######## modn_updown_counter ########
**modn_updown_counter: routing congestion**

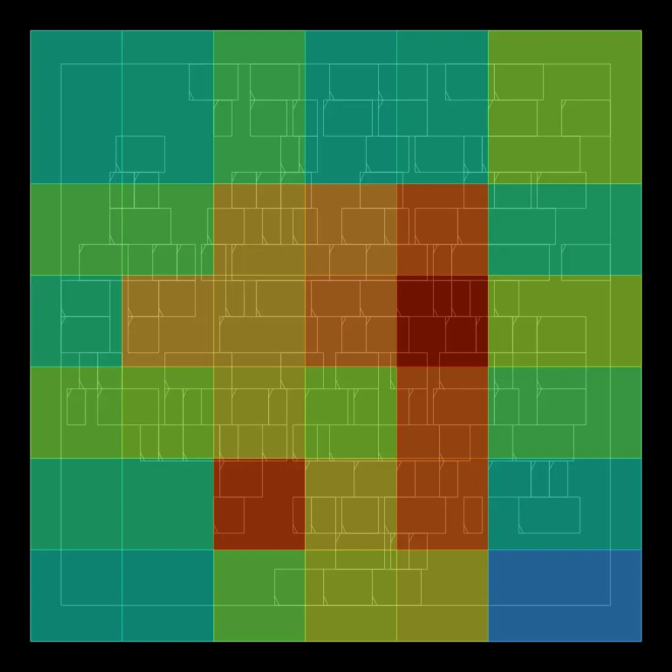

[src/rtl/modn_cnt_pkg.sv]
// Shared definitions for the modulo-N up/down counter family.
// Holds direction encodings and the effective-modulus / terminal-value helpers
// used by both the counter top and its next-state logic.
package modn_cnt_pkg;

  // Direction encodings for the `up` input.
  localparam logic DIR_UP   = 1'b1;
  localparam logic DIR_DOWN = 1'b0;

  // Widest counter the helpers support. Callers zero-extend into this width
  // and cast the result back down to WIDTH+1 bits.
  localparam int MODN_MAX_W = 31;

  typedef logic [MODN_MAX_W:0] modn_wide_t;

  // Effective modulus: a programmed value of zero means 2^width, which needs
  // the extra top bit to be representable.
  function automatic modn_wide_t eff_mod(input logic [MODN_MAX_W-1:0] modv,
                                         input int unsigned           width);
    modn_wide_t r;
    if (modv == '0) r = modn_wide_t'(1) << width;
    else            r = {1'b0, modv};
    return r;
  endfunction

  // Terminal value of an up count (Me-1). Me is never zero, so no underflow.
  function automatic modn_wide_t term_val(input modn_wide_t me);
    return me - modn_wide_t'(1);
  endfunction

endpackage

[src/rtl/modn_next_state.sv]
// Combinational next-count and terminal detection for modn_updown_counter.
// Given the current count, the effective modulus and the direction it
// produces the value the count takes on a step, whether the current count
// sits at the terminal value for that direction, and whether a step taken
// now is a wrap step.
module modn_next_state
  import modn_cnt_pkg::*;
#(
  parameter int WIDTH = 4
) (
  input  logic [WIDTH-1:0] q,
  input  logic [WIDTH:0]   me,
  input  logic             up,
  input  logic             step,
  output logic [WIDTH-1:0] q_next,
  output logic             at_term,
  output logic             wrap_step
);

  logic [WIDTH:0] q_ext;
  logic [WIDTH:0] term;
  logic           q_zero;
  logic           at_top;
  logic           out_of_range;

  assign q_ext        = {1'b0, q};
  assign term         = (WIDTH+1)'(term_val(modn_wide_t'(me)));
  assign q_zero       = (q == '0);
  assign at_top       = (q_ext == term);
  // A count at or above Me can only come from a load or a live modulus
  // reduction; such counts recover to zero without signalling a wrap.
  assign out_of_range = (q_ext >= me);

  // Terminal value depends on direction: Me-1 counting up, 0 counting down.
  assign at_term   = (up == DIR_UP) ? at_top : q_zero;
  assign wrap_step = step & at_term;

  // Next count for a step. The terminal test is checked first so that Me=1
  // (terminal value 0 in both directions) keeps the count pinned at 0.
  always_comb begin
    q_next = q;
    if (up == DIR_UP) begin
      if (at_top)            q_next = '0;
      else if (out_of_range) q_next = '0;
      else                   q_next = q + WIDTH'(1);
    end else begin
      if (q_zero)            q_next = WIDTH'(term);
      else if (out_of_range) q_next = '0;
      else                   q_next = q - WIDTH'(1);
    end
  end

endmodule

[src/rtl/modn_updown_counter.sv]
// Parametrised modulo-N up/down counter with parallel load and cascade
// chaining (tc of one stage feeds carry_in of the next).
// Optional build macro MODN_CNT_SHADOW_EN: when defined, the modulus is
// sampled into a shadow register on clear and on every wrap step, so a
// modulus change only takes effect at the start of the next period. When
// undefined the live modulus input is used every cycle.
module modn_updown_counter
  import modn_cnt_pkg::*;
#(
  parameter int WIDTH = 4
) (
  input  logic             clock,
  input  logic             clear,
  input  logic             en,
  input  logic             carry_in,
  input  logic             up,
  input  logic             load,
  input  logic [WIDTH-1:0] load_val,
  input  logic [WIDTH-1:0] modulus,
  output logic [WIDTH-1:0] q,
  output logic [WIDTH-1:0] q_bar,
  output logic             tc,
  output logic             wrap
);

  logic             step;
  logic [WIDTH-1:0] mod_sel;
  logic [WIDTH:0]   me;
  logic [WIDTH-1:0] q_next;
  logic             at_term;
  logic             wrap_step;

  // Only the least-significant stage has carry_in tied high; upper stages
  // step solely when everything below them wraps on this edge.
  assign step = en & carry_in;

`ifdef MODN_CNT_SHADOW_EN
  logic [WIDTH-1:0] mod_shadow;

  // Capture the modulus at period boundaries; load leaves it untouched.
  always_ff @(posedge clock) begin
    if (clear)   mod_shadow <= modulus;
    else if (tc) mod_shadow <= modulus;
  end

  assign mod_sel = mod_shadow;
`else
  assign mod_sel = modulus;
`endif

  // Me in WIDTH+1 bits so that a programmed zero can mean 2^WIDTH.
  assign me = (WIDTH+1)'(eff_mod(MODN_MAX_W'(mod_sel), WIDTH));

  modn_next_state #(
    .WIDTH (WIDTH)
  ) u_next (
    .q         (q),
    .me        (me),
    .up        (up),
    .step      (step),
    .q_next    (q_next),
    .at_term   (at_term),
    .wrap_step (wrap_step)
  );

  // Terminal count is combinational so the next stage steps on the very
  // edge this stage wraps; clear and load suppress it since they win.
  assign tc = wrap_step & ~clear & ~load;

  // Count register: clear > load > step > hold.
  always_ff @(posedge clock) begin
    if (clear)     q <= '0;
    else if (load) q <= load_val;
    else if (step) q <= q_next;
  end

  // One-cycle pulse marking that the previous edge was a wrap step.
  always_ff @(posedge clock) begin
    if (clear) wrap <= 1'b0;
    else       wrap <= tc;
  end

  assign q_bar = ~q;

endmodule
[config.mk]
export PLATFORM = sky130hd
export DESIGN_NAME = modn_updown_counter
export DESIGN_NICKNAME = d
export VERILOG_FILES = /design/src/rtl/modn_cnt_pkg.sv /design/src/rtl/modn_next_state.sv /design/src/rtl/modn_updown_counter.sv
export SDC_FILE = /design/constraint.sdc
export NUM_CORES = 1
export LEC_CHECK = 0
export CORE_MARGIN = 2
export CORE_UTILIZATION = 40
export DETAILED_ROUTE_END_ITERATION = 8
export PLACE_DENSITY = 0.77
export SLEW_MARGIN = 20
export SYNTH_ARGS = -nofsm -noshare
export SYNTH_HDL_FRONTEND = slang
export SYNTH_SLANG_ARGS = --single-unit
[constraint.sdc]
create_clock -name clock -period 7.43 [get_ports clock]
set_clock_uncertainty 0.05 [all_clocks]
set_input_delay 1.1145 -clock clock [delete_from_list [all_inputs] [get_ports clock]]
set_output_delay 1.1145 -clock clock [all_outputs]
set_load 0.05 [all_outputs]
######## regfile_wb_arbiter_flat ########
File: src/rtl/regfile_wb_arbiter_pkg.sv
// Shared constants and types for the register-file writeback arbiter.
// Requester indices double as bit positions in the two-bit valid/ready vectors.
package regfile_pkg;

   localparam logic REQ_ALU = 1'b0;
   localparam logic REQ_MEM = 1'b1;

   localparam int unsigned REG_ADDR_W = 5;
   localparam int unsigned REG_DATA_W = 32;

   typedef struct packed {
      logic                  valid;
      logic [REG_ADDR_W-1:0] addr;
      logic [REG_DATA_W-1:0] data;
   } wb_req_t;

endpackage

File: src/rtl/regfile_wb_arbiter_if.sv
// Bundles both writeback requesters, the stall input, the register-file write
// port and the contention counter. The master side is the requesters/register file.
interface regfile_wb_arbiter_if #(
   parameter int unsigned DATA_W = regfile_pkg::REG_DATA_W,
   parameter int unsigned ADDR_W = regfile_pkg::REG_ADDR_W,
   parameter int unsigned CNT_W  = 16
);
   logic              alu_valid;
   logic [ADDR_W-1:0] alu_addr;
   logic [DATA_W-1:0] alu_data;
   logic              alu_ready;
   logic              mem_valid;
   logic [ADDR_W-1:0] mem_addr;
   logic [DATA_W-1:0] mem_data;
   logic              mem_ready;
   logic              wb_stall;
   logic              wb_write;
   logic [ADDR_W-1:0] wb_addr;
   logic [DATA_W-1:0] wb_data;
   logic [CNT_W-1:0]  conflict_cnt;

   modport master (
      output alu_valid, alu_addr, alu_data, mem_valid, mem_addr, mem_data, wb_stall,
      input  alu_ready, mem_ready, wb_write, wb_addr, wb_data, conflict_cnt
   );

   modport slave (
      input  alu_valid, alu_addr, alu_data, mem_valid, mem_addr, mem_data, wb_stall,
      output alu_ready, mem_ready, wb_write, wb_addr, wb_data, conflict_cnt
   );
endinterface

File: src/rtl/regfile_wb_arbiter_pick.sv
// Combinational grant selection: at most one ready, never for an idle requester.
// pref_i names the requester that wins when both are valid.
module wb_arb_pick
   import regfile_pkg::*;
(
   input  logic [1:0] valid_i,
   input  logic       stall_i,
   input  logic       pref_i,
   output logic [1:0] ready_o,
   output logic       win_o
);

   // Winner selection and ready generation.
   always_comb begin
      ready_o = 2'b00;
      win_o   = REQ_MEM;
      if (&valid_i) begin
         win_o = pref_i;
      end else if (valid_i[REQ_ALU]) begin
         win_o = REQ_ALU;
      end else begin
         win_o = REQ_MEM;
      end
      if (!stall_i) begin
         ready_o[win_o] = valid_i[win_o];
      end else begin
         ready_o = 2'b00;
      end
   end

endmodule

File: src/rtl/regfile_wb_arbiter.sv
// Writeback arbiter for the single register-file write port (ALU vs. load unit).
// Define WB_ARB_RR_EN for round-robin tie breaking; otherwise mem always wins ties.
module regfile_wb_arbiter
   import regfile_pkg::*;
#(
   parameter int unsigned DATA_W = REG_DATA_W,
   parameter int unsigned ADDR_W = REG_ADDR_W,
   parameter int unsigned CNT_W  = 16
) (
   input  logic                 clk,
   input  logic                 reset,
   regfile_wb_arbiter_if.slave  bus
);

   localparam logic [CNT_W-1:0] CNT_ONE = {{(CNT_W-1){1'b0}}, 1'b1};

   logic [1:0]        valid_s;
   logic [1:0]        ready_s;
   logic              win_s;
   logic              ptr_s;
   logic              hold_s;
   logic              xfer_s;
   logic              refused_s;
   logic              contested_s;
   logic [ADDR_W-1:0] sel_addr_s;
   logic [DATA_W-1:0] sel_data_s;

   logic              wb_write_q, wb_write_d;
   logic [ADDR_W-1:0] wb_addr_q, wb_addr_d;
   logic [DATA_W-1:0] wb_data_q, wb_data_d;
   logic [CNT_W-1:0]  cnt_q, cnt_d;

   // Requests seen while in reset are refused like a stall.
   assign valid_s     = {bus.mem_valid, bus.alu_valid};
   assign hold_s      = bus.wb_stall | reset;
   assign xfer_s      = |ready_s;
   assign refused_s   = |(valid_s & ~ready_s);
   assign contested_s = (&valid_s) & ~hold_s;
   assign sel_addr_s  = (win_s == REQ_MEM) ? bus.mem_addr : bus.alu_addr;
   assign sel_data_s  = (win_s == REQ_MEM) ? bus.mem_data : bus.alu_data;

   wb_arb_pick u_pick (
      .valid_i (valid_s),
      .stall_i (hold_s),
      .pref_i  (ptr_s),
      .ready_o (ready_s),
      .win_o   (win_s)
   );

   assign bus.alu_ready    = ready_s[REQ_ALU];
   assign bus.mem_ready    = ready_s[REQ_MEM];
   assign bus.wb_write     = wb_write_q;
   assign bus.wb_addr      = wb_addr_q;
   assign bus.wb_data      = wb_data_q;
   assign bus.conflict_cnt = cnt_q;

   // Next-state for write port and saturating contention counter.
   always_comb begin
      wb_write_d = xfer_s && (sel_addr_s != '0);
      wb_addr_d  = wb_addr_q;
      wb_data_d  = wb_data_q;
      cnt_d      = cnt_q;
      if (wb_write_d) begin
         wb_addr_d = sel_addr_s;
         wb_data_d = sel_data_s;
      end else begin
         wb_addr_d = wb_addr_q;
         wb_data_d = wb_data_q;
      end
      if (refused_s && (cnt_q != '1)) begin
         cnt_d = cnt_q + CNT_ONE;
      end else begin
         cnt_d = cnt_q;
      end
   end

   // Output and counter registers.
   always_ff @(posedge clk) begin
      if (reset) begin
         wb_write_q <= 1'b0;
         wb_addr_q  <= '0;
         wb_data_q  <= '0;
         cnt_q      <= '0;
      end else begin
         wb_write_q <= wb_write_d;
         wb_addr_q  <= wb_addr_d;
         wb_data_q  <= wb_data_d;
         cnt_q      <= cnt_d;
      end
   end

`ifdef WB_ARB_RR_EN
   logic ptr_q, ptr_d;

   // After a contested grant the other requester becomes preferred.
   always_comb begin
      ptr_d = ptr_q;
      if (contested_s) begin
         ptr_d = ~win_s;
      end else begin
         ptr_d = ptr_q;
      end
   end

   // Round-robin pointer register.
   always_ff @(posedge clk) begin
      if (reset) begin
         ptr_q <= REQ_MEM;
      end else begin
         ptr_q <= ptr_d;
      end
   end

   assign ptr_s = ptr_q;
`else
   assign ptr_s = REQ_MEM;
`endif

endmodule
File: src/flat_wrapper.sv
// flat-port wrapper written by rule: the top's interface ports become plain ports
module regfile_wb_arbiter_flat import regfile_pkg::*;
#(
   parameter int unsigned DATA_W = REG_DATA_W,
   parameter int unsigned ADDR_W = REG_ADDR_W,
   parameter int unsigned CNT_W  = 16
)
  (clk, reset, bus_alu_valid, bus_alu_addr, bus_alu_data, bus_mem_valid, bus_mem_addr, bus_mem_data, bus_wb_stall, bus_alu_ready, bus_mem_ready, bus_wb_write, bus_wb_addr, bus_wb_data, bus_conflict_cnt);
  regfile_wb_arbiter_if #(.DATA_W(DATA_W), .ADDR_W(ADDR_W), .CNT_W(CNT_W)) bus_i ();
  input  logic clk;
  input  logic reset;
  input wire logic [$bits(bus_i.alu_valid)-1:0] bus_alu_valid;
  input wire logic [$bits(bus_i.alu_addr)-1:0] bus_alu_addr;
  input wire logic [$bits(bus_i.alu_data)-1:0] bus_alu_data;
  input wire logic [$bits(bus_i.mem_valid)-1:0] bus_mem_valid;
  input wire logic [$bits(bus_i.mem_addr)-1:0] bus_mem_addr;
  input wire logic [$bits(bus_i.mem_data)-1:0] bus_mem_data;
  input wire logic [$bits(bus_i.wb_stall)-1:0] bus_wb_stall;
  output wire logic [$bits(bus_i.alu_ready)-1:0] bus_alu_ready;
  output wire logic [$bits(bus_i.mem_ready)-1:0] bus_mem_ready;
  output wire logic [$bits(bus_i.wb_write)-1:0] bus_wb_write;
  output wire logic [$bits(bus_i.wb_addr)-1:0] bus_wb_addr;
  output wire logic [$bits(bus_i.wb_data)-1:0] bus_wb_data;
  output wire logic [$bits(bus_i.conflict_cnt)-1:0] bus_conflict_cnt;
  assign bus_i.alu_valid = bus_alu_valid;
  assign bus_i.alu_addr = bus_alu_addr;
  assign bus_i.alu_data = bus_alu_data;
  assign bus_i.mem_valid = bus_mem_valid;
  assign bus_i.mem_addr = bus_mem_addr;
  assign bus_i.mem_data = bus_mem_data;
  assign bus_i.wb_stall = bus_wb_stall;
  assign bus_alu_ready = bus_i.alu_ready;
  assign bus_mem_ready = bus_i.mem_ready;
  assign bus_wb_write = bus_i.wb_write;
  assign bus_wb_addr = bus_i.wb_addr;
  assign bus_wb_data = bus_i.wb_data;
  assign bus_conflict_cnt = bus_i.conflict_cnt;
  regfile_wb_arbiter #(.DATA_W(DATA_W), .ADDR_W(ADDR_W), .CNT_W(CNT_W)) u_core (.clk(clk), .reset(reset), .bus(bus_i));
endmodule
File: config.mk
export PLATFORM = sky130hd
export DESIGN_NAME = regfile_wb_arbiter_flat
export DESIGN_NICKNAME = d
export VERILOG_FILES = /design/src/rtl/regfile_wb_arbiter_pkg.sv /design/src/rtl/regfile_wb_arbiter_if.sv /design/src/rtl/regfile_wb_arbiter_pick.sv /design/src/rtl/regfile_wb_arbiter.sv /design/src/flat_wrapper.sv
export SDC_FILE = /design/constraint.sdc
export NUM_CORES = 1
export LEC_CHECK = 0
export ABC_AREA = 1
export CAP_MARGIN = 0
export CORE_ASPECT_RATIO = 0.75
export CORE_UTILIZATION = 30
export CTS_CLUSTER_SIZE = 12
export DETAILED_ROUTE_END_ITERATION = 8
export GPL_ROUTABILITY_DRIVEN = 1
export SLEW_MARGIN = 20
export SYNTH_ARGS = -nofsm -noshare
export SYNTH_HDL_FRONTEND = slang
export SYNTH_SLANG_ARGS = --single-unit
File: constraint.sdc
create_clock -name clk -period 2.1 [get_ports clk]
set_clock_uncertainty 0.05 [all_clocks]
set_input_delay 0.21 -clock clk [delete_from_list [all_inputs] [get_ports clk]]
set_output_delay 0.21 -clock clk [all_outputs]
set_load 0.005 [all_outputs]
######## bpi_access_arb ########
<file path="config.mk">
export PLATFORM = sky130hd
export DESIGN_NAME = bpi_access_arb
export DESIGN_NICKNAME = d
export VERILOG_FILES = /design/src/rtl/bpi_pkg.sv /design/src/rtl/rr_arbiter.sv /design/src/rtl/bpi_access_arb.sv
export SDC_FILE = /design/constraint.sdc
export NUM_CORES = 1
export LEC_CHECK = 0
export CAP_MARGIN = 20
export CORE_ASPECT_RATIO = 1.25
export CORE_MARGIN = 2
export CORE_UTILIZATION = 39
export CTS_CLUSTER_DIAMETER = 200
export DETAILED_ROUTE_END_ITERATION = 8
export GPL_TIMING_DRIVEN = 0
export HOLD_SLACK_MARGIN = 0.05
export PLACE_DENSITY_LB_ADDON = 0.12
export SLEW_MARGIN = 20
export SYNTH_ARGS = -nofsm -noshare
export SYNTH_HDL_FRONTEND = slang
export SYNTH_HIERARCHICAL = 1
export SYNTH_SLANG_ARGS = --single-unit
</file>
<file path="constraint.sdc">
create_clock -name clk -period 3.3 [get_ports clk]
set_input_delay 0.825 -clock clk [delete_from_list [all_inputs] [get_ports clk]]
set_output_delay 0.825 -clock clk [all_outputs]
set_load 0.02 [all_outputs]
</file>
<file path="src/rtl/bpi_pkg.sv">
// Shared action codes, FSM state encoding and timeout default for the BPI flash arbiter.
package bpi_pkg;

    localparam logic [2:0]  ACT_READ            = 3'b001;
    localparam logic [2:0]  ACT_PROG            = 3'b010;
    localparam logic [2:0]  ACT_ERASE           = 3'b100;
    localparam logic [27:0] TIMEOUT_CYC_DEFAULT = 28'd200_000_000;

    typedef enum logic [2:0] {
        S_IDLE,
        S_ISSUE,
        S_WAIT_BUSY,
        S_WAIT_IDLE,
        S_DONE,
        S_HOLD
    } state_t;

    function automatic logic action_legal(input logic [2:0] act);
        return (act == ACT_READ) || (act == ACT_PROG) || (act == ACT_ERASE);
    endfunction

endpackage

</file>
<file path="src/rtl/rr_arbiter.sv">
// Combinational round-robin arbiter: search starts at slot ptr and wraps around.
module rr_arbiter #(
    parameter int unsigned N  = 3,
    parameter int unsigned IW = 2
) (
    input  logic [N-1:0]  req,
    input  logic [IW-1:0] ptr,
    output logic [N-1:0]  grant
);

    logic found;

    always_comb begin
        grant = '0;
        found = 1'b0;
        for (int unsigned i = 0; i < N; i++) begin
            for (int unsigned j = 0; j < N; j++) begin
                if (!found && req[j] && (j == (32'(ptr) + i) % N)) begin
                    grant[j] = 1'b1;
                    found    = 1'b1;
                end
            end
        end
    end

endmodule

</file>
<file path="src/rtl/bpi_access_arb.sv">
// Shares one BPI flash interface between N_REQ requesters: round-robin grant,
// single outstanding action, start-wait and busy timeouts, optional grant lock.
module bpi_access_arb
    import bpi_pkg::*;
#(
    parameter int unsigned N_REQ       = 3,
    parameter logic [27:0] TIMEOUT_CYC = TIMEOUT_CYC_DEFAULT,
    parameter int unsigned START_WAIT  = 8
) (
    input  logic                  clk,
    input  logic                  rst,
    input  logic [N_REQ-1:0]      req,
    input  logic [N_REQ-1:0]      req_lock,
    input  logic [3*N_REQ-1:0]    req_action,
    input  logic [24*N_REQ-1:0]   req_addr,
    input  logic [16*N_REQ-1:0]   req_wdata,
    output logic [N_REQ-1:0]      grant,
    output logic [N_REQ-1:0]      done,
    output logic [N_REQ-1:0]      err,
    output logic [15:0]           rdata,
    output logic                  rdata_valid,
    output logic [2:0]            ACTION_EN,
    output logic [23:0]           ADDR,
    output logic [15:0]           BPI_din,
    input  logic [15:0]           BPI_dout,
    input  logic                  read_valid,
    input  logic                  write_start,
    input  logic                  bpi_idle
);

    localparam int unsigned IW = (N_REQ > 1) ? $clog2(N_REQ) : 1;

    state_t           state, next_state;
    logic [N_REQ-1:0] grant_r, arb_grant;
    logic [IW-1:0]    owner_idx, arb_idx, sel_idx, ptr;
    logic [2:0]       action_r, sel_action;
    logic [23:0]      sel_addr;
    logic [15:0]      sel_wdata;
    logic [27:0]      cnt;
    logic             err_flag, rd_seen;
    logic             owner_req, owner_lock, busy_op;
    logic             take_grant, drop_grant, start, timeout;
    logic             unused_write_start;

    assign unused_write_start = write_start;

    rr_arbiter #(.N(N_REQ), .IW(IW)) u_rr (
        .req   (req),
        .ptr   (ptr),
        .grant (arb_grant)
    );

    always_comb begin
        arb_idx = '0;
        for (int unsigned i = 0; i < N_REQ; i++)
            if (arb_grant[i]) arb_idx = IW'(i);
    end

    // New operations come from the arbiter winner in IDLE, from the locked owner in HOLD.
    assign sel_idx = (state == S_IDLE) ? arb_idx : owner_idx;

    always_comb begin
        sel_action = '0;
        sel_addr   = '0;
        sel_wdata  = '0;
        for (int unsigned i = 0; i < N_REQ; i++) begin
            if (sel_idx == IW'(i)) begin
                sel_action = req_action[3*i +: 3];
                sel_addr   = req_addr[24*i +: 24];
                sel_wdata  = req_wdata[16*i +: 16];
            end
        end
    end

    assign owner_req  = |(req & grant_r);
    assign owner_lock = |(req_lock & grant_r);
    assign busy_op    = (state == S_ISSUE) || (state == S_WAIT_BUSY) || (state == S_WAIT_IDLE);

    always_comb begin
        next_state = state;
        take_grant = 1'b0;
        drop_grant = 1'b0;
        start      = 1'b0;
        timeout    = 1'b0;
        case (state)
            S_IDLE: begin
                if (bpi_idle && (|req)) begin
                    take_grant = 1'b1;
                    start      = 1'b1;
                    next_state = action_legal(sel_action) ? S_ISSUE : S_DONE;
                end
            end
            S_ISSUE: next_state = S_WAIT_BUSY;
            S_WAIT_BUSY: begin
                if (!bpi_idle)
                    next_state = S_WAIT_IDLE;
                else if (cnt == 28'(START_WAIT - 1))
                    next_state = S_DONE;
            end
            S_WAIT_IDLE: begin
                if (bpi_idle) begin
                    next_state = S_DONE;
                end else if (cnt == TIMEOUT_CYC - 28'd1) begin
                    next_state = S_DONE;
                    timeout    = 1'b1;
                end
            end
            S_DONE: begin
                if (owner_lock) begin
                    next_state = S_HOLD;
                end else begin
                    next_state = S_IDLE;
                    drop_grant = 1'b1;
                end
            end
            S_HOLD: begin
                if (owner_req) begin
                    start      = 1'b1;
                    next_state = action_legal(sel_action) ? S_ISSUE : S_DONE;
                end else if (!owner_lock) begin
                    next_state = S_IDLE;
                    drop_grant = 1'b1;
                end
            end
            default: next_state = S_IDLE;
        endcase
    end

    always_ff @(posedge clk) begin
        if (rst) begin
            state       <= S_IDLE;
            grant_r     <= '0;
            owner_idx   <= '0;
            ptr         <= '0;
            action_r    <= '0;
            ADDR        <= '0;
            BPI_din     <= '0;
            cnt         <= '0;
            err_flag    <= 1'b0;
            rd_seen     <= 1'b0;
            rdata       <= '0;
            rdata_valid <= 1'b0;
        end else begin
            state       <= next_state;
            rdata_valid <= 1'b0;
            if (take_grant) begin
                grant_r   <= arb_grant;
                owner_idx <= arb_idx;
                ptr       <= (arb_idx == IW'(N_REQ - 1)) ? '0 : arb_idx + IW'(1);
            end else if (drop_grant) begin
                grant_r <= '0;
            end
            if (start) begin
                action_r <= sel_action;
                ADDR     <= sel_addr;
                BPI_din  <= sel_wdata;
                err_flag <= !action_legal(sel_action);
                rd_seen  <= 1'b0;
            end
            if (timeout)
                err_flag <= 1'b1;
            if (next_state != state)
                cnt <= '0;
            else if (state == S_WAIT_BUSY || state == S_WAIT_IDLE)
                cnt <= cnt + 28'd1;
            if (busy_op && read_valid && !rd_seen && action_r == ACT_READ) begin
                rdata       <= BPI_dout;
                rdata_valid <= 1'b1;
                rd_seen     <= 1'b1;
            end
        end
    end

    assign grant     = grant_r;
    assign done      = (state == S_DONE) ? grant_r : '0;
    assign err       = (state == S_DONE && err_flag) ? grant_r : '0;
    assign ACTION_EN = (state == S_ISSUE) ? action_r : 3'b000;

endmodule

</file>
######## uart_loader ########
`config.mk`:
```
export PLATFORM = sky130hd
export DESIGN_NAME = uart_loader
export DESIGN_NICKNAME = d
export VERILOG_FILES = /design/src/rtl/uart_loader.sv
export SDC_FILE = /design/constraint.sdc
export NUM_CORES = 1
export LEC_CHECK = 0
export CAP_MARGIN = 0
export CORE_ASPECT_RATIO = 0.75
export CORE_MARGIN = 4
export CORE_UTILIZATION = 49
export CTS_CLUSTER_DIAMETER = 100
export DETAILED_ROUTE_END_ITERATION = 8
export MAX_ROUTING_LAYER = met4
export PLACE_DENSITY = 0.7
export REMOVE_ABC_BUFFERS = 1
export SLEW_MARGIN = 20
export SYNTH_ARGS = -nofsm -noshare
export SYNTH_HDL_FRONTEND = slang
export SYNTH_SLANG_ARGS = --single-unit
```
`constraint.sdc`:
```
create_clock -name clk_50M -period 2.73 [get_ports clk_50M]
set_clock_uncertainty 0.2 [all_clocks]
set_input_delay 0.4095 -clock clk_50M [delete_from_list [all_inputs] [get_ports clk_50M]]
set_output_delay 0.4095 -clock clk_50M [all_outputs]
set_load 0.03 [all_outputs]
```
`src/rtl/uart_loader.sv`:
```
// uart_loader: receives a length-prefixed little-endian frame of 16-bit words
// from a byte stream and writes each word to memory at 0-based addresses.
// Optional feature macro: UART_LOADER_CHECKSUM_EN. When it is defined, the
// frame carries a trailing 16-bit sum of the payload words, and a mismatch
// aborts the frame.
module uart_loader #(
  parameter int unsigned TIMEOUT_CYCLES = 5000000,
  parameter int unsigned MAX_WORDS      = 1024
) (
  input  logic        clk_50M,
  input  logic        rst,
  input  logic        byte_ready,
  input  logic [7:0]  byte_in,
  input  logic        clear,
  output logic        mem_we,
  output logic [15:0] mem_addr,
  output logic [15:0] mem_data,
  output logic        busy,
  output logic        done,
  output logic        error
);

  localparam int unsigned TO_W = $clog2(TIMEOUT_CYCLES + 1);
  localparam logic [TO_W-1:0] TO_LAST = TO_W'(TIMEOUT_CYCLES - 1);
  localparam logic [15:0] MAX_LEN = 16'(MAX_WORDS);

  typedef enum logic [2:0] {
    S_IDLE,
    S_LEN_HI,
    S_DATA_LO,
    S_DATA_HI,
`ifdef UART_LOADER_CHECKSUM_EN
    S_CSUM_LO,
    S_CSUM_HI,
`endif
    S_DONE,
    S_ERROR
  } state_t;

  // State entered once the payload is complete.
`ifdef UART_LOADER_CHECKSUM_EN
  localparam state_t S_TAIL = S_CSUM_LO;
`else
  localparam state_t S_TAIL = S_DONE;
`endif

  state_t            state_q, state_d;
  logic              ready_q;
  logic              armed_q;
  logic [7:0]        lo_q;
  logic [15:0]       len_q;
  logic [15:0]       idx_q;
  logic [TO_W-1:0]   to_q;
`ifdef UART_LOADER_CHECKSUM_EN
  logic [15:0]       csum_q;
`endif

  logic              byte_acc_c;
  logic              in_frame_c;
  logic              timeout_hit_c;
  logic              last_word_c;
  logic              take_lo_c;
  logic              busy_next_c;
  logic              wr_c;
  logic [15:0]       word_c;

  // Byte strobe: rising edge of byte_ready, only once the edge register holds
  // a value sampled after reset, so a level already high at reset release is
  // ignored.
  assign byte_acc_c    = byte_ready & ~ready_q & armed_q;
  assign word_c        = {byte_in, lo_q};
  assign in_frame_c    = !(state_q == S_IDLE || state_q == S_DONE || state_q == S_ERROR);
  assign timeout_hit_c = in_frame_c && !byte_acc_c && (to_q == TO_LAST);
  assign last_word_c   = ((idx_q + 16'd1) == len_q);
  assign busy_next_c   = !(state_d == S_IDLE || state_d == S_DONE || state_d == S_ERROR);
`ifdef UART_LOADER_CHECKSUM_EN
  assign take_lo_c = byte_acc_c && !clear &&
                     (state_q == S_IDLE || state_q == S_DATA_LO || state_q == S_CSUM_LO);
`else
  assign take_lo_c = byte_acc_c && !clear &&
                     (state_q == S_IDLE || state_q == S_DATA_LO);
`endif

  // State register.
  always_ff @(posedge clk_50M or negedge rst) begin
    if (!rst) state_q <= S_IDLE;
    else      state_q <= state_d;
  end

  // Next-state decode and write request; clear beats timeout beats bytes.
  always_comb begin
    state_d = state_q;
    wr_c    = 1'b0;
    if (clear) begin
      state_d = S_IDLE;
    end else if (timeout_hit_c) begin
      state_d = S_ERROR;
    end else if (byte_acc_c) begin
      case (state_q)
        S_IDLE:    state_d = S_LEN_HI;
        S_LEN_HI: begin
          if (word_c > MAX_LEN)     state_d = S_ERROR;
          else if (word_c == 16'd0) state_d = S_TAIL;
          else                      state_d = S_DATA_LO;
        end
        S_DATA_LO: state_d = S_DATA_HI;
        S_DATA_HI: begin
          wr_c    = 1'b1;
          state_d = last_word_c ? S_TAIL : S_DATA_LO;
        end
`ifdef UART_LOADER_CHECKSUM_EN
        S_CSUM_LO: state_d = S_CSUM_HI;
        S_CSUM_HI: state_d = (word_c == csum_q) ? S_DONE : S_ERROR;
`endif
        default:   state_d = state_q;
      endcase
    end
  end

  // Datapath and registered outputs.
  always_ff @(posedge clk_50M or negedge rst) begin
    if (!rst) begin
      ready_q  <= 1'b0;
      armed_q  <= 1'b0;
      lo_q     <= 8'd0;
      len_q    <= 16'd0;
      idx_q    <= 16'd0;
      to_q     <= '0;
      mem_we   <= 1'b0;
      mem_addr <= 16'd0;
      mem_data <= 16'd0;
      busy     <= 1'b0;
      done     <= 1'b0;
      error    <= 1'b0;
`ifdef UART_LOADER_CHECKSUM_EN
      csum_q   <= 16'd0;
`endif
    end else begin
      ready_q <= byte_ready;
      armed_q <= 1'b1;
      mem_we  <= wr_c;
      busy    <= busy_next_c;
      done    <= (state_d == S_DONE);
      error   <= (state_d == S_ERROR);
      if (wr_c) begin
        mem_addr <= idx_q;
        mem_data <= word_c;
      end
      if (clear) begin
        lo_q   <= 8'd0;
        len_q  <= 16'd0;
        idx_q  <= 16'd0;
        to_q   <= '0;
`ifdef UART_LOADER_CHECKSUM_EN
        csum_q <= 16'd0;
`endif
      end else begin
        if (take_lo_c) lo_q <= byte_in;
        if (byte_acc_c && state_q == S_LEN_HI) len_q <= word_c;
        if (wr_c) begin
          if (idx_q != MAX_LEN) idx_q <= idx_q + 16'd1;
`ifdef UART_LOADER_CHECKSUM_EN
          csum_q <= csum_q + word_c;
`endif
        end
        if (!in_frame_c || byte_acc_c) to_q <= '0;
        else                           to_q <= to_q + TO_W'(1);
      end
    end
  end

endmodule

```

==> notes/layouts.md <==
Pictures saved along the way, in no particular order.

Signal metal coverage by tile.
picture 1
Bar = 20 um. The die is cut into 22 by 27 equal tiles; dark blue is low, red is high, scaled to the fullest tile. Values are wire area over tile area, all layers added.
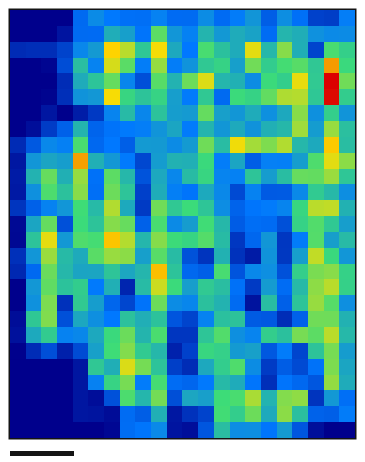
picture 2
Bar = 20 um. The die is cut into 25 by 19 equal tiles; dark blue is low, red is high, scaled to the fullest tile. Values are wire area over tile area, all layers added.
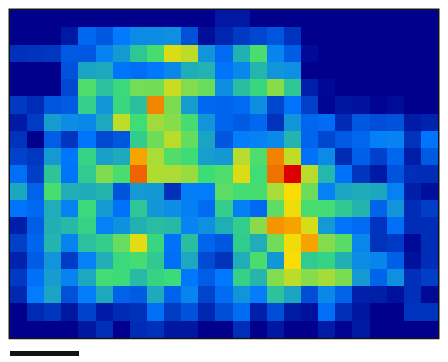
picture 3
Bar = 10 um. The die is cut into 9 by 9 equal tiles; dark blue is low, red is high, scaled to the fullest tile. Values are wire area over tile area, all layers added.
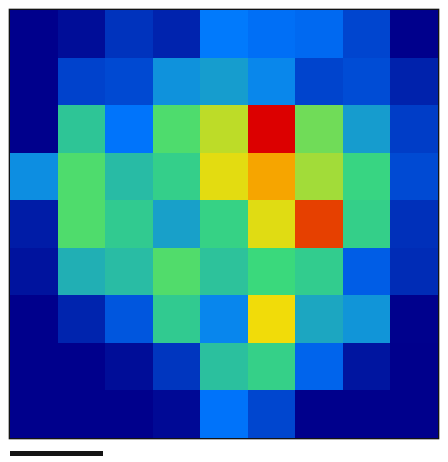
picture 4
Bar = 20 um. The die is cut into 24 by 18 equal tiles; dark blue is low, red is high, scaled to the fullest tile. Values are wire area over tile area, all layers added.
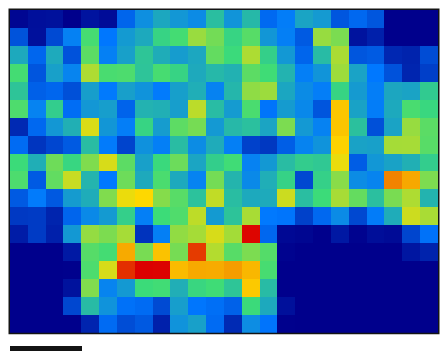
| picture | from |
|---|---|
| picture 3 | modn_updown_counter |
| picture 2 | uart_loader |
| picture 4 | regfile_wb_arbiter_flat |
| picture 1 | bpi_access_arb |

Key to picture 4:
fullest tile: 0.42
nearly empty tiles: 16%
emptiest ninth of the die: bottom right
tiles over half the peak: 24%
mean over tiles: 0.14

**modn_updown_counter: cells colored by class**

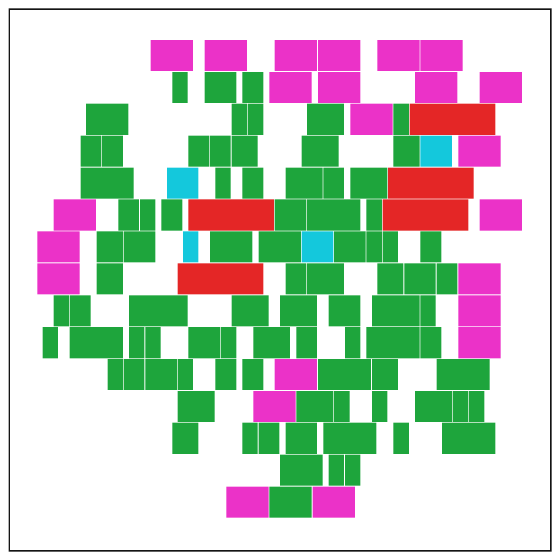
[remaining logic cells] green | cells: 87 | share of their area: 62%
[registers] red | cells: 5 | share of their area: 11%
[remaining buffers and delay cells] magenta | cells: 23 | share of their area: 25%
[clock drivers and dummy loads] cyan | cells: 4 | share of their area: 2.8%
Seq/total area: 10.5%
final core utilization: 56.4%
cell area after layout: 953 sq um
Core Box Area: 1690 sq um

Notes on 'routing congestion' of modn_updown_counter above:
GR Util met2: 35.3%
GRT busiest layer: met2
met1 usage: 25.1%
met3 Use GR: 7.14%
GRT Resource Usage Total: 21.2%

==> flow_metrics.tcl, modn_updown_counter <==
# metrics dict for downstream scripts
set metrics [dict create \
    status "completed" \
    p_leak_uw 0.000400 \
    fin_nets 142 \
    seq_area_sq_um 100 \
    setup.worst_path.start "modulus[0]" \
    path_buffers 4 \
    comb-power_uw 78.6 \
    p_clk_share_pct 22.0 \
    hold_viol_final 0 \
    largest_cell_class "combinational gates" \
    buffers 23 \
    final_layout_top_logic_cells "clkdlybuf4s50_1, inv_1, nor2_1" \
    dieHeight_um 46.0 \
    wl_met1_um 879 \
    ys.flops 5 \
    grt_pass1_wl_mm 3.19 \
    postCtsHoldBufs 0 \
    fmax_mhz 175 \
    sh_comb_area_pct 55.2 \
    topCellsByArea "dfxtp_1, ha_1, inv_1" \
    drv_cap 0 \
    grt_max_degree 13 \
    final_cells 136 \
]
[modn_updown_counter: synth_stat cells (2+ instances only)]
| cell | count |
|---|---|
| inv_1 | 12 |
| nor2_1 | 10 |
| ha_1 | 8 |
| o21ai_0 | 7 |
| a21oi_1 | 5 |
| dfxtp_1 | 5 |
| a211oi_1 | 4 |
| nand3_1 | 4 |
| nand2_1 | 3 |
| nand4_1 | 3 |
| a2111oi_0 | 2 |
| a211o_1 | 2 |
| a221oi_1 | 2 |
| buf_6 | 2 |
| nor3_1 | 2 |
| o21bai_1 | 2 |
| or4b_1 | 2 |
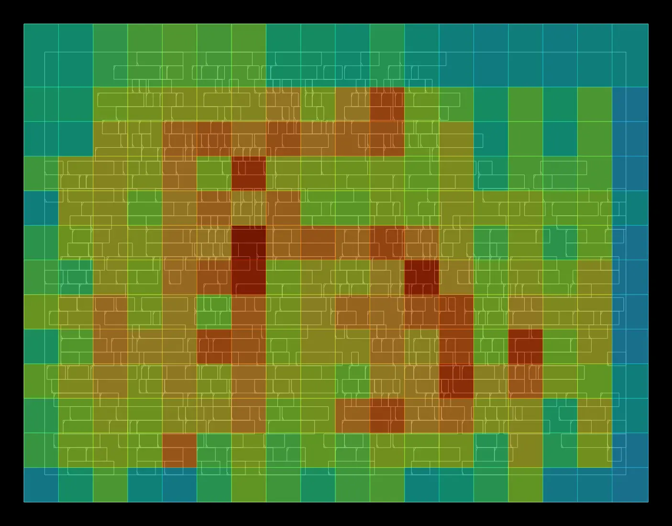
**Above:** uart_loader (routing congestion).
final core utilization: 61.9%
GR Util met2: 28.8%
met3 Use GR: 4.54%

**uart_loader: where the registers sit**

Bar = 20 um.
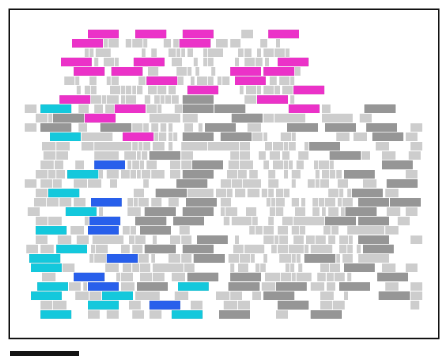
[mem_data] cyan | flops: 16
[lo_q] blue | flops: 8
[to_q] magenta | flops: 23
Reg area: 2600 sq um
Seq/total area: 43.0%
Seq. pwr: 1560 uW

==> flow_metrics.tcl, uart_loader <==
# metrics dict for downstream scripts
set metrics [dict create \
    cts_inserted_buffers 9 \
    grt-busiest-layer "met1" \
    fillCellCount 822 \
    design.seq.count 104 \
    ys.flops 104 \
    cpMaxStageDelayCell "dfrtp_1" \
    pre_cts_ws_ns 0.126 \
    status "completed" \
    ys_warn_count 0 \
    dr_wl_met3_um 533 \
    gp_congestion 0.878 \
    dieHeight_um 95.4 \
    root_buffer "clkbuf_16" \
    dr_wl_met2_mm 4.64 \
    wirelength_mm 10.7 \
    ys_cells 452 \
    rsz0062_at_grt "no" \
    cp_max_fo 5 \
    drc 0 \
    mux_share_pct 9.46 \
    holdPathStages 1 \
    p_total_uw 3060 \
    worst_pin_slew_ns 0.636 \
    die_area_sq_um 11900 \
    dp.cells 631 \
]
-- uart_loader: power groups by stage --
stage / clock, uW / combinational [uW] / sequential [uW]
2_1_floorplan: 0 / 35.2 / 1590
3_3_place_gp: 0 / 119 / 1590
3_5_place_dp: 0 / 123 / 1590
4_1_cts: 1400 / 125 / 1560
6_report: 1380 / 122 / 1560
5_1_grt: 1470 / 138 / 1560
-- uart_loader: registers in the layout, summed over array words and instances (netlist names) --
register  count
ready_q       1
error         1
mem_addr     16
mem_data     16
busy          1
armed_q       1
idx_q        16
len_q        16
done          1
to_q         23
lo_q          8
state_q       3
mem_we        1
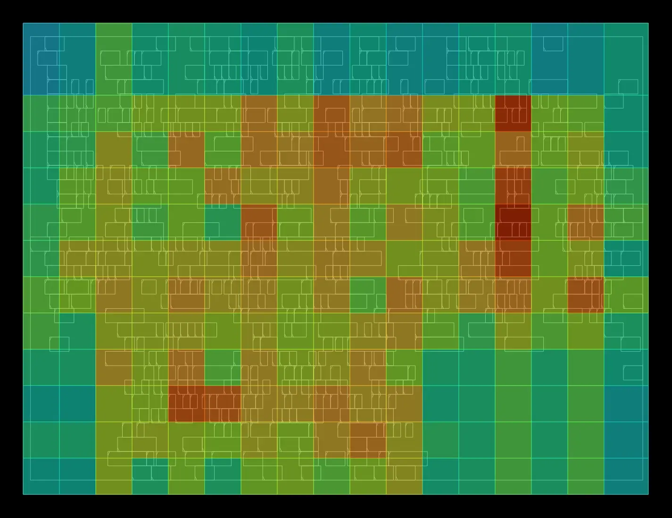
**Above:** regfile_wb_arbiter_flat (routing congestion).
met1 usage: 23.6%
GRT Resource Usage Total: 17.0%

**regfile_wb_arbiter_flat: where the registers sit**

Bar = 20 um.
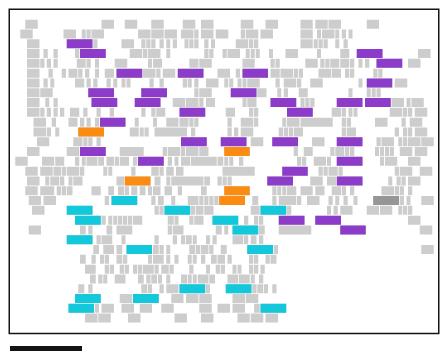
[u_core.bus.conflict_cnt] cyan | flops: 16
[u_core.bus.wb_addr] orange | flops: 5 | where: middle
[u_core.bus.wb_data] purple | flops: 32

==> flow_metrics.tcl, regfile_wb_arbiter_flat <==
# metrics dict for downstream scripts
set metrics [dict create \
    status "completed" \
    syn_nets 564 \
    yosys.area_share.xor_xnor_pct 3.14 \
    p_total_uw 2530 \
    buffers 145 \
    slew_violations 0 \
    worstSetupPathType "register to register" \
    antenna_found_initial 0 \
    p_clk_share_pct 32.9 \
    final-nonclk-buf-share_pct 30.9 \
    vdd_drop_max_uv 342 \
    sh_seq_area_pct 23.2 \
    inverters 24 \
    synth.avg_cell_area_sq_um 6.34 \
    sh_comb_area_pct 37.2 \
    synth.logic.top_family "simple AND/OR/NAND/NOR gates" \
    yosys.area.top_type_share_pct 35.2 \
    path_buffers 2 \
    fillCellCount 1025 \
    p_clk_uw 835 \
    clock_path_buffers 2 \
    cp-endpoint "u_core.bus.conflict_cnt[15]" \
    path_cells "ha_1, nand3_1, inv_1, nand2_1, nor2_1, nor2b_1, buf_4, a21oi_1, nor2_1" \
    clk_pin_slew_ns 0.07 \
    drtPass1Iterations 4 \
    r2r_start "u_core.bus.conflict_cnt[1]" \
]
regfile_wb_arbiter_flat: sequential cells by signal, summed over array words and instances, names as in the netlist:
signal	count
u_core.bus.conflict_cnt	16
u_core.bus.wb_addr	5
u_core.bus.wb_data	32
u_core.bus.wb_write	1
regfile_wb_arbiter_flat: routing by layer:
metal / wire length, um / up-vias / track usage (%)
li1: - / 1750 / -
met1: 4590 / 1470 / 23.6
met2: 4150 / 99 / 27.9
met3: 514 / 2 / 2.90
met4: 41 / 0 / 3.80
met5: 0 / - / 0
**bpi_access_arb: wiring by layer**

Bar = 20 um.
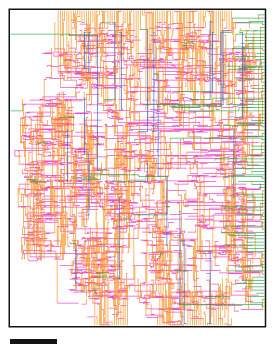
[M4] blue | wire length: 741 um
[M1] magenta | wire length: 7140 um
[M3] green | wire length: 1150 um
[M2] orange | wire length: 9790 um

**bpi_access_arb: where the registers sit**

Bar = 20 um.
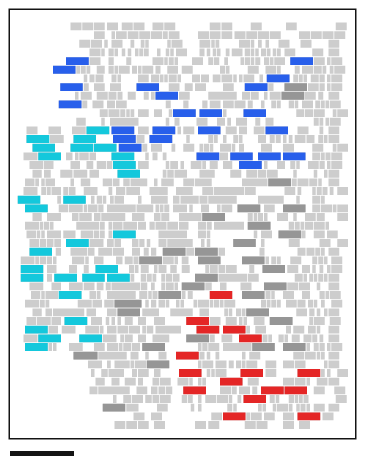
[ADDR] blue | flops: 24
[cnt] cyan | flops: 28
[rdata] red | flops: 16

==> flow_metrics.tcl, bpi_access_arb <==
# metrics dict for downstream scripts
set metrics [dict create \
    largest_cell_class "combinational gates" \
    holdPathStages 2 \
    worstSetupPathType "input pin to register" \
    p_leak_uw 0.00297 \
    grt_max_degree 17 \
    syn2layout_area_growth_pct 59.3 \
    status "finished with violations" \
    clock_area_share_pct 3.17 \
    worst_slack_ns -0.0299 \
    dieHeight_um 134 \
    io_pins 225 \
    cp.depth 15 \
    setup.worst_path.start "req[1]" \
    placed_area_sq_um 7800 \
    dp.cells 1066 \
    fmax_mhz 300 \
    violations "setup timing" \
    syn_area_sq_um 5300 \
    path_buffers 5 \
    grt-ovfl-total 0 \
    antenna_cells 0 \
    vdd_drop_max_uv 354 \
    grt_usage_pct 25.1 \
    setup_viol_count_final 28 \
]
## bpi_access_arb: kinds of logic after synthesis
logic type | after synthesis | share of synthesized area, %
AND/OR/NAND/NOR | 342 | 32.7
AND-OR/OR-AND | 128 | 16.4
adder cells (fa/ha/maj) | 3 | 0.708
flip-flops | 99 | 37.4
multiplexers | 14 | 2.83
buffers and inverters | 58 | 5.19
XOR/XNOR | 29 | 4.79
## bpi_access_arb: power by group
part | switching [uW] | total, uW | internal (uW)
Clock | 460 | 973 | 513
Sequential | 119 | 1510 | 1390
Combinational | 1680 | 3130 | 1450
Total | 2260 | 5610 | 3350

######## stdp_update_seq ########
**stdp_update_seq: routing congestion**

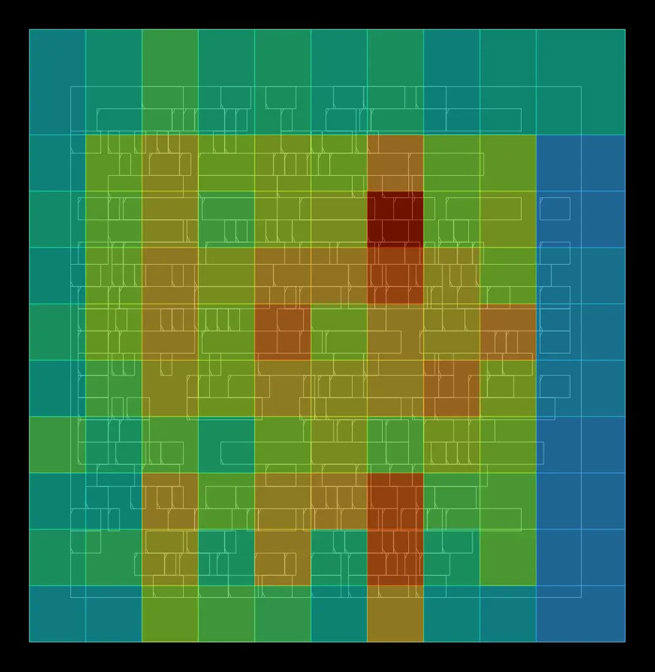

## src/rtl/stdp_update_seq.sv

```systemverilog
// STDP weight-update sequencer for one neuron column: walks N_SYN synapses through
// read / evaluate / write-back, sharing one comp_edge datapath and one LFSR.
module stdp_update_seq #(
  parameter int N_SYN  = 16,
  parameter int W_BITS = 3,
  parameter int P_BITS = 7
) (
  input  logic                     clk_i,
  input  logic                     rst_i,
  input  logic                     start_i,
  input  logic [N_SYN-1:0]         x_edge_vec_i,
  input  logic                     y_edge_in_i,
  output logic                     busy_o,
  output logic                     done_o,
  output logic                     x_edge_o,
  output logic                     y_edge_o,
  input  logic [P_BITS-1:0]        prob_i,
  input  logic                     inc_i,
  input  logic [P_BITS-1:0]        rand_i,
  output logic                     rand_adv_o,
  output logic [$clog2(N_SYN)-1:0] w_addr_o,
  output logic                     w_rd_en_o,
  input  logic [W_BITS-1:0]        w_rd_data_i,
  output logic                     w_wr_en_o,
  output logic [W_BITS-1:0]        w_wr_data_o
);

  localparam int AW = $clog2(N_SYN);
  localparam logic [W_BITS-1:0] W_MAX = '1;
  localparam logic [AW-1:0]     IDX_LAST = AW'(N_SYN - 1);

  typedef enum logic [2:0] {S_IDLE, S_RD, S_EV, S_WR, S_DONE} state_t;

  state_t            state_q;
  logic [AW-1:0]     idx_q;
  logic [N_SYN-1:0]  snap_x_q;
  logic              snap_y_q;

  logic [AW-1:0]     idx_d;
  logic [W_BITS-1:0] new_w_d;
  logic              fire_d;
  logic              wr_d;

  // Evaluation datapath: only meaningful in EV, where w_rd_data_i is valid.
  always_comb begin
    idx_d   = idx_q + 1'b1;
    fire_d  = (rand_i < prob_i);
    new_w_d = w_rd_data_i;
    if (inc_i) begin
      if (w_rd_data_i != W_MAX) new_w_d = w_rd_data_i + 1'b1;
    end else begin
      if (w_rd_data_i != '0)    new_w_d = w_rd_data_i - 1'b1;
    end
    wr_d = fire_d && (new_w_d != w_rd_data_i);
  end

  always_ff @(posedge clk_i or posedge rst_i) begin
    if (rst_i) begin
      state_q     <= S_IDLE;
      idx_q       <= '0;
      snap_x_q    <= '0;
      snap_y_q    <= 1'b0;
      busy_o      <= 1'b0;
      done_o      <= 1'b0;
      x_edge_o    <= 1'b0;
      y_edge_o    <= 1'b0;
      rand_adv_o  <= 1'b0;
      w_addr_o    <= '0;
      w_rd_en_o   <= 1'b0;
      w_wr_en_o   <= 1'b0;
      w_wr_data_o <= '0;
    end else begin
      case (state_q)
        S_IDLE: begin
          if (start_i) begin
            // Snapshot feeds later synapses; synapse 0 takes the live inputs directly.
            snap_x_q  <= x_edge_vec_i;
            snap_y_q  <= y_edge_in_i;
            idx_q     <= '0;
            w_addr_o  <= '0;
            x_edge_o  <= x_edge_vec_i[0];
            y_edge_o  <= y_edge_in_i;
            w_rd_en_o <= 1'b1;
            busy_o    <= 1'b1;
            state_q   <= S_RD;
          end
        end
        S_RD: begin
          w_rd_en_o <= 1'b0;
          state_q   <= S_EV;
        end
        S_EV: begin
          w_wr_en_o   <= wr_d;
          w_wr_data_o <= new_w_d;
          rand_adv_o  <= 1'b1;
          state_q     <= S_WR;
        end
        S_WR: begin
          w_wr_en_o  <= 1'b0;
          rand_adv_o <= 1'b0;
          if (idx_q == IDX_LAST) begin
            busy_o  <= 1'b0;
            done_o  <= 1'b1;
            state_q <= S_DONE;
          end else begin
            idx_q     <= idx_d;
            w_addr_o  <= idx_d;
            x_edge_o  <= snap_x_q[idx_d];
            y_edge_o  <= snap_y_q;
            w_rd_en_o <= 1'b1;
            state_q   <= S_RD;
          end
        end
        S_DONE: begin
          done_o  <= 1'b0;
          state_q <= S_IDLE;
        end
        default: state_q <= S_IDLE;
      endcase
    end
  end

endmodule
```

## config.mk

```make
export PLATFORM = sky130hd
export DESIGN_NAME = stdp_update_seq
export DESIGN_NICKNAME = d
export VERILOG_FILES = /design/src/rtl/stdp_update_seq.sv
export SDC_FILE = /design/constraint.sdc
export NUM_CORES = 1
export LEC_CHECK = 0
export CORE_AREA = 5 5 68 70
export DETAILED_ROUTE_END_ITERATION = 8
export DIE_AREA = 0 0 73 75
export PLACE_DENSITY = 0.78
export SLEW_MARGIN = 20
export SYNTH_ARGS = -nofsm -noshare
export SYNTH_HDL_FRONTEND = slang
export SYNTH_SLANG_ARGS = --single-unit
```

## constraint.sdc

```tcl
create_clock -name clk_i -period 2.2 [get_ports clk_i]
set_clock_uncertainty 0.05 [all_clocks]
set_input_delay 0.55 -clock clk_i [delete_from_list [all_inputs] [get_ports clk_i]]
set_output_delay 0.55 -clock clk_i [all_outputs]
set_load 0.02 [all_outputs]
```

######## stepper_tone_gen ########
**src/rtl/stepper_tone_gen_pkg.sv**
```systemverilog
// Shared types and constants for the stepper tone generator.
package stepper_tone_gen_pkg;
  localparam int CNT_W_DEF = 24;

  typedef enum logic [1:0] {ST_IDLE, ST_RUN, ST_DRAIN, ST_HOLD} state_t;

  localparam logic [1:0] OCT_SAME  = 2'd0;
  localparam logic [1:0] OCT_UP1   = 2'd1;
  localparam logic [1:0] OCT_DOWN1 = 2'd2;
  localparam logic [1:0] OCT_UP2   = 2'd3;
endpackage

```
**src/rtl/stepper_oct_scale.sv**
```systemverilog
// Octave scaling of the half-period count with saturation and a minimum clamp.
module stepper_oct_scale
  import stepper_tone_gen_pkg::*;
#(
  parameter int CNT_W    = CNT_W_DEF,
  parameter int MIN_HALF = 2
) (
  input  logic [CNT_W-1:0] half,
  input  logic [1:0]       oct,
  output logic [CNT_W-1:0] p_eff
);
  localparam logic [CNT_W-1:0] MIN_LIM = CNT_W'(MIN_HALF);

  logic [CNT_W-1:0] scaled;

  always_comb begin
    scaled = half;
    case (oct)
      OCT_UP1:   scaled = half >> 1;
      OCT_DOWN1: scaled = half[CNT_W-1] ? '1 : (half << 1);
      OCT_UP2:   scaled = half >> 2;
      default:   scaled = half;
    endcase
    // zero input stays zero so "no note" survives scaling; shifted-out values clamp up
    p_eff = scaled;
    if (half == '0)
      p_eff = '0;
    else if (scaled < MIN_LIM)
      p_eff = MIN_LIM;
  end
endmodule

```
**src/rtl/stepper_tone_gen.sv**
```systemverilog
// Square-wave STEP/DIR/ENABLE generator for one stepper channel driven by a half-period count.
module stepper_tone_gen
  import stepper_tone_gen_pkg::*;
#(
  parameter int CNT_W       = CNT_W_DEF,
  parameter int MIN_HALF    = 2,
  parameter int DIR_STEPS   = 200,
  parameter int IDLE_CYCLES = 50000000
) (
  input  logic             clk,
  input  logic             rst,
  input  logic [CNT_W-1:0] halfPeriodIn,
  input  logic             noteOn,
  input  logic [1:0]       octSel,
  output logic             stepOut,
  output logic             dirOut,
  output logic             enableOut,
  output logic             busy
);
  localparam int TW = (IDLE_CYCLES > 1) ? $clog2(IDLE_CYCLES) : 1;
  localparam int SW = (DIR_STEPS > 1) ? $clog2(DIR_STEPS) : 1;
  localparam logic [TW-1:0] TMR_LAST = TW'(IDLE_CYCLES - 1);
  localparam logic [SW-1:0] STP_LAST = SW'(DIR_STEPS - 1);

  state_t           state, state_n;
  logic [CNT_W-1:0] p_eff, p_lat, p_lat_n, phase, phase_n;
  logic [TW-1:0]    tmr, tmr_n;
  logic [SW-1:0]    scnt;
  logic             dir_pend, step_n, go, half_end, rise, fall;

  stepper_oct_scale #(.CNT_W(CNT_W), .MIN_HALF(MIN_HALF)) u_scale (
    .half  (halfPeriodIn),
    .oct   (octSel),
    .p_eff (p_eff)
  );

  assign go       = noteOn && (p_eff != '0);
  assign half_end = (phase == p_lat - CNT_W'(1));

  always_comb begin
    state_n = state;
    phase_n = phase;
    p_lat_n = p_lat;
    step_n  = stepOut;
    tmr_n   = tmr;
    case (state)
      ST_IDLE: begin
        if (go) begin
          state_n = ST_RUN;
          p_lat_n = p_eff;
          phase_n = '0;
        end
      end
      ST_RUN: begin
        if (!go && !stepOut) begin
          state_n = ST_HOLD;
          phase_n = '0;
          tmr_n   = '0;
        end else if (half_end) begin
          step_n  = ~stepOut;
          phase_n = '0;
          if (go) p_lat_n = p_eff;
          else begin
            state_n = ST_HOLD;
            tmr_n   = '0;
          end
        end else begin
          phase_n = phase + CNT_W'(1);
          if (!go) state_n = ST_DRAIN;
        end
      end
      ST_DRAIN: begin
        // the high half finishes on the latched period; go only matters at its end
        if (half_end) begin
          step_n  = 1'b0;
          phase_n = '0;
          if (go) begin
            state_n = ST_RUN;
            p_lat_n = p_eff;
          end else begin
            state_n = ST_HOLD;
            tmr_n   = '0;
          end
        end else begin
          phase_n = phase + CNT_W'(1);
        end
      end
      ST_HOLD: begin
        if (go) begin
          state_n = ST_RUN;
          p_lat_n = p_eff;
          phase_n = '0;
          tmr_n   = '0;
        end else if (tmr == TMR_LAST) begin
          state_n = ST_IDLE;
          tmr_n   = '0;
        end else begin
          tmr_n = tmr + TW'(1);
        end
      end
      default: state_n = ST_IDLE;
    endcase
  end

  assign rise = !stepOut && step_n;
  assign fall = stepOut && !step_n;

  always_ff @(posedge clk) begin
    if (rst) begin
      state     <= ST_IDLE;
      phase     <= '0;
      p_lat     <= '0;
      tmr       <= '0;
      stepOut   <= 1'b0;
      enableOut <= 1'b0;
      busy      <= 1'b0;
      scnt      <= '0;
      dir_pend  <= 1'b0;
      dirOut    <= 1'b0;
    end else begin
      state     <= state_n;
      phase     <= phase_n;
      p_lat     <= p_lat_n;
      tmr       <= tmr_n;
      stepOut   <= step_n;
      enableOut <= (state_n != ST_IDLE);
      busy      <= (state_n == ST_RUN) || (state_n == ST_DRAIN);
      if (rise) begin
        if (scnt == STP_LAST) begin
          scnt     <= '0;
          dir_pend <= 1'b1;
        end else begin
          scnt <= scnt + SW'(1);
        end
      end
      // direction flips only as STEP goes low so the driver never sees DIR move mid-pulse
      if (fall && dir_pend) begin
        dirOut   <= ~dirOut;
        dir_pend <= 1'b0;
      end
    end
  end
endmodule

```
**config.mk**
```make
export PLATFORM = sky130hd
export DESIGN_NAME = stepper_tone_gen
export DESIGN_NICKNAME = d
export VERILOG_FILES = /design/src/rtl/stepper_tone_gen_pkg.sv /design/src/rtl/stepper_oct_scale.sv /design/src/rtl/stepper_tone_gen.sv
export SDC_FILE = /design/constraint.sdc
export NUM_CORES = 1
export LEC_CHECK = 0
export CORE_MARGIN = 8
export CORE_UTILIZATION = 50
export CTS_CLUSTER_DIAMETER = 150
export DETAILED_ROUTE_END_ITERATION = 10
export PLACE_DENSITY = 0.75
export SLEW_MARGIN = 20
export SYNTH_ARGS = -nofsm -noshare
export SYNTH_HDL_FRONTEND = slang
export SYNTH_SLANG_ARGS = --single-unit
```
**constraint.sdc**
```tcl
create_clock -name clk -period 6.07 [get_ports clk]
set_input_delay 1.214 -clock clk [delete_from_list [all_inputs] [get_ports clk]]
set_output_delay 1.214 -clock clk [all_outputs]
set_load 0.02 [all_outputs]
```

==> layout pictures side by side <==
Signal metal coverage by tile.
image #1
Bar = 20 um. The die is cut into 15 by 15 equal tiles; dark blue is low, red is high, scaled to the fullest tile. Values are wire area over tile area, all layers added.
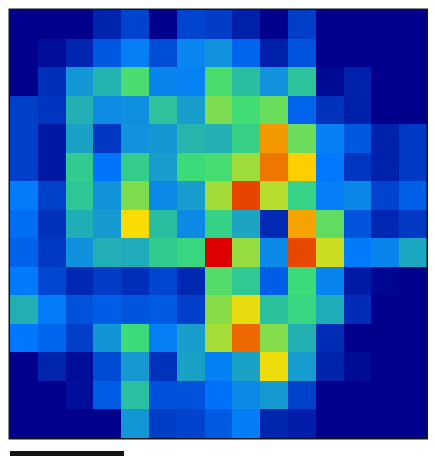
image #2
Bar = 50 um. The die is cut into 26 by 26 equal tiles; dark blue is low, red is high, scaled to the fullest tile. Values are wire area over tile area, all layers added.
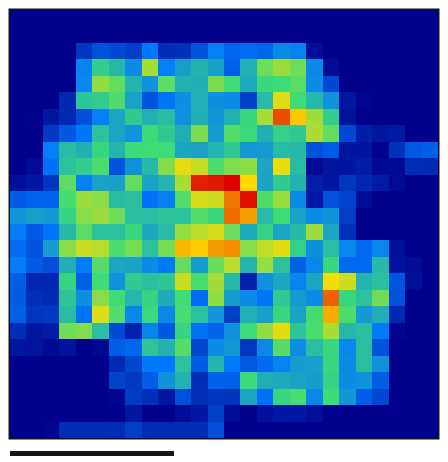
stdp_update_seq is image #1.
stepper_tone_gen is image #2.
The one with the largest die is image #2.

Key to image #2:
mean over tiles: 0.16
tiles over half the peak: 16%
densest ninth of the die: middle
emptiest ninth of the die: top right
fullest tile: 0.65

**stdp_update_seq: wiring by layer**

Bar = 20 um.
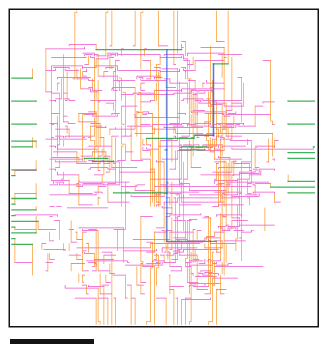
[M1] magenta | wire length: 1660 um
[M2] orange | wire length: 1750 um
[M3] green | wire length: 200 um
[M4] blue | wire length: 62.6 um
GRT Resource Usage Total: 14.4%
routed vias: 1464

Notes on 'routing congestion' of stdp_update_seq above:
final core utilization: 63.1%
GRT busiest layer: met2
met3 Use GR: 4.41%
post-DR wirelength/cell: 12.4 um
met1 usage: 17.1%

==> flow_metrics.tcl, stdp_update_seq <==
# metrics dict for downstream scripts
set metrics [dict create \
    cp_slowest_stage_delay_ns 0.60 \
    grt_max_degree 35 \
    final_layout_top_logic_cells "nand2_1, clkdlybuf4s50_1, dfrtp_1" \
    path_buffers 0 \
    fp_util_pct 46.0 \
    io_buffer_count 51 \
    arrival_ns 2.15 \
    design_area_sq_um 2470 \
    finalClockPeriodUsage_pct 93.4 \
    cts.repair.resized 0 \
    design.seq.count 34 \
    maxPowerGroup "combinational logic" \
    slew_violations 0 \
    netSwitchingFraction_pct 35.5 \
    largest_cell_class "combinational gates" \
    sh_comb_area_pct 34.6 \
    r2r_setup_slack_ns 0.15 \
    dieWidth_um 73 \
    power_frac_seq_pct 36.3 \
    vdd_drop_max_uv 494 \
    drtPass1Iterations 4 \
    synth.avg_cell_area_sq_um 9.47 \
    status "completed" \
]
## stdp_update_seq: synth_stat cells, types with 2 or more instances
library cell  count
a21boi_0          2
a21o_1            2
a21oi_1           8
buf_2             6
dfrtp_1          34
ha_1             10
inv_1            13
mux2i_1           2
mux4_1            4
nand2_1          57
nand2b_1          4
nand3_1           6
nor2_1            9
o21a_1            2
o21ai_0           8
xnor2_1           2
xor2_1            3
## stdp_update_seq: layer usage
layer	vias up	GRT usage, %
li1	749	-
met5	-	0
met3	6	4.41
met1	670	17.1
met2	39	24.2
met4	0	6.56
**stepper_tone_gen: cells colored by class**

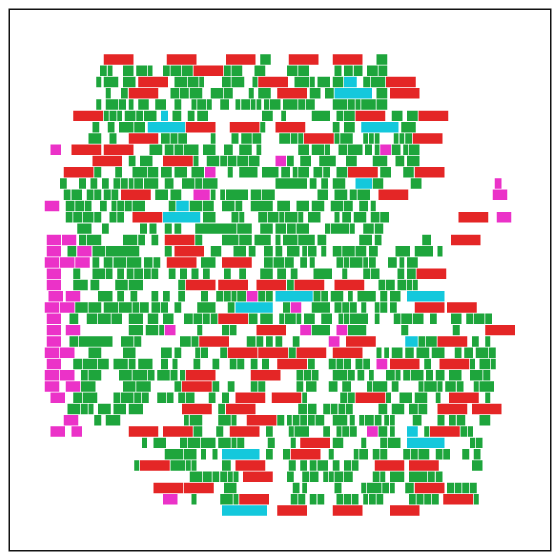
[remaining logic cells] green | cells: 706 | share of their area: 64%
[remaining buffers and delay cells] magenta | cells: 46 | share of their area: 6.1%
[clock drivers and dummy loads] cyan | cells: 16 | share of their area: 4.4%
[registers] red | cells: 89 | share of their area: 25%

**stepper_tone_gen: wiring by layer**

Bar = 50 um.
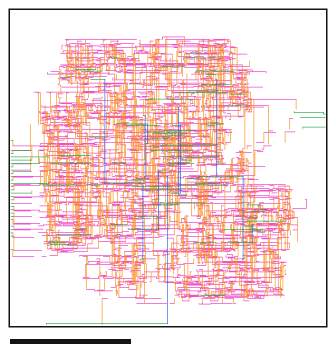
[M3] green | wire length: 888 um
[M1] magenta | wire length: 8370 um
[M2] orange | wire length: 7550 um
[M4] blue | wire length: 338 um
post-DR wirelength/cell: 16.7 um
routed vias: 6551
GRT Resource Usage Total: 21.0%

==> flow_metrics.tcl, stepper_tone_gen <==
# metrics dict for downstream scripts
set metrics [dict create \
    p_seq_uw 650 \
    status "completed" \
    setup_viol_count_final 0 \
    dr_wl_met3_um 887 \
    hold_end "p_lat[23]" \
    setup.worst_path.start "p_lat[2]" \
    syn_nets 902 \
    cts_sinks 89 \
    cp.required_ns 6.31 \
    p_clk_uw 579 \
    cp_slowest_stage_delay_ns 0.64 \
    cpMaxStageDelayCell "a211oi_1" \
    clock_buffers 9 \
    syn_area_sq_um 6530 \
    holdWs_ns 0.504 \
    min_period_ns 4.82 \
    drt_iter0_drc 700 \
    fp_util_pct 51.5 \
    reg2regPathDepth 14 \
    syn_inst 862 \
    clock_path_buffers 2 \
    post_cts_buffers 0 \
    synth-adder-area-share_pct 2.11 \
    die_area_sq_um 17000 \
    grt-busiest-layer "met2" \
    cp-endpoint "scnt[7]" \
    drv_cap 0 \
    final-nonclk-buf-share_pct 5.88 \
    io_pins 33 \
]
[stepper_tone_gen: cells in the final DEF, fill, tap and decap left out, types with 8 or more instances in the layout]
cell type,n
or3_1,13
or4_1,13
clkdlybuf4s50_1,31
a21oi_1,89
xnor2_1,18
nand2_1,47
a22oi_1,23
a211oi_1,12
inv_1,23
ha_1,11
buf_4,13
mux2i_1,27
o221ai_1,18
nor4_1,22
xor2_1,13
nand2b_1,8
dfxtp_1,89
nor2_1,54
nand4_1,14
nor4b_1,14
clkbuf_16,9
o21ai_0,44
nor3_1,66
nor4bb_1,10
nand3_1,50
o31ai_1,15
and3_1,13

######## clk_div ########
**clk_div: pin map**

Pins as bars across the die edge, other pins in gray.
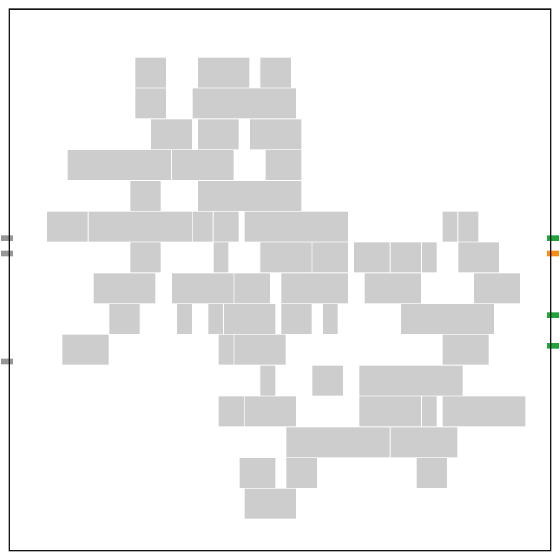

## src/rtl/clk_div_pkg.sv

```systemverilog
// Shared constants for the programmable clock divider.
package clk_div_pkg;

  // Default width of the division ratio input (largest ratio 2^3-1 = 7).
  localparam int RATIO_WD_DEF = 3;

  // Smallest ratio that actually divides; 0 and 1 fall back to bypass.
  localparam int MIN_DIV_RATIO = 2;

endpackage : clk_div_pkg

```

## src/rtl/clk_div_phase_cnt.sv

```systemverilog
// Phase counter for the clock divider: generates the registered divided
// clock with a low phase of L = N - floor(N/2) cycles and a high phase of
// H = floor(N/2) cycles for ratio N.
module clk_div_phase_cnt
  import clk_div_pkg::*;
#(
  parameter int RATIO_WD = RATIO_WD_DEF
) (
  input  logic                clk,
  input  logic                rst_n,
  input  logic                active,
  input  logic [RATIO_WD-1:0] ratio,
  output logic                div_clk
);

  logic [RATIO_WD-1:0] cnt;
  logic                div_clk_r;
  logic [RATIO_WD-1:0] hi_len;
  logic [RATIO_WD-1:0] lo_len;
  logic [RATIO_WD-1:0] hi_thr;
  logic [RATIO_WD-1:0] lo_thr;

  // Both lengths are >= 1 whenever active (N >= 2), so the -1 cannot wrap
  // in the cases that matter; the thresholds are ignored while inactive.
  assign hi_len = ratio >> 1;
  assign lo_len = ratio - hi_len;
  assign hi_thr = hi_len - RATIO_WD'(1);
  assign lo_thr = lo_len - RATIO_WD'(1);

  // Phase state machine: >= compares make a ratio change take effect on the
  // next edge without letting the counter run past the new threshold.
  always_ff @(posedge clk or negedge rst_n) begin
    if (!rst_n) begin
      cnt       <= '0;
      div_clk_r <= 1'b0;
    end else if (!active) begin
      cnt       <= '0;
      div_clk_r <= 1'b0;
    end else if (!div_clk_r && (cnt >= lo_thr)) begin
      cnt       <= '0;
      div_clk_r <= 1'b1;
    end else if (div_clk_r && (cnt >= hi_thr)) begin
      cnt       <= '0;
      div_clk_r <= 1'b0;
    end else begin
      cnt       <= cnt + RATIO_WD'(1);
    end
  end

  assign div_clk = div_clk_r;

endmodule : clk_div_phase_cnt

```

## src/rtl/clk_div.sv

```systemverilog
// Programmable integer clock divider. Divides i_ref_clk by i_div_ratio when
// enabled and the ratio is at least 2; otherwise passes i_ref_clk straight
// through. A mode switch may produce one short pulse on the output.
module clk_div
  import clk_div_pkg::*;
#(
  parameter int RATIO_WD = RATIO_WD_DEF
) (
  input  logic                i_ref_clk,
  input  logic                i_rst_n,
  input  logic                i_clk_en,
  input  logic [RATIO_WD-1:0] i_div_ratio,
  output logic                o_div_clk
);

  logic div_active;
  logic div_clk_r;

  // Divide only when enabled and the ratio is a real division.
  assign div_active = i_clk_en && (i_div_ratio >= RATIO_WD'(MIN_DIV_RATIO));

  clk_div_phase_cnt #(
    .RATIO_WD (RATIO_WD)
  ) u_phase_cnt (
    .clk     (i_ref_clk),
    .rst_n   (i_rst_n),
    .active  (div_active),
    .ratio   (i_div_ratio),
    .div_clk (div_clk_r)
  );

  // Combinational output select: zero latency in bypass.
  assign o_div_clk = div_active ? div_clk_r : i_ref_clk;

endmodule : clk_div

```

## config.mk

```make
export PLATFORM = sky130hd
export DESIGN_NAME = clk_div
export DESIGN_NICKNAME = d
export VERILOG_FILES = /design/src/rtl/clk_div_pkg.sv /design/src/rtl/clk_div_phase_cnt.sv /design/src/rtl/clk_div.sv
export SDC_FILE = /design/constraint.sdc
export NUM_CORES = 1
export LEC_CHECK = 0
export CAP_MARGIN = 20
export CORE_MARGIN = 2
export CORE_UTILIZATION = 23
export CTS_CLUSTER_DIAMETER = 100
export DETAILED_ROUTE_END_ITERATION = 6
export GPL_TIMING_DRIVEN = 1
export PLACE_DENSITY = 0.52
export SLEW_MARGIN = 40
export SYNTH_ARGS = -nofsm -noshare
export SYNTH_HDL_FRONTEND = slang
export SYNTH_SLANG_ARGS = --single-unit
```

## constraint.sdc

```tcl
create_clock -name i_ref_clk -period 1.7 [get_ports i_ref_clk]
set_input_delay 0.34 -clock i_ref_clk [delete_from_list [all_inputs] [get_ports i_ref_clk]]
set_output_delay 0.34 -clock i_ref_clk [all_outputs]
set_load 0.01 [all_outputs]
```

######## tlp_header_assembler ########
<file path="src/rtl/tlp_header_assembler.sv">
`default_nettype none
// ============================================================================
// Module   : tlp_header_assembler
// Brief    : Builds 3DW/4DW PCIe TLP headers from request fields and streams
//            them, followed by pass-through payload, as 32-bit DWs.
// Revision : 1.0 - initial release
// ============================================================================
module tlp_header_assembler #(
  parameter int LINK_NUMBER = 0,
  parameter int DW_WIDTH    = 32
) (
  input  logic                clk,
  input  logic                rst,
  input  logic                req_valid,
  output logic                req_ready,
  input  logic [6:0]          req_fmt_type,
  input  logic [9:0]          req_length,
  input  logic [15:0]         req_requester_id,
  input  logic [7:0]          req_tag,
  input  logic [3:0]          req_first_be,
  input  logic [3:0]          req_last_be,
  input  logic [63:0]         req_addr,
  input  logic [DW_WIDTH-1:0] pl_data,
  input  logic                pl_valid,
  output logic                pl_ready,
  output logic [DW_WIDTH-1:0] out_dw,
  output logic                out_valid,
  output logic                out_sop,
  output logic                out_eop,
  input  logic                next_ready
);

  generate
    if (DW_WIDTH != 32 || LINK_NUMBER < 0) begin : g_bad_cfg
      $error("tlp_header_assembler: DW_WIDTH must be 32 and LINK_NUMBER non-negative");
    end
  endgenerate

  typedef enum logic [1:0] {
    ST_IDLE    = 2'd0,
    ST_HDR     = 2'd1,
    ST_PAYLOAD = 2'd2
  } state_t;

  state_t      r_state;
  logic [6:0]  r_fmt_type;
  logic [9:0]  r_length;
  logic [15:0] r_rid;
  logic [7:0]  r_tag;
  logic [3:0]  r_first_be;
  logic [3:0]  r_last_be;
  logic [61:0] r_addr;
  logic [1:0]  r_hdr_idx;
  logic [10:0] r_cnt;

  logic        w_is_4dw;
  logic        w_with_data;
  logic        w_last_hdr;
  logic [31:0] w_hdr_dw;
  logic [31:0] w_addr_lo;
  logic [3:0]  w_last_be;
  logic        w_unused_addr_lsb;

  assign w_unused_addr_lsb = ^req_addr[1:0];
  assign w_is_4dw          = r_fmt_type[5];
  assign w_with_data       = r_fmt_type[6];
  assign w_last_hdr        = (r_hdr_idx == (w_is_4dw ? 2'd3 : 2'd2));
  assign w_addr_lo         = {r_addr[29:0], 2'b00};
  // A single-DW TLP must carry a zero last-BE field.
  assign w_last_be         = (r_length == 10'd1) ? 4'b0000 : r_last_be;

  always_comb begin
    w_hdr_dw = 32'd0;
    case (r_hdr_idx)
      2'd0:    w_hdr_dw = {1'b0, r_fmt_type, 14'b0, r_length};
      2'd1:    w_hdr_dw = {r_rid, r_tag, w_last_be, r_first_be};
      2'd2:    w_hdr_dw = w_is_4dw ? r_addr[61:30] : w_addr_lo;
      default: w_hdr_dw = w_addr_lo;
    endcase
  end

  always_comb begin
    req_ready = (r_state == ST_IDLE);
    out_dw    = '0;
    out_valid = 1'b0;
    out_sop   = 1'b0;
    out_eop   = 1'b0;
    pl_ready  = 1'b0;
    case (r_state)
      ST_HDR: begin
        out_valid = 1'b1;
        out_dw    = w_hdr_dw;
        out_sop   = (r_hdr_idx == 2'd0);
        out_eop   = w_last_hdr && !w_with_data;
      end
      ST_PAYLOAD: begin
        out_dw    = pl_data;
        out_valid = pl_valid;
        out_eop   = pl_valid && (r_cnt == 11'd1);
        pl_ready  = pl_valid && next_ready;
      end
      default: ;
    endcase
  end

  always_ff @(posedge clk) begin
    if (rst) begin
      r_state    <= ST_IDLE;
      r_fmt_type <= '0;
      r_length   <= '0;
      r_rid      <= '0;
      r_tag      <= '0;
      r_first_be <= '0;
      r_last_be  <= '0;
      r_addr     <= '0;
      r_hdr_idx  <= '0;
      r_cnt      <= '0;
    end else begin
      case (r_state)
        ST_IDLE: begin
          if (req_valid) begin
            r_fmt_type <= req_fmt_type;
            r_length   <= req_length;
            r_rid      <= req_requester_id;
            r_tag      <= req_tag;
            r_first_be <= req_first_be;
            r_last_be  <= req_last_be;
            r_addr     <= req_addr[63:2];
            r_hdr_idx  <= 2'd0;
            r_state    <= ST_HDR;
          end
        end
        ST_HDR: begin
          if (next_ready) begin
            if (w_last_hdr) begin
              // Length 0 encodes 1024 DWs.
              r_cnt   <= {(r_length == 10'd0), r_length};
              r_state <= w_with_data ? ST_PAYLOAD : ST_IDLE;
            end else begin
              r_hdr_idx <= r_hdr_idx + 2'd1;
            end
          end
        end
        ST_PAYLOAD: begin
          if (pl_valid && next_ready) begin
            r_cnt <= r_cnt - 11'd1;
            if (r_cnt == 11'd1) begin
              r_state <= ST_IDLE;
            end
          end
        end
        default: r_state <= ST_IDLE;
      endcase
    end
  end

endmodule
`default_nettype wire

</file>
<file path="config.mk">
export PLATFORM = sky130hd
export DESIGN_NAME = tlp_header_assembler
export DESIGN_NICKNAME = d
export VERILOG_FILES = /design/src/rtl/tlp_header_assembler.sv
export SDC_FILE = /design/constraint.sdc
export NUM_CORES = 1
export LEC_CHECK = 0
export ABC_AREA = 1
export CORE_MARGIN = 1
export CORE_UTILIZATION = 43
export DETAILED_ROUTE_END_ITERATION = 16
export GPL_TIMING_DRIVEN = 0
export PLACE_DENSITY = 0.76
export SLEW_MARGIN = 20
export SYNTH_ARGS = -nofsm -noshare
export SYNTH_HDL_FRONTEND = slang
export SYNTH_SLANG_ARGS = --single-unit
</file>
<file path="constraint.sdc">
create_clock -name clk -period 1.6 [get_ports clk]
set_input_delay 0.32 -clock clk [delete_from_list [all_inputs] [get_ports clk]]
set_output_delay 0.32 -clock clk [all_outputs]
set_load 0.005 [all_outputs]
</file>
######## pci_bus_arbiter ########
===== config.mk =====
export PLATFORM = sky130hd
export DESIGN_NAME = pci_bus_arbiter
export DESIGN_NICKNAME = d
export VERILOG_FILES = /design/src/rtl/pci_bus_pkg.sv /design/src/rtl/pci_rr_picker.sv /design/src/rtl/pci_bus_arbiter.sv
export SDC_FILE = /design/constraint.sdc
export NUM_CORES = 1
export LEC_CHECK = 0
export CAP_MARGIN = 20
export CORE_AREA = 5 5 48 50
export CTS_BUF_LIST = sky130_fd_sc_hd__clkbuf_4
export DETAILED_ROUTE_END_ITERATION = 12
export DIE_AREA = 0 0 53 55
export PLACE_DENSITY = 0.8
export SYNTH_ARGS = -nofsm -noshare
export SYNTH_HDL_FRONTEND = slang
export SYNTH_SLANG_ARGS = --single-unit

===== constraint.sdc =====
create_clock -name clk -period 2.7 [get_ports clk]
set_input_delay 0.27 -clock clk [delete_from_list [all_inputs] [get_ports clk]]
set_output_delay 0.27 -clock clk [all_outputs]
set_load 0.05 [all_outputs]

===== src/rtl/pci_bus_pkg.sv =====
// Shared definitions for the PCI bus arbiter: FSM state encoding,
// active-low bus line levels and the default grant timeout.
package pci_bus_pkg;

  typedef enum logic [1:0] {
    ST_IDLE  = 2'd0,
    ST_GRANT = 2'd1,
    ST_BUSY  = 2'd2,
    ST_TURN  = 2'd3
  } state_t;

  // Levels for the shared active-low frame/irdy lines.
  localparam logic BUS_ASSERT   = 1'b0;
  localparam logic BUS_DEASSERT = 1'b1;

  localparam int unsigned DEFAULT_TIMEOUT = 16;

endpackage


===== src/rtl/pci_rr_picker.sv =====
// Combinational round-robin selector.
// Ports: req    - request vector, one bit per device
//        last   - index of the previous owner; search starts just above it
//        winner - first requesting index found, wrapping modulo NUM_DEV
//        valid  - high when any request bit is set
module pci_rr_picker #(
  parameter int unsigned NUM_DEV = 4,
  parameter int unsigned IDXW    = 2
) (
  input  logic [NUM_DEV-1:0] req,
  input  logic [IDXW-1:0]    last,
  output logic [IDXW-1:0]    winner,
  output logic               valid
);

  // Walk last+1 .. last+NUM_DEV; the last step lands on the owner itself,
  // so a lone requester can win again.
  always_comb begin
    int unsigned j;
    logic [IDXW-1:0] idx;
    winner = last;
    valid  = 1'b0;
    j      = 0;
    idx    = '0;
    for (int unsigned i = 1; i <= NUM_DEV; i++) begin
      j   = (32'(last) + i) % NUM_DEV;
      idx = IDXW'(j);
      if (!valid && req[idx]) begin
        winner = idx;
        valid  = 1'b1;
      end
    end
  end

endmodule


===== src/rtl/pci_bus_arbiter.sv =====
// Round-robin PCI bus arbiter with idle-bus regrant and grant timeout.
// Ports: clk, rst  - bus clock, synchronous active-high reset
//        req       - per-device requests (active-high)
//        frame     - shared frame (active-low)
//        irdy      - shared initiator ready (active-low)
//        gnt       - one-hot registered grants
//        owner     - current or most recent grantee index
//        bus_busy  - high while the owner runs a transaction
//        timeout   - one-cycle pulse when an unused grant is revoked
module pci_bus_arbiter
  import pci_bus_pkg::*;
#(
  parameter int unsigned NUM_DEV = 4,
  parameter int unsigned TIMEOUT = DEFAULT_TIMEOUT,
  parameter int unsigned IDXW    = 2
) (
  input  logic               clk,
  input  logic               rst,
  input  logic [NUM_DEV-1:0] req,
  input  logic               frame,
  input  logic               irdy,
  output logic [NUM_DEV-1:0] gnt,
  output logic [IDXW-1:0]    owner,
  output logic               bus_busy,
  output logic               timeout
);

  localparam int unsigned   TW        = (TIMEOUT > 1) ? $clog2(TIMEOUT) : 1;
  localparam logic [TW-1:0] TIMER_MAX = TW'(TIMEOUT - 1);

  state_t          state;
  logic [TW-1:0]   timer;
  logic [IDXW-1:0] pick_idx;
  logic            pick_valid;
  logic            bus_idle;
  logic            req_owner;

  assign bus_idle  = (frame == BUS_DEASSERT) && (irdy == BUS_DEASSERT);
  assign req_owner = req[owner];

  pci_rr_picker #(
    .NUM_DEV (NUM_DEV),
    .IDXW    (IDXW)
  ) u_picker (
    .req    (req),
    .last   (owner),
    .winner (pick_idx),
    .valid  (pick_valid)
  );

  // Arbitration FSM; all outputs are registered here.
  always_ff @(posedge clk) begin
    if (rst) begin
      state    <= ST_IDLE;
      gnt      <= '0;
      owner    <= IDXW'(NUM_DEV - 1);
      bus_busy <= 1'b0;
      timeout  <= 1'b0;
      timer    <= '0;
    end else begin
      timeout <= 1'b0;
      unique case (state)
        ST_IDLE: begin
          if (pick_valid && bus_idle) begin
            gnt   <= NUM_DEV'(1) << pick_idx;
            owner <= pick_idx;
            timer <= '0;
            state <= ST_GRANT;
          end
        end
        ST_GRANT: begin
          // A dropped request outranks a simultaneous frame assertion.
          if (!req_owner) begin
            gnt   <= '0;
            state <= ST_TURN;
          end else if (frame == BUS_ASSERT) begin
            bus_busy <= 1'b1;
            state    <= ST_BUSY;
          end else if (timer == TIMER_MAX) begin
            gnt     <= '0;
            timeout <= 1'b1;
            state   <= ST_TURN;
          end else begin
            timer <= timer + 1'b1;
          end
        end
        ST_BUSY: begin
          if (!req_owner) begin
            gnt      <= '0;
            bus_busy <= 1'b0;
            state    <= ST_TURN;
          end
        end
        ST_TURN: begin
          if (bus_idle) state <= ST_IDLE;
        end
        default: state <= ST_IDLE;
      endcase
    end
  end

  a_gnt_onehot: assert property (@(posedge clk) disable iff (rst) $onehot0(gnt));

endmodule

######## rr_burst_arbiter_flat ########
### config.mk
export PLATFORM = sky130hd
export DESIGN_NAME = rr_burst_arbiter_flat
export DESIGN_NICKNAME = d
export VERILOG_FILES = /design/src/rtl/rr_burst_arbiter_pkg.sv /design/src/rtl/rr_burst_arbiter_if.sv /design/src/rtl/rr_burst_arbiter_rr_pick.sv /design/src/rtl/rr_burst_arbiter.sv /design/src/flat_wrapper.sv
export SDC_FILE = /design/constraint.sdc
export NUM_CORES = 1
export LEC_CHECK = 0
export ABC_CLOCK_PERIOD_IN_PS = 3700
export CORE_AREA = 2 2 87 89
export CTS_BUF_LIST = sky130_fd_sc_hd__clkbuf_8 sky130_fd_sc_hd__clkbuf_16
export CTS_CLUSTER_DIAMETER = 60
export DETAILED_ROUTE_END_ITERATION = 10
export DIE_AREA = 0 0 89 91
export DONT_BUFFER_PORTS = 1
export SLEW_MARGIN = 20
export SYNTH_ARGS = -nofsm -noshare
export SYNTH_HDL_FRONTEND = slang
export SYNTH_SLANG_ARGS = --single-unit
### constraint.sdc
create_clock -name BUS_CLK -period 3.7 [get_ports BUS_CLK]
set_input_delay 0.74 -clock BUS_CLK [delete_from_list [all_inputs] [get_ports BUS_CLK]]
set_output_delay 0.74 -clock BUS_CLK [all_outputs]
set_load 0.02 [all_outputs]
### src/rtl/rr_burst_arbiter_pkg.sv
// Shared definitions for the round-robin burst arbiter and its helpers.
// Contents:
//   arb_state_t : output ownership state (idle / locked to one channel)
//   idx_w()     : width of a channel index; never narrower than 1 bit
//   slice()     : extract word c from a packed multi-channel bus
package rr_burst_arbiter_pkg;

   typedef enum logic {
      ST_IDLE   = 1'b0,
      ST_LOCKED = 1'b1
   } arb_state_t;

   function automatic int unsigned idx_w(input int unsigned n);
      return (n > 1) ? $clog2(n) : 1;
   endfunction

   localparam int unsigned MAX_CH = 32;
   localparam int unsigned MAX_DW = 64;

   function automatic logic [MAX_DW-1:0] slice(input logic [MAX_CH*MAX_DW-1:0] bus,
                                                input int unsigned c,
                                                input int unsigned dw);
      logic [MAX_DW-1:0] w;
      w = '0;
      for (int unsigned b = 0; b < MAX_DW; b++) begin
         if (b < dw) w[b] = bus[c*dw + b];
      end
      return w;
   endfunction

endpackage

### src/rtl/rr_burst_arbiter_if.sv
// Channel-side and stream-side signals of the round-robin burst arbiter.
// slave  : arbiter view (request/data/config in, grant/stream out)
// master : environment view (drives requests, consumes the merged stream)
//   WRITE_REQ  channel has a word        HOLD_REQ  channel keeps ownership
//   DATA_IN    packed channel words      CH_ENABLE run-time channel mask
//   BURST_LEN  words per grant (0 -> 1)  READY_OUT downstream accepts
//   READ_GRANT one-hot pop strobe        WRITE_OUT stream word valid/taken
//   DATA_OUT   stream word               GRANT_ID  last owner index
//   LOCKED     a channel owns the output
interface rr_burst_arbiter_if
   import rr_burst_arbiter_pkg::*;
#(
   parameter int unsigned WIDTH      = 5,
   parameter int unsigned DATA_WIDTH = 32,
   parameter int unsigned BURST_W    = 4
);
   localparam int unsigned IDW = idx_w(WIDTH);

   logic [WIDTH-1:0]            WRITE_REQ;
   logic [WIDTH-1:0]            HOLD_REQ;
   logic [WIDTH*DATA_WIDTH-1:0] DATA_IN;
   logic [WIDTH-1:0]            CH_ENABLE;
   logic [BURST_W-1:0]          BURST_LEN;
   logic                        READY_OUT;
   logic [WIDTH-1:0]            READ_GRANT;
   logic                        WRITE_OUT;
   logic [DATA_WIDTH-1:0]       DATA_OUT;
   logic [IDW-1:0]              GRANT_ID;
   logic                        LOCKED;

   modport slave (
      input  WRITE_REQ, HOLD_REQ, DATA_IN, CH_ENABLE, BURST_LEN, READY_OUT,
      output READ_GRANT, WRITE_OUT, DATA_OUT, GRANT_ID, LOCKED
   );

   modport master (
      output WRITE_REQ, HOLD_REQ, DATA_IN, CH_ENABLE, BURST_LEN, READY_OUT,
      input  READ_GRANT, WRITE_OUT, DATA_OUT, GRANT_ID, LOCKED
   );

endinterface

### src/rtl/rr_burst_arbiter_rr_pick.sv
// Rotating-priority encoder: returns the first set bit of elig_i searching
// upward from ptr_i+1 with wrap-around.
//   elig_i : eligible channels
//   ptr_i  : last served channel
//   pick_o : index of next channel to serve (0 when none)
//   any_o  : at least one channel eligible
module rr_pick
   import rr_burst_arbiter_pkg::*;
#(
   parameter int unsigned WIDTH = 5,
   localparam int unsigned IDW  = idx_w(WIDTH)
) (
   input  logic [WIDTH-1:0] elig_i,
   input  logic [IDW-1:0]   ptr_i,
   output logic [IDW-1:0]   pick_o,
   output logic             any_o
);

   logic [2*WIDTH-1:0] dbl;
   logic [2*WIDTH-1:0] masked;

   // Duplicating the request vector turns the wrapped search into a plain
   // lowest-set-bit search above ptr_i; the window ptr+1..ptr+WIDTH always
   // contains one copy of every channel.
   always_comb begin
      dbl    = {elig_i, elig_i};
      masked = '0;
      for (int unsigned i = 0; i < 2*WIDTH; i++) begin
         if (i > 32'(ptr_i)) masked[i] = dbl[i];
      end
      pick_o = '0;
      for (int unsigned i = 2*WIDTH; i > 0; i--) begin
         if (masked[i-1]) pick_o = IDW'((i-1) % WIDTH);
      end
      any_o = |elig_i;
   end

endmodule

### src/rtl/rr_burst_arbiter.sv
// Round-robin merge of WIDTH first-word-fall-through channel FIFOs into one
// stream. Grants last up to BURST_LEN words; HOLD_REQ extends ownership to
// keep multi-word records atomic; a new owner is picked in the same cycle
// the previous one releases, so back-to-back bursts have no bubble.
//   BUS_CLK : clock, all state on rising edge
//   BUS_RST : asynchronous active-high reset
//   bus     : channel requests/data/config in, grant and merged stream out
module rr_burst_arbiter
   import rr_burst_arbiter_pkg::*;
#(
   parameter int unsigned WIDTH      = 5,
   parameter int unsigned DATA_WIDTH = 32,
   parameter int unsigned BURST_W    = 4
) (
   input  logic               BUS_CLK,
   input  logic               BUS_RST,
   rr_burst_arbiter_if.slave  bus
);

   localparam int unsigned        IDW     = idx_w(WIDTH);
   localparam logic [BURST_W-1:0] CNT_MAX = '1;

   arb_state_t          state_q, state_d;
   logic [IDW-1:0]      owner_q, owner_d;
   logic [IDW-1:0]      ptr_q, ptr_d;
   logic [IDW-1:0]      gid_q, gid_d;
   logic [BURST_W-1:0]  count_q, count_d;

   logic [WIDTH-1:0]      elig;
   logic [IDW-1:0]        pick;
   logic                  any;
   logic                  locked;
   logic [IDW-1:0]        active;
   logic                  valid;
   logic                  xfer;
   logic [BURST_W-1:0]    len;
   logic [BURST_W:0]      count_inc;
   logic                  burst_end;
   logic [DATA_WIDTH-1:0] word;

   rr_pick #(.WIDTH(WIDTH)) u_pick (
      .elig_i (elig),
      .ptr_i  (ptr_q),
      .pick_o (pick),
      .any_o  (any)
   );

   always_comb begin
      elig      = bus.WRITE_REQ & bus.CH_ENABLE;
      locked    = (state_q == ST_LOCKED);
      active    = locked ? owner_q : pick;
      valid     = locked ? elig[owner_q] : any;
      xfer      = valid & bus.READY_OUT & ~BUS_RST;
      len       = (bus.BURST_LEN == '0) ? BURST_W'(1) : bus.BURST_LEN;
      // One extra bit so a saturated counter still reaches the burst end.
      count_inc = {1'b0, count_q} + {{BURST_W{1'b0}}, 1'b1};
      burst_end = (count_inc >= {1'b0, len}) & ~bus.HOLD_REQ[active];
      word      = '0;
      for (int unsigned c = 0; c < WIDTH; c++) begin
         if (active == IDW'(c)) word = bus.DATA_IN[c*DATA_WIDTH +: DATA_WIDTH];
      end
   end

   assign bus.WRITE_OUT  = xfer;
   assign bus.READ_GRANT = xfer ? (WIDTH'(1) << active) : '0;
   assign bus.DATA_OUT   = (valid & ~BUS_RST) ? word : '0;
   assign bus.GRANT_ID   = gid_q;
   assign bus.LOCKED     = locked;

   always_comb begin
      state_d = state_q;
      owner_d = owner_q;
      ptr_d   = ptr_q;
      gid_d   = gid_q;
      count_d = count_q;
      if (xfer) begin
         gid_d = active;
         if (burst_end) begin
            state_d = ST_IDLE;
            count_d = '0;
            ptr_d   = active;
         end else begin
            state_d = ST_LOCKED;
            owner_d = active;
            count_d = (count_q == CNT_MAX) ? count_q : count_inc[BURST_W-1:0];
         end
      end else if (locked &&
                   (!bus.CH_ENABLE[owner_q] ||
                    (!elig[owner_q] && !bus.HOLD_REQ[owner_q]))) begin
         // A disabled owner is dropped even mid-record; an owner with no data
         // and no record in progress gives way to the others.
         state_d = ST_IDLE;
         count_d = '0;
         ptr_d   = owner_q;
      end
   end

   always_ff @(posedge BUS_CLK or posedge BUS_RST) begin
      if (BUS_RST) begin
         state_q <= ST_IDLE;
         owner_q <= '0;
         ptr_q   <= IDW'(WIDTH-1);
         gid_q   <= '0;
         count_q <= '0;
      end else begin
         state_q <= state_d;
         owner_q <= owner_d;
         ptr_q   <= ptr_d;
         gid_q   <= gid_d;
         count_q <= count_d;
      end
   end

endmodule

### src/flat_wrapper.sv
// flat-port wrapper written by rule: the top's interface ports become plain ports
module rr_burst_arbiter_flat import rr_burst_arbiter_pkg::*;
#(
   parameter int unsigned WIDTH      = 5,
   parameter int unsigned DATA_WIDTH = 32,
   parameter int unsigned BURST_W    = 4
)
  (BUS_CLK, BUS_RST, bus_WRITE_REQ, bus_HOLD_REQ, bus_DATA_IN, bus_CH_ENABLE, bus_BURST_LEN, bus_READY_OUT, bus_READ_GRANT, bus_WRITE_OUT, bus_DATA_OUT, bus_GRANT_ID, bus_LOCKED);
  rr_burst_arbiter_if #(.WIDTH(WIDTH), .DATA_WIDTH(DATA_WIDTH), .BURST_W(BURST_W)) bus_i ();
  input  logic BUS_CLK;
  input  logic BUS_RST;
  input wire logic [$bits(bus_i.WRITE_REQ)-1:0] bus_WRITE_REQ;
  input wire logic [$bits(bus_i.HOLD_REQ)-1:0] bus_HOLD_REQ;
  input wire logic [$bits(bus_i.DATA_IN)-1:0] bus_DATA_IN;
  input wire logic [$bits(bus_i.CH_ENABLE)-1:0] bus_CH_ENABLE;
  input wire logic [$bits(bus_i.BURST_LEN)-1:0] bus_BURST_LEN;
  input wire logic [$bits(bus_i.READY_OUT)-1:0] bus_READY_OUT;
  output wire logic [$bits(bus_i.READ_GRANT)-1:0] bus_READ_GRANT;
  output wire logic [$bits(bus_i.WRITE_OUT)-1:0] bus_WRITE_OUT;
  output wire logic [$bits(bus_i.DATA_OUT)-1:0] bus_DATA_OUT;
  output wire logic [$bits(bus_i.GRANT_ID)-1:0] bus_GRANT_ID;
  output wire logic [$bits(bus_i.LOCKED)-1:0] bus_LOCKED;
  assign bus_i.WRITE_REQ = bus_WRITE_REQ;
  assign bus_i.HOLD_REQ = bus_HOLD_REQ;
  assign bus_i.DATA_IN = bus_DATA_IN;
  assign bus_i.CH_ENABLE = bus_CH_ENABLE;
  assign bus_i.BURST_LEN = bus_BURST_LEN;
  assign bus_i.READY_OUT = bus_READY_OUT;
  assign bus_READ_GRANT = bus_i.READ_GRANT;
  assign bus_WRITE_OUT = bus_i.WRITE_OUT;
  assign bus_DATA_OUT = bus_i.DATA_OUT;
  assign bus_GRANT_ID = bus_i.GRANT_ID;
  assign bus_LOCKED = bus_i.LOCKED;
  rr_burst_arbiter #(.WIDTH(WIDTH), .DATA_WIDTH(DATA_WIDTH), .BURST_W(BURST_W)) u_core (.BUS_CLK(BUS_CLK), .BUS_RST(BUS_RST), .bus(bus_i));
endmodule
**rr_burst_arbiter_flat: where the registers sit**

Bar = 20 um.
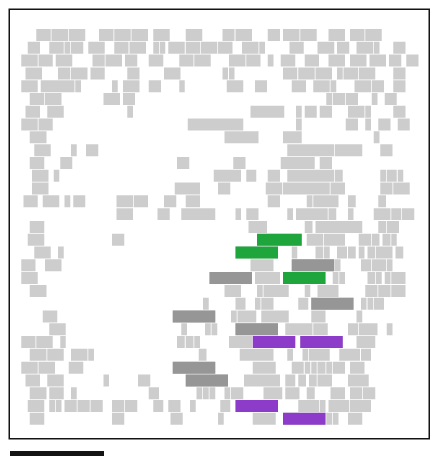
[u_core.ptr_q] green | flops: 3
[u_core.count_q] purple | flops: 4
Seq. pwr: 347 uW
Reg area: 352 sq um
final core utilization: 44.0%

==> flow_metrics.tcl, rr_burst_arbiter_flat <==
# metrics dict for downstream scripts
set metrics [dict create \
    worstSetupPathType "register to primary output" \
    post_cts_buffers 1 \
    core-area_sq_um 7140 \
    skew_ns 0.00134 \
    sh_seq_area_pct 11.2 \
    grt-ovfl-total 0 \
    hold_viol_final 0 \
    path_buffers 2 \
    cpMaxStageDelayCell "dfstp_2" \
    async_flop_share_pct 100 \
    pre_cts_ws_ns 0.0462 \
    cp.depth 10 \
    largest_register_ffs 4 \
    cp_max_fo 24 \
    p_switching_uw 1600 \
    syn_inst 300 \
    antenna_found_initial 0 \
    ys.flops 14 \
    top_register "u_core.count_q" \
    grt_pass1_wl_mm 15.6 \
    critPathTopFamily "AND-OR/OR-AND gates" \
    fillCellCount 763 \
    status "completed" \
    fmax_mhz 278 \
]
[rr_burst_arbiter_flat: routing by layer]
layer	track usage (%)	vias to the layer above	share of wire, %	routed length (um)
li1	-	1291	-	-
met1	35.7	1360	42	4570
met2	38.0	245	46	5050
met3	5.64	14	11	1240
met4	3.98	0	0.89	97
met5	0	-	0	0
[rr_burst_arbiter_flat: metrics by stage]
step	cells	hold slack, ns
floorplan	300	0.493
global placement	421	0.518
detailed placement	421	0.523
CTS	427	0.437
global route	436	0.480
finish	436	0.419
**clk_div: cells colored by class**

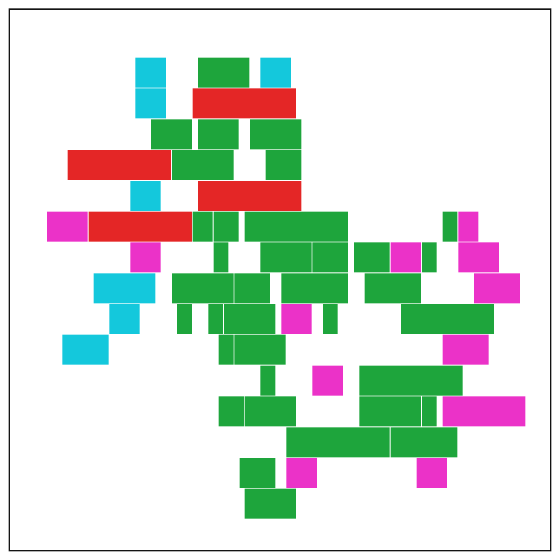
[clock-net drivers] cyan | cells: 7 | share of their area: 9.6%
[remaining buffers and delay cells] magenta | cells: 12 | share of their area: 17%
[registers] red | cells: 4 | share of their area: 15%
[remaining logic cells] green | cells: 36 | share of their area: 59%
Core Box Area: 1760 sq um
Seq/total area: 14.3%

**clk_div: signal metal coverage by tile**

Bar = 10 um. The die is cut into 10 by 10 equal tiles; dark blue is low, red is high, scaled to the fullest tile. Values are wire area over tile area, all layers added.
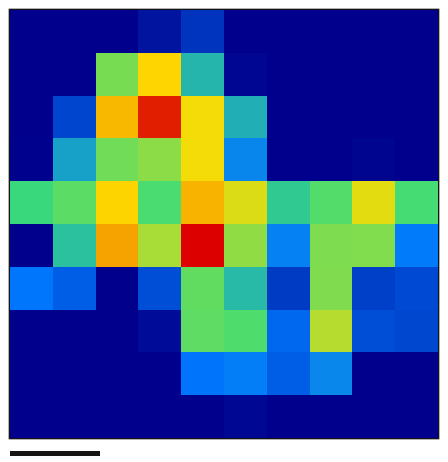
densest ninth of the die: middle
emptiest ninth of the die: top right
nearly empty tiles: 46%
GRT Resource Usage Total: 10.4%
routed vias: 330
post-DR wirelength/cell: 9.82 um
final wirelength: 825 um

About 'pin map' of clk_div:
[i_clk_en] orange | pins: 1 | direction: input | edge: right
[i_div_ratio] green | pins: 3 | direction: input | edge: right
all pins by edge: 4 right, 3 left
port bufs: 6
die width: 47.7 um
Die Y: 47.7 um

==> flow_metrics.tcl, clk_div <==
# metrics dict for downstream scripts
set metrics [dict create \
    cp-start-kind "input pin" \
    violations "setup timing" \
    final_cells 84 \
    worst_slack_ns -0.0352 \
    mux_share_pct 3.42 \
    syn_area_sq_um 439 \
    r2r_start "u_phase_cnt.cnt[0]" \
    reg2regPathDepth 6 \
    warning_count 32 \
    comb_area_sq_um 368 \
    status "finished with violations" \
    reg2reg_to "u_phase_cnt.cnt[1]" \
    vias_per_cell 3.93 \
    buffers 12 \
    p_total_uw 582 \
    holdWs_ns 0.202 \
    dr_wl_met2_um 386 \
    post-route-util_pct 39.6 \
    setup_viol_count_final 2 \
    ys_warn_count 0 \
    antenna_left 0 \
    grt_max_degree 5 \
    clock_latency_ns 0.34 \
]
[clk_div: critical path: stages]
cell and delay (ns):
buf_12 0.10, inv_12 0.03, ha_4 0.14, fa_2 0.33, xor2_1 0.15, ha_1 0.30, a21oi_2 0.15, o21ai_2 0.08
o21a_4 0.21, nor3b_2 0.17
[clk_div: registers in the layout, indices dropped and copies added (netlist names)]
| register | flops |
|---|---|
| u_phase_cnt.cnt | 3 |
| u_phase_cnt.div_clk | 1 |
[clk_div: where the power goes]
part / switching (uW) / total (uW) / internal (uW)
sequential: 17.4 / 127 / 110
combinational: 88.5 / 193 / 104
clock: 78.3 / 262 / 184
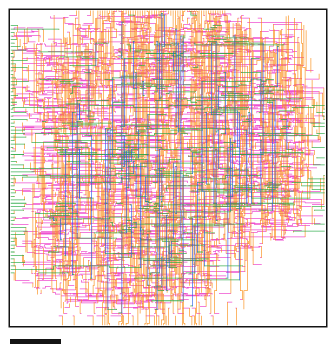
**Above:** tlp_header_assembler (wiring by layer).
Bar = 20 um.
[M4] blue | wire length: 2240 um
[M3] green | wire length: 2830 um
[M2] orange | wire length: 13500 um
[M1] magenta | wire length: 10400 um

**tlp_header_assembler: signal metal coverage by tile**

Bar = 20 um. The die is cut into 25 by 25 equal tiles; dark blue is low, red is high, scaled to the fullest tile. Values are wire area over tile area, all layers added.
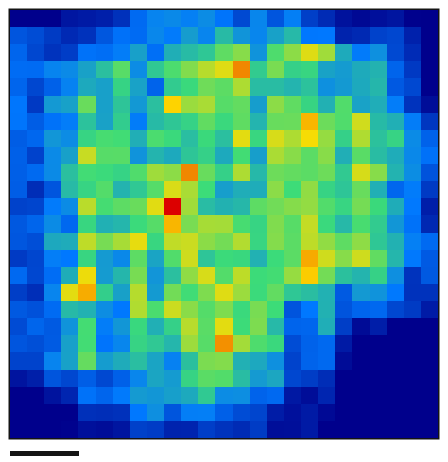
tiles over half the peak: 26%
nearly empty tiles: 9.4%
mean over tiles: 0.34
densest ninth of the die: middle
emptiest ninth of the die: bottom right

==> flow_metrics.tcl, tlp_header_assembler <==
# metrics dict for downstream scripts
set metrics [dict create \
    first_global_vias 7538 \
    setup_viol_count_final 51 \
    drc 0 \
    wl_met1_mm 10.4 \
    mux_share_pct 0 \
    dpl.hpwl_mm 16.8 \
    antenna_left 0 \
    antenna_cells 0 \
    yosysUniqueCellTypes 38 \
    worst_slack_ns -0.935 \
    syn2layout_area_growth_pct 68.7 \
    status "finished with violations" \
    grt-ovfl-total 0 \
    wirelength_mm 29.0 \
    drive_gt1_share_pct 30.7 \
    clock_path_buffers 2 \
    cts_sinks 126 \
    flop_cell "dfxtp_1" \
    hold_end "r_cnt[9]" \
    vias_per_cell 5.83 \
    worst_pin_slew_ns 0.501 \
    reg2reg_to "r_cnt[3]" \
    slew_violations 0 \
    p_switching_uw 7250 \
    violations "setup timing" \
    syn_area_sq_um 6340 \
    vdd_drop_max_uv 1050 \
    dp.cells 1323 \
    rsz0062_at_grt "yes" \
    hold_viol_final 0 \
]
## tlp_header_assembler: area by class of cell
cell class	count	area (sq um)
Multi-Input combinational cell	716	4070
Sequential cell	126	2540
Clock inverter	14	158
Buffer	59	569
Inverter	53	249
Timing Repair Buffer	255	2450
Tap cell	184	230
Clock buffer	18	429
Fill cell	1016	3780
## tlp_header_assembler: critical path, cell delays in order (launching register included)
cell and delay [ns]:
dfxtp_4 0.38, inv_4 0.08, ha_4 0.17, nand2_4 0.08, inv_8 0.09, buf_6 0.11, buf_8 0.13, nand2_2 0.05
o211ai_1 0.21, nand2_1 0.15, a21oi_1 0.16, buf_2 0.16
**pci_bus_arbiter: where the registers sit**

Bar = 20 um.
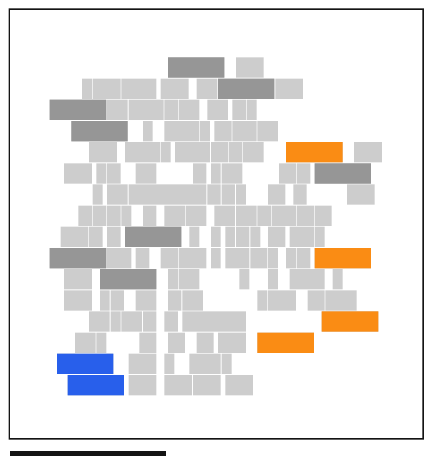
[owner] blue | flops: 2
[timer] orange | flops: 4
not colored: 8

==> flow_metrics.tcl, pci_bus_arbiter <==
# metrics dict for downstream scripts
set metrics [dict create \
    status "completed" \
    p_int_uw 510 \
    yosys.area.top_type_share_pct 29.6 \
    cts_sinks 14 \
    cp-endpoint "gnt[3]" \
    wl_per_cell_um 13.3 \
    hold_viol_final 0 \
    routed.top_layer "met4" \
    design_area_sq_um 1140 \
    dieWidth_um 53 \
    ys_cells 114 \
    edf_count 0 \
    p_comb_share_pct 56.3 \
    fmax_mhz 465 \
    antenna_found_initial 0 \
    root_buffer "clkbuf_4" \
    clock_latency_ns 0.28 \
    synth.avg_cell_area_sq_um 8.32 \
    io_buffer_count 15 \
]
==> pci_bus_arbiter: registers in the layout, summed over array words and instances (netlist names) <==
register	count
bus_busy	1
gnt	4
owner	2
state	2
timeout	1
timer	4
==> pci_bus_arbiter: power by group through the flow <==
stage / sequential (uW) / combinational (uW) / clock (uW)
final: 280 / 522 / 125
after global placement: 282 / 516 / 0
after detailed placement: 285 / 520 / 0
after floorplan: 341 / 346 / 0
after CTS: 281 / 521 / 129
after global routing: 288 / 579 / 143

######## bus_multiplier ########
**bus_multiplier: pin map**

Pins as bars across the die edge, other pins in gray.
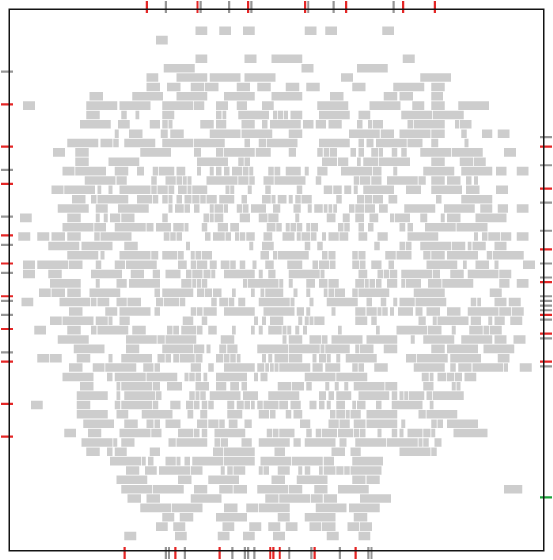

### config.mk
export PLATFORM = sky130hd
export DESIGN_NAME = bus_multiplier
export DESIGN_NICKNAME = d
export VERILOG_FILES = /design/src/rtl/bus_multiplier.sv
export SDC_FILE = /design/constraint.sdc
export NUM_CORES = 1
export LEC_CHECK = 0
export CAP_MARGIN = 40
export CORE_AREA = 2 2 153 155
export CTS_BUF_LIST = sky130_fd_sc_hd__clkbuf_16
export CTS_CLUSTER_DIAMETER = 80
export CTS_CLUSTER_SIZE = 12
export DETAILED_ROUTE_END_ITERATION = 8
export DIE_AREA = 0 0 155 157
export GPL_TIMING_DRIVEN = 0
export PLACE_DENSITY = 0.65
export SLEW_MARGIN = 20
export SYNTH_ARGS = -nofsm -noshare
export SYNTH_HDL_FRONTEND = slang
export SYNTH_SLANG_ARGS = --single-unit
### constraint.sdc
create_clock -name clk -period 6.2 [get_ports clk]
set_clock_uncertainty 0.15 [all_clocks]
set_input_delay 0.62 -clock clk [delete_from_list [all_inputs] [get_ports clk]]
set_output_delay 0.62 -clock clk [all_outputs]
set_load 0.005 [all_outputs]
### src/rtl/bus_multiplier.sv
// Iterative shift-add unsigned multiplier on the shared OR-combined data bus.
// One product bit per clock; the product is read back as two gated bus-width halves.
module bus_multiplier #(
  parameter int width = 32
) (
  input  logic             clk,
  input  logic             rst,
  input  logic [width-1:0] in,
  input  logic             we_a,
  input  logic             we_b,
  input  logic             start,
  input  logic             oe_lo,
  input  logic             oe_hi,
  output logic [width-1:0] out,
  output logic             busy,
  output logic             done
);

  // state | meaning
  // IDLE  | no product computed since reset; operands may be loaded
  // RUN   | shifting/adding one multiplier bit per clock
  // DONE  | product held; operands may be loaded, start begins a new run
  typedef enum logic [1:0] {IDLE, RUN, DONE} state_t;

  localparam int CW = (width > 1) ? $clog2(width) : 1;

  state_t              state_q, state_d;
  logic [width-1:0]    a_q, a_d;
  logic [width-1:0]    b_q, b_d;
  logic [width-1:0]    mcand_q, mcand_d;
  logic [width-1:0]    hi_q, hi_d;
  logic [width-1:0]    lo_q, lo_d;
  logic [CW-1:0]       cnt_q, cnt_d;
  logic [width:0]      sum;
  logic                accept;
  logic                last_step;

  assign accept    = (state_q != RUN) && start;
  assign last_step = (cnt_q == CW'(width - 1));

  always_ff @(posedge clk or negedge rst) begin
    if (!rst) state_q <= IDLE;
    else      state_q <= state_d;
  end

  always_comb begin
    state_d = state_q;
    case (state_q)
      IDLE:    if (start) state_d = RUN;
      RUN:     if (last_step) state_d = DONE;
      DONE:    if (start) state_d = RUN;
      default: state_d = IDLE;
    endcase
  end

  always_comb begin
    busy = (state_q == RUN);
    done = (state_q == DONE);
    out  = ((oe_lo && !busy) ? lo_q : '0) | ((oe_hi && !busy) ? hi_q : '0);
  end

  // Carry out of the add lands in hi[width-1] after the right shift.
  always_comb begin
    sum     = {1'b0, hi_q} + (lo_q[0] ? {1'b0, mcand_q} : {(width+1){1'b0}});
    a_d     = a_q;
    b_d     = b_q;
    mcand_d = mcand_q;
    hi_d    = hi_q;
    lo_d    = lo_q;
    cnt_d   = cnt_q;
    if (state_q != RUN) begin
      if (we_a) a_d = in;
      if (we_b) b_d = in;
    end
    if (accept) begin
      mcand_d = a_q;
      hi_d    = '0;
      lo_d    = b_q;
      cnt_d   = '0;
    end else if (state_q == RUN) begin
      hi_d  = sum[width:1];
      lo_d  = {sum[0], lo_q[width-1:1]};
      cnt_d = cnt_q + CW'(1);
    end
  end

  always_ff @(posedge clk or negedge rst) begin
    if (!rst) begin
      a_q     <= '0;
      b_q     <= '0;
      mcand_q <= '0;
      hi_q    <= '0;
      lo_q    <= '0;
      cnt_q   <= '0;
    end else begin
      a_q     <= a_d;
      b_q     <= b_d;
      mcand_q <= mcand_d;
      hi_q    <= hi_d;
      lo_q    <= lo_d;
      cnt_q   <= cnt_d;
    end
  end

endmodule

######## axis_s2mm_packer_flat ########
File: src/rtl/axis_s2mm_packer_if.sv
// AXI-Stream bundle: data, byte enables, last marker and the valid/ready handshake.
interface axis_s2mm_packer_if #(
    parameter int DW = 32
) ();
    logic [DW-1:0]   tdata;
    logic [DW/8-1:0] tkeep;
    logic            tlast;
    logic            tvalid;
    logic            tready;

    modport master (output tdata, output tkeep, output tlast, output tvalid, input tready);
    modport slave  (input tdata, input tkeep, input tlast, input tvalid, output tready);
endinterface

File: src/rtl/axis_s2mm_packer.sv
// Packs IN_DW-bit words into OUT_DW-bit AXI-Stream beats for the DMA S2MM channel.
// Each software-armed frame carries frame_len words and ends on a tlast beat; a short
// final beat has zeroed data and tkeep in its unfilled lanes.
module axis_s2mm_packer #(
    parameter int IN_DW  = 32,
    parameter int OUT_DW = 64,
    parameter int LEN_W  = 16
) (
    input  logic             axi_clk,
    input  logic             axi_rst_n,
    input  logic             start,
    input  logic [LEN_W-1:0] frame_len,
    output logic             busy,
    output logic             frame_done,
    output logic [31:0]      frame_cnt,
    axis_s2mm_packer_if.slave  s_axis,
    axis_s2mm_packer_if.master m_axis
);
    localparam int RATIO  = OUT_DW / IN_DW;
    localparam int IN_KW  = IN_DW / 8;
    localparam int OUT_KW = OUT_DW / 8;
    localparam int LANE_W = (RATIO > 1) ? $clog2(RATIO) : 1;
    // The top lane is never stored: a word landing there completes the beat directly.
    localparam int ACC_W  = (RATIO > 1) ? (RATIO - 1) * IN_DW : IN_DW;
    localparam logic [LANE_W-1:0] LAST_LANE = LANE_W'(RATIO - 1);

    typedef enum logic [1:0] {IDLE, RUN, DRAIN} state_t;

    state_t              state_q, state_d;
    logic [LEN_W-1:0]    remaining_q, remaining_d;
    logic [LANE_W-1:0]   lane_q, lane_d;
    logic [ACC_W-1:0]    acc_q;
    logic [OUT_DW-1:0]   out_data_q;
    logic [OUT_KW-1:0]   out_keep_q;
    logic                out_last_q;
    logic                out_valid_q;
    logic                done_q;
    logic [31:0]         cnt_q;

    logic                last_word;
    logic                completes;
    logic                s_ready;
    logic                in_hs;
    logic                tlast_hs;
    logic [OUT_DW-1:0]   beat_data;
    logic [OUT_KW-1:0]   beat_keep;
    logic                unused_in;

    // Input sideband is not meaningful for this stream; framing comes from frame_len.
    assign unused_in = ^{s_axis.tkeep, s_axis.tlast};

    // Handshake qualifiers: a completing word needs room in the output register.
    always_comb begin
        last_word = (remaining_q == LEN_W'(1));
        completes = last_word || (lane_q == LAST_LANE);
        s_ready   = (state_q == RUN) &&
                    (!completes || !out_valid_q || m_axis.tready);
        in_hs     = s_axis.tvalid && s_ready;
        tlast_hs  = out_valid_q && m_axis.tready && out_last_q;
    end

    // Assemble the candidate beat: stored lanes below, the live word at lane_q, zeros above.
    for (genvar gi = 0; gi < RATIO; gi++) begin : g_lane
        localparam logic [LANE_W-1:0] LANE = LANE_W'(gi);
        if (gi < RATIO - 1) begin : g_stored
            assign beat_data[gi*IN_DW +: IN_DW] =
                (lane_q == LANE) ? s_axis.tdata :
                (lane_q >  LANE) ? acc_q[gi*IN_DW +: IN_DW] : '0;
        end else begin : g_top
            assign beat_data[gi*IN_DW +: IN_DW] = (lane_q == LANE) ? s_axis.tdata : '0;
        end
        assign beat_keep[gi*IN_KW +: IN_KW] = (lane_q >= LANE) ? '1 : '0;
    end

    // Frame FSM next state plus word/lane bookkeeping, which moves only on input handshakes.
    always_comb begin
        state_d     = state_q;
        remaining_d = remaining_q;
        lane_d      = lane_q;
        unique case (state_q)
            IDLE: begin
                if (start && (frame_len != '0)) begin
                    state_d     = RUN;
                    remaining_d = frame_len;
                    lane_d      = '0;
                end
            end
            RUN: begin
                if (in_hs) begin
                    remaining_d = remaining_q - LEN_W'(1);
                    lane_d      = completes ? '0 : lane_q + LANE_W'(1);
                    if (last_word) begin
                        state_d = DRAIN;
                    end
                end
            end
            DRAIN: begin
                if (tlast_hs) begin
                    state_d = IDLE;
                end
            end
            default: state_d = IDLE;
        endcase
    end

    // FSM and bookkeeping registers.
    always_ff @(posedge axi_clk) begin
        if (!axi_rst_n) begin
            state_q     <= IDLE;
            remaining_q <= '0;
            lane_q      <= '0;
        end else begin
            state_q     <= state_d;
            remaining_q <= remaining_d;
            lane_q      <= lane_d;
        end
    end

    // Lane accumulator: holds the non-completing words of the beat being built.
    always_ff @(posedge axi_clk) begin
        if (!axi_rst_n) begin
            acc_q <= '0;
        end else if (in_hs && !completes) begin
            acc_q[lane_q*IN_DW +: IN_DW] <= s_axis.tdata;
        end
    end

    // Output beat register: load on a completing word (even while draining), else drop on accept.
    always_ff @(posedge axi_clk) begin
        if (!axi_rst_n) begin
            out_data_q  <= '0;
            out_keep_q  <= '0;
            out_last_q  <= 1'b0;
            out_valid_q <= 1'b0;
        end else if (in_hs && completes) begin
            out_data_q  <= beat_data;
            out_keep_q  <= beat_keep;
            out_last_q  <= last_word;
            out_valid_q <= 1'b1;
        end else if (m_axis.tready) begin
            out_valid_q <= 1'b0;
        end
    end

    // Frame completion pulse and wrapping completed-frame counter.
    always_ff @(posedge axi_clk) begin
        if (!axi_rst_n) begin
            done_q <= 1'b0;
            cnt_q  <= '0;
        end else begin
            done_q <= tlast_hs;
            if (tlast_hs) begin
                cnt_q <= cnt_q + 32'd1;
            end
        end
    end

    assign busy          = (state_q != IDLE);
    assign frame_done    = done_q;
    assign frame_cnt     = cnt_q;
    assign s_axis.tready = s_ready;
    assign m_axis.tdata  = out_data_q;
    assign m_axis.tkeep  = out_keep_q;
    assign m_axis.tlast  = out_last_q;
    assign m_axis.tvalid = out_valid_q;
endmodule
File: src/flat_wrapper.sv
// flat-port wrapper written by rule: the top's interface ports become plain ports
module axis_s2mm_packer_flat 
#(
    parameter int IN_DW  = 32,
    parameter int OUT_DW = 64,
    parameter int LEN_W  = 16
)
  (axi_clk, axi_rst_n, start, frame_len, busy, frame_done, frame_cnt, s_axis_tdata, s_axis_tkeep, s_axis_tlast, s_axis_tvalid, s_axis_tready, m_axis_tdata, m_axis_tkeep, m_axis_tlast, m_axis_tvalid, m_axis_tready);
  axis_s2mm_packer_if s_axis_i ();
  axis_s2mm_packer_if m_axis_i ();
  input  logic axi_clk;
  input  logic axi_rst_n;
  input  logic start;
  input  logic [LEN_W-1:0] frame_len;
  output logic busy;
  output logic frame_done;
  output logic [31:0] frame_cnt;
  input wire logic [$bits(s_axis_i.tdata)-1:0] s_axis_tdata;
  input wire logic [$bits(s_axis_i.tkeep)-1:0] s_axis_tkeep;
  input wire logic [$bits(s_axis_i.tlast)-1:0] s_axis_tlast;
  input wire logic [$bits(s_axis_i.tvalid)-1:0] s_axis_tvalid;
  output wire logic [$bits(s_axis_i.tready)-1:0] s_axis_tready;
  output wire logic [$bits(m_axis_i.tdata)-1:0] m_axis_tdata;
  output wire logic [$bits(m_axis_i.tkeep)-1:0] m_axis_tkeep;
  output wire logic [$bits(m_axis_i.tlast)-1:0] m_axis_tlast;
  output wire logic [$bits(m_axis_i.tvalid)-1:0] m_axis_tvalid;
  input wire logic [$bits(m_axis_i.tready)-1:0] m_axis_tready;
  assign s_axis_i.tdata = s_axis_tdata;
  assign s_axis_i.tkeep = s_axis_tkeep;
  assign s_axis_i.tlast = s_axis_tlast;
  assign s_axis_i.tvalid = s_axis_tvalid;
  assign s_axis_tready = s_axis_i.tready;
  assign m_axis_tdata = m_axis_i.tdata;
  assign m_axis_tkeep = m_axis_i.tkeep;
  assign m_axis_tlast = m_axis_i.tlast;
  assign m_axis_tvalid = m_axis_i.tvalid;
  assign m_axis_i.tready = m_axis_tready;
  axis_s2mm_packer #(.IN_DW(IN_DW), .OUT_DW(OUT_DW), .LEN_W(LEN_W)) u_core (.axi_clk(axi_clk), .axi_rst_n(axi_rst_n), .start(start), .frame_len(frame_len), .busy(busy), .frame_done(frame_done), .frame_cnt(frame_cnt), .s_axis(s_axis_i), .m_axis(m_axis_i));
endmodule
File: config.mk
export PLATFORM = sky130hd
export DESIGN_NAME = axis_s2mm_packer_flat
export DESIGN_NICKNAME = d
export VERILOG_FILES = /design/src/rtl/axis_s2mm_packer_if.sv /design/src/rtl/axis_s2mm_packer.sv /design/src/flat_wrapper.sv
export SDC_FILE = /design/constraint.sdc
export NUM_CORES = 1
export LEC_CHECK = 0
export CORE_AREA = 2 2 107 109
export DETAILED_ROUTE_END_ITERATION = 6
export DIE_AREA = 0 0 109 111
export PLACE_DENSITY = 0.86
export SLEW_MARGIN = 20
export SYNTH_ARGS = -nofsm -noshare
export SYNTH_HDL_FRONTEND = slang
export SYNTH_SLANG_ARGS = --single-unit
File: constraint.sdc
create_clock -name axi_clk -period 2 [get_ports axi_clk]
set_input_delay 0.4 -clock axi_clk [delete_from_list [all_inputs] [get_ports axi_clk]]
set_output_delay 0.4 -clock axi_clk [all_outputs]
set_load 0.005 [all_outputs]
######## rand_scheduler_flat ########
**src/rtl/rand_scheduler_if.sv**
```systemverilog
// rand_scheduler_if
// Bundles the request/grant and random-delivery signals of rand_scheduler.
//   req        requester request levels (held until the matching ack)
//   seed_load  one-cycle pulse reloading the LFSR
//   seed       seed value sampled with seed_load
//   ack        one-hot, one-cycle grant pulse
//   rnd_out    delivered random byte, valid while rnd_valid is high
//   rnd_valid  high during the grant cycle only
//   ready      high while the scheduler waits in READY
//   grant_cnt  running count of grants since reset (wraps)
// The master modport is the requester side, the slave modport the scheduler.
interface rand_scheduler_if #(
   parameter int N_REQ = 4
);
   logic [N_REQ-1:0] req;
   logic             seed_load;
   logic [7:0]       seed;
   logic [N_REQ-1:0] ack;
   logic [7:0]       rnd_out;
   logic             rnd_valid;
   logic             ready;
   logic [15:0]      grant_cnt;

   modport master (
      output req, seed_load, seed,
      input  ack, rnd_out, rnd_valid, ready, grant_cnt
   );

   modport slave (
      input  req, seed_load, seed,
      output ack, rnd_out, rnd_valid, ready, grant_cnt
   );
endinterface

```
**src/rtl/rand_scheduler.sv**
```systemverilog
// rand_scheduler
// Shares one 8-bit Fibonacci LFSR between N_REQ requesters. A value is only
// handed out after the LFSR has shifted at least MIN_SHIFTS times since the
// previous delivery (or reseed), and requesters are served round-robin.
// Ports:
//   clock  system clock, rising edge
//   reset  asynchronous active-high reset
//   bus    rand_scheduler_if slave modport (req/seed_load/seed in,
//          ack/rnd_out/rnd_valid/ready/grant_cnt out)
// SEED must be nonzero, otherwise the LFSR locks up at zero.
module rand_scheduler #(
   parameter int         N_REQ      = 4,
   parameter int         MIN_SHIFTS = 8,
   parameter logic [7:0] SEED       = 8'h0F
) (
   input logic            clock,
   input logic            reset,
   rand_scheduler_if.slave bus
);

   localparam int FW = $clog2(MIN_SHIFTS + 1);
   localparam int PW = (N_REQ > 1) ? $clog2(N_REQ) : 1;

   localparam logic [1:0] WAIT  = 2'd0;
   localparam logic [1:0] READY = 2'd1;
   localparam logic [1:0] GRANT = 2'd2;

   logic [1:0]       state_q,     state_d;
   logic [7:0]       lfsr_q,      lfsr_d;
   logic [FW-1:0]    fresh_q,     fresh_d;
   logic [PW-1:0]    ptr_q,       ptr_d;
   logic [N_REQ-1:0] ack_q,       ack_d;
   logic [7:0]       rnd_out_q,   rnd_out_d;
   logic             rnd_valid_q, rnd_valid_d;
   logic [15:0]      grant_cnt_q, grant_cnt_d;

   logic             grantNow;
   logic             winnerFound;
   logic [PW-1:0]    winnerIdx;
   logic [PW-1:0]    candIdx;
   int               candSum;

   // Round-robin search: walk upward from ptr_q with wrap and take the
   // first active request.
   always_comb begin : arbiter
      winnerFound = 1'b0;
      winnerIdx   = '0;
      candIdx     = '0;
      candSum     = 0;
      for (int k = 0; k < N_REQ; k++) begin
         candSum = int'(ptr_q) + k;
         if (candSum >= N_REQ) begin
            candSum = candSum - N_REQ;
         end
         candIdx = PW'(candSum);
         if (!winnerFound && bus.req[candIdx]) begin
            winnerFound = 1'b1;
            winnerIdx   = candIdx;
         end
      end
   end

   // Next-state logic. A reseed wins over a pending grant, and the freshness
   // counter restarts whenever a value is consumed or the LFSR is reloaded.
   always_comb begin : nextState
      grantNow = (state_q == READY) && (|bus.req) && !bus.seed_load;

      if (bus.seed_load || grantNow) begin
         fresh_d = '0;
      end else if (fresh_q == FW'(MIN_SHIFTS)) begin
         fresh_d = fresh_q;
      end else begin
         fresh_d = fresh_q + FW'(1);
      end

      state_d = state_q;
      if (bus.seed_load) begin
         state_d = WAIT;
      end else begin
         case (state_q)
            WAIT:    if (fresh_d == FW'(MIN_SHIFTS)) state_d = READY;
            READY:   if (grantNow) state_d = GRANT;
            GRANT:   state_d = WAIT;
            default: state_d = WAIT;
         endcase
      end

      if (bus.seed_load) begin
         lfsr_d = (bus.seed == 8'h00) ? SEED : bus.seed;
      end else begin
         lfsr_d = {lfsr_q[6:0], lfsr_q[7] ^ lfsr_q[5] ^ lfsr_q[4] ^ lfsr_q[3]};
      end

      ptr_d       = ptr_q;
      ack_d       = '0;
      rnd_valid_d = 1'b0;
      rnd_out_d   = rnd_out_q;
      grant_cnt_d = grant_cnt_q;
      if (grantNow) begin
         ptr_d       = (winnerIdx == PW'(N_REQ - 1)) ? '0 : winnerIdx + PW'(1);
         ack_d       = N_REQ'(1) << winnerIdx;
         rnd_valid_d = 1'b1;
         rnd_out_d   = lfsr_q;
         grant_cnt_d = grant_cnt_q + 16'd1;
      end
   end

   // State registers; reset also kills an in-flight grant pulse at once.
   always_ff @(posedge clock or posedge reset) begin : regs
      if (reset) begin
         state_q     <= WAIT;
         lfsr_q      <= SEED;
         fresh_q     <= '0;
         ptr_q       <= '0;
         ack_q       <= '0;
         rnd_out_q   <= 8'h00;
         rnd_valid_q <= 1'b0;
         grant_cnt_q <= 16'h0000;
      end else begin
         state_q     <= state_d;
         lfsr_q      <= lfsr_d;
         fresh_q     <= fresh_d;
         ptr_q       <= ptr_d;
         ack_q       <= ack_d;
         rnd_out_q   <= rnd_out_d;
         rnd_valid_q <= rnd_valid_d;
         grant_cnt_q <= grant_cnt_d;
      end
   end

   assign bus.ack       = ack_q;
   assign bus.rnd_out   = rnd_out_q;
   assign bus.rnd_valid = rnd_valid_q;
   assign bus.ready     = (state_q == READY);
   assign bus.grant_cnt = grant_cnt_q;

endmodule

```
**src/flat_wrapper.sv**
```systemverilog
// flat-port wrapper written by rule: the top's interface ports become plain ports
module rand_scheduler_flat 
#(
   parameter int         N_REQ      = 4,
   parameter int         MIN_SHIFTS = 8,
   parameter logic [7:0] SEED       = 8'h0F
)
  (clock, reset, bus_req, bus_seed_load, bus_seed, bus_ack, bus_rnd_out, bus_rnd_valid, bus_ready, bus_grant_cnt);
  rand_scheduler_if #(.N_REQ(N_REQ)) bus_i ();
  input logic clock;
  input logic reset;
  input wire logic [$bits(bus_i.req)-1:0] bus_req;
  input wire logic [$bits(bus_i.seed_load)-1:0] bus_seed_load;
  input wire logic [$bits(bus_i.seed)-1:0] bus_seed;
  output wire logic [$bits(bus_i.ack)-1:0] bus_ack;
  output wire logic [$bits(bus_i.rnd_out)-1:0] bus_rnd_out;
  output wire logic [$bits(bus_i.rnd_valid)-1:0] bus_rnd_valid;
  output wire logic [$bits(bus_i.ready)-1:0] bus_ready;
  output wire logic [$bits(bus_i.grant_cnt)-1:0] bus_grant_cnt;
  assign bus_i.req = bus_req;
  assign bus_i.seed_load = bus_seed_load;
  assign bus_i.seed = bus_seed;
  assign bus_ack = bus_i.ack;
  assign bus_rnd_out = bus_i.rnd_out;
  assign bus_rnd_valid = bus_i.rnd_valid;
  assign bus_ready = bus_i.ready;
  assign bus_grant_cnt = bus_i.grant_cnt;
  rand_scheduler #(.N_REQ(N_REQ), .MIN_SHIFTS(MIN_SHIFTS), .SEED(SEED)) u_core (.clock(clock), .reset(reset), .bus(bus_i));
endmodule
```
**config.mk**
```make
export PLATFORM = sky130hd
export DESIGN_NAME = rand_scheduler_flat
export DESIGN_NICKNAME = d
export VERILOG_FILES = /design/src/rtl/rand_scheduler_if.sv /design/src/rtl/rand_scheduler.sv /design/src/flat_wrapper.sv
export SDC_FILE = /design/constraint.sdc
export NUM_CORES = 1
export LEC_CHECK = 0
export CORE_MARGIN = 4
export CORE_UTILIZATION = 32
export CTS_BUF_LIST = sky130_fd_sc_hd__clkbuf_4 sky130_fd_sc_hd__clkbuf_8
export DETAILED_ROUTE_END_ITERATION = 10
export MAX_ROUTING_LAYER = met4
export SYNTH_ARGS = -nofsm -noshare
export SYNTH_HDL_FRONTEND = slang
export SYNTH_SLANG_ARGS = --single-unit
```
**constraint.sdc**
```tcl
create_clock -name clock -period 1.9 [get_ports clock]
set_input_delay 0.38 -clock clock [delete_from_list [all_inputs] [get_ports clock]]
set_output_delay 0.38 -clock clock [all_outputs]
set_load 0.005 [all_outputs]
```

==> notes/layouts.md <==
Pictures saved along the way, in no particular order.

Routing congestion.
shot_01.png
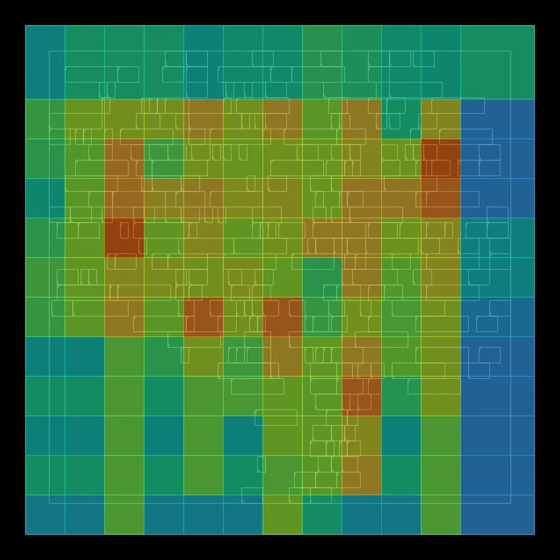
shot_02.png
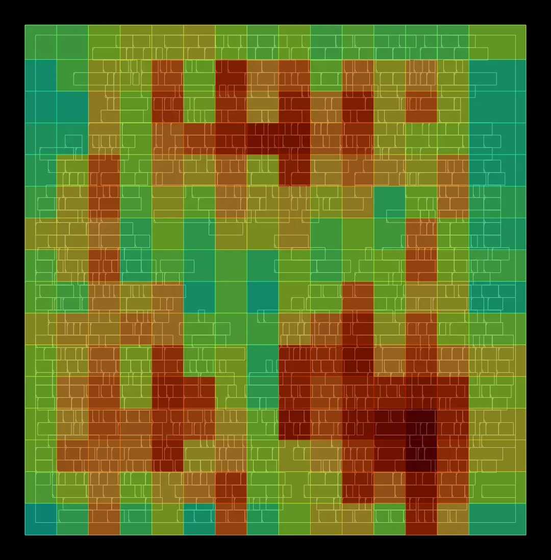
shot_03.png
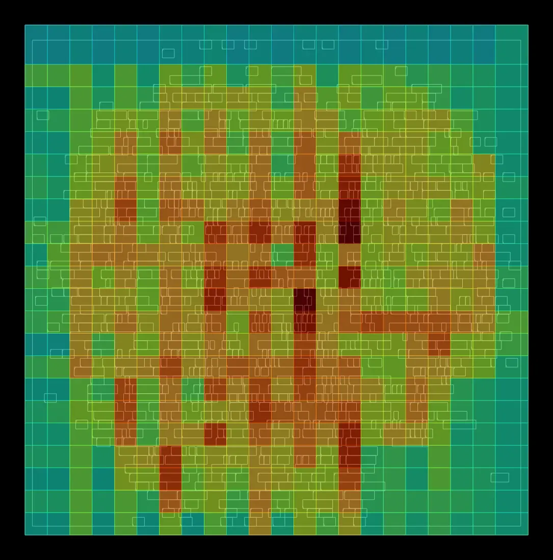
axis_s2mm_packer_flat: shot_02.png
rand_scheduler_flat: shot_01.png
bus_multiplier: shot_03.png

**rand_scheduler_flat: cells colored by class**

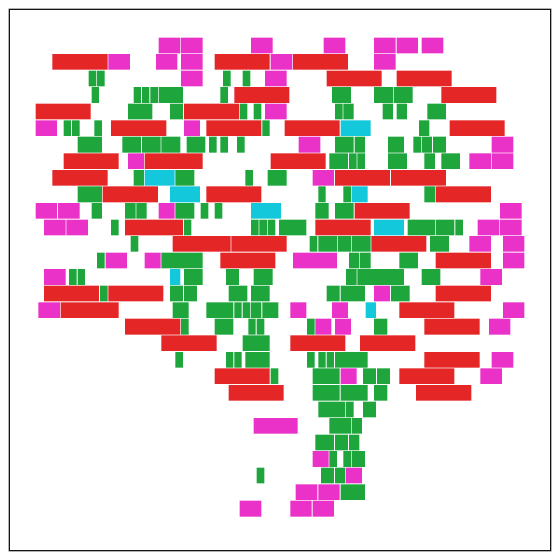
[remaining buffers and delay cells] magenta | cells: 58 | share of their area: 21%
[registers] red | cells: 45 | share of their area: 42%
[remaining logic cells] green | cells: 142 | share of their area: 34%
[clock drivers and dummy loads] cyan | cells: 8 | share of their area: 3.2%

==> flow_metrics.tcl, rand_scheduler_flat <==
# metrics dict for downstream scripts
set metrics [dict create \
    status "completed" \
    grt-ovfl-total 0 \
    simple_gate_share_pct 20.1 \
    drv_cap 0 \
    clock_area_share_pct 3.07 \
    aoi_share_pct 5.87 \
    cp.required_ns 1.52 \
    synth.avg_cell_area_sq_um 10.9 \
    synth-adder-area-share_pct 4.19 \
    grtUsageMet2_pct 17.7 \
    clock_path_buffers 2 \
    post-route-util_pct 44.3 \
    setup_viol_count_final 0 \
    mux_share_pct 3.42 \
    top_cell "dfrtp_1" \
    reg2reg_to "u_core.ptr_q[1]" \
    edf_count 0 \
    ys_warn_count 0 \
    drtPass1Iterations 4 \
    yosys.area.top_type_share_pct 49.1 \
    core-area_sq_um 6350 \
    antenna_found_initial 0 \
    cts_sinks 45 \
    finalClockPeriodUsage_pct 94.7 \
    dp.cells 322 \
    drc 0 \
    seq_area_sq_um 1130 \
    dpl.hpwl_mm 3.04 \
    slew_headroom_pct 79.2 \
    flop_cell "dfrtp_1" \
]
==> rand_scheduler_flat: layer usage <==
metal  up-vias  share of wire (%)
li1        767                  -
met1       741                 47
met5         -                  0
met3         4                4.6
met2        29                 47
met4         0               0.83
==> rand_scheduler_flat: where the power goes <==
part | internal [uW] | switching (uW) | leakage, uW | total (uW)
Combinational | 110 | 85.9 | 0.000670 | 196
Sequential | 1000 | 28.0 | 0.000591 | 1030
Clock | 270 | 310 | 0.0000484 | 579
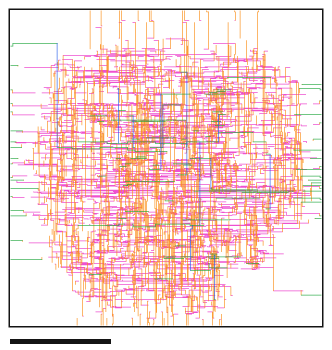
**Above:** bus_multiplier (wiring by layer).
Bar = 50 um.
[M1] magenta | wire length: 10700 um
[M4] blue | wire length: 346 um
[M2] orange | wire length: 10500 um
[M3] green | wire length: 1010 um

## Picture notes: 'pin map' of bus_multiplier
[in] red | pins: 32 | direction: input | edge: 10 left, 8 bottom, 7 top, 7 right
[rst] green | pins: 1 | direction: input | edge: right
all pins by edge: 21 right, 20 bottom, 18 left, 14 top
port bufs: 71
die width: 155 um

==> flow_metrics.tcl, bus_multiplier <==
# metrics dict for downstream scripts
set metrics [dict create \
    crit_top_cell "clkbuf_1" \
    synth.largest_area_cell "dfrtp_1" \
    drc 0 \
    p_clk_share_pct 17.4 \
    ys_warn_count 0 \
    synth.logic.top_family "multiplexers" \
    yosys.area.top_type_share_pct 47.0 \
    buffers 132 \
    root_buffer "clkbuf_16" \
    slew_violations 0 \
    io_pins 73 \
    rows 55 \
    wirelength_mm 22.6 \
    p_leak_uw 0.00453 \
    synth-adder-area-share_pct 5.01 \
    status "completed" \
]
==> bus_multiplier: sequential cells by signal (all words and copies together) (netlist names) <==
| name | count |
|---|---|
| hi_q | 32 |
| a_q | 32 |
| cnt_q | 5 |
| mcand_q | 32 |
| lo_q | 32 |
| b_q | 32 |
| state_q | 2 |
==> bus_multiplier: cells by family after synthesis <==
logic type | Yosys count
AOI/OAI and AO/OA | 212
and+or+nand+nor | 201
DFF | 167
muxes | 129
buffers and inverters | 70
adders and majority gates | 35
xor gates and xnor gates | 20
**axis_s2mm_packer_flat: signal metal coverage by tile**

Bar = 20 um. The die is cut into 22 by 22 equal tiles; dark blue is low, red is high, scaled to the fullest tile. Values are wire area over tile area, all layers added.
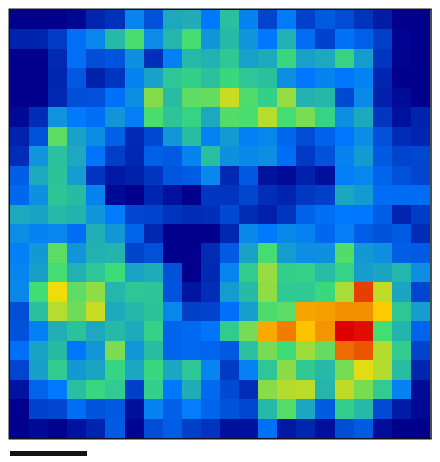
fullest tile: 0.78
densest ninth of the die: bottom right
nearly empty tiles: 7.4%
tiles over half the peak: 13%
mean over tiles: 0.23
GRT Resource Usage Total: 28.4%
final wirelength: 16.4 mm
routed vias: 5441

==> flow_metrics.tcl, axis_s2mm_packer_flat <==
# metrics dict for downstream scripts
set metrics [dict create \
    drc 0 \
    violations "setup timing" \
    routed.top_layer "met4" \
    setup_viol_count_final 4 \
    status "finished with violations" \
    async_flop_share_pct 0 \
    worst_slack_ns -0.0208 \
    p_clk_uw 2690 \
    yosys.area.top_type_share_pct 44.3 \
    rows 39 \
    design.seq.count 119 \
    aoi_share_pct 16.0 \
    critPathCaptureType "primary output" \
    cp-start-kind "register" \
    io_pins 131 \
    postCtsHoldBufs 0 \
]
axis_s2mm_packer_flat: registers in the layout, summed over array words and instances (netlist names), 2 cells and up:
signal / count
u_core.remaining_q: 16
u_core.out_data_q: 32
u_core.frame_cnt: 32
u_core.state_q: 2
u_core.acc_q: 32
axis_s2mm_packer_flat: timing repair:
item | CTS | global route
setup buffers | 6 | 3
hold endpoints to repair | 0 | 0
pin swaps | 8 | 18
gates resized | 32 | 26
cloned | 4 | 0
setup endpoints to repair | 48 | 53

######## adder_arbiter ########
**adder_arbiter: where the registers sit**

Bar = 20 um.
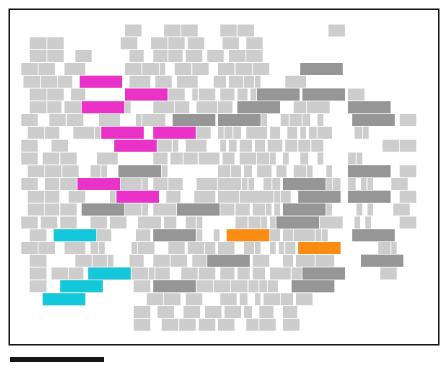

### src/rtl/adder_arbiter.sv
// Round-robin arbiter sharing one registered add/subtract unit among NREQ requesters.
// Each operation walks IDLE -> EXEC -> RESP, so peak throughput is one result per three cycles.
module adder_arbiter #(
    parameter int NREQ  = 4,
    parameter int WIDTH = 8
) (
    input  logic                     clk,
    input  logic                     rst,
    input  logic                     en,
    input  logic [NREQ-1:0]          req,
    input  logic [NREQ-1:0]          op_sub,
    input  logic [NREQ*WIDTH-1:0]    op_a,
    input  logic [NREQ*WIDTH-1:0]    op_b,
    output logic [NREQ-1:0]          gnt,
    output logic                     busy,
    output logic                     done,
    output logic [$clog2(NREQ)-1:0]  done_id,
    output logic [WIDTH-1:0]         result,
    output logic                     carry
);

    localparam int IDW = $clog2(NREQ);

    localparam logic [1:0] IDLE = 2'd0;
    localparam logic [1:0] EXEC = 2'd1;
    localparam logic [1:0] RESP = 2'd2;

    logic [1:0]       state;
    logic [IDW-1:0]   ptr;
    logic [IDW-1:0]   win;
    logic [IDW-1:0]   pick;
    logic             pick_vld;
    logic [WIDTH-1:0] a_lat;
    logic [WIDTH-1:0] b_lat;
    logic             sub_lat;
    logic [WIDTH:0]   sum;
    logic [WIDTH-1:0] a_arr [NREQ];
    logic [WIDTH-1:0] b_arr [NREQ];

    // Subtract is A + ~B + 1, so the top bit doubles as the "no borrow" flag.
    function automatic logic [WIDTH:0] add_sub(input logic [WIDTH-1:0] a,
                                               input logic [WIDTH-1:0] b,
                                               input logic             sub);
        logic [WIDTH-1:0] bb;
        bb = sub ? ~b : b;
        return {1'b0, a} + {1'b0, bb} + {{WIDTH{1'b0}}, sub};
    endfunction

    always_comb begin
        for (int i = 0; i < NREQ; i++) begin
            a_arr[i] = op_a[i*WIDTH +: WIDTH];
            b_arr[i] = op_b[i*WIDTH +: WIDTH];
        end
    end

    // First set request at or above ptr, wrapping past NREQ-1 back to 0.
    always_comb begin
        int k;
        pick     = '0;
        pick_vld = 1'b0;
        k        = 0;
        for (int i = 0; i < NREQ; i++) begin
            k = int'(ptr) + i;
            if (k >= NREQ) k = k - NREQ;
            if (!pick_vld && req[k[IDW-1:0]]) begin
                pick     = k[IDW-1:0];
                pick_vld = 1'b1;
            end
        end
    end

    assign sum  = add_sub(a_lat, b_lat, sub_lat);
    assign busy = (state != IDLE);
    assign done = (state == RESP);

    always_ff @(posedge clk or posedge rst) begin
        if (rst) begin
            state   <= IDLE;
            ptr     <= '0;
            win     <= '0;
            gnt     <= '0;
            a_lat   <= '0;
            b_lat   <= '0;
            sub_lat <= 1'b0;
            result  <= '0;
            carry   <= 1'b0;
            done_id <= '0;
        end else begin
            case (state)
                IDLE: begin
                    if (en && pick_vld) begin
                        gnt     <= NREQ'(1) << pick;
                        a_lat   <= a_arr[pick];
                        b_lat   <= b_arr[pick];
                        sub_lat <= op_sub[pick];
                        win     <= pick;
                        state   <= EXEC;
                    end
                end
                EXEC: begin
                    result  <= sum[WIDTH-1:0];
                    carry   <= sum[WIDTH];
                    done_id <= win;
                    state   <= RESP;
                end
                RESP: begin
                    gnt   <= '0;
                    ptr   <= (win == IDW'(NREQ-1)) ? '0 : win + 1'b1;
                    state <= IDLE;
                end
                default: begin
                    gnt   <= '0;
                    state <= IDLE;
                end
            endcase
        end
    end

endmodule

### config.mk
export PLATFORM = sky130hd
export DESIGN_NAME = adder_arbiter
export DESIGN_NICKNAME = d
export VERILOG_FILES = /design/src/rtl/adder_arbiter.sv
export SDC_FILE = /design/constraint.sdc
export NUM_CORES = 1
export LEC_CHECK = 0
export CORE_AREA = 2 2 89 69
export DETAILED_ROUTE_END_ITERATION = 7
export DIE_AREA = 0 0 91 71
export PLACE_DENSITY = 0.89
export SLEW_MARGIN = 20
export SYNTH_ARGS = -nofsm -noshare
export SYNTH_HDL_FRONTEND = slang
export SYNTH_SLANG_ARGS = --single-unit
### constraint.sdc
create_clock -name clk -period 3.75 [get_ports clk]
set_input_delay 0.75 -clock clk [delete_from_list [all_inputs] [get_ports clk]]
set_output_delay 0.75 -clock clk [all_outputs]
set_load 0.02 [all_outputs]
######## alu_cmd_sender ########
### config.mk
export PLATFORM = sky130hd
export DESIGN_NAME = alu_cmd_sender
export DESIGN_NICKNAME = d
export VERILOG_FILES = /design/src/rtl/alu_cmd_sender.sv
export SDC_FILE = /design/constraint.sdc
export NUM_CORES = 1
export LEC_CHECK = 0
export CAP_MARGIN = 20
export CELL_PAD_IN_SITES_DETAIL_PLACEMENT = 0
export CELL_PAD_IN_SITES_GLOBAL_PLACEMENT = 2
export CORE_ASPECT_RATIO = 0.9
export CORE_UTILIZATION = 41
export DETAILED_ROUTE_END_ITERATION = 10
export DONT_BUFFER_PORTS = 1
export GPL_ROUTABILITY_DRIVEN = 1
export GPL_TIMING_DRIVEN = 0
export PLACE_DENSITY_LB_ADDON = 0.2
export SETUP_SLACK_MARGIN = 0.1
export SYNTH_ARGS = -nofsm -noshare
export SYNTH_HDL_FRONTEND = slang
export SYNTH_SLANG_ARGS = --single-unit
### constraint.sdc
create_clock -name clk -period 1.88 [get_ports clk]
set_clock_uncertainty 0.05 [all_clocks]
set_input_delay 0.376 -clock clk [delete_from_list [all_inputs] [get_ports clk]]
set_output_delay 0.376 -clock clk [all_outputs]
set_load 0.05 [all_outputs]
### src/rtl/alu_cmd_sender.sv
// alu_cmd_sender: sends A, B, {0,opcode} as three UART bytes, then waits for one result byte or a timeout.
// Optional macro ALU_CMD_RETRY_EN: resend the latched command once after the first timeout.

module alu_cmd_sender #(
  parameter int NBIT_DATA_LEN  = 8,
  parameter int NBIT_OP        = 6,
  parameter int TIMEOUT_CYCLES = 200000
) (
  input  logic                     clk,
  input  logic                     rst_n,
  input  logic                     cmd_valid,
  output logic                     cmd_ready,
  input  logic [NBIT_DATA_LEN-1:0] a,
  input  logic [NBIT_DATA_LEN-1:0] b,
  input  logic [NBIT_OP-1:0]       opcode,
  output logic                     tx_start,
  output logic [NBIT_DATA_LEN-1:0] tx_data,
  input  logic                     tx_done_tick,
  input  logic [NBIT_DATA_LEN-1:0] rx_data,
  input  logic                     rx_done_tick,
  output logic                     rsp_valid,
  output logic [NBIT_DATA_LEN-1:0] rsp_data,
  output logic                     rsp_timeout
);

  localparam int TW = $clog2(TIMEOUT_CYCLES);
  localparam logic [TW-1:0] TIMER_LAST = TW'(TIMEOUT_CYCLES - 1);

  typedef enum logic [2:0] {
    ST_IDLE     = 3'd0,
    ST_SEND_A   = 3'd1,
    ST_WAIT_A   = 3'd2,
    ST_SEND_B   = 3'd3,
    ST_WAIT_B   = 3'd4,
    ST_SEND_OP  = 3'd5,
    ST_WAIT_OP  = 3'd6,
    ST_WAIT_RSP = 3'd7
  } state_t;

  function automatic logic [NBIT_DATA_LEN-1:0] op_to_byte(input logic [NBIT_OP-1:0] op);
    return NBIT_DATA_LEN'(op);
  endfunction

  state_t                   state_r, state_s;
  logic [TW-1:0]            timer_r, timer_s;
  logic [NBIT_DATA_LEN-1:0] b_r;
  logic [NBIT_OP-1:0]       op_r;
  logic                     cmd_ready_r, cmd_ready_s;
  logic                     tx_start_r, tx_start_s;
  logic [NBIT_DATA_LEN-1:0] tx_data_r, tx_data_s;
  logic                     rsp_valid_r, rsp_valid_s;
  logic [NBIT_DATA_LEN-1:0] rsp_data_r, rsp_data_s;
  logic                     rsp_timeout_r, rsp_timeout_s;
  logic                     accept_s;
`ifdef ALU_CMD_RETRY_EN
  logic [NBIT_DATA_LEN-1:0] a_r;
  logic                     retry_r, retry_s;
`endif

  assign accept_s = cmd_valid && cmd_ready_r;

  // Next-state and next-output logic; outputs are registered from these values.
  always_comb begin
    state_s       = state_r;
    timer_s       = {TW{1'b0}};
    tx_data_s     = tx_data_r;
    rsp_data_s    = rsp_data_r;
    rsp_valid_s   = 1'b0;
    rsp_timeout_s = 1'b0;
`ifdef ALU_CMD_RETRY_EN
    retry_s       = retry_r;
`endif
    case (state_r)
      ST_IDLE: begin
`ifdef ALU_CMD_RETRY_EN
        retry_s = 1'b0;
`endif
        if (accept_s) begin
          state_s   = ST_SEND_A;
          tx_data_s = a;
        end else begin
          state_s = ST_IDLE;
        end
      end
      ST_SEND_A:  state_s = ST_WAIT_A;
      ST_WAIT_A: begin
        if (tx_done_tick) begin
          state_s   = ST_SEND_B;
          tx_data_s = b_r;
        end else begin
          state_s = ST_WAIT_A;
        end
      end
      ST_SEND_B:  state_s = ST_WAIT_B;
      ST_WAIT_B: begin
        if (tx_done_tick) begin
          state_s   = ST_SEND_OP;
          tx_data_s = op_to_byte(op_r);
        end else begin
          state_s = ST_WAIT_B;
        end
      end
      ST_SEND_OP: state_s = ST_WAIT_OP;
      ST_WAIT_OP: begin
        if (tx_done_tick) begin
          state_s = ST_WAIT_RSP;
        end else begin
          state_s = ST_WAIT_OP;
        end
      end
      ST_WAIT_RSP: begin
        // A byte arriving on the expiry cycle still counts as a response.
        if (rx_done_tick) begin
          rsp_data_s  = rx_data;
          rsp_valid_s = 1'b1;
          state_s     = ST_IDLE;
        end else if (timer_r == TIMER_LAST) begin
`ifdef ALU_CMD_RETRY_EN
          if (!retry_r) begin
            retry_s   = 1'b1;
            state_s   = ST_SEND_A;
            tx_data_s = a_r;
          end else begin
            rsp_timeout_s = 1'b1;
            state_s       = ST_IDLE;
          end
`else
          rsp_timeout_s = 1'b1;
          state_s       = ST_IDLE;
`endif
        end else begin
          timer_s = timer_r + {{(TW-1){1'b0}}, 1'b1};
          state_s = ST_WAIT_RSP;
        end
      end
      default: state_s = ST_IDLE;
    endcase
    tx_start_s  = (state_s == ST_SEND_A) || (state_s == ST_SEND_B) || (state_s == ST_SEND_OP);
    cmd_ready_s = (state_s == ST_IDLE);
  end

  // State, timer and registered outputs.
  always_ff @(posedge clk or negedge rst_n) begin
    if (!rst_n) begin
      state_r       <= ST_IDLE;
      timer_r       <= {TW{1'b0}};
      cmd_ready_r   <= 1'b1;
      tx_start_r    <= 1'b0;
      tx_data_r     <= {NBIT_DATA_LEN{1'b0}};
      rsp_valid_r   <= 1'b0;
      rsp_data_r    <= {NBIT_DATA_LEN{1'b0}};
      rsp_timeout_r <= 1'b0;
    end else begin
      state_r       <= state_s;
      timer_r       <= timer_s;
      cmd_ready_r   <= cmd_ready_s;
      tx_start_r    <= tx_start_s;
      tx_data_r     <= tx_data_s;
      rsp_valid_r   <= rsp_valid_s;
      rsp_data_r    <= rsp_data_s;
      rsp_timeout_r <= rsp_timeout_s;
    end
  end

  // Command operands captured at acceptance; input changes afterwards are ignored.
  always_ff @(posedge clk or negedge rst_n) begin
    if (!rst_n) begin
      b_r     <= {NBIT_DATA_LEN{1'b0}};
      op_r    <= {NBIT_OP{1'b0}};
`ifdef ALU_CMD_RETRY_EN
      a_r     <= {NBIT_DATA_LEN{1'b0}};
      retry_r <= 1'b0;
`endif
    end else begin
`ifdef ALU_CMD_RETRY_EN
      retry_r <= retry_s;
`endif
      if (accept_s) begin
        b_r  <= b;
        op_r <= opcode;
`ifdef ALU_CMD_RETRY_EN
        a_r  <= a;
`endif
      end
    end
  end

  assign cmd_ready   = cmd_ready_r;
  assign tx_start    = tx_start_r;
  assign tx_data     = tx_data_r;
  assign rsp_valid   = rsp_valid_r;
  assign rsp_data    = rsp_data_r;
  assign rsp_timeout = rsp_timeout_r;

endmodule

######## gelato_warp_launcher ########
**src/rtl/gelato_warp_launcher.sv**
```systemverilog
// ---------------------------------------------------------------------------
// gelato_warp_launcher
//
// Kernel-init endpoint between the GPU launch logic and the split table.
// It accepts one launch request (start pc + signed worker count) and
// converts it into a stream of split-table entries, one per warp of
// WARP_SIZE threads. Each entry carries the warp slot index, the start pc
// and the mask of live lanes.
//
// Ports:
//   clk           clock
//   rst_n         synchronous active-low reset
//   init_valid    launch request strobe, one cycle per request
//   init_pc       kernel start pc
//   init_workers  signed total thread count
//   busy          launch in progress; new requests are rejected
//   warp_valid    split-table entry valid
//   warp_ready    split table accepts the entry
//   warp_id       warp slot index
//   warp_pc       start pc of the warp
//   warp_mask     live lanes of the warp (bit i = lane i)
//   launch_done   one-cycle pulse after the last entry is accepted
//   launch_err    one-cycle pulse when a request is rejected
// ---------------------------------------------------------------------------
module gelato_warp_launcher #(
   parameter int WARP_SIZE  = 32,
   parameter int NUM_WARPS  = 32,
   parameter int ADDR_WIDTH = 32
) (
   input  logic                         clk,
   input  logic                         rst_n,
   input  logic                         init_valid,
   input  logic [ADDR_WIDTH-1:0]        init_pc,
   input  logic [31:0]                  init_workers,
   output logic                         busy,
   output logic                         warp_valid,
   input  logic                         warp_ready,
   output logic [$clog2(NUM_WARPS)-1:0] warp_id,
   output logic [ADDR_WIDTH-1:0]        warp_pc,
   output logic [WARP_SIZE-1:0]         warp_mask,
   output logic                         launch_done,
   output logic                         launch_err
);

   localparam int LOG_WS = $clog2(WARP_SIZE);
   localparam int ID_W   = $clog2(NUM_WARPS);
   // Warp count can reach NUM_WARPS itself, so it needs one extra bit.
   localparam int CNT_W  = ID_W + 1;
   // 33-bit limit so the positive 32-bit worker count never overflows.
   localparam logic [32:0] LIMIT = 33'(WARP_SIZE * NUM_WARPS);

   typedef enum logic [1:0] {IDLE, ISSUE, DONE} state_t;

   state_t                  state_reg, state_next;
   logic [ADDR_WIDTH-1:0]   pc_reg;
   logic [CNT_W-1:0]        nwarps_reg;
   logic [LOG_WS-1:0]       rem_reg;
   logic [ID_W-1:0]         cnt_reg;
   logic                    err_reg;

   // Request classification. Sign bit set or zero means nothing to launch;
   // the over-limit test is only meaningful for positive counts.
   logic                    w_nonpos;
   logic                    w_over;
   logic                    accept;
   logic [CNT_W-1:0]        nwarps_calc;
   logic [LOG_WS-1:0]       rem_calc;

   assign w_nonpos = init_workers[31] || (init_workers == 32'd0);
   assign w_over   = ({1'b0, init_workers} > LIMIT);
   assign accept   = init_valid && (state_reg == IDLE) && !w_nonpos && !w_over;

   // ceil(W / WARP_SIZE) = (W >> LOG_WS) + (any low bit set). W is bounded by
   // the limit here, so the quotient fits in CNT_W bits.
   assign rem_calc    = init_workers[LOG_WS-1:0];
   assign nwarps_calc = init_workers[LOG_WS +: CNT_W] + CNT_W'(|rem_calc);

   logic last;
   logic handshake;
   logic partial_last;
   logic [WARP_SIZE-1:0] mask_calc;

   assign last         = ({1'b0, cnt_reg} == (nwarps_reg - CNT_W'(1)));
   assign handshake    = (state_reg == ISSUE) && warp_ready;
   assign partial_last = last && (rem_reg != '0);

   // Lane gi is live unless this is a short final warp and gi >= rem.
   genvar gi;
   generate
      for (gi = 0; gi < WARP_SIZE; gi++) begin : g_mask
         assign mask_calc[gi] = !partial_last || (rem_reg > LOG_WS'(gi));
      end
   endgenerate

   // ---------------- state register ----------------
   always_ff @(posedge clk) begin
      if (!rst_n) begin
         state_reg <= IDLE;
      end else begin
         state_reg <= state_next;
      end
   end

   // ---------------- next-state logic ----------------
   always_comb begin
      state_next = state_reg;
      case (state_reg)
         IDLE: begin
            if (init_valid) begin
               if (w_nonpos) begin
                  state_next = DONE;
               end else if (!w_over) begin
                  state_next = ISSUE;
               end
            end
         end
         ISSUE: begin
            if (warp_ready && last) begin
               state_next = DONE;
            end
         end
         DONE:    state_next = IDLE;
         default: state_next = IDLE;
      endcase
   end

   // ---------------- launch datapath ----------------
   always_ff @(posedge clk) begin
      if (!rst_n) begin
         pc_reg     <= '0;
         nwarps_reg <= '0;
         rem_reg    <= '0;
         cnt_reg    <= '0;
         err_reg    <= 1'b0;
      end else begin
         // Rejections: anything arriving while busy, or an oversized launch.
         err_reg <= init_valid && ((state_reg != IDLE) || (!w_nonpos && w_over));
         if (accept) begin
            pc_reg     <= init_pc;
            nwarps_reg <= nwarps_calc;
            rem_reg    <= rem_calc;
            cnt_reg    <= '0;
         end else if (handshake) begin
            cnt_reg <= cnt_reg + ID_W'(1);
         end
      end
   end

   // ---------------- outputs ----------------
   // Entry fields are driven only while issuing; they come straight from
   // registers, so they stay stable through backpressure.
   always_comb begin
      busy        = (state_reg != IDLE);
      warp_valid  = 1'b0;
      warp_id     = '0;
      warp_pc     = '0;
      warp_mask   = '0;
      launch_done = (state_reg == DONE);
      launch_err  = err_reg;
      if (state_reg == ISSUE) begin
         warp_valid = 1'b1;
         warp_id    = cnt_reg;
         warp_pc    = pc_reg;
         warp_mask  = mask_calc;
      end
   end

endmodule
```
**config.mk**
```make
export PLATFORM = sky130hd
export DESIGN_NAME = gelato_warp_launcher
export DESIGN_NICKNAME = d
export VERILOG_FILES = /design/src/rtl/gelato_warp_launcher.sv
export SDC_FILE = /design/constraint.sdc
export NUM_CORES = 1
export LEC_CHECK = 0
export ABC_AREA = 1
export CORE_ASPECT_RATIO = 0.7
export CORE_MARGIN = 2
export CORE_UTILIZATION = 45
export DETAILED_ROUTE_END_ITERATION = 12
export PLACE_DENSITY = 0.82
export REMOVE_ABC_BUFFERS = 1
export SLEW_MARGIN = 20
export SYNTH_ARGS = -nofsm -noshare
export SYNTH_HDL_FRONTEND = slang
export SYNTH_SLANG_ARGS = --single-unit
```
**constraint.sdc**
```tcl
create_clock -name clk -period 2.85 [get_ports clk]
set_clock_uncertainty 0.15 [all_clocks]
set_input_delay 0.57 -clock clk [delete_from_list [all_inputs] [get_ports clk]]
set_output_delay 0.57 -clock clk [all_outputs]
set_load 0.005 [all_outputs]
```
**adder_arbiter: cells colored by class**

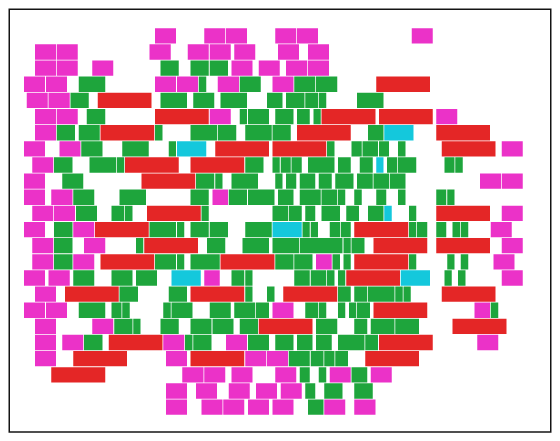
[registers] red | cells: 38 | share of their area: 28%
[remaining buffers and delay cells] magenta | cells: 95 | share of their area: 28%
[clock drivers and dummy loads] cyan | cells: 7 | share of their area: 2.3%
[remaining logic cells] green | cells: 188 | share of their area: 41%
Core Box Area: 5650 sq um
row count: 24

About 'where the registers sit' of adder_arbiter:
[state] orange | flops: 2
[b_lat] magenta | flops: 8
[gnt] cyan | flops: 4 | where: bottom left

==> flow_metrics.tcl, adder_arbiter <==
# metrics dict for downstream scripts
set metrics [dict create \
    mux_share_pct 9.69 \
    dr_wl_met3_um 456 \
    antenna_left 0 \
    synth-adder-area-share_pct 5.43 \
    cp-start-kind "input pin" \
    drive_gt1_share_pct 7.62 \
    post-route-util_pct 60.9 \
    comb_area_sq_um 1350 \
    setup_viol_count_final 0 \
    holdPathStages 2 \
    fin_nets 413 \
    arrival_ns 2.99 \
    cp_max_fo 15 \
    final_layout_top_logic_cells "clkdlybuf4s50_1, dfrtp_1, nand2_1" \
    cp.required_ns 3.91 \
    status "completed" \
    comb-power_uw 1550 \
    path_buffers 2 \
]
## adder_arbiter: tightest hold or removal path: cells and delay by family (launching register included)
kind / cells / cell delay, ns
AND/OR/NAND/NOR: 2 / 0.10
flip-flops: 1 / 0.34
## adder_arbiter: Yosys cell counts, drive strengths merged (4+ instances only)
cell type,count,area (sq um)
ha,9,113
o21ai,11,58.8
nand2,24,90.1
mux2i,21,214
a221oi,15,131
xor2,9,78.8
o221ai,4,35.0
nor3b,5,42.5
buf,12,108
inv,7,26.3
dfrtp,38,951
a21oi,4,20.0
nor2,21,78.8
o22ai,16,156
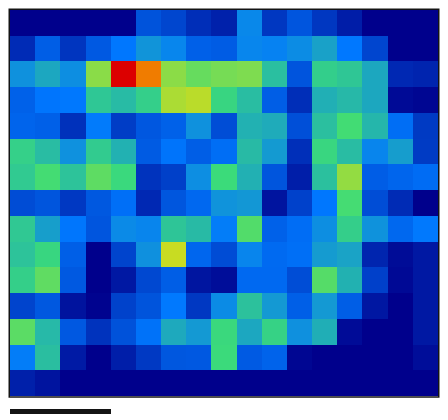
**Above:** alu_cmd_sender (signal metal coverage by tile).
Bar = 20 um. The die is cut into 17 by 15 equal tiles; dark blue is low, red is high, scaled to the fullest tile. Values are wire area over tile area, all layers added.
fullest tile: 0.55
densest ninth of the die: top middle
mean over tiles: 0.13
emptiest ninth of the die: bottom right
routed vias: 1745
final wirelength: 5.36 mm
GRT Resource Usage Total: 17.7%
post-DR wirelength/cell: 18.1 um

==> flow_metrics.tcl, alu_cmd_sender <==
# metrics dict for downstream scripts
set metrics [dict create \
    buffers 15 \
    cp-endpoint "tx_data[4]" \
    status "completed" \
    drv_cap 0 \
    ys_warn_count 0 \
    critPathCaptureType "register" \
    topCellsByArea "dfrtp_1, mux2_2, nor2_1" \
    fp_util_pct 43.8 \
    drive_gt1_share_pct 26.9 \
    netSwitchingFraction_pct 43.0 \
    final_cells 297 \
    synth.largest_area_cell "dfrtp_1" \
    final-nonclk-buf-share_pct 5.21 \
    hold_viol_final 0 \
    synth.avg_cell_area_sq_um 11.9 \
    worst_pin_slew_ns 0.497 \
    vias_per_cell 5.88 \
    fmax_mhz 546 \
    routed.top_layer "met4" \
    dieHeight_um 76.8 \
    largest_register_ffs 18 \
    async_flop_share_pct 100 \
    clock_path_buffers 2 \
    io_buffer_count 0 \
    inverters 6 \
    ys_chip_area_sq_um 2550 \
    slew_violations 0 \
    antenna_left 0 \
    final_layout_top_logic_cells "dfrtp_1, mux2_2, nor2_1" \
    r2r_setup_slack_ns 0.05 \
]
-- alu_cmd_sender: kinds of logic after synthesis --
logic type / synth area share (%)
xor+xnor: 3.78
mux: 13.2
fa+ha+maj: 0.491
simple gates: 13.5
flops: 54.0
compound gates: 11.8
buf+inv: 3.14
-- alu_cmd_sender: layer usage --
layer	global-route usage, %	vias up
met5	0	-
met4	3.56	0
met1	23.8	882
met3	5.49	2
met2	28.4	59
li1	-	802
-- alu_cmd_sender: worst max-delay path, stage by stage (launching register included) --
cell,delay [ns]
dfstp_2,0.71
nand3b_1,0.11
a21o_1,0.19
a21oi_4,0.17
buf_12,0.15
mux2_2,0.34
**gelato_warp_launcher: wiring by layer**

Bar = 20 um.
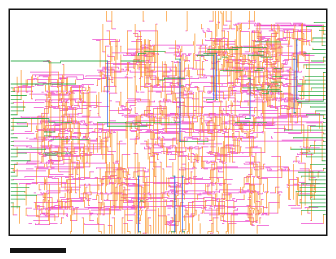
[M2] orange | wire length: 5040 um
[M1] magenta | wire length: 4640 um
[M3] green | wire length: 725 um
[M4] blue | wire length: 198 um

**gelato_warp_launcher: where the registers sit**

Bar = 20 um.
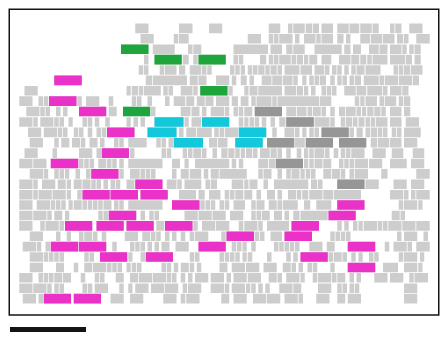
[cnt_reg] green | flops: 5
[pc_reg] magenta | flops: 32
[nwarps_reg] cyan | flops: 6 | where: middle

==> flow_metrics.tcl, gelato_warp_launcher <==
# metrics dict for downstream scripts
set metrics [dict create \
    status "finished with violations" \
    violations "setup timing" \
    cp.required_ns 2.13 \
    cts_sinks 51 \
    fin_nets 841 \
    setup_viol_count_final 1 \
    num_vias 4321 \
    io_pins 141 \
    yosys.area_share.xor_xnor_pct 2.14 \
    synth.largest_area_cell "dfxtp_1" \
    worstSetupPathType "register to primary output" \
    dpl.hpwl_mm 7.48 \
    largest_register_ffs 32 \
    core-area_sq_um 7910 \
    p_per_area_nw_per_um2 295 \
    fp_util_pct 46.5 \
    critPathCaptureType "primary output" \
    holdWs_ns 0.333 \
    cp-endpoint "warp_mask[31]" \
    worst_slack_ns -0.0122 \
    p_comb_share_pct 12.5 \
    drtPass1Iterations 5 \
    cp.depth 11 \
    p_clk_uw 711 \
]
==> gelato_warp_launcher: final cells by class <==
type                    count  area, sq um  share of cell area, %
multi-input cells         408         2080                   37.7
repair buffers            171         1610                   29.2
flip-flops and latches     51         1020                   18.6
inverters                 132          498                   9.03
clock buffers               6          139                   2.52
well taps                 101          126                   2.29
clock inverters             2         38.8                  0.703
==> gelato_warp_launcher: kinds of logic (layout without fill, tap and decap cells) <==
kind of cell | count (synthesis) | count (layout)
fa+ha+maj | 4 | 4
simple gates | 349 | 349
xor+xnor | 9 | 9
buf+inv | 165 | 311
flops | 51 | 51
compound gates | 46 | 46

######## keypad_time_loader ########
**keypad_time_loader: cells colored by class**

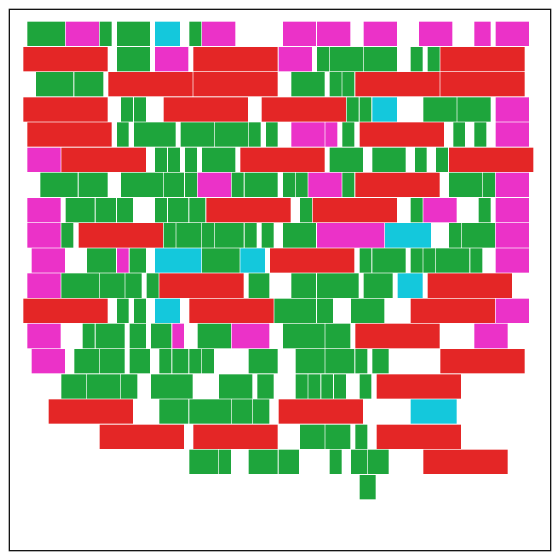

**src/rtl/keypad_time_loader.sv**
```systemverilog
// keypad_time_loader: debounces keypad digits and shifts them into an MM:SS entry register.
// Optional LOADER_SEC_CLAMP_EN clamps displayed seconds above 59 to 59.
module keypad_time_loader #(
    parameter int DEBOUNCE_CYCLES = 4,
    parameter int DBC_W           = 8
) (
    input  logic       clk,
    input  logic       clear_,
    input  logic       enable_,
    input  logic       flush_,
    input  logic [3:0] bcd_in,
    input  logic       data_valid,
    output logic [3:0] min_tens,
    output logic [3:0] min_ones,
    output logic [3:0] sec_tens,
    output logic [3:0] sec_ones,
    output logic [2:0] digits_entered,
    output logic       full,
    output logic       key_accepted
);
    localparam logic [1:0] IDLE         = 2'd0;
    localparam logic [1:0] DEBOUNCE     = 2'd1;
    localparam logic [1:0] WAIT_RELEASE = 2'd2;
    localparam logic [DBC_W-1:0] DBC_MAX = DBC_W'(DEBOUNCE_CYCLES);
    logic [1:0]       state_q, state_d;
    logic [DBC_W-1:0] cnt_q, cnt_d;
    logic [3:0]       dig_q, dig_d;
    logic [15:0]      tm_q, tm_d;
    logic [2:0]       num_q, num_d;
    logic             acc_q, acc_d;
    logic             do_acc;
    logic [3:0]       acc_dig;
    always_comb begin
        state_d = state_q;
        cnt_d   = cnt_q;
        dig_d   = dig_q;
        tm_d    = tm_q;
        num_d   = num_q;
        acc_d   = 1'b0;
        do_acc  = 1'b0;
        acc_dig = dig_q;
        if (!flush_) begin
            state_d = IDLE;
            cnt_d   = '0;
            tm_d    = '0;
            num_d   = '0;
        end else if (enable_) begin
            state_d = IDLE;
            cnt_d   = '0;
        end else begin
            case (state_q)
                IDLE: if (data_valid) begin
                    dig_d = bcd_in;
                    cnt_d = DBC_W'(1);
                    if (DEBOUNCE_CYCLES == 1) begin
                        do_acc  = 1'b1;
                        acc_dig = bcd_in;
                    end else state_d = DEBOUNCE;
                end
                DEBOUNCE: if (!data_valid || bcd_in != dig_q) begin
                    state_d = IDLE;
                    cnt_d   = '0;
                end else begin
                    cnt_d  = cnt_q + 1'b1;
                    do_acc = (cnt_d == DBC_MAX);
                end
                WAIT_RELEASE: state_d = data_valid ? WAIT_RELEASE : IDLE;
                default: state_d = IDLE;
            endcase
        end
        // Full or non-decimal keys still consume the press so a held key is not retried.
        if (do_acc) begin
            state_d = WAIT_RELEASE;
            if (acc_dig <= 4'd9 && !full) begin
                tm_d  = {tm_q[11:0], acc_dig};
                num_d = num_q + 3'd1;
                acc_d = 1'b1;
            end
        end
    end
    always_ff @(posedge clk or negedge clear_) begin
        if (!clear_) begin
            state_q <= IDLE;
            cnt_q   <= '0;
            dig_q   <= '0;
            tm_q    <= '0;
            num_q   <= '0;
            acc_q   <= 1'b0;
        end else begin
            state_q <= state_d;
            cnt_q   <= cnt_d;
            dig_q   <= dig_d;
            tm_q    <= tm_d;
            num_q   <= num_d;
            acc_q   <= acc_d;
        end
    end
    assign min_tens       = tm_q[15:12];
    assign min_ones       = tm_q[11:8];
    assign digits_entered = num_q;
    assign full           = (num_q == 3'd4);
    assign key_accepted   = acc_q;
`ifdef LOADER_SEC_CLAMP_EN
    logic clamp;
    assign clamp    = tm_q[7:4] > 4'd5;
    assign sec_tens = clamp ? 4'd5 : tm_q[7:4];
    assign sec_ones = clamp ? 4'd9 : tm_q[3:0];
`else
    assign sec_tens = tm_q[7:4];
    assign sec_ones = tm_q[3:0];
`endif
endmodule

```
**config.mk**
```make
export PLATFORM = sky130hd
export DESIGN_NAME = keypad_time_loader
export DESIGN_NICKNAME = d
export VERILOG_FILES = /design/src/rtl/keypad_time_loader.sv
export SDC_FILE = /design/constraint.sdc
export NUM_CORES = 1
export LEC_CHECK = 0
export CORE_UTILIZATION = 56
export CTS_CLUSTER_DIAMETER = 50
export CTS_CLUSTER_SIZE = 20
export DETAILED_ROUTE_END_ITERATION = 16
export GPL_TIMING_DRIVEN = 0
export PLACE_DENSITY = 0.95
export SYNTH_ARGS = -nofsm -noshare
export SYNTH_HDL_FRONTEND = slang
export SYNTH_SLANG_ARGS = --single-unit
```
**constraint.sdc**
```tcl
create_clock -name clk -period 3.3 [get_ports clk]
set_input_delay 0.495 -clock clk [delete_from_list [all_inputs] [get_ports clk]]
set_output_delay 0.495 -clock clk [all_outputs]
set_load 0.005 [all_outputs]
```
######## stereo_i2s_tx ########
`config.mk`:
```
export PLATFORM = sky130hd
export DESIGN_NAME = stereo_i2s_tx
export DESIGN_NICKNAME = d
export VERILOG_FILES = /design/src/rtl/stereo_i2s_tx.sv
export SDC_FILE = /design/constraint.sdc
export NUM_CORES = 1
export LEC_CHECK = 0
export ABC_AREA = 0
export CORE_UTILIZATION = 50
export DETAILED_ROUTE_END_ITERATION = 10
export HOLD_SLACK_MARGIN = 0.03
export PLACE_DENSITY = 0.73
export SYNTH_ARGS = -nofsm -noshare
export SYNTH_HDL_FRONTEND = slang
export SYNTH_SLANG_ARGS = --single-unit
```
`constraint.sdc`:
```
create_clock -name clk -period 2.5 [get_ports clk]
set_clock_uncertainty 0.05 [all_clocks]
set_input_delay 0.375 -clock clk [delete_from_list [all_inputs] [get_ports clk]]
set_output_delay 0.375 -clock clk [all_outputs]
set_load 0.03 [all_outputs]
```
`src/rtl/stereo_i2s_tx.sv`:
```
// stereo_i2s_tx: holds one signed 16-bit L/R pair and serialises it as standard
// I2S (32 bclk per frame, MSB first, data lagging lrclk by one bclk).
module stereo_i2s_tx #(
  parameter int BCLK_HALF = 4
) (
  input  logic        clk,
  input  logic        reset,
  input  logic [15:0] in_L,
  input  logic [15:0] in_R,
  input  logic        in_ready,
  output logic        frame_req,
  output logic        bclk,
  output logic        lrclk,
  output logic        sdata,
  output logic        underrun,
  output logic        overrun
);

  localparam int DIV_W = (BCLK_HALF > 2) ? $clog2(BCLK_HALF) : 1;
  localparam logic [DIV_W-1:0] DIV_LAST = DIV_W'(BCLK_HALF - 1);

  // bit-clock generation state
  logic [DIV_W-1:0] div_r, div_nxt_s;
  logic             bclk_r, bclk_nxt_s;
  logic             lrclk_r, lrclk_nxt_s;
  logic [4:0]       slot_r, slot_nxt_s;

  // data path state
  logic [15:0]      hold_left_r, hold_left_nxt_s;
  logic [15:0]      hold_right_r, hold_right_nxt_s;
  logic             hold_valid_r, hold_valid_nxt_s;
  logic [31:0]      shift_r, shift_nxt_s;
  logic             sdata_r, sdata_nxt_s;

  // status pulses
  logic             frame_req_r, frame_req_nxt_s;
  logic             underrun_r, underrun_nxt_s;
  logic             overrun_r, overrun_nxt_s;

  logic             div_wrap_s;
  logic             fall_s;
  logic             load_s;

  // Event decode: a fall event is the cycle whose edge drives bclk 1->0.
  always_comb begin
    div_wrap_s = (div_r == DIV_LAST);
    fall_s     = div_wrap_s & bclk_r;
    load_s     = fall_s & (slot_r == 5'd31);
  end

  // Next state of the divider, bit clock, slot counter and word select.
  always_comb begin
    div_nxt_s   = div_r;
    bclk_nxt_s  = bclk_r;
    slot_nxt_s  = slot_r;
    lrclk_nxt_s = lrclk_r;
    if (div_wrap_s) begin
      div_nxt_s  = {DIV_W{1'b0}};
      bclk_nxt_s = ~bclk_r;
    end else begin
      div_nxt_s  = div_r + DIV_W'(1);
    end
    if (fall_s) begin
      slot_nxt_s  = slot_r + 5'd1;
      lrclk_nxt_s = slot_nxt_s[4];
    end else begin
      slot_nxt_s  = slot_r;
    end
  end

  // Next state of the shifter, output delay flop and holding buffer.
  always_comb begin
    shift_nxt_s      = shift_r;
    sdata_nxt_s      = sdata_r;
    hold_left_nxt_s  = hold_left_r;
    hold_right_nxt_s = hold_right_r;
    hold_valid_nxt_s = hold_valid_r;
    // sdata lags the shifter by one slot, giving the I2S one-bit delay
    if (fall_s) begin
      sdata_nxt_s = shift_r[31];
    end else begin
      sdata_nxt_s = sdata_r;
    end
    if (load_s) begin
      if (hold_valid_r) begin
        shift_nxt_s = {hold_left_r, hold_right_r};
      end else begin
        shift_nxt_s = 32'd0;
      end
    end else if (fall_s) begin
      shift_nxt_s = {shift_r[30:0], 1'b0};
    end else begin
      shift_nxt_s = shift_r;
    end
    // a capture coinciding with a load refills the buffer just emptied
    if (in_ready) begin
      hold_left_nxt_s  = in_L;
      hold_right_nxt_s = in_R;
      hold_valid_nxt_s = 1'b1;
    end else if (load_s) begin
      hold_valid_nxt_s = 1'b0;
    end else begin
      hold_valid_nxt_s = hold_valid_r;
    end
  end

  // Next state of the one-cycle status pulses.
  always_comb begin
    frame_req_nxt_s = load_s;
    underrun_nxt_s  = load_s & ~hold_valid_r;
    overrun_nxt_s   = in_ready & hold_valid_r & ~load_s;
  end

  // Timing registers: divider, bit clock, slot counter, word select.
  always_ff @(posedge clk or negedge reset) begin
    if (!reset) begin
      div_r   <= {DIV_W{1'b0}};
      bclk_r  <= 1'b0;
      slot_r  <= 5'd31;
      lrclk_r <= 1'b0;
    end else begin
      div_r   <= div_nxt_s;
      bclk_r  <= bclk_nxt_s;
      slot_r  <= slot_nxt_s;
      lrclk_r <= lrclk_nxt_s;
    end
  end

  // Data registers: holding buffer, shifter and serial output.
  always_ff @(posedge clk or negedge reset) begin
    if (!reset) begin
      hold_left_r  <= 16'd0;
      hold_right_r <= 16'd0;
      hold_valid_r <= 1'b0;
      shift_r      <= 32'd0;
      sdata_r      <= 1'b0;
    end else begin
      hold_left_r  <= hold_left_nxt_s;
      hold_right_r <= hold_right_nxt_s;
      hold_valid_r <= hold_valid_nxt_s;
      shift_r      <= shift_nxt_s;
      sdata_r      <= sdata_nxt_s;
    end
  end

  // Status pulse registers.
  always_ff @(posedge clk or negedge reset) begin
    if (!reset) begin
      frame_req_r <= 1'b0;
      underrun_r  <= 1'b0;
      overrun_r   <= 1'b0;
    end else begin
      frame_req_r <= frame_req_nxt_s;
      underrun_r  <= underrun_nxt_s;
      overrun_r   <= overrun_nxt_s;
    end
  end

  assign bclk      = bclk_r;
  assign lrclk     = lrclk_r;
  assign sdata     = sdata_r;
  assign frame_req = frame_req_r;
  assign underrun  = underrun_r;
  assign overrun   = overrun_r;

endmodule
```
**keypad_time_loader: wiring by layer**

Bar = 20 um.
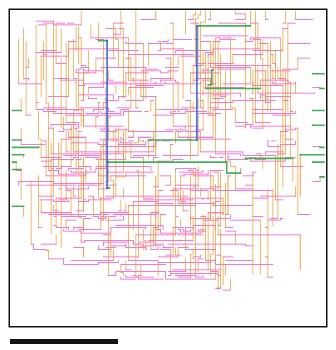
[M1] magenta | wire length: 1530 um
[M4] blue | wire length: 48.3 um
[M2] orange | wire length: 1620 um
[M3] green | wire length: 98.9 um

About 'cells colored by class' of keypad_time_loader:
[remaining buffers and delay cells] magenta | cells: 34 | share of their area: 15%
[registers] red | cells: 34 | share of their area: 40%
[remaining logic cells] green | cells: 136 | share of their area: 41%
[clock drivers and dummy loads] cyan | cells: 8 | share of their area: 3.7%
Seq/total area: 38.7%
row count: 20

==> flow_metrics.tcl, keypad_time_loader <==
# metrics dict for downstream scripts
set metrics [dict create \
    status "completed" \
    r2r_setup_slack_ns 1.28 \
    yosys.area_share.xor_xnor_pct 3.45 \
    critPathTopFamily "simple AND/OR/NAND/NOR gates" \
    syn_area_sq_um 1780 \
    fmax_mhz 454 \
    r2r_start "cnt_q[0]" \
    wirelength_mm 3.30 \
    holdWs_ns 0.215 \
    p_total_uw 786 \
    cp-endpoint "tm_q[8]" \
    worst_pin_slew_ns 0.741 \
    inverters 21 \
    setup_viol_count_final 0 \
    synth.largest_area_cell "dfrtp_1" \
    layout_top_cell "dfrtp_1" \
    rsz0062_at_grt "no" \
    io_buffer_count 29 \
    mux_share_pct 13.2 \
    ys.flops 34 \
    dr_wl_met2_mm 1.62 \
    grtUsageMet3_pct 4.84 \
    comb.multi_input.count 115 \
    comb_area_sq_um 806 \
    ys_cells 175 \
    gp_congestion 0.854 \
    slew_violations 0 \
    dr_wl_met3_um 98 \
    drive_gt1_share_pct 10.4 \
]
-- keypad_time_loader: worst reg2reg max path: stages, from the launching register on --
cell      delay (ns)
dfrtp_1         0.47
nand3_2         0.18
nor4_2          0.35
and4bb_1        0.27
buf_6           0.13
nand2_4         0.15
buf_12          0.17
mux2i_1         0.23
-- keypad_time_loader: stage by stage --
step                setup slack [ns]  cell area [sq um]  instances
floorplan                       1.41               1780        175
global placement               0.780               2120        248
detailed placement             0.771               2120        248
CTS                             1.11               2200        256
global route                   0.968               2200        256
finish                          1.10               2200        256
**stereo_i2s_tx: wiring by layer**

Bar = 20 um.
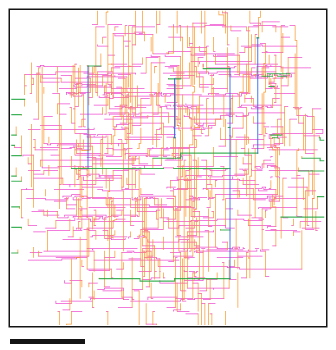
[M3] green | wire length: 186 um
[M4] blue | wire length: 129 um
[M2] orange | wire length: 2860 um
[M1] magenta | wire length: 2610 um
final wirelength: 5.79 mm
post-DR wirelength/cell: 14.3 um
GRT Resource Usage Total: 18.2%

==> flow_metrics.tcl, stereo_i2s_tx <==
# metrics dict for downstream scripts
set metrics [dict create \
    dieWidth_um 83.9 \
    status "finished with violations" \
    ys_chip_area_sq_um 3350 \
    holdWs_ns 0.103 \
    largestRegisters "shift_r: 32 flops, hold_left_r: 16 flops, hold_right_r: 16 flops" \
    comb.multi_input.count 187 \
    reg2regPathDepth 7 \
    p_comb_share_pct 6.4 \
    design.seq.count 78 \
    yosysUniqueCellTypes 25 \
    final-nonclk-buf-share_pct 11.3 \
    tritoncts "done" \
    syn_nets 327 \
    maxPowerGroup "sequential cells" \
    drc 5 \
    cts_inserted_buffers 9 \
    violations "DRC" \
    fin_setup_tns_ns 0 \
]
stereo_i2s_tx: Yosys cell counts (all sizes together):
| master | instances |
|---|---|
| a21o | 1 |
| xor2 | 1 |
| xnor2 | 3 |
| mux2 | 32 |
| and2 | 1 |
| dfstp | 5 |
| buf | 22 |
| nand4 | 1 |
| nand2 | 15 |
| nor2b | 31 |
| and3 | 2 |
| o21ai | 1 |
| nor2 | 33 |
| nand3 | 1 |
| clkbuf | 1 |
| a31oi | 31 |
| inv | 1 |
| a21oi | 31 |
| dfrtp | 73 |
| ha | 3 |

==> layout pictures side by side <==
Signal metal coverage by tile.
Plate I
Bar = 20 um. The die is cut into 12 by 12 equal tiles; dark blue is low, red is high, scaled to the fullest tile. Values are wire area over tile area, all layers added.
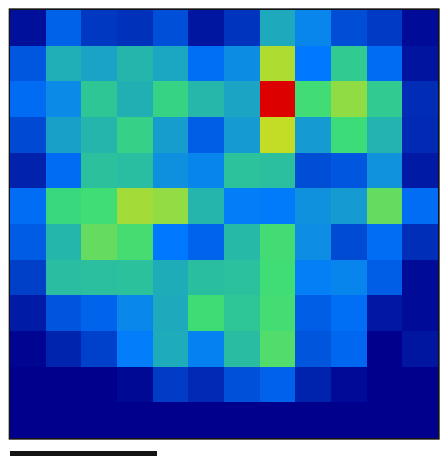
Plate II
Bar = 20 um. The die is cut into 17 by 17 equal tiles; dark blue is low, red is high, scaled to the fullest tile. Values are wire area over tile area, all layers added.
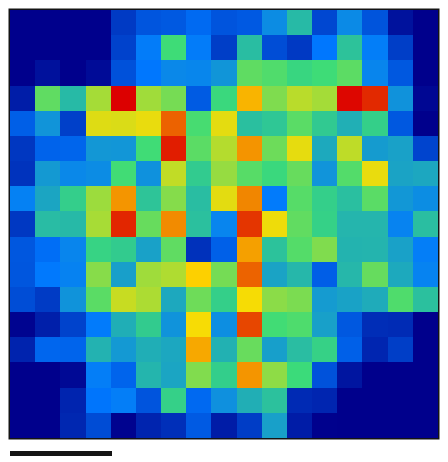
Of these, largest die: Plate II
For keypad_time_loader, see Plate I.
For stereo_i2s_tx, see Plate II.

Key to Plate II:
mean over tiles: 0.13
densest ninth of the die: middle
tiles over half the peak: 28%
nearly empty tiles: 13%
emptiest ninth of the die: bottom right


######## stb_inst_arb_flat ########
**stb_inst_arb_flat: wiring by layer**

Bar = 20 um.
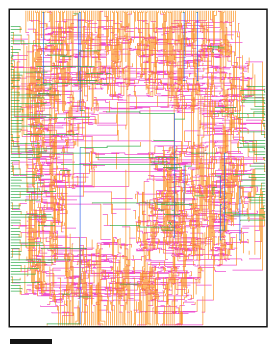

==> src/rtl/stb_inst_arb_if.sv <==
// Request and engine-side bus of the store-instruction arbiter.
// slave = arbiter view, master = requesters plus engine view.
interface stb_inst_arb_if #(
  parameter int unsigned NUM_REQ       = 4,
  parameter int unsigned ADDR_WIDTH    = 32,
  parameter int unsigned UR_ADDR_WIDTH = 11
);
  logic [NUM_REQ-1:0]               i_req_valid;
  logic [NUM_REQ-1:0]               o_req_ready;
  logic [NUM_REQ*6-1:0]             i_req_smc_strb;
  logic [NUM_REQ*4-1:0]             i_req_byte_strb;
  logic [NUM_REQ*2-1:0]             i_req_brst;
  logic [NUM_REQ*ADDR_WIDTH-1:0]    i_req_gr_base_addr;
  logic [NUM_REQ*4-1:0]             i_req_ur_id;
  logic [NUM_REQ*UR_ADDR_WIDTH-1:0] i_req_ur_addr;
  logic [NUM_REQ-1:0]               o_req_done;

  logic                     o_stb_valid;
  logic [5:0]               o_stb_smc_strb;
  logic [3:0]               o_stb_byte_strb;
  logic [1:0]               o_stb_brst;
  logic [ADDR_WIDTH-1:0]    o_stb_gr_base_addr;
  logic [3:0]               o_stb_ur_id;
  logic [UR_ADDR_WIDTH-1:0] o_stb_ur_addr;
  logic                     i_stb_d_valid;
  logic                     i_stb_d_done;

  modport slave (
    input  i_req_valid, i_req_smc_strb, i_req_byte_strb, i_req_brst,
           i_req_gr_base_addr, i_req_ur_id, i_req_ur_addr,
           i_stb_d_valid, i_stb_d_done,
    output o_req_ready, o_req_done,
           o_stb_valid, o_stb_smc_strb, o_stb_byte_strb, o_stb_brst,
           o_stb_gr_base_addr, o_stb_ur_id, o_stb_ur_addr
  );

  modport master (
    output i_req_valid, i_req_smc_strb, i_req_byte_strb, i_req_brst,
           i_req_gr_base_addr, i_req_ur_id, i_req_ur_addr,
           i_stb_d_valid, i_stb_d_done,
    input  o_req_ready, o_req_done,
           o_stb_valid, o_stb_smc_strb, o_stb_byte_strb, o_stb_brst,
           o_stb_gr_base_addr, o_stb_ur_id, o_stb_ur_addr
  );
endinterface

==> src/rtl/stb_inst_arb.sv <==
// Round-robin arbiter sharing one store engine between NUM_REQ requesters:
// one instruction outstanding at a time, completion routed to its owner.
module stb_inst_arb #(
  parameter int unsigned NUM_REQ       = 4,
  parameter int unsigned ADDR_WIDTH    = 32,
  parameter int unsigned UR_ADDR_WIDTH = 11,
  parameter int unsigned TMO_WIDTH     = 16
) (
  input  logic          clk,
  input  logic          rst,
  stb_inst_arb_if.slave bus,
  output logic          o_busy,
  output logic [2:0]    o_owner,
  output logic          o_tmo_err,
  output logic [1:0]    o_state
);
  localparam int unsigned PTR_W = (NUM_REQ > 1) ? $clog2(NUM_REQ) : 1;

  typedef enum logic [1:0] {
    IDLE  = 2'd0,
    ISSUE = 2'd1,
    WAIT  = 2'd2,
    RESP  = 2'd3
  } state_e;

  state_e                   state_q, state_d;
  logic [PTR_W-1:0]         rr_ptr_q, rr_ptr_d;
  logic [2:0]               owner_q, owner_d;
  logic [5:0]               smc_strb_q, smc_strb_d;
  logic [3:0]               byte_strb_q, byte_strb_d;
  logic [1:0]               brst_q, brst_d;
  logic [ADDR_WIDTH-1:0]    gr_base_addr_q, gr_base_addr_d;
  logic [3:0]               ur_id_q, ur_id_d;
  logic [UR_ADDR_WIDTH-1:0] ur_addr_q, ur_addr_d;
  logic                     stb_valid_q, stb_valid_d;
  logic [NUM_REQ-1:0]       req_done_q, req_done_d;
  logic [TMO_WIDTH-1:0]     tmo_cnt_q, tmo_cnt_d;
  logic                     tmo_err_q, tmo_err_d;
  logic                     busy_q, busy_d;

  logic                     grant_vld_c;
  logic [PTR_W-1:0]         grant_idx_c;
  logic [NUM_REQ-1:0]       req_ready_c;
  logic [TMO_WIDTH-1:0]     tmo_inc_c;
  logic                     unused_d_valid;

  // The engine's accept strobe carries no information the sequencer needs.
  assign unused_d_valid = bus.i_stb_d_valid;

  // First valid requester at or after rr_ptr, wrapping modulo NUM_REQ.
  always_comb begin : rr_pick
    int unsigned idx;
    idx         = 0;
    grant_vld_c = 1'b0;
    grant_idx_c = '0;
    for (int unsigned i = 0; i < NUM_REQ; i++) begin
      idx = 32'(rr_ptr_q) + i;
      if (idx >= NUM_REQ) idx = idx - NUM_REQ;
      if (!grant_vld_c && bus.i_req_valid[PTR_W'(idx)]) begin
        grant_vld_c = 1'b1;
        grant_idx_c = PTR_W'(idx);
      end
    end
  end

  assign req_ready_c = (state_q == IDLE && grant_vld_c) ? (NUM_REQ'(1) << grant_idx_c) : '0;
  assign tmo_inc_c   = tmo_cnt_q + TMO_WIDTH'(1);

  // Sequencer: grant/capture, one-cycle issue, wait for done or timeout, respond.
  always_comb begin
    state_d        = state_q;
    rr_ptr_d       = rr_ptr_q;
    owner_d        = owner_q;
    smc_strb_d     = smc_strb_q;
    byte_strb_d    = byte_strb_q;
    brst_d         = brst_q;
    gr_base_addr_d = gr_base_addr_q;
    ur_id_d        = ur_id_q;
    ur_addr_d      = ur_addr_q;
    stb_valid_d    = 1'b0;
    req_done_d     = '0;
    tmo_cnt_d      = tmo_cnt_q;
    tmo_err_d      = tmo_err_q;

    unique case (state_q)
      IDLE: begin
        if (grant_vld_c) begin
          state_d        = ISSUE;
          owner_d        = 3'(grant_idx_c);
          smc_strb_d     = bus.i_req_smc_strb[32'(grant_idx_c)*6 +: 6];
          byte_strb_d    = bus.i_req_byte_strb[32'(grant_idx_c)*4 +: 4];
          brst_d         = bus.i_req_brst[32'(grant_idx_c)*2 +: 2];
          gr_base_addr_d = bus.i_req_gr_base_addr[32'(grant_idx_c)*ADDR_WIDTH +: ADDR_WIDTH];
          ur_id_d        = bus.i_req_ur_id[32'(grant_idx_c)*4 +: 4];
          ur_addr_d      = bus.i_req_ur_addr[32'(grant_idx_c)*UR_ADDR_WIDTH +: UR_ADDR_WIDTH];
          rr_ptr_d       = (32'(grant_idx_c) == NUM_REQ - 1) ? '0 : grant_idx_c + PTR_W'(1);
          stb_valid_d    = 1'b1;
          tmo_cnt_d      = '0;
        end
      end
      ISSUE: begin
        state_d = WAIT;
      end
      WAIT: begin
        if (tmo_cnt_q != '1) tmo_cnt_d = tmo_inc_c;
        if (bus.i_stb_d_done) begin
          state_d    = RESP;
          req_done_d = NUM_REQ'(1) << owner_q;
        end else if (tmo_inc_c == '1) begin
          // Hung store: release the requester anyway and flag it.
          state_d    = RESP;
          tmo_err_d  = 1'b1;
          req_done_d = NUM_REQ'(1) << owner_q;
        end
      end
      RESP: begin
        state_d = IDLE;
      end
      default: begin
        state_d = IDLE;
      end
    endcase

    busy_d = (state_d != IDLE);
  end

  always_ff @(posedge clk) begin
    if (rst) begin
      state_q        <= IDLE;
      rr_ptr_q       <= '0;
      owner_q        <= '0;
      smc_strb_q     <= '0;
      byte_strb_q    <= '0;
      brst_q         <= '0;
      gr_base_addr_q <= '0;
      ur_id_q        <= '0;
      ur_addr_q      <= '0;
      stb_valid_q    <= 1'b0;
      req_done_q     <= '0;
      tmo_cnt_q      <= '0;
      tmo_err_q      <= 1'b0;
      busy_q         <= 1'b0;
    end else begin
      state_q        <= state_d;
      rr_ptr_q       <= rr_ptr_d;
      owner_q        <= owner_d;
      smc_strb_q     <= smc_strb_d;
      byte_strb_q    <= byte_strb_d;
      brst_q         <= brst_d;
      gr_base_addr_q <= gr_base_addr_d;
      ur_id_q        <= ur_id_d;
      ur_addr_q      <= ur_addr_d;
      stb_valid_q    <= stb_valid_d;
      req_done_q     <= req_done_d;
      tmo_cnt_q      <= tmo_cnt_d;
      tmo_err_q      <= tmo_err_d;
      busy_q         <= busy_d;
    end
  end

  assign bus.o_req_ready        = req_ready_c;
  assign bus.o_req_done         = req_done_q;
  assign bus.o_stb_valid        = stb_valid_q;
  assign bus.o_stb_smc_strb     = smc_strb_q;
  assign bus.o_stb_byte_strb    = byte_strb_q;
  assign bus.o_stb_brst         = brst_q;
  assign bus.o_stb_gr_base_addr = gr_base_addr_q;
  assign bus.o_stb_ur_id        = ur_id_q;
  assign bus.o_stb_ur_addr      = ur_addr_q;
  assign o_busy                 = busy_q;
  assign o_owner                = owner_q;
  assign o_tmo_err              = tmo_err_q;
  assign o_state                = state_q;
endmodule

==> src/flat_wrapper.sv <==
// flat-port wrapper written by rule: the top's interface ports become plain ports
module stb_inst_arb_flat 
#(
  parameter int unsigned NUM_REQ       = 4,
  parameter int unsigned ADDR_WIDTH    = 32,
  parameter int unsigned UR_ADDR_WIDTH = 11,
  parameter int unsigned TMO_WIDTH     = 16
)
  (clk, rst, o_busy, o_owner, o_tmo_err, o_state, bus_i_req_valid, bus_i_req_smc_strb, bus_i_req_byte_strb, bus_i_req_brst, bus_i_req_gr_base_addr, bus_i_req_ur_id, bus_i_req_ur_addr, bus_i_stb_d_valid, bus_i_stb_d_done, bus_o_req_ready, bus_o_req_done, bus_o_stb_valid, bus_o_stb_smc_strb, bus_o_stb_byte_strb, bus_o_stb_brst, bus_o_stb_gr_base_addr, bus_o_stb_ur_id, bus_o_stb_ur_addr);
  stb_inst_arb_if #(.NUM_REQ(NUM_REQ), .ADDR_WIDTH(ADDR_WIDTH), .UR_ADDR_WIDTH(UR_ADDR_WIDTH)) bus_i ();
  input  logic clk;
  input  logic rst;
  output logic o_busy;
  output logic [2:0] o_owner;
  output logic o_tmo_err;
  output logic [1:0] o_state;
  input wire logic [$bits(bus_i.i_req_valid)-1:0] bus_i_req_valid;
  input wire logic [$bits(bus_i.i_req_smc_strb)-1:0] bus_i_req_smc_strb;
  input wire logic [$bits(bus_i.i_req_byte_strb)-1:0] bus_i_req_byte_strb;
  input wire logic [$bits(bus_i.i_req_brst)-1:0] bus_i_req_brst;
  input wire logic [$bits(bus_i.i_req_gr_base_addr)-1:0] bus_i_req_gr_base_addr;
  input wire logic [$bits(bus_i.i_req_ur_id)-1:0] bus_i_req_ur_id;
  input wire logic [$bits(bus_i.i_req_ur_addr)-1:0] bus_i_req_ur_addr;
  input wire logic [$bits(bus_i.i_stb_d_valid)-1:0] bus_i_stb_d_valid;
  input wire logic [$bits(bus_i.i_stb_d_done)-1:0] bus_i_stb_d_done;
  output wire logic [$bits(bus_i.o_req_ready)-1:0] bus_o_req_ready;
  output wire logic [$bits(bus_i.o_req_done)-1:0] bus_o_req_done;
  output wire logic [$bits(bus_i.o_stb_valid)-1:0] bus_o_stb_valid;
  output wire logic [$bits(bus_i.o_stb_smc_strb)-1:0] bus_o_stb_smc_strb;
  output wire logic [$bits(bus_i.o_stb_byte_strb)-1:0] bus_o_stb_byte_strb;
  output wire logic [$bits(bus_i.o_stb_brst)-1:0] bus_o_stb_brst;
  output wire logic [$bits(bus_i.o_stb_gr_base_addr)-1:0] bus_o_stb_gr_base_addr;
  output wire logic [$bits(bus_i.o_stb_ur_id)-1:0] bus_o_stb_ur_id;
  output wire logic [$bits(bus_i.o_stb_ur_addr)-1:0] bus_o_stb_ur_addr;
  assign bus_i.i_req_valid = bus_i_req_valid;
  assign bus_i.i_req_smc_strb = bus_i_req_smc_strb;
  assign bus_i.i_req_byte_strb = bus_i_req_byte_strb;
  assign bus_i.i_req_brst = bus_i_req_brst;
  assign bus_i.i_req_gr_base_addr = bus_i_req_gr_base_addr;
  assign bus_i.i_req_ur_id = bus_i_req_ur_id;
  assign bus_i.i_req_ur_addr = bus_i_req_ur_addr;
  assign bus_i.i_stb_d_valid = bus_i_stb_d_valid;
  assign bus_i.i_stb_d_done = bus_i_stb_d_done;
  assign bus_o_req_ready = bus_i.o_req_ready;
  assign bus_o_req_done = bus_i.o_req_done;
  assign bus_o_stb_valid = bus_i.o_stb_valid;
  assign bus_o_stb_smc_strb = bus_i.o_stb_smc_strb;
  assign bus_o_stb_byte_strb = bus_i.o_stb_byte_strb;
  assign bus_o_stb_brst = bus_i.o_stb_brst;
  assign bus_o_stb_gr_base_addr = bus_i.o_stb_gr_base_addr;
  assign bus_o_stb_ur_id = bus_i.o_stb_ur_id;
  assign bus_o_stb_ur_addr = bus_i.o_stb_ur_addr;
  stb_inst_arb #(.NUM_REQ(NUM_REQ), .ADDR_WIDTH(ADDR_WIDTH), .UR_ADDR_WIDTH(UR_ADDR_WIDTH), .TMO_WIDTH(TMO_WIDTH)) u_core (.clk(clk), .rst(rst), .bus(bus_i), .o_busy(o_busy), .o_owner(o_owner), .o_tmo_err(o_tmo_err), .o_state(o_state));
endmodule
==> config.mk <==
export PLATFORM = sky130hd
export DESIGN_NAME = stb_inst_arb_flat
export DESIGN_NICKNAME = d
export VERILOG_FILES = /design/src/rtl/stb_inst_arb_if.sv /design/src/rtl/stb_inst_arb.sv /design/src/flat_wrapper.sv
export SDC_FILE = /design/constraint.sdc
export NUM_CORES = 1
export LEC_CHECK = 0
export CORE_ASPECT_RATIO = 1.25
export CORE_MARGIN = 4
export CORE_UTILIZATION = 36
export CTS_CLUSTER_DIAMETER = 50
export DETAILED_ROUTE_END_ITERATION = 12
export PLACE_DENSITY = 0.78
export RECOVER_POWER = 100
export SLEW_MARGIN = 20
export SYNTH_ARGS = -nofsm -noshare
export SYNTH_HDL_FRONTEND = slang
export SYNTH_SLANG_ARGS = --single-unit
==> constraint.sdc <==
create_clock -name clk -period 2.38 [get_ports clk]
set_clock_uncertainty 0.15 [all_clocks]
set_input_delay 0.357 -clock clk [delete_from_list [all_inputs] [get_ports clk]]
set_output_delay 0.357 -clock clk [all_outputs]
set_load 0.02 [all_outputs]
######## agc ########
$ cat src/rtl/agc.sv
// Automatic gain control: multiplies each sample by an adaptive gain, saturates the
// product to sfix39_En36 and steers the gain so |out| tracks REF_LEVEL.
module agc #(
    parameter logic [38:0] REF_LEVEL = 39'h10_0000_0000,
    parameter int unsigned MU_SHIFT  = 8,
    parameter logic [25:0] GAIN_INIT = 26'h100_0000,
    parameter logic [25:0] GAIN_MIN  = 26'h000_0000,
    parameter logic [25:0] GAIN_MAX  = 26'h3FF_FFFF
) (
    input  logic        clk,
    input  logic        reset,
    input  logic        clk_enable,
    input  logic [12:0] inp_agc,
    output logic [38:0] out_agc
);

    localparam int unsigned IN_W    = 13;
    localparam int unsigned GAIN_W  = 26;
    localparam int unsigned OUT_W   = 39;
    localparam int unsigned PROD_W  = IN_W + GAIN_W + 1;
    localparam int unsigned ALIGN_W = PROD_W + 6;
    localparam int unsigned HEAD_W  = ALIGN_W - OUT_W + 1;
    localparam int unsigned ERR_W   = OUT_W + 1;
    localparam int unsigned SUM_W   = GAIN_W + 2;
    localparam int unsigned STEP_SH = 12 + MU_SHIFT;

    logic signed [OUT_W-1:0]   out_q, out_d;
    logic        [GAIN_W-1:0]  gain_q, gain_d;

    logic signed [PROD_W-1:0]  prod;
    logic signed [ALIGN_W-1:0] aligned;
    logic signed [OUT_W-1:0]   sat;
    logic        [OUT_W-1:0]   mag;
    logic signed [ERR_W-1:0]   err;
    logic signed [ERR_W-1:0]   step;
    logic signed [SUM_W-1:0]   gain_sum;
    logic        [GAIN_W-1:0]  gain_clamped;

    // Datapath: gained/saturated sample and next gain, both from pre-edge state
    always_comb begin
        prod    = PROD_W'($signed(inp_agc)) * PROD_W'($signed({1'b0, gain_q}));
        aligned = {prod, 6'b0};

        // Fits in 39 bits only when all headroom bits match the sign
        if (aligned[ALIGN_W-1:OUT_W-1] == {HEAD_W{aligned[ALIGN_W-1]}}) begin
            sat = aligned[OUT_W-1:0];
        end else if (aligned[ALIGN_W-1]) begin
            sat = {1'b1, {(OUT_W-1){1'b0}}};
        end else begin
            sat = {1'b0, {(OUT_W-1){1'b1}}};
        end

        // Unsigned magnitude keeps |-4.0| = 4.0 exact
        mag      = out_q[OUT_W-1] ? OUT_W'(-out_q) : OUT_W'(out_q);
        err      = $signed({1'b0, REF_LEVEL}) - $signed({1'b0, mag});
        step     = err >>> STEP_SH;
        gain_sum = $signed({2'b00, gain_q}) + SUM_W'(step);

        if (gain_sum < $signed({2'b00, GAIN_MIN})) begin
            gain_clamped = GAIN_MIN;
        end else if (gain_sum > $signed({2'b00, GAIN_MAX})) begin
            gain_clamped = GAIN_MAX;
        end else begin
            gain_clamped = gain_sum[GAIN_W-1:0];
        end

        out_d  = out_q;
        gain_d = gain_q;
        if (clk_enable) begin
            out_d  = sat;
            gain_d = gain_clamped;
        end
    end

    always_ff @(posedge clk or posedge reset) begin
        if (reset) begin
            out_q  <= '0;
            gain_q <= GAIN_INIT;
        end else begin
            out_q  <= out_d;
            gain_q <= gain_d;
        end
    end

    assign out_agc = out_q;

endmodule

$ cat config.mk
export PLATFORM = sky130hd
export DESIGN_NAME = agc
export DESIGN_NICKNAME = d
export VERILOG_FILES = /design/src/rtl/agc.sv
export SDC_FILE = /design/constraint.sdc
export NUM_CORES = 1
export LEC_CHECK = 0
export ABC_AREA = 1
export CORE_AREA = 2 2 167 169
export DETAILED_ROUTE_END_ITERATION = 16
export DIE_AREA = 0 0 169 171
export HOLD_SLACK_MARGIN = 0.1
export PLACE_DENSITY_LB_ADDON = 0.15
export SYNTH_ARGS = -nofsm -noshare
export SYNTH_HDL_FRONTEND = slang
export SYNTH_SLANG_ARGS = --single-unit
$ cat constraint.sdc
create_clock -name clk -period 14.1 [get_ports clk]
set_input_delay 4.23 -clock clk [delete_from_list [all_inputs] [get_ports clk]]
set_output_delay 4.23 -clock clk [all_outputs]
set_load 0.01 [all_outputs]
######## diff_pdm_driver ########
File: src/rtl/diff_pdm_pkg.sv
// Shared types and helpers for the differential PDM driver.
// Build option DIFF_PDM_DEADTIME_EN enables break-before-make on bit changes.
package diff_pdm_pkg;

    localparam int DEF_WIDTH     = 8;
    localparam int DEF_FRAME_LEN = 16;

    typedef enum logic [1:0] {
        IDLE = 2'd0,
        RUN  = 2'd1,
        PARK = 2'd2
    } state_t;

    // Signed two's complement to offset binary: flip bit w-1.
    function automatic logic [63:0] offset_bin(input logic [63:0] v,
                                                input int w);
        return v ^ (64'd1 << (w - 1));
    endfunction

endpackage

File: src/rtl/pdm_accum.sv
// First-order sigma-delta accumulator; the carry of acc+u is the PDM bit.
// clear makes the current step start from zero (fresh frame entry).
import diff_pdm_pkg::*;

module pdm_accum #(
    parameter int WIDTH = DEF_WIDTH
) (
    input  logic             clk,
    input  logic             rst,
    input  logic             clear,
    input  logic             step,
    input  logic [WIDTH-1:0] u,
    output logic             pdm_bit
);

    logic [WIDTH-1:0] acc;
    logic [WIDTH-1:0] base;
    logic [WIDTH:0]   sum;

    assign base    = clear ? '0 : acc;
    assign sum     = {1'b0, base} + {1'b0, u};
    assign pdm_bit = sum[WIDTH];

    always_ff @(posedge clk) begin
        if (rst) begin
            acc <= '0;
        end else if (step) begin
            acc <= sum[WIDTH-1:0];
        end
    end

endmodule

File: src/rtl/diff_pdm_driver.sv
// Complementary PDM pair driver for comparator stimulus and self-test.
// Define DIFF_PDM_DEADTIME_EN for a 0/0 dead cycle whenever the bit flips.
import diff_pdm_pkg::*;

module diff_pdm_driver #(
    parameter int WIDTH     = DEF_WIDTH,
    parameter int FRAME_LEN = DEF_FRAME_LEN
) (
    input  logic             clk,
    input  logic             rst,
    input  logic             en,
    input  logic [WIDTH-1:0] code,
    input  logic             code_valid,
    output logic             code_ready,
    output logic             vip,
    output logic             vin,
    output logic             busy,
    output logic             frame_done
);

    localparam int CW = $clog2(FRAME_LEN);
    localparam logic [CW-1:0] LAST = CW'(FRAME_LEN - 1);

    state_t           state;
    logic [CW-1:0]    cnt;
    logic [WIDTH-1:0] code_q;
    logic [WIDTH-1:0] u;
    logic             last;
    logic             accept;
    logic             step;
    logic             clear;
    logic             pdm_bit;
    logic             dead;

    assign last       = (state == RUN) && (cnt == '0);
    assign code_ready = en && ((state == IDLE) || last);
    assign frame_done = last && en;
    assign busy       = (state != IDLE);
    assign accept     = code_valid && code_ready;
    assign clear      = (state == IDLE);
    assign step       = accept || ((state == RUN) && en && (cnt != '0));
    assign u          = WIDTH'(offset_bin(64'(accept ? code : code_q), WIDTH));

    pdm_accum #(.WIDTH(WIDTH)) u_accum (
        .clk     (clk),
        .rst     (rst),
        .clear   (clear),
        .step    (step),
        .u       (u),
        .pdm_bit (pdm_bit)
    );

`ifdef DIFF_PDM_DEADTIME_EN
    logic prev;

    // Only a change between two RUN cycles is dead; frame entry never is.
    assign dead = (state == RUN) && (pdm_bit != prev);

    always_ff @(posedge clk) begin
        if (rst) begin
            prev <= 1'b0;
        end else if (step) begin
            prev <= pdm_bit;
        end
    end
`else
    assign dead = 1'b0;
`endif

    always_ff @(posedge clk) begin
        if (rst) begin
            state  <= IDLE;
            cnt    <= '0;
            code_q <= '0;
            vip    <= 1'b0;
            vin    <= 1'b0;
        end else begin
            vip <= 1'b0;
            vin <= 1'b0;
            if (step) begin
                vip <= pdm_bit & ~dead;
                vin <= ~pdm_bit & ~dead;
            end
            unique case (state)
                IDLE: begin
                    if (accept) begin
                        state  <= RUN;
                        cnt    <= LAST;
                        code_q <= code;
                    end
                end
                RUN: begin
                    if (!en) begin
                        state <= PARK;
                    end else if (cnt != '0) begin
                        cnt <= cnt - CW'(1);
                    end else if (accept) begin
                        cnt    <= LAST;
                        code_q <= code;
                    end else begin
                        state <= PARK;
                    end
                end
                PARK: state <= IDLE;
                default: state <= IDLE;
            endcase
        end
    end

endmodule

File: config.mk
export PLATFORM = sky130hd
export DESIGN_NAME = diff_pdm_driver
export DESIGN_NICKNAME = d
export VERILOG_FILES = /design/src/rtl/diff_pdm_pkg.sv /design/src/rtl/pdm_accum.sv /design/src/rtl/diff_pdm_driver.sv
export SDC_FILE = /design/constraint.sdc
export NUM_CORES = 1
export LEC_CHECK = 0
export CAP_MARGIN = 30
export CORE_MARGIN = 5
export CORE_UTILIZATION = 50
export DETAILED_ROUTE_END_ITERATION = 10
export PLACE_DENSITY = 0.78
export SLEW_MARGIN = 20
export SYNTH_ARGS = -nofsm -noshare
export SYNTH_HDL_FRONTEND = slang
export SYNTH_SLANG_ARGS = --single-unit
export TNS_END_PERCENT = 100
File: constraint.sdc
create_clock -name clk -period 4.15 [get_ports clk]
set_input_delay 0.83 -clock clk [delete_from_list [all_inputs] [get_ports clk]]
set_output_delay 0.83 -clock clk [all_outputs]
set_load 0.01 [all_outputs]
######## mem_arbiter ########
$ cat config.mk
export PLATFORM = sky130hd
export DESIGN_NAME = mem_arbiter
export DESIGN_NICKNAME = d
export VERILOG_FILES = /design/src/rtl/mem_arbiter.sv
export SDC_FILE = /design/constraint.sdc
export NUM_CORES = 1
export LEC_CHECK = 0
export CAP_MARGIN = 20
export CORE_UTILIZATION = 34
export DETAILED_ROUTE_END_ITERATION = 7
export MAX_ROUTING_LAYER = met4
export PLACE_DENSITY = 0.85
export SYNTH_ARGS = -nofsm -noshare
export SYNTH_HDL_FRONTEND = slang
export SYNTH_SLANG_ARGS = --single-unit
$ cat constraint.sdc
create_clock -name CLK -period 2.4 [get_ports CLK]
set_clock_uncertainty 0.2 [all_clocks]
set_input_delay 0.6 -clock CLK [delete_from_list [all_inputs] [get_ports CLK]]
set_output_delay 0.6 -clock CLK [all_outputs]
set_load 0.005 [all_outputs]
$ cat src/rtl/mem_arbiter.sv
// Shared RAM port arbiter for the fetch and data-memory ports.
// One access in flight at a time; data wins unless a waiting fetch has hit its starvation limit.
module mem_arbiter #(
   parameter int ADDR_W       = 32,
   parameter int DATA_W       = 32,
   parameter int STARVE_LIMIT = 4
) (
   input  logic              CLK,
   input  logic              nRST,
   input  logic              iREN,
   input  logic [ADDR_W-1:0] iaddr,
   output logic              iwait,
   output logic [DATA_W-1:0] iload,
   input  logic              dREN,
   input  logic              dWEN,
   input  logic [ADDR_W-1:0] daddr,
   input  logic [DATA_W-1:0] dstore,
   output logic              dwait,
   output logic [DATA_W-1:0] dload,
   output logic              ram_req,
   output logic              ram_wen,
   output logic [ADDR_W-1:0] ram_addr,
   output logic [DATA_W-1:0] ram_wdata,
   input  logic [DATA_W-1:0] ram_rdata,
   input  logic              ram_ready
);

   localparam int SCNT_W = $clog2(STARVE_LIMIT + 1);
   localparam logic [SCNT_W-1:0] SCNT_MAX = SCNT_W'(STARVE_LIMIT);

   typedef enum logic [1:0] {IDLE, IBUSY, DBUSY} state_t;

   state_t            state_reg, state_next;
   logic [SCNT_W-1:0] scnt_reg, scnt_next;
   logic [ADDR_W-1:0] addr_reg, addr_next;
   logic [DATA_W-1:0] wdata_reg, wdata_next;
   logic              wen_reg, wen_next;

   logic d_req;
   logic grant_d;
   logic grant_i;

   assign d_req   = dREN | dWEN;
   assign grant_d = d_req && !(iREN && (scnt_reg == SCNT_MAX));
   assign grant_i = !grant_d && iREN;

   always_ff @(posedge CLK) begin
      if (!nRST) begin
         state_reg <= IDLE;
         scnt_reg  <= '0;
         addr_reg  <= '0;
         wdata_reg <= '0;
         wen_reg   <= 1'b0;
      end else begin
         state_reg <= state_next;
         scnt_reg  <= scnt_next;
         addr_reg  <= addr_next;
         wdata_reg <= wdata_next;
         wen_reg   <= wen_next;
      end
   end

   always_comb begin
      state_next = state_reg;
      scnt_next  = scnt_reg;
      addr_next  = addr_reg;
      wdata_next = wdata_reg;
      wen_next   = wen_reg;
      case (state_reg)
         IDLE: begin
            if (grant_d) begin
               state_next = DBUSY;
               addr_next  = daddr;
               wdata_next = dstore;
               wen_next   = dWEN;
               // Only data grants taken while a fetch waits count toward starvation.
               if (!iREN)
                  scnt_next = '0;
               else if (scnt_reg != SCNT_MAX)
                  scnt_next = scnt_reg + SCNT_W'(1);
            end else if (grant_i) begin
               state_next = IBUSY;
               addr_next  = iaddr;
               wdata_next = '0;
               wen_next   = 1'b0;
               scnt_next  = '0;
            end else begin
               scnt_next = '0;
            end
         end
         IBUSY, DBUSY: begin
            if (ram_ready)
               state_next = IDLE;
         end
         default: state_next = IDLE;
      endcase
   end

   always_comb begin
      ram_req   = (state_reg != IDLE);
      ram_wen   = wen_reg;
      ram_addr  = addr_reg;
      ram_wdata = wdata_reg;
      iwait     = iREN && !((state_reg == IBUSY) && ram_ready);
      dwait     = d_req && !((state_reg == DBUSY) && ram_ready);
      iload     = ram_rdata;
      dload     = ram_rdata;
   end

endmodule


==> notes/layouts.md <==
Pictures saved along the way, in no particular order.

Routing congestion.
panel A
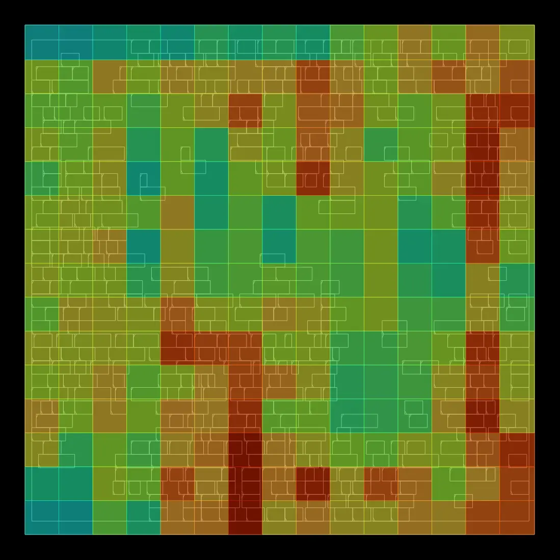
panel B
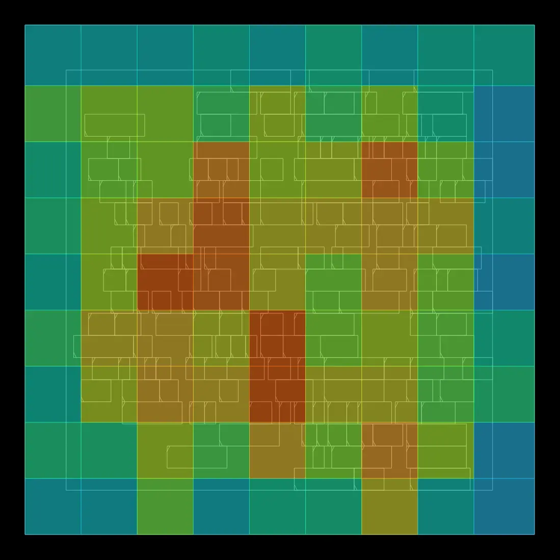
panel C
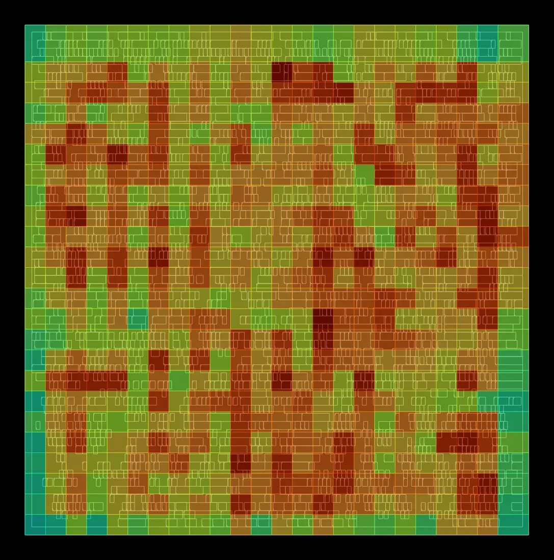
panel D
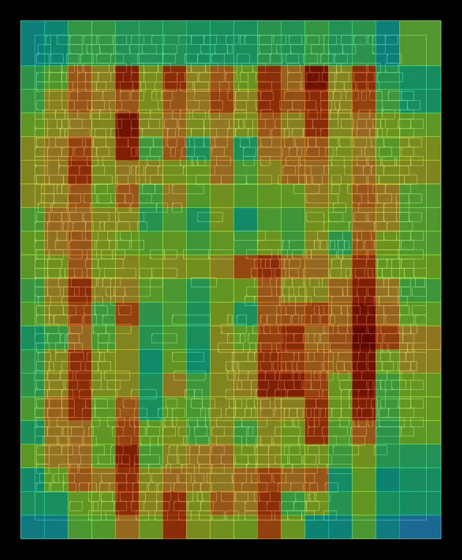
- lowest utilization: panel A
- highest track usage: panel C
mem_arbiter -> panel A
agc -> panel C
stb_inst_arb_flat -> panel D
diff_pdm_driver -> panel B

**diff_pdm_driver: where the registers sit**

Bar = 20 um.
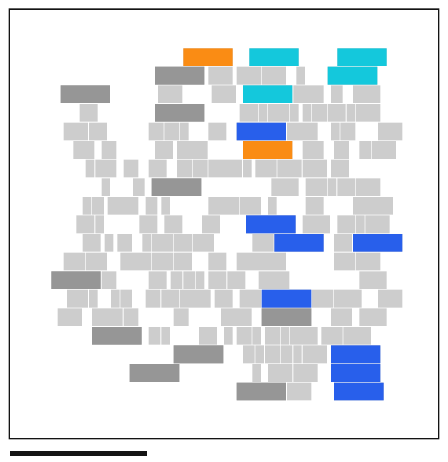
[code_q] blue | flops: 8
[state] orange | flops: 2
[cnt] cyan | flops: 4
not colored: 10
Reg area: 480 sq um
final core utilization: 59.5%
Seq/total area: 29.8%

==> flow_metrics.tcl, diff_pdm_driver <==
# metrics dict for downstream scripts
set metrics [dict create \
    wl_met1_mm 1.30 \
    top_cell "dfxtp_1" \
    io_pins 17 \
    grt-ovfl-total 0 \
    final_cells 197 \
    syn2layout_area_growth_pct 16.3 \
    clock_area_share_pct 2.25 \
    buffers 17 \
    syn_area_sq_um 1390 \
    design.seq.count 24 \
    core-area_sq_um 2710 \
    tritoncts "done" \
    flop_cell "dfxtp_1" \
    cts.repair.resized 0 \
    path_cells "clkdlybuf4s50_1, nand3b_1, a21oi_4, buf_4, mux2_2, fa_1, a211oi_1, o21a_1, nor2_1, o311a_1" \
    worst_pin_slew_ns 0.858 \
    setup.worst_path.start "en" \
    root_buffer "clkbuf_4" \
    num_vias 1160 \
    min-delay-start "u_accum.acc[3]" \
    status "completed" \
    r2r_start "cnt[0]" \
    r2r_setup_slack_ns 0.79 \
    antenna_found_initial 0 \
    wl_per_cell_um 15.0 \
    design_area_sq_um 1610 \
    clk_pin_slew_ns 0.13 \
    drc 0 \
]
## diff_pdm_driver: cells in the final DEF (no fill, tap or decap), drive strengths merged, types with 3 or more instances in the layout
cell / n
a21oi: 8
nor2: 14
mux2i: 3
nand3b: 3
a211oi: 7
nand2: 9
nor2b: 9
nand2b: 4
dfxtp: 24
and2b: 7
inv: 5
clkbuf: 4
o21a: 4
ha: 10
clkdlybuf4s50: 16
mux2: 7
o21ai: 5
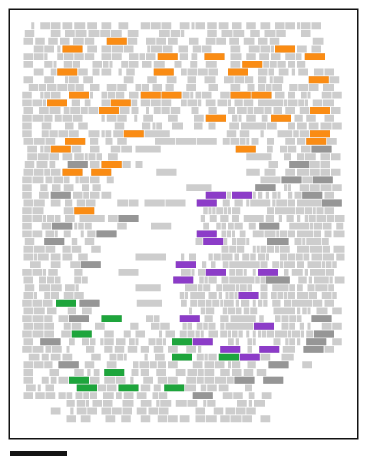
**Above:** stb_inst_arb_flat (where the registers sit).
Bar = 20 um.
[u_core.bus.o_stb_ur_addr] green | flops: 11
[u_core.bus.o_stb_gr_base_addr] orange | flops: 32 | where: a horizontal strip, top
[u_core.tmo_cnt_q] purple | flops: 16
not colored: 29
Seq/total area: 17.2%
final core utilization: 63.6%

**stb_inst_arb_flat: cells colored by class**

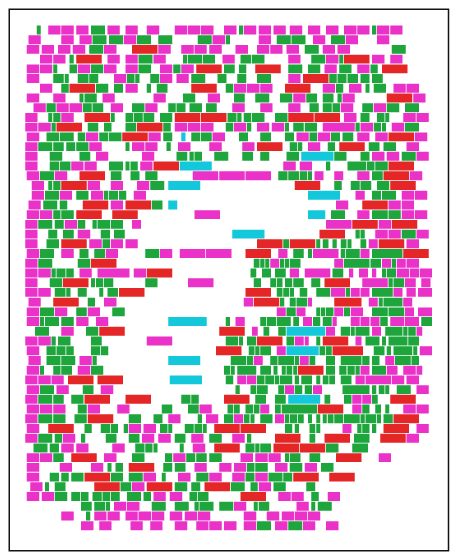
[clock drivers and dummy loads] cyan | cells: 14 | share of their area: 3.1%
[remaining buffers and delay cells] magenta | cells: 391 | share of their area: 39%
[registers] red | cells: 88 | share of their area: 18%
[remaining logic cells] green | cells: 530 | share of their area: 40%
row count: 52
cell area after layout: 10300 sq um

Notes on 'wiring by layer' of stb_inst_arb_flat above:
[M2] orange | wire length: 12700 um
[M1] magenta | wire length: 9330 um
[M3] green | wire length: 1680 um
[M4] blue | wire length: 429 um

==> flow_metrics.tcl, stb_inst_arb_flat <==
# metrics dict for downstream scripts
set metrics [dict create \
    synth.largest_area_cell "dfxtp_1" \
    grt-busiest-layer "met2" \
    dpl.hpwl_mm 17.6 \
    fp_util_pct 36.6 \
    wl_per_cell_um 19.5 \
    drt_iter0_drc 442 \
    syn_nets 942 \
    clock_latency_ns 0.33 \
    synth.avg_cell_area_sq_um 8.56 \
    htreeDepth 3 \
    status "completed" \
    clock_area_share_pct 3.02 \
    num_vias 6832 \
    io_buffer_count 316 \
    use_met1_pct 28.4 \
    grtUsageMet3_pct 5.64 \
    antenna_found_initial 0 \
    fin_nets 1273 \
    wirelength_mm 24.2 \
    ys_seq_share_pct 29.9 \
]
==> stb_inst_arb_flat: kinds of logic (layout without fill, tap and decap cells) <==
family | count (synthesis) | after routing | share of synthesized area (%)
AND/OR/NAND/NOR | 152 | 152 | 14.6
AND-OR/OR-AND | 230 | 230 | 31.9
buffers and inverters | 144 | 478 | 9.46
XOR/XNOR | 5 | 5 | 0.743
other | 1 | 1 | 0.0636
flip-flops | 88 | 88 | 29.9
adder cells (fa/ha/maj) | 9 | 9 | 1.91
multiplexers | 60 | 60 | 11.4
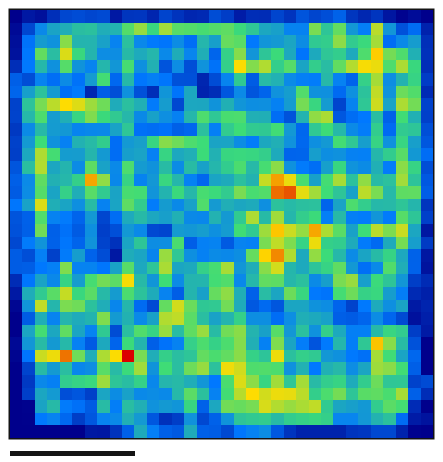
**Above:** agc (signal metal coverage by tile).
Bar = 50 um. The die is cut into 34 by 34 equal tiles; dark blue is low, red is high, scaled to the fullest tile. Values are wire area over tile area, all layers added.
mean over tiles: 0.28
tiles over half the peak: 22%
fullest tile: 0.77
nearly empty tiles: 2.3%
routed vias: 15700
post-DR wirelength/cell: 17.8 um
GRT Resource Usage Total: 35.7%
final wirelength: 49.7 mm

==> flow_metrics.tcl, agc <==
# metrics dict for downstream scripts
set metrics [dict create \
    cp.depth 26 \
    yosys.area_share.xor_xnor_pct 3.79 \
    postCtsHoldBufs 0 \
    cts_inserted_buffers 9 \
    synth.largest_area_cell "fa_1" \
    cts.repair.resized 0 \
    yosysUniqueCellTypes 44 \
    sh_comb_area_pct 73.8 \
    seq_area_sq_um 1500 \
    clk_pin_slew_ns 0.06 \
    dieHeight_um 171 \
    syn_nets 2882 \
    slew_violations 0 \
    ys.flops 60 \
    io_buffer_count 54 \
    finalClockPeriodUsage_pct 86.4 \
    cts_sinks 60 \
    grt_pass1_wl_mm 80.5 \
    status "completed" \
    cp.required_ns 14.25 \
]
-- agc: state kept, by name, summed over array words and instances, names as in the netlist --
| name | flops |
|---|---|
| out_agc | 34 |
| gain_q | 26 |
-- agc: per-layer routing --
metal | part of all wire [%] | track usage (%) | vias to the layer above
met2 | 49 | 59.9 | 632
li1 | - | - | 7309
met4 | 3.2 | 11.9 | 0
met5 | 0 | 0 | -
met1 | 41 | 48.1 | 7661
met3 | 6.9 | 4.70 | 122
**mem_arbiter: cells colored by class**

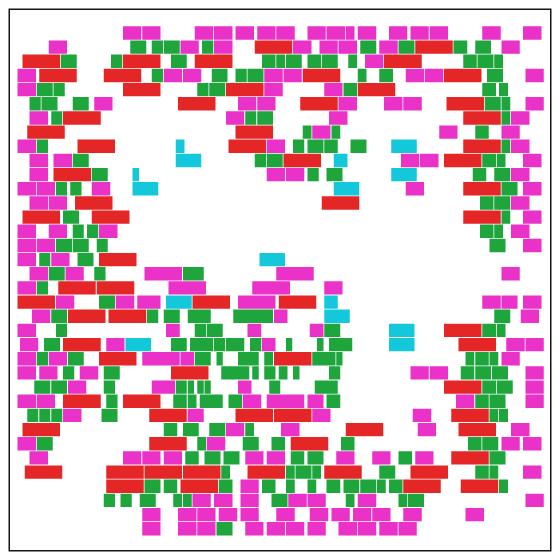
[clock drivers and dummy loads] cyan | cells: 15 | share of their area: 3.6%
[registers] red | cells: 70 | share of their area: 28%
[remaining buffers and delay cells] magenta | cells: 183 | share of their area: 38%
[remaining logic cells] green | cells: 199 | share of their area: 30%
Core Box Area: 9910 sq um
Seq/total area: 27.5%

**mem_arbiter: where the registers sit**

Bar = 20 um.
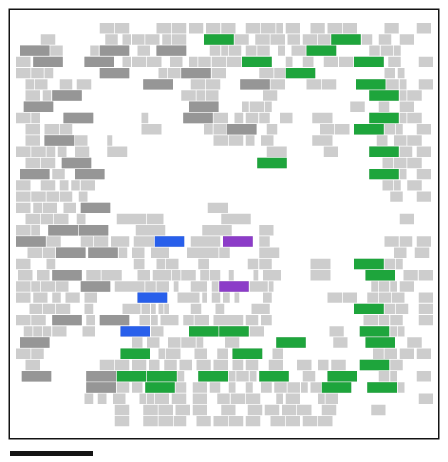
[scnt_reg] blue | flops: 3
[ram_addr] green | flops: 32
[state_reg] purple | flops: 2
not colored: 33
Reg area: 1400 sq um
final core utilization: 51.4%

==> flow_metrics.tcl, mem_arbiter <==
# metrics dict for downstream scripts
set metrics [dict create \
    postCtsHoldBufs 0 \
    layout_top_cell "clkdlybuf4s50_1" \
    ys.flops 70 \
    warning_count 29 \
    post_cts_buffers 0 \
    use_met1_pct 24.0 \
    worstSetupPathType "input pin to primary output" \
    vias_per_cell 5.46 \
    antenna_left 0 \
    dr_wl_met2_mm 5.66 \
    cts.repair.resized 5 \
    ys_seq_share_pct 39.9 \
    flop_cell "dfxtp_1" \
    status "completed" \
    worst_slack_ns 0.0573 \
    yosys.area_share.xor_xnor_pct 0 \
    worst_pin_slew_ns 0.534 \
    aoi_share_pct 25.8 \
    dieHeight_um 104 \
    clock_path_buffers 2 \
    holdWs_ns 0.275 \
    root_buffer "clkbuf_8" \
    edf_count 0 \
    largest_cell_class "buffers" \
]
[mem_arbiter: worst paths after layout]
| kind | startpoint | endpoint | slack [ns] | cells after the start |
|---|---|---|---|---|
| setup / recovery | iREN | iwait | 0.06 | 3 |
| hold / removal | state_reg[1] | state_reg[1] | 0.27 | 2 |
| setup reg to reg | state_reg[0] | ram_addr[27] | 0.49 | 7 |
| hold reg to reg | state_reg[1] | state_reg[1] | 0.27 | 2 |
[mem_arbiter: critical path: cells and delay by family]
kind / cells / cell delay, ns
AOI/OAI and AO/OA: 1 / 0.17
buffers and inverters: 2 / 0.77


==> layout pictures side by side <==
Wiring by layer.
(a)
Bar = 20 um.
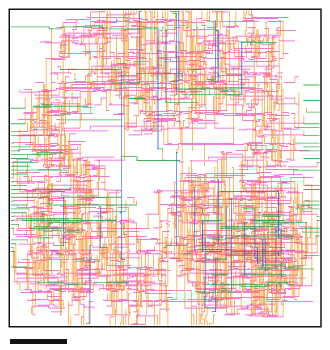
(b)
Bar = 20 um.
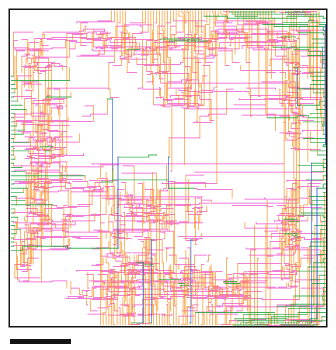
(c)
Bar = 10 um.
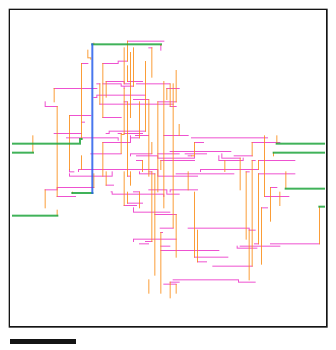
(d)
Bar = 20 um.
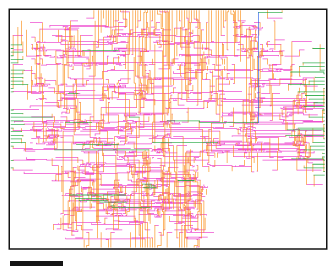
(e)
Bar = 20 um.
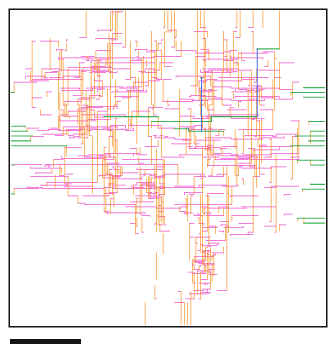
(f)
Bar = 20 um.
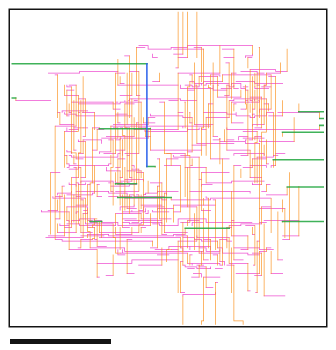
(a): axis_s2mm_packer_flat
(e): rand_scheduler_flat
(c): clk_div
(f): diff_pdm_driver
(b): mem_arbiter
(d): regfile_wb_arbiter_flat
Of these, smallest die: (c)

Key to (f):
[M4] blue | wire length: 20.4 um
[M1] magenta | wire length: 1300 um
[M2] orange | wire length: 1530 um
[M3] green | wire length: 104 um


==> layout pictures side by side <==
Signal metal coverage by tile.
shot_01.png
Bar = 20 um. The die is cut into 21 by 21 equal tiles; dark blue is low, red is high, scaled to the fullest tile. Values are wire area over tile area, all layers added.
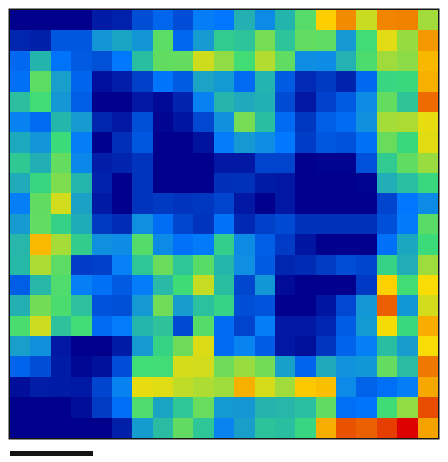
shot_02.png
Bar = 20 um. The die is cut into 22 by 16 equal tiles; dark blue is low, red is high, scaled to the fullest tile. Values are wire area over tile area, all layers added.
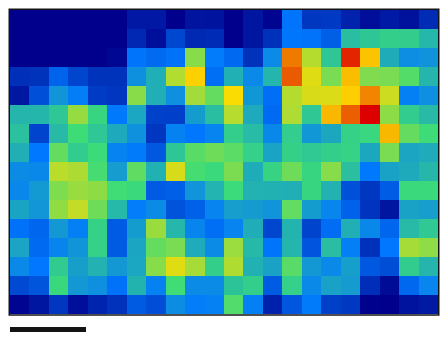
shot_03.png
Bar = 20 um. The die is cut into 18 by 18 equal tiles; dark blue is low, red is high, scaled to the fullest tile. Values are wire area over tile area, all layers added.
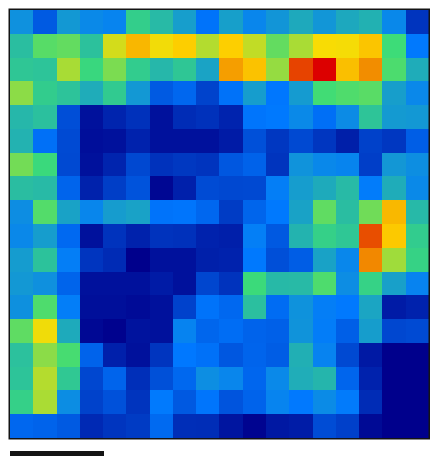
shot_04.png
Bar = 20 um. The die is cut into 18 by 14 equal tiles; dark blue is low, red is high, scaled to the fullest tile. Values are wire area over tile area, all layers added.
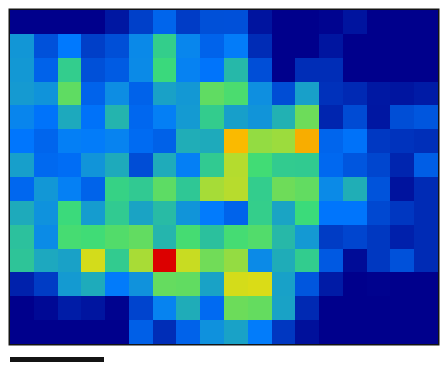
shot_05.png
Bar = 20 um. The die is cut into 24 by 30 equal tiles; dark blue is low, red is high, scaled to the fullest tile. Values are wire area over tile area, all layers added.
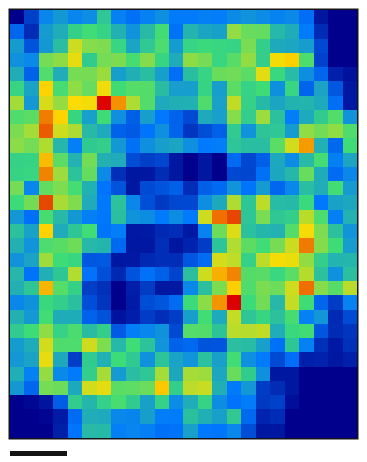
shot_06.png
Bar = 20 um. The die is cut into 13 by 13 equal tiles; dark blue is low, red is high, scaled to the fullest tile. Values are wire area over tile area, all layers added.
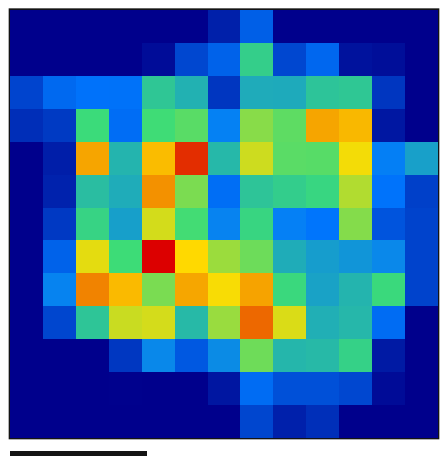
Of these, smallest die: shot_06.png
shot_01.png is mem_arbiter.
shot_05.png is stb_inst_arb_flat.
shot_03.png is rr_burst_arbiter_flat.
shot_02.png is gelato_warp_launcher.
shot_04.png is adder_arbiter.
shot_06.png is diff_pdm_driver.

Key to shot_03.png:
mean over tiles: 0.23
tiles over half the peak: 14%
nearly empty tiles: 4.0%
fullest tile: 0.79

Power is estimated from default activity; no workload was simulated.
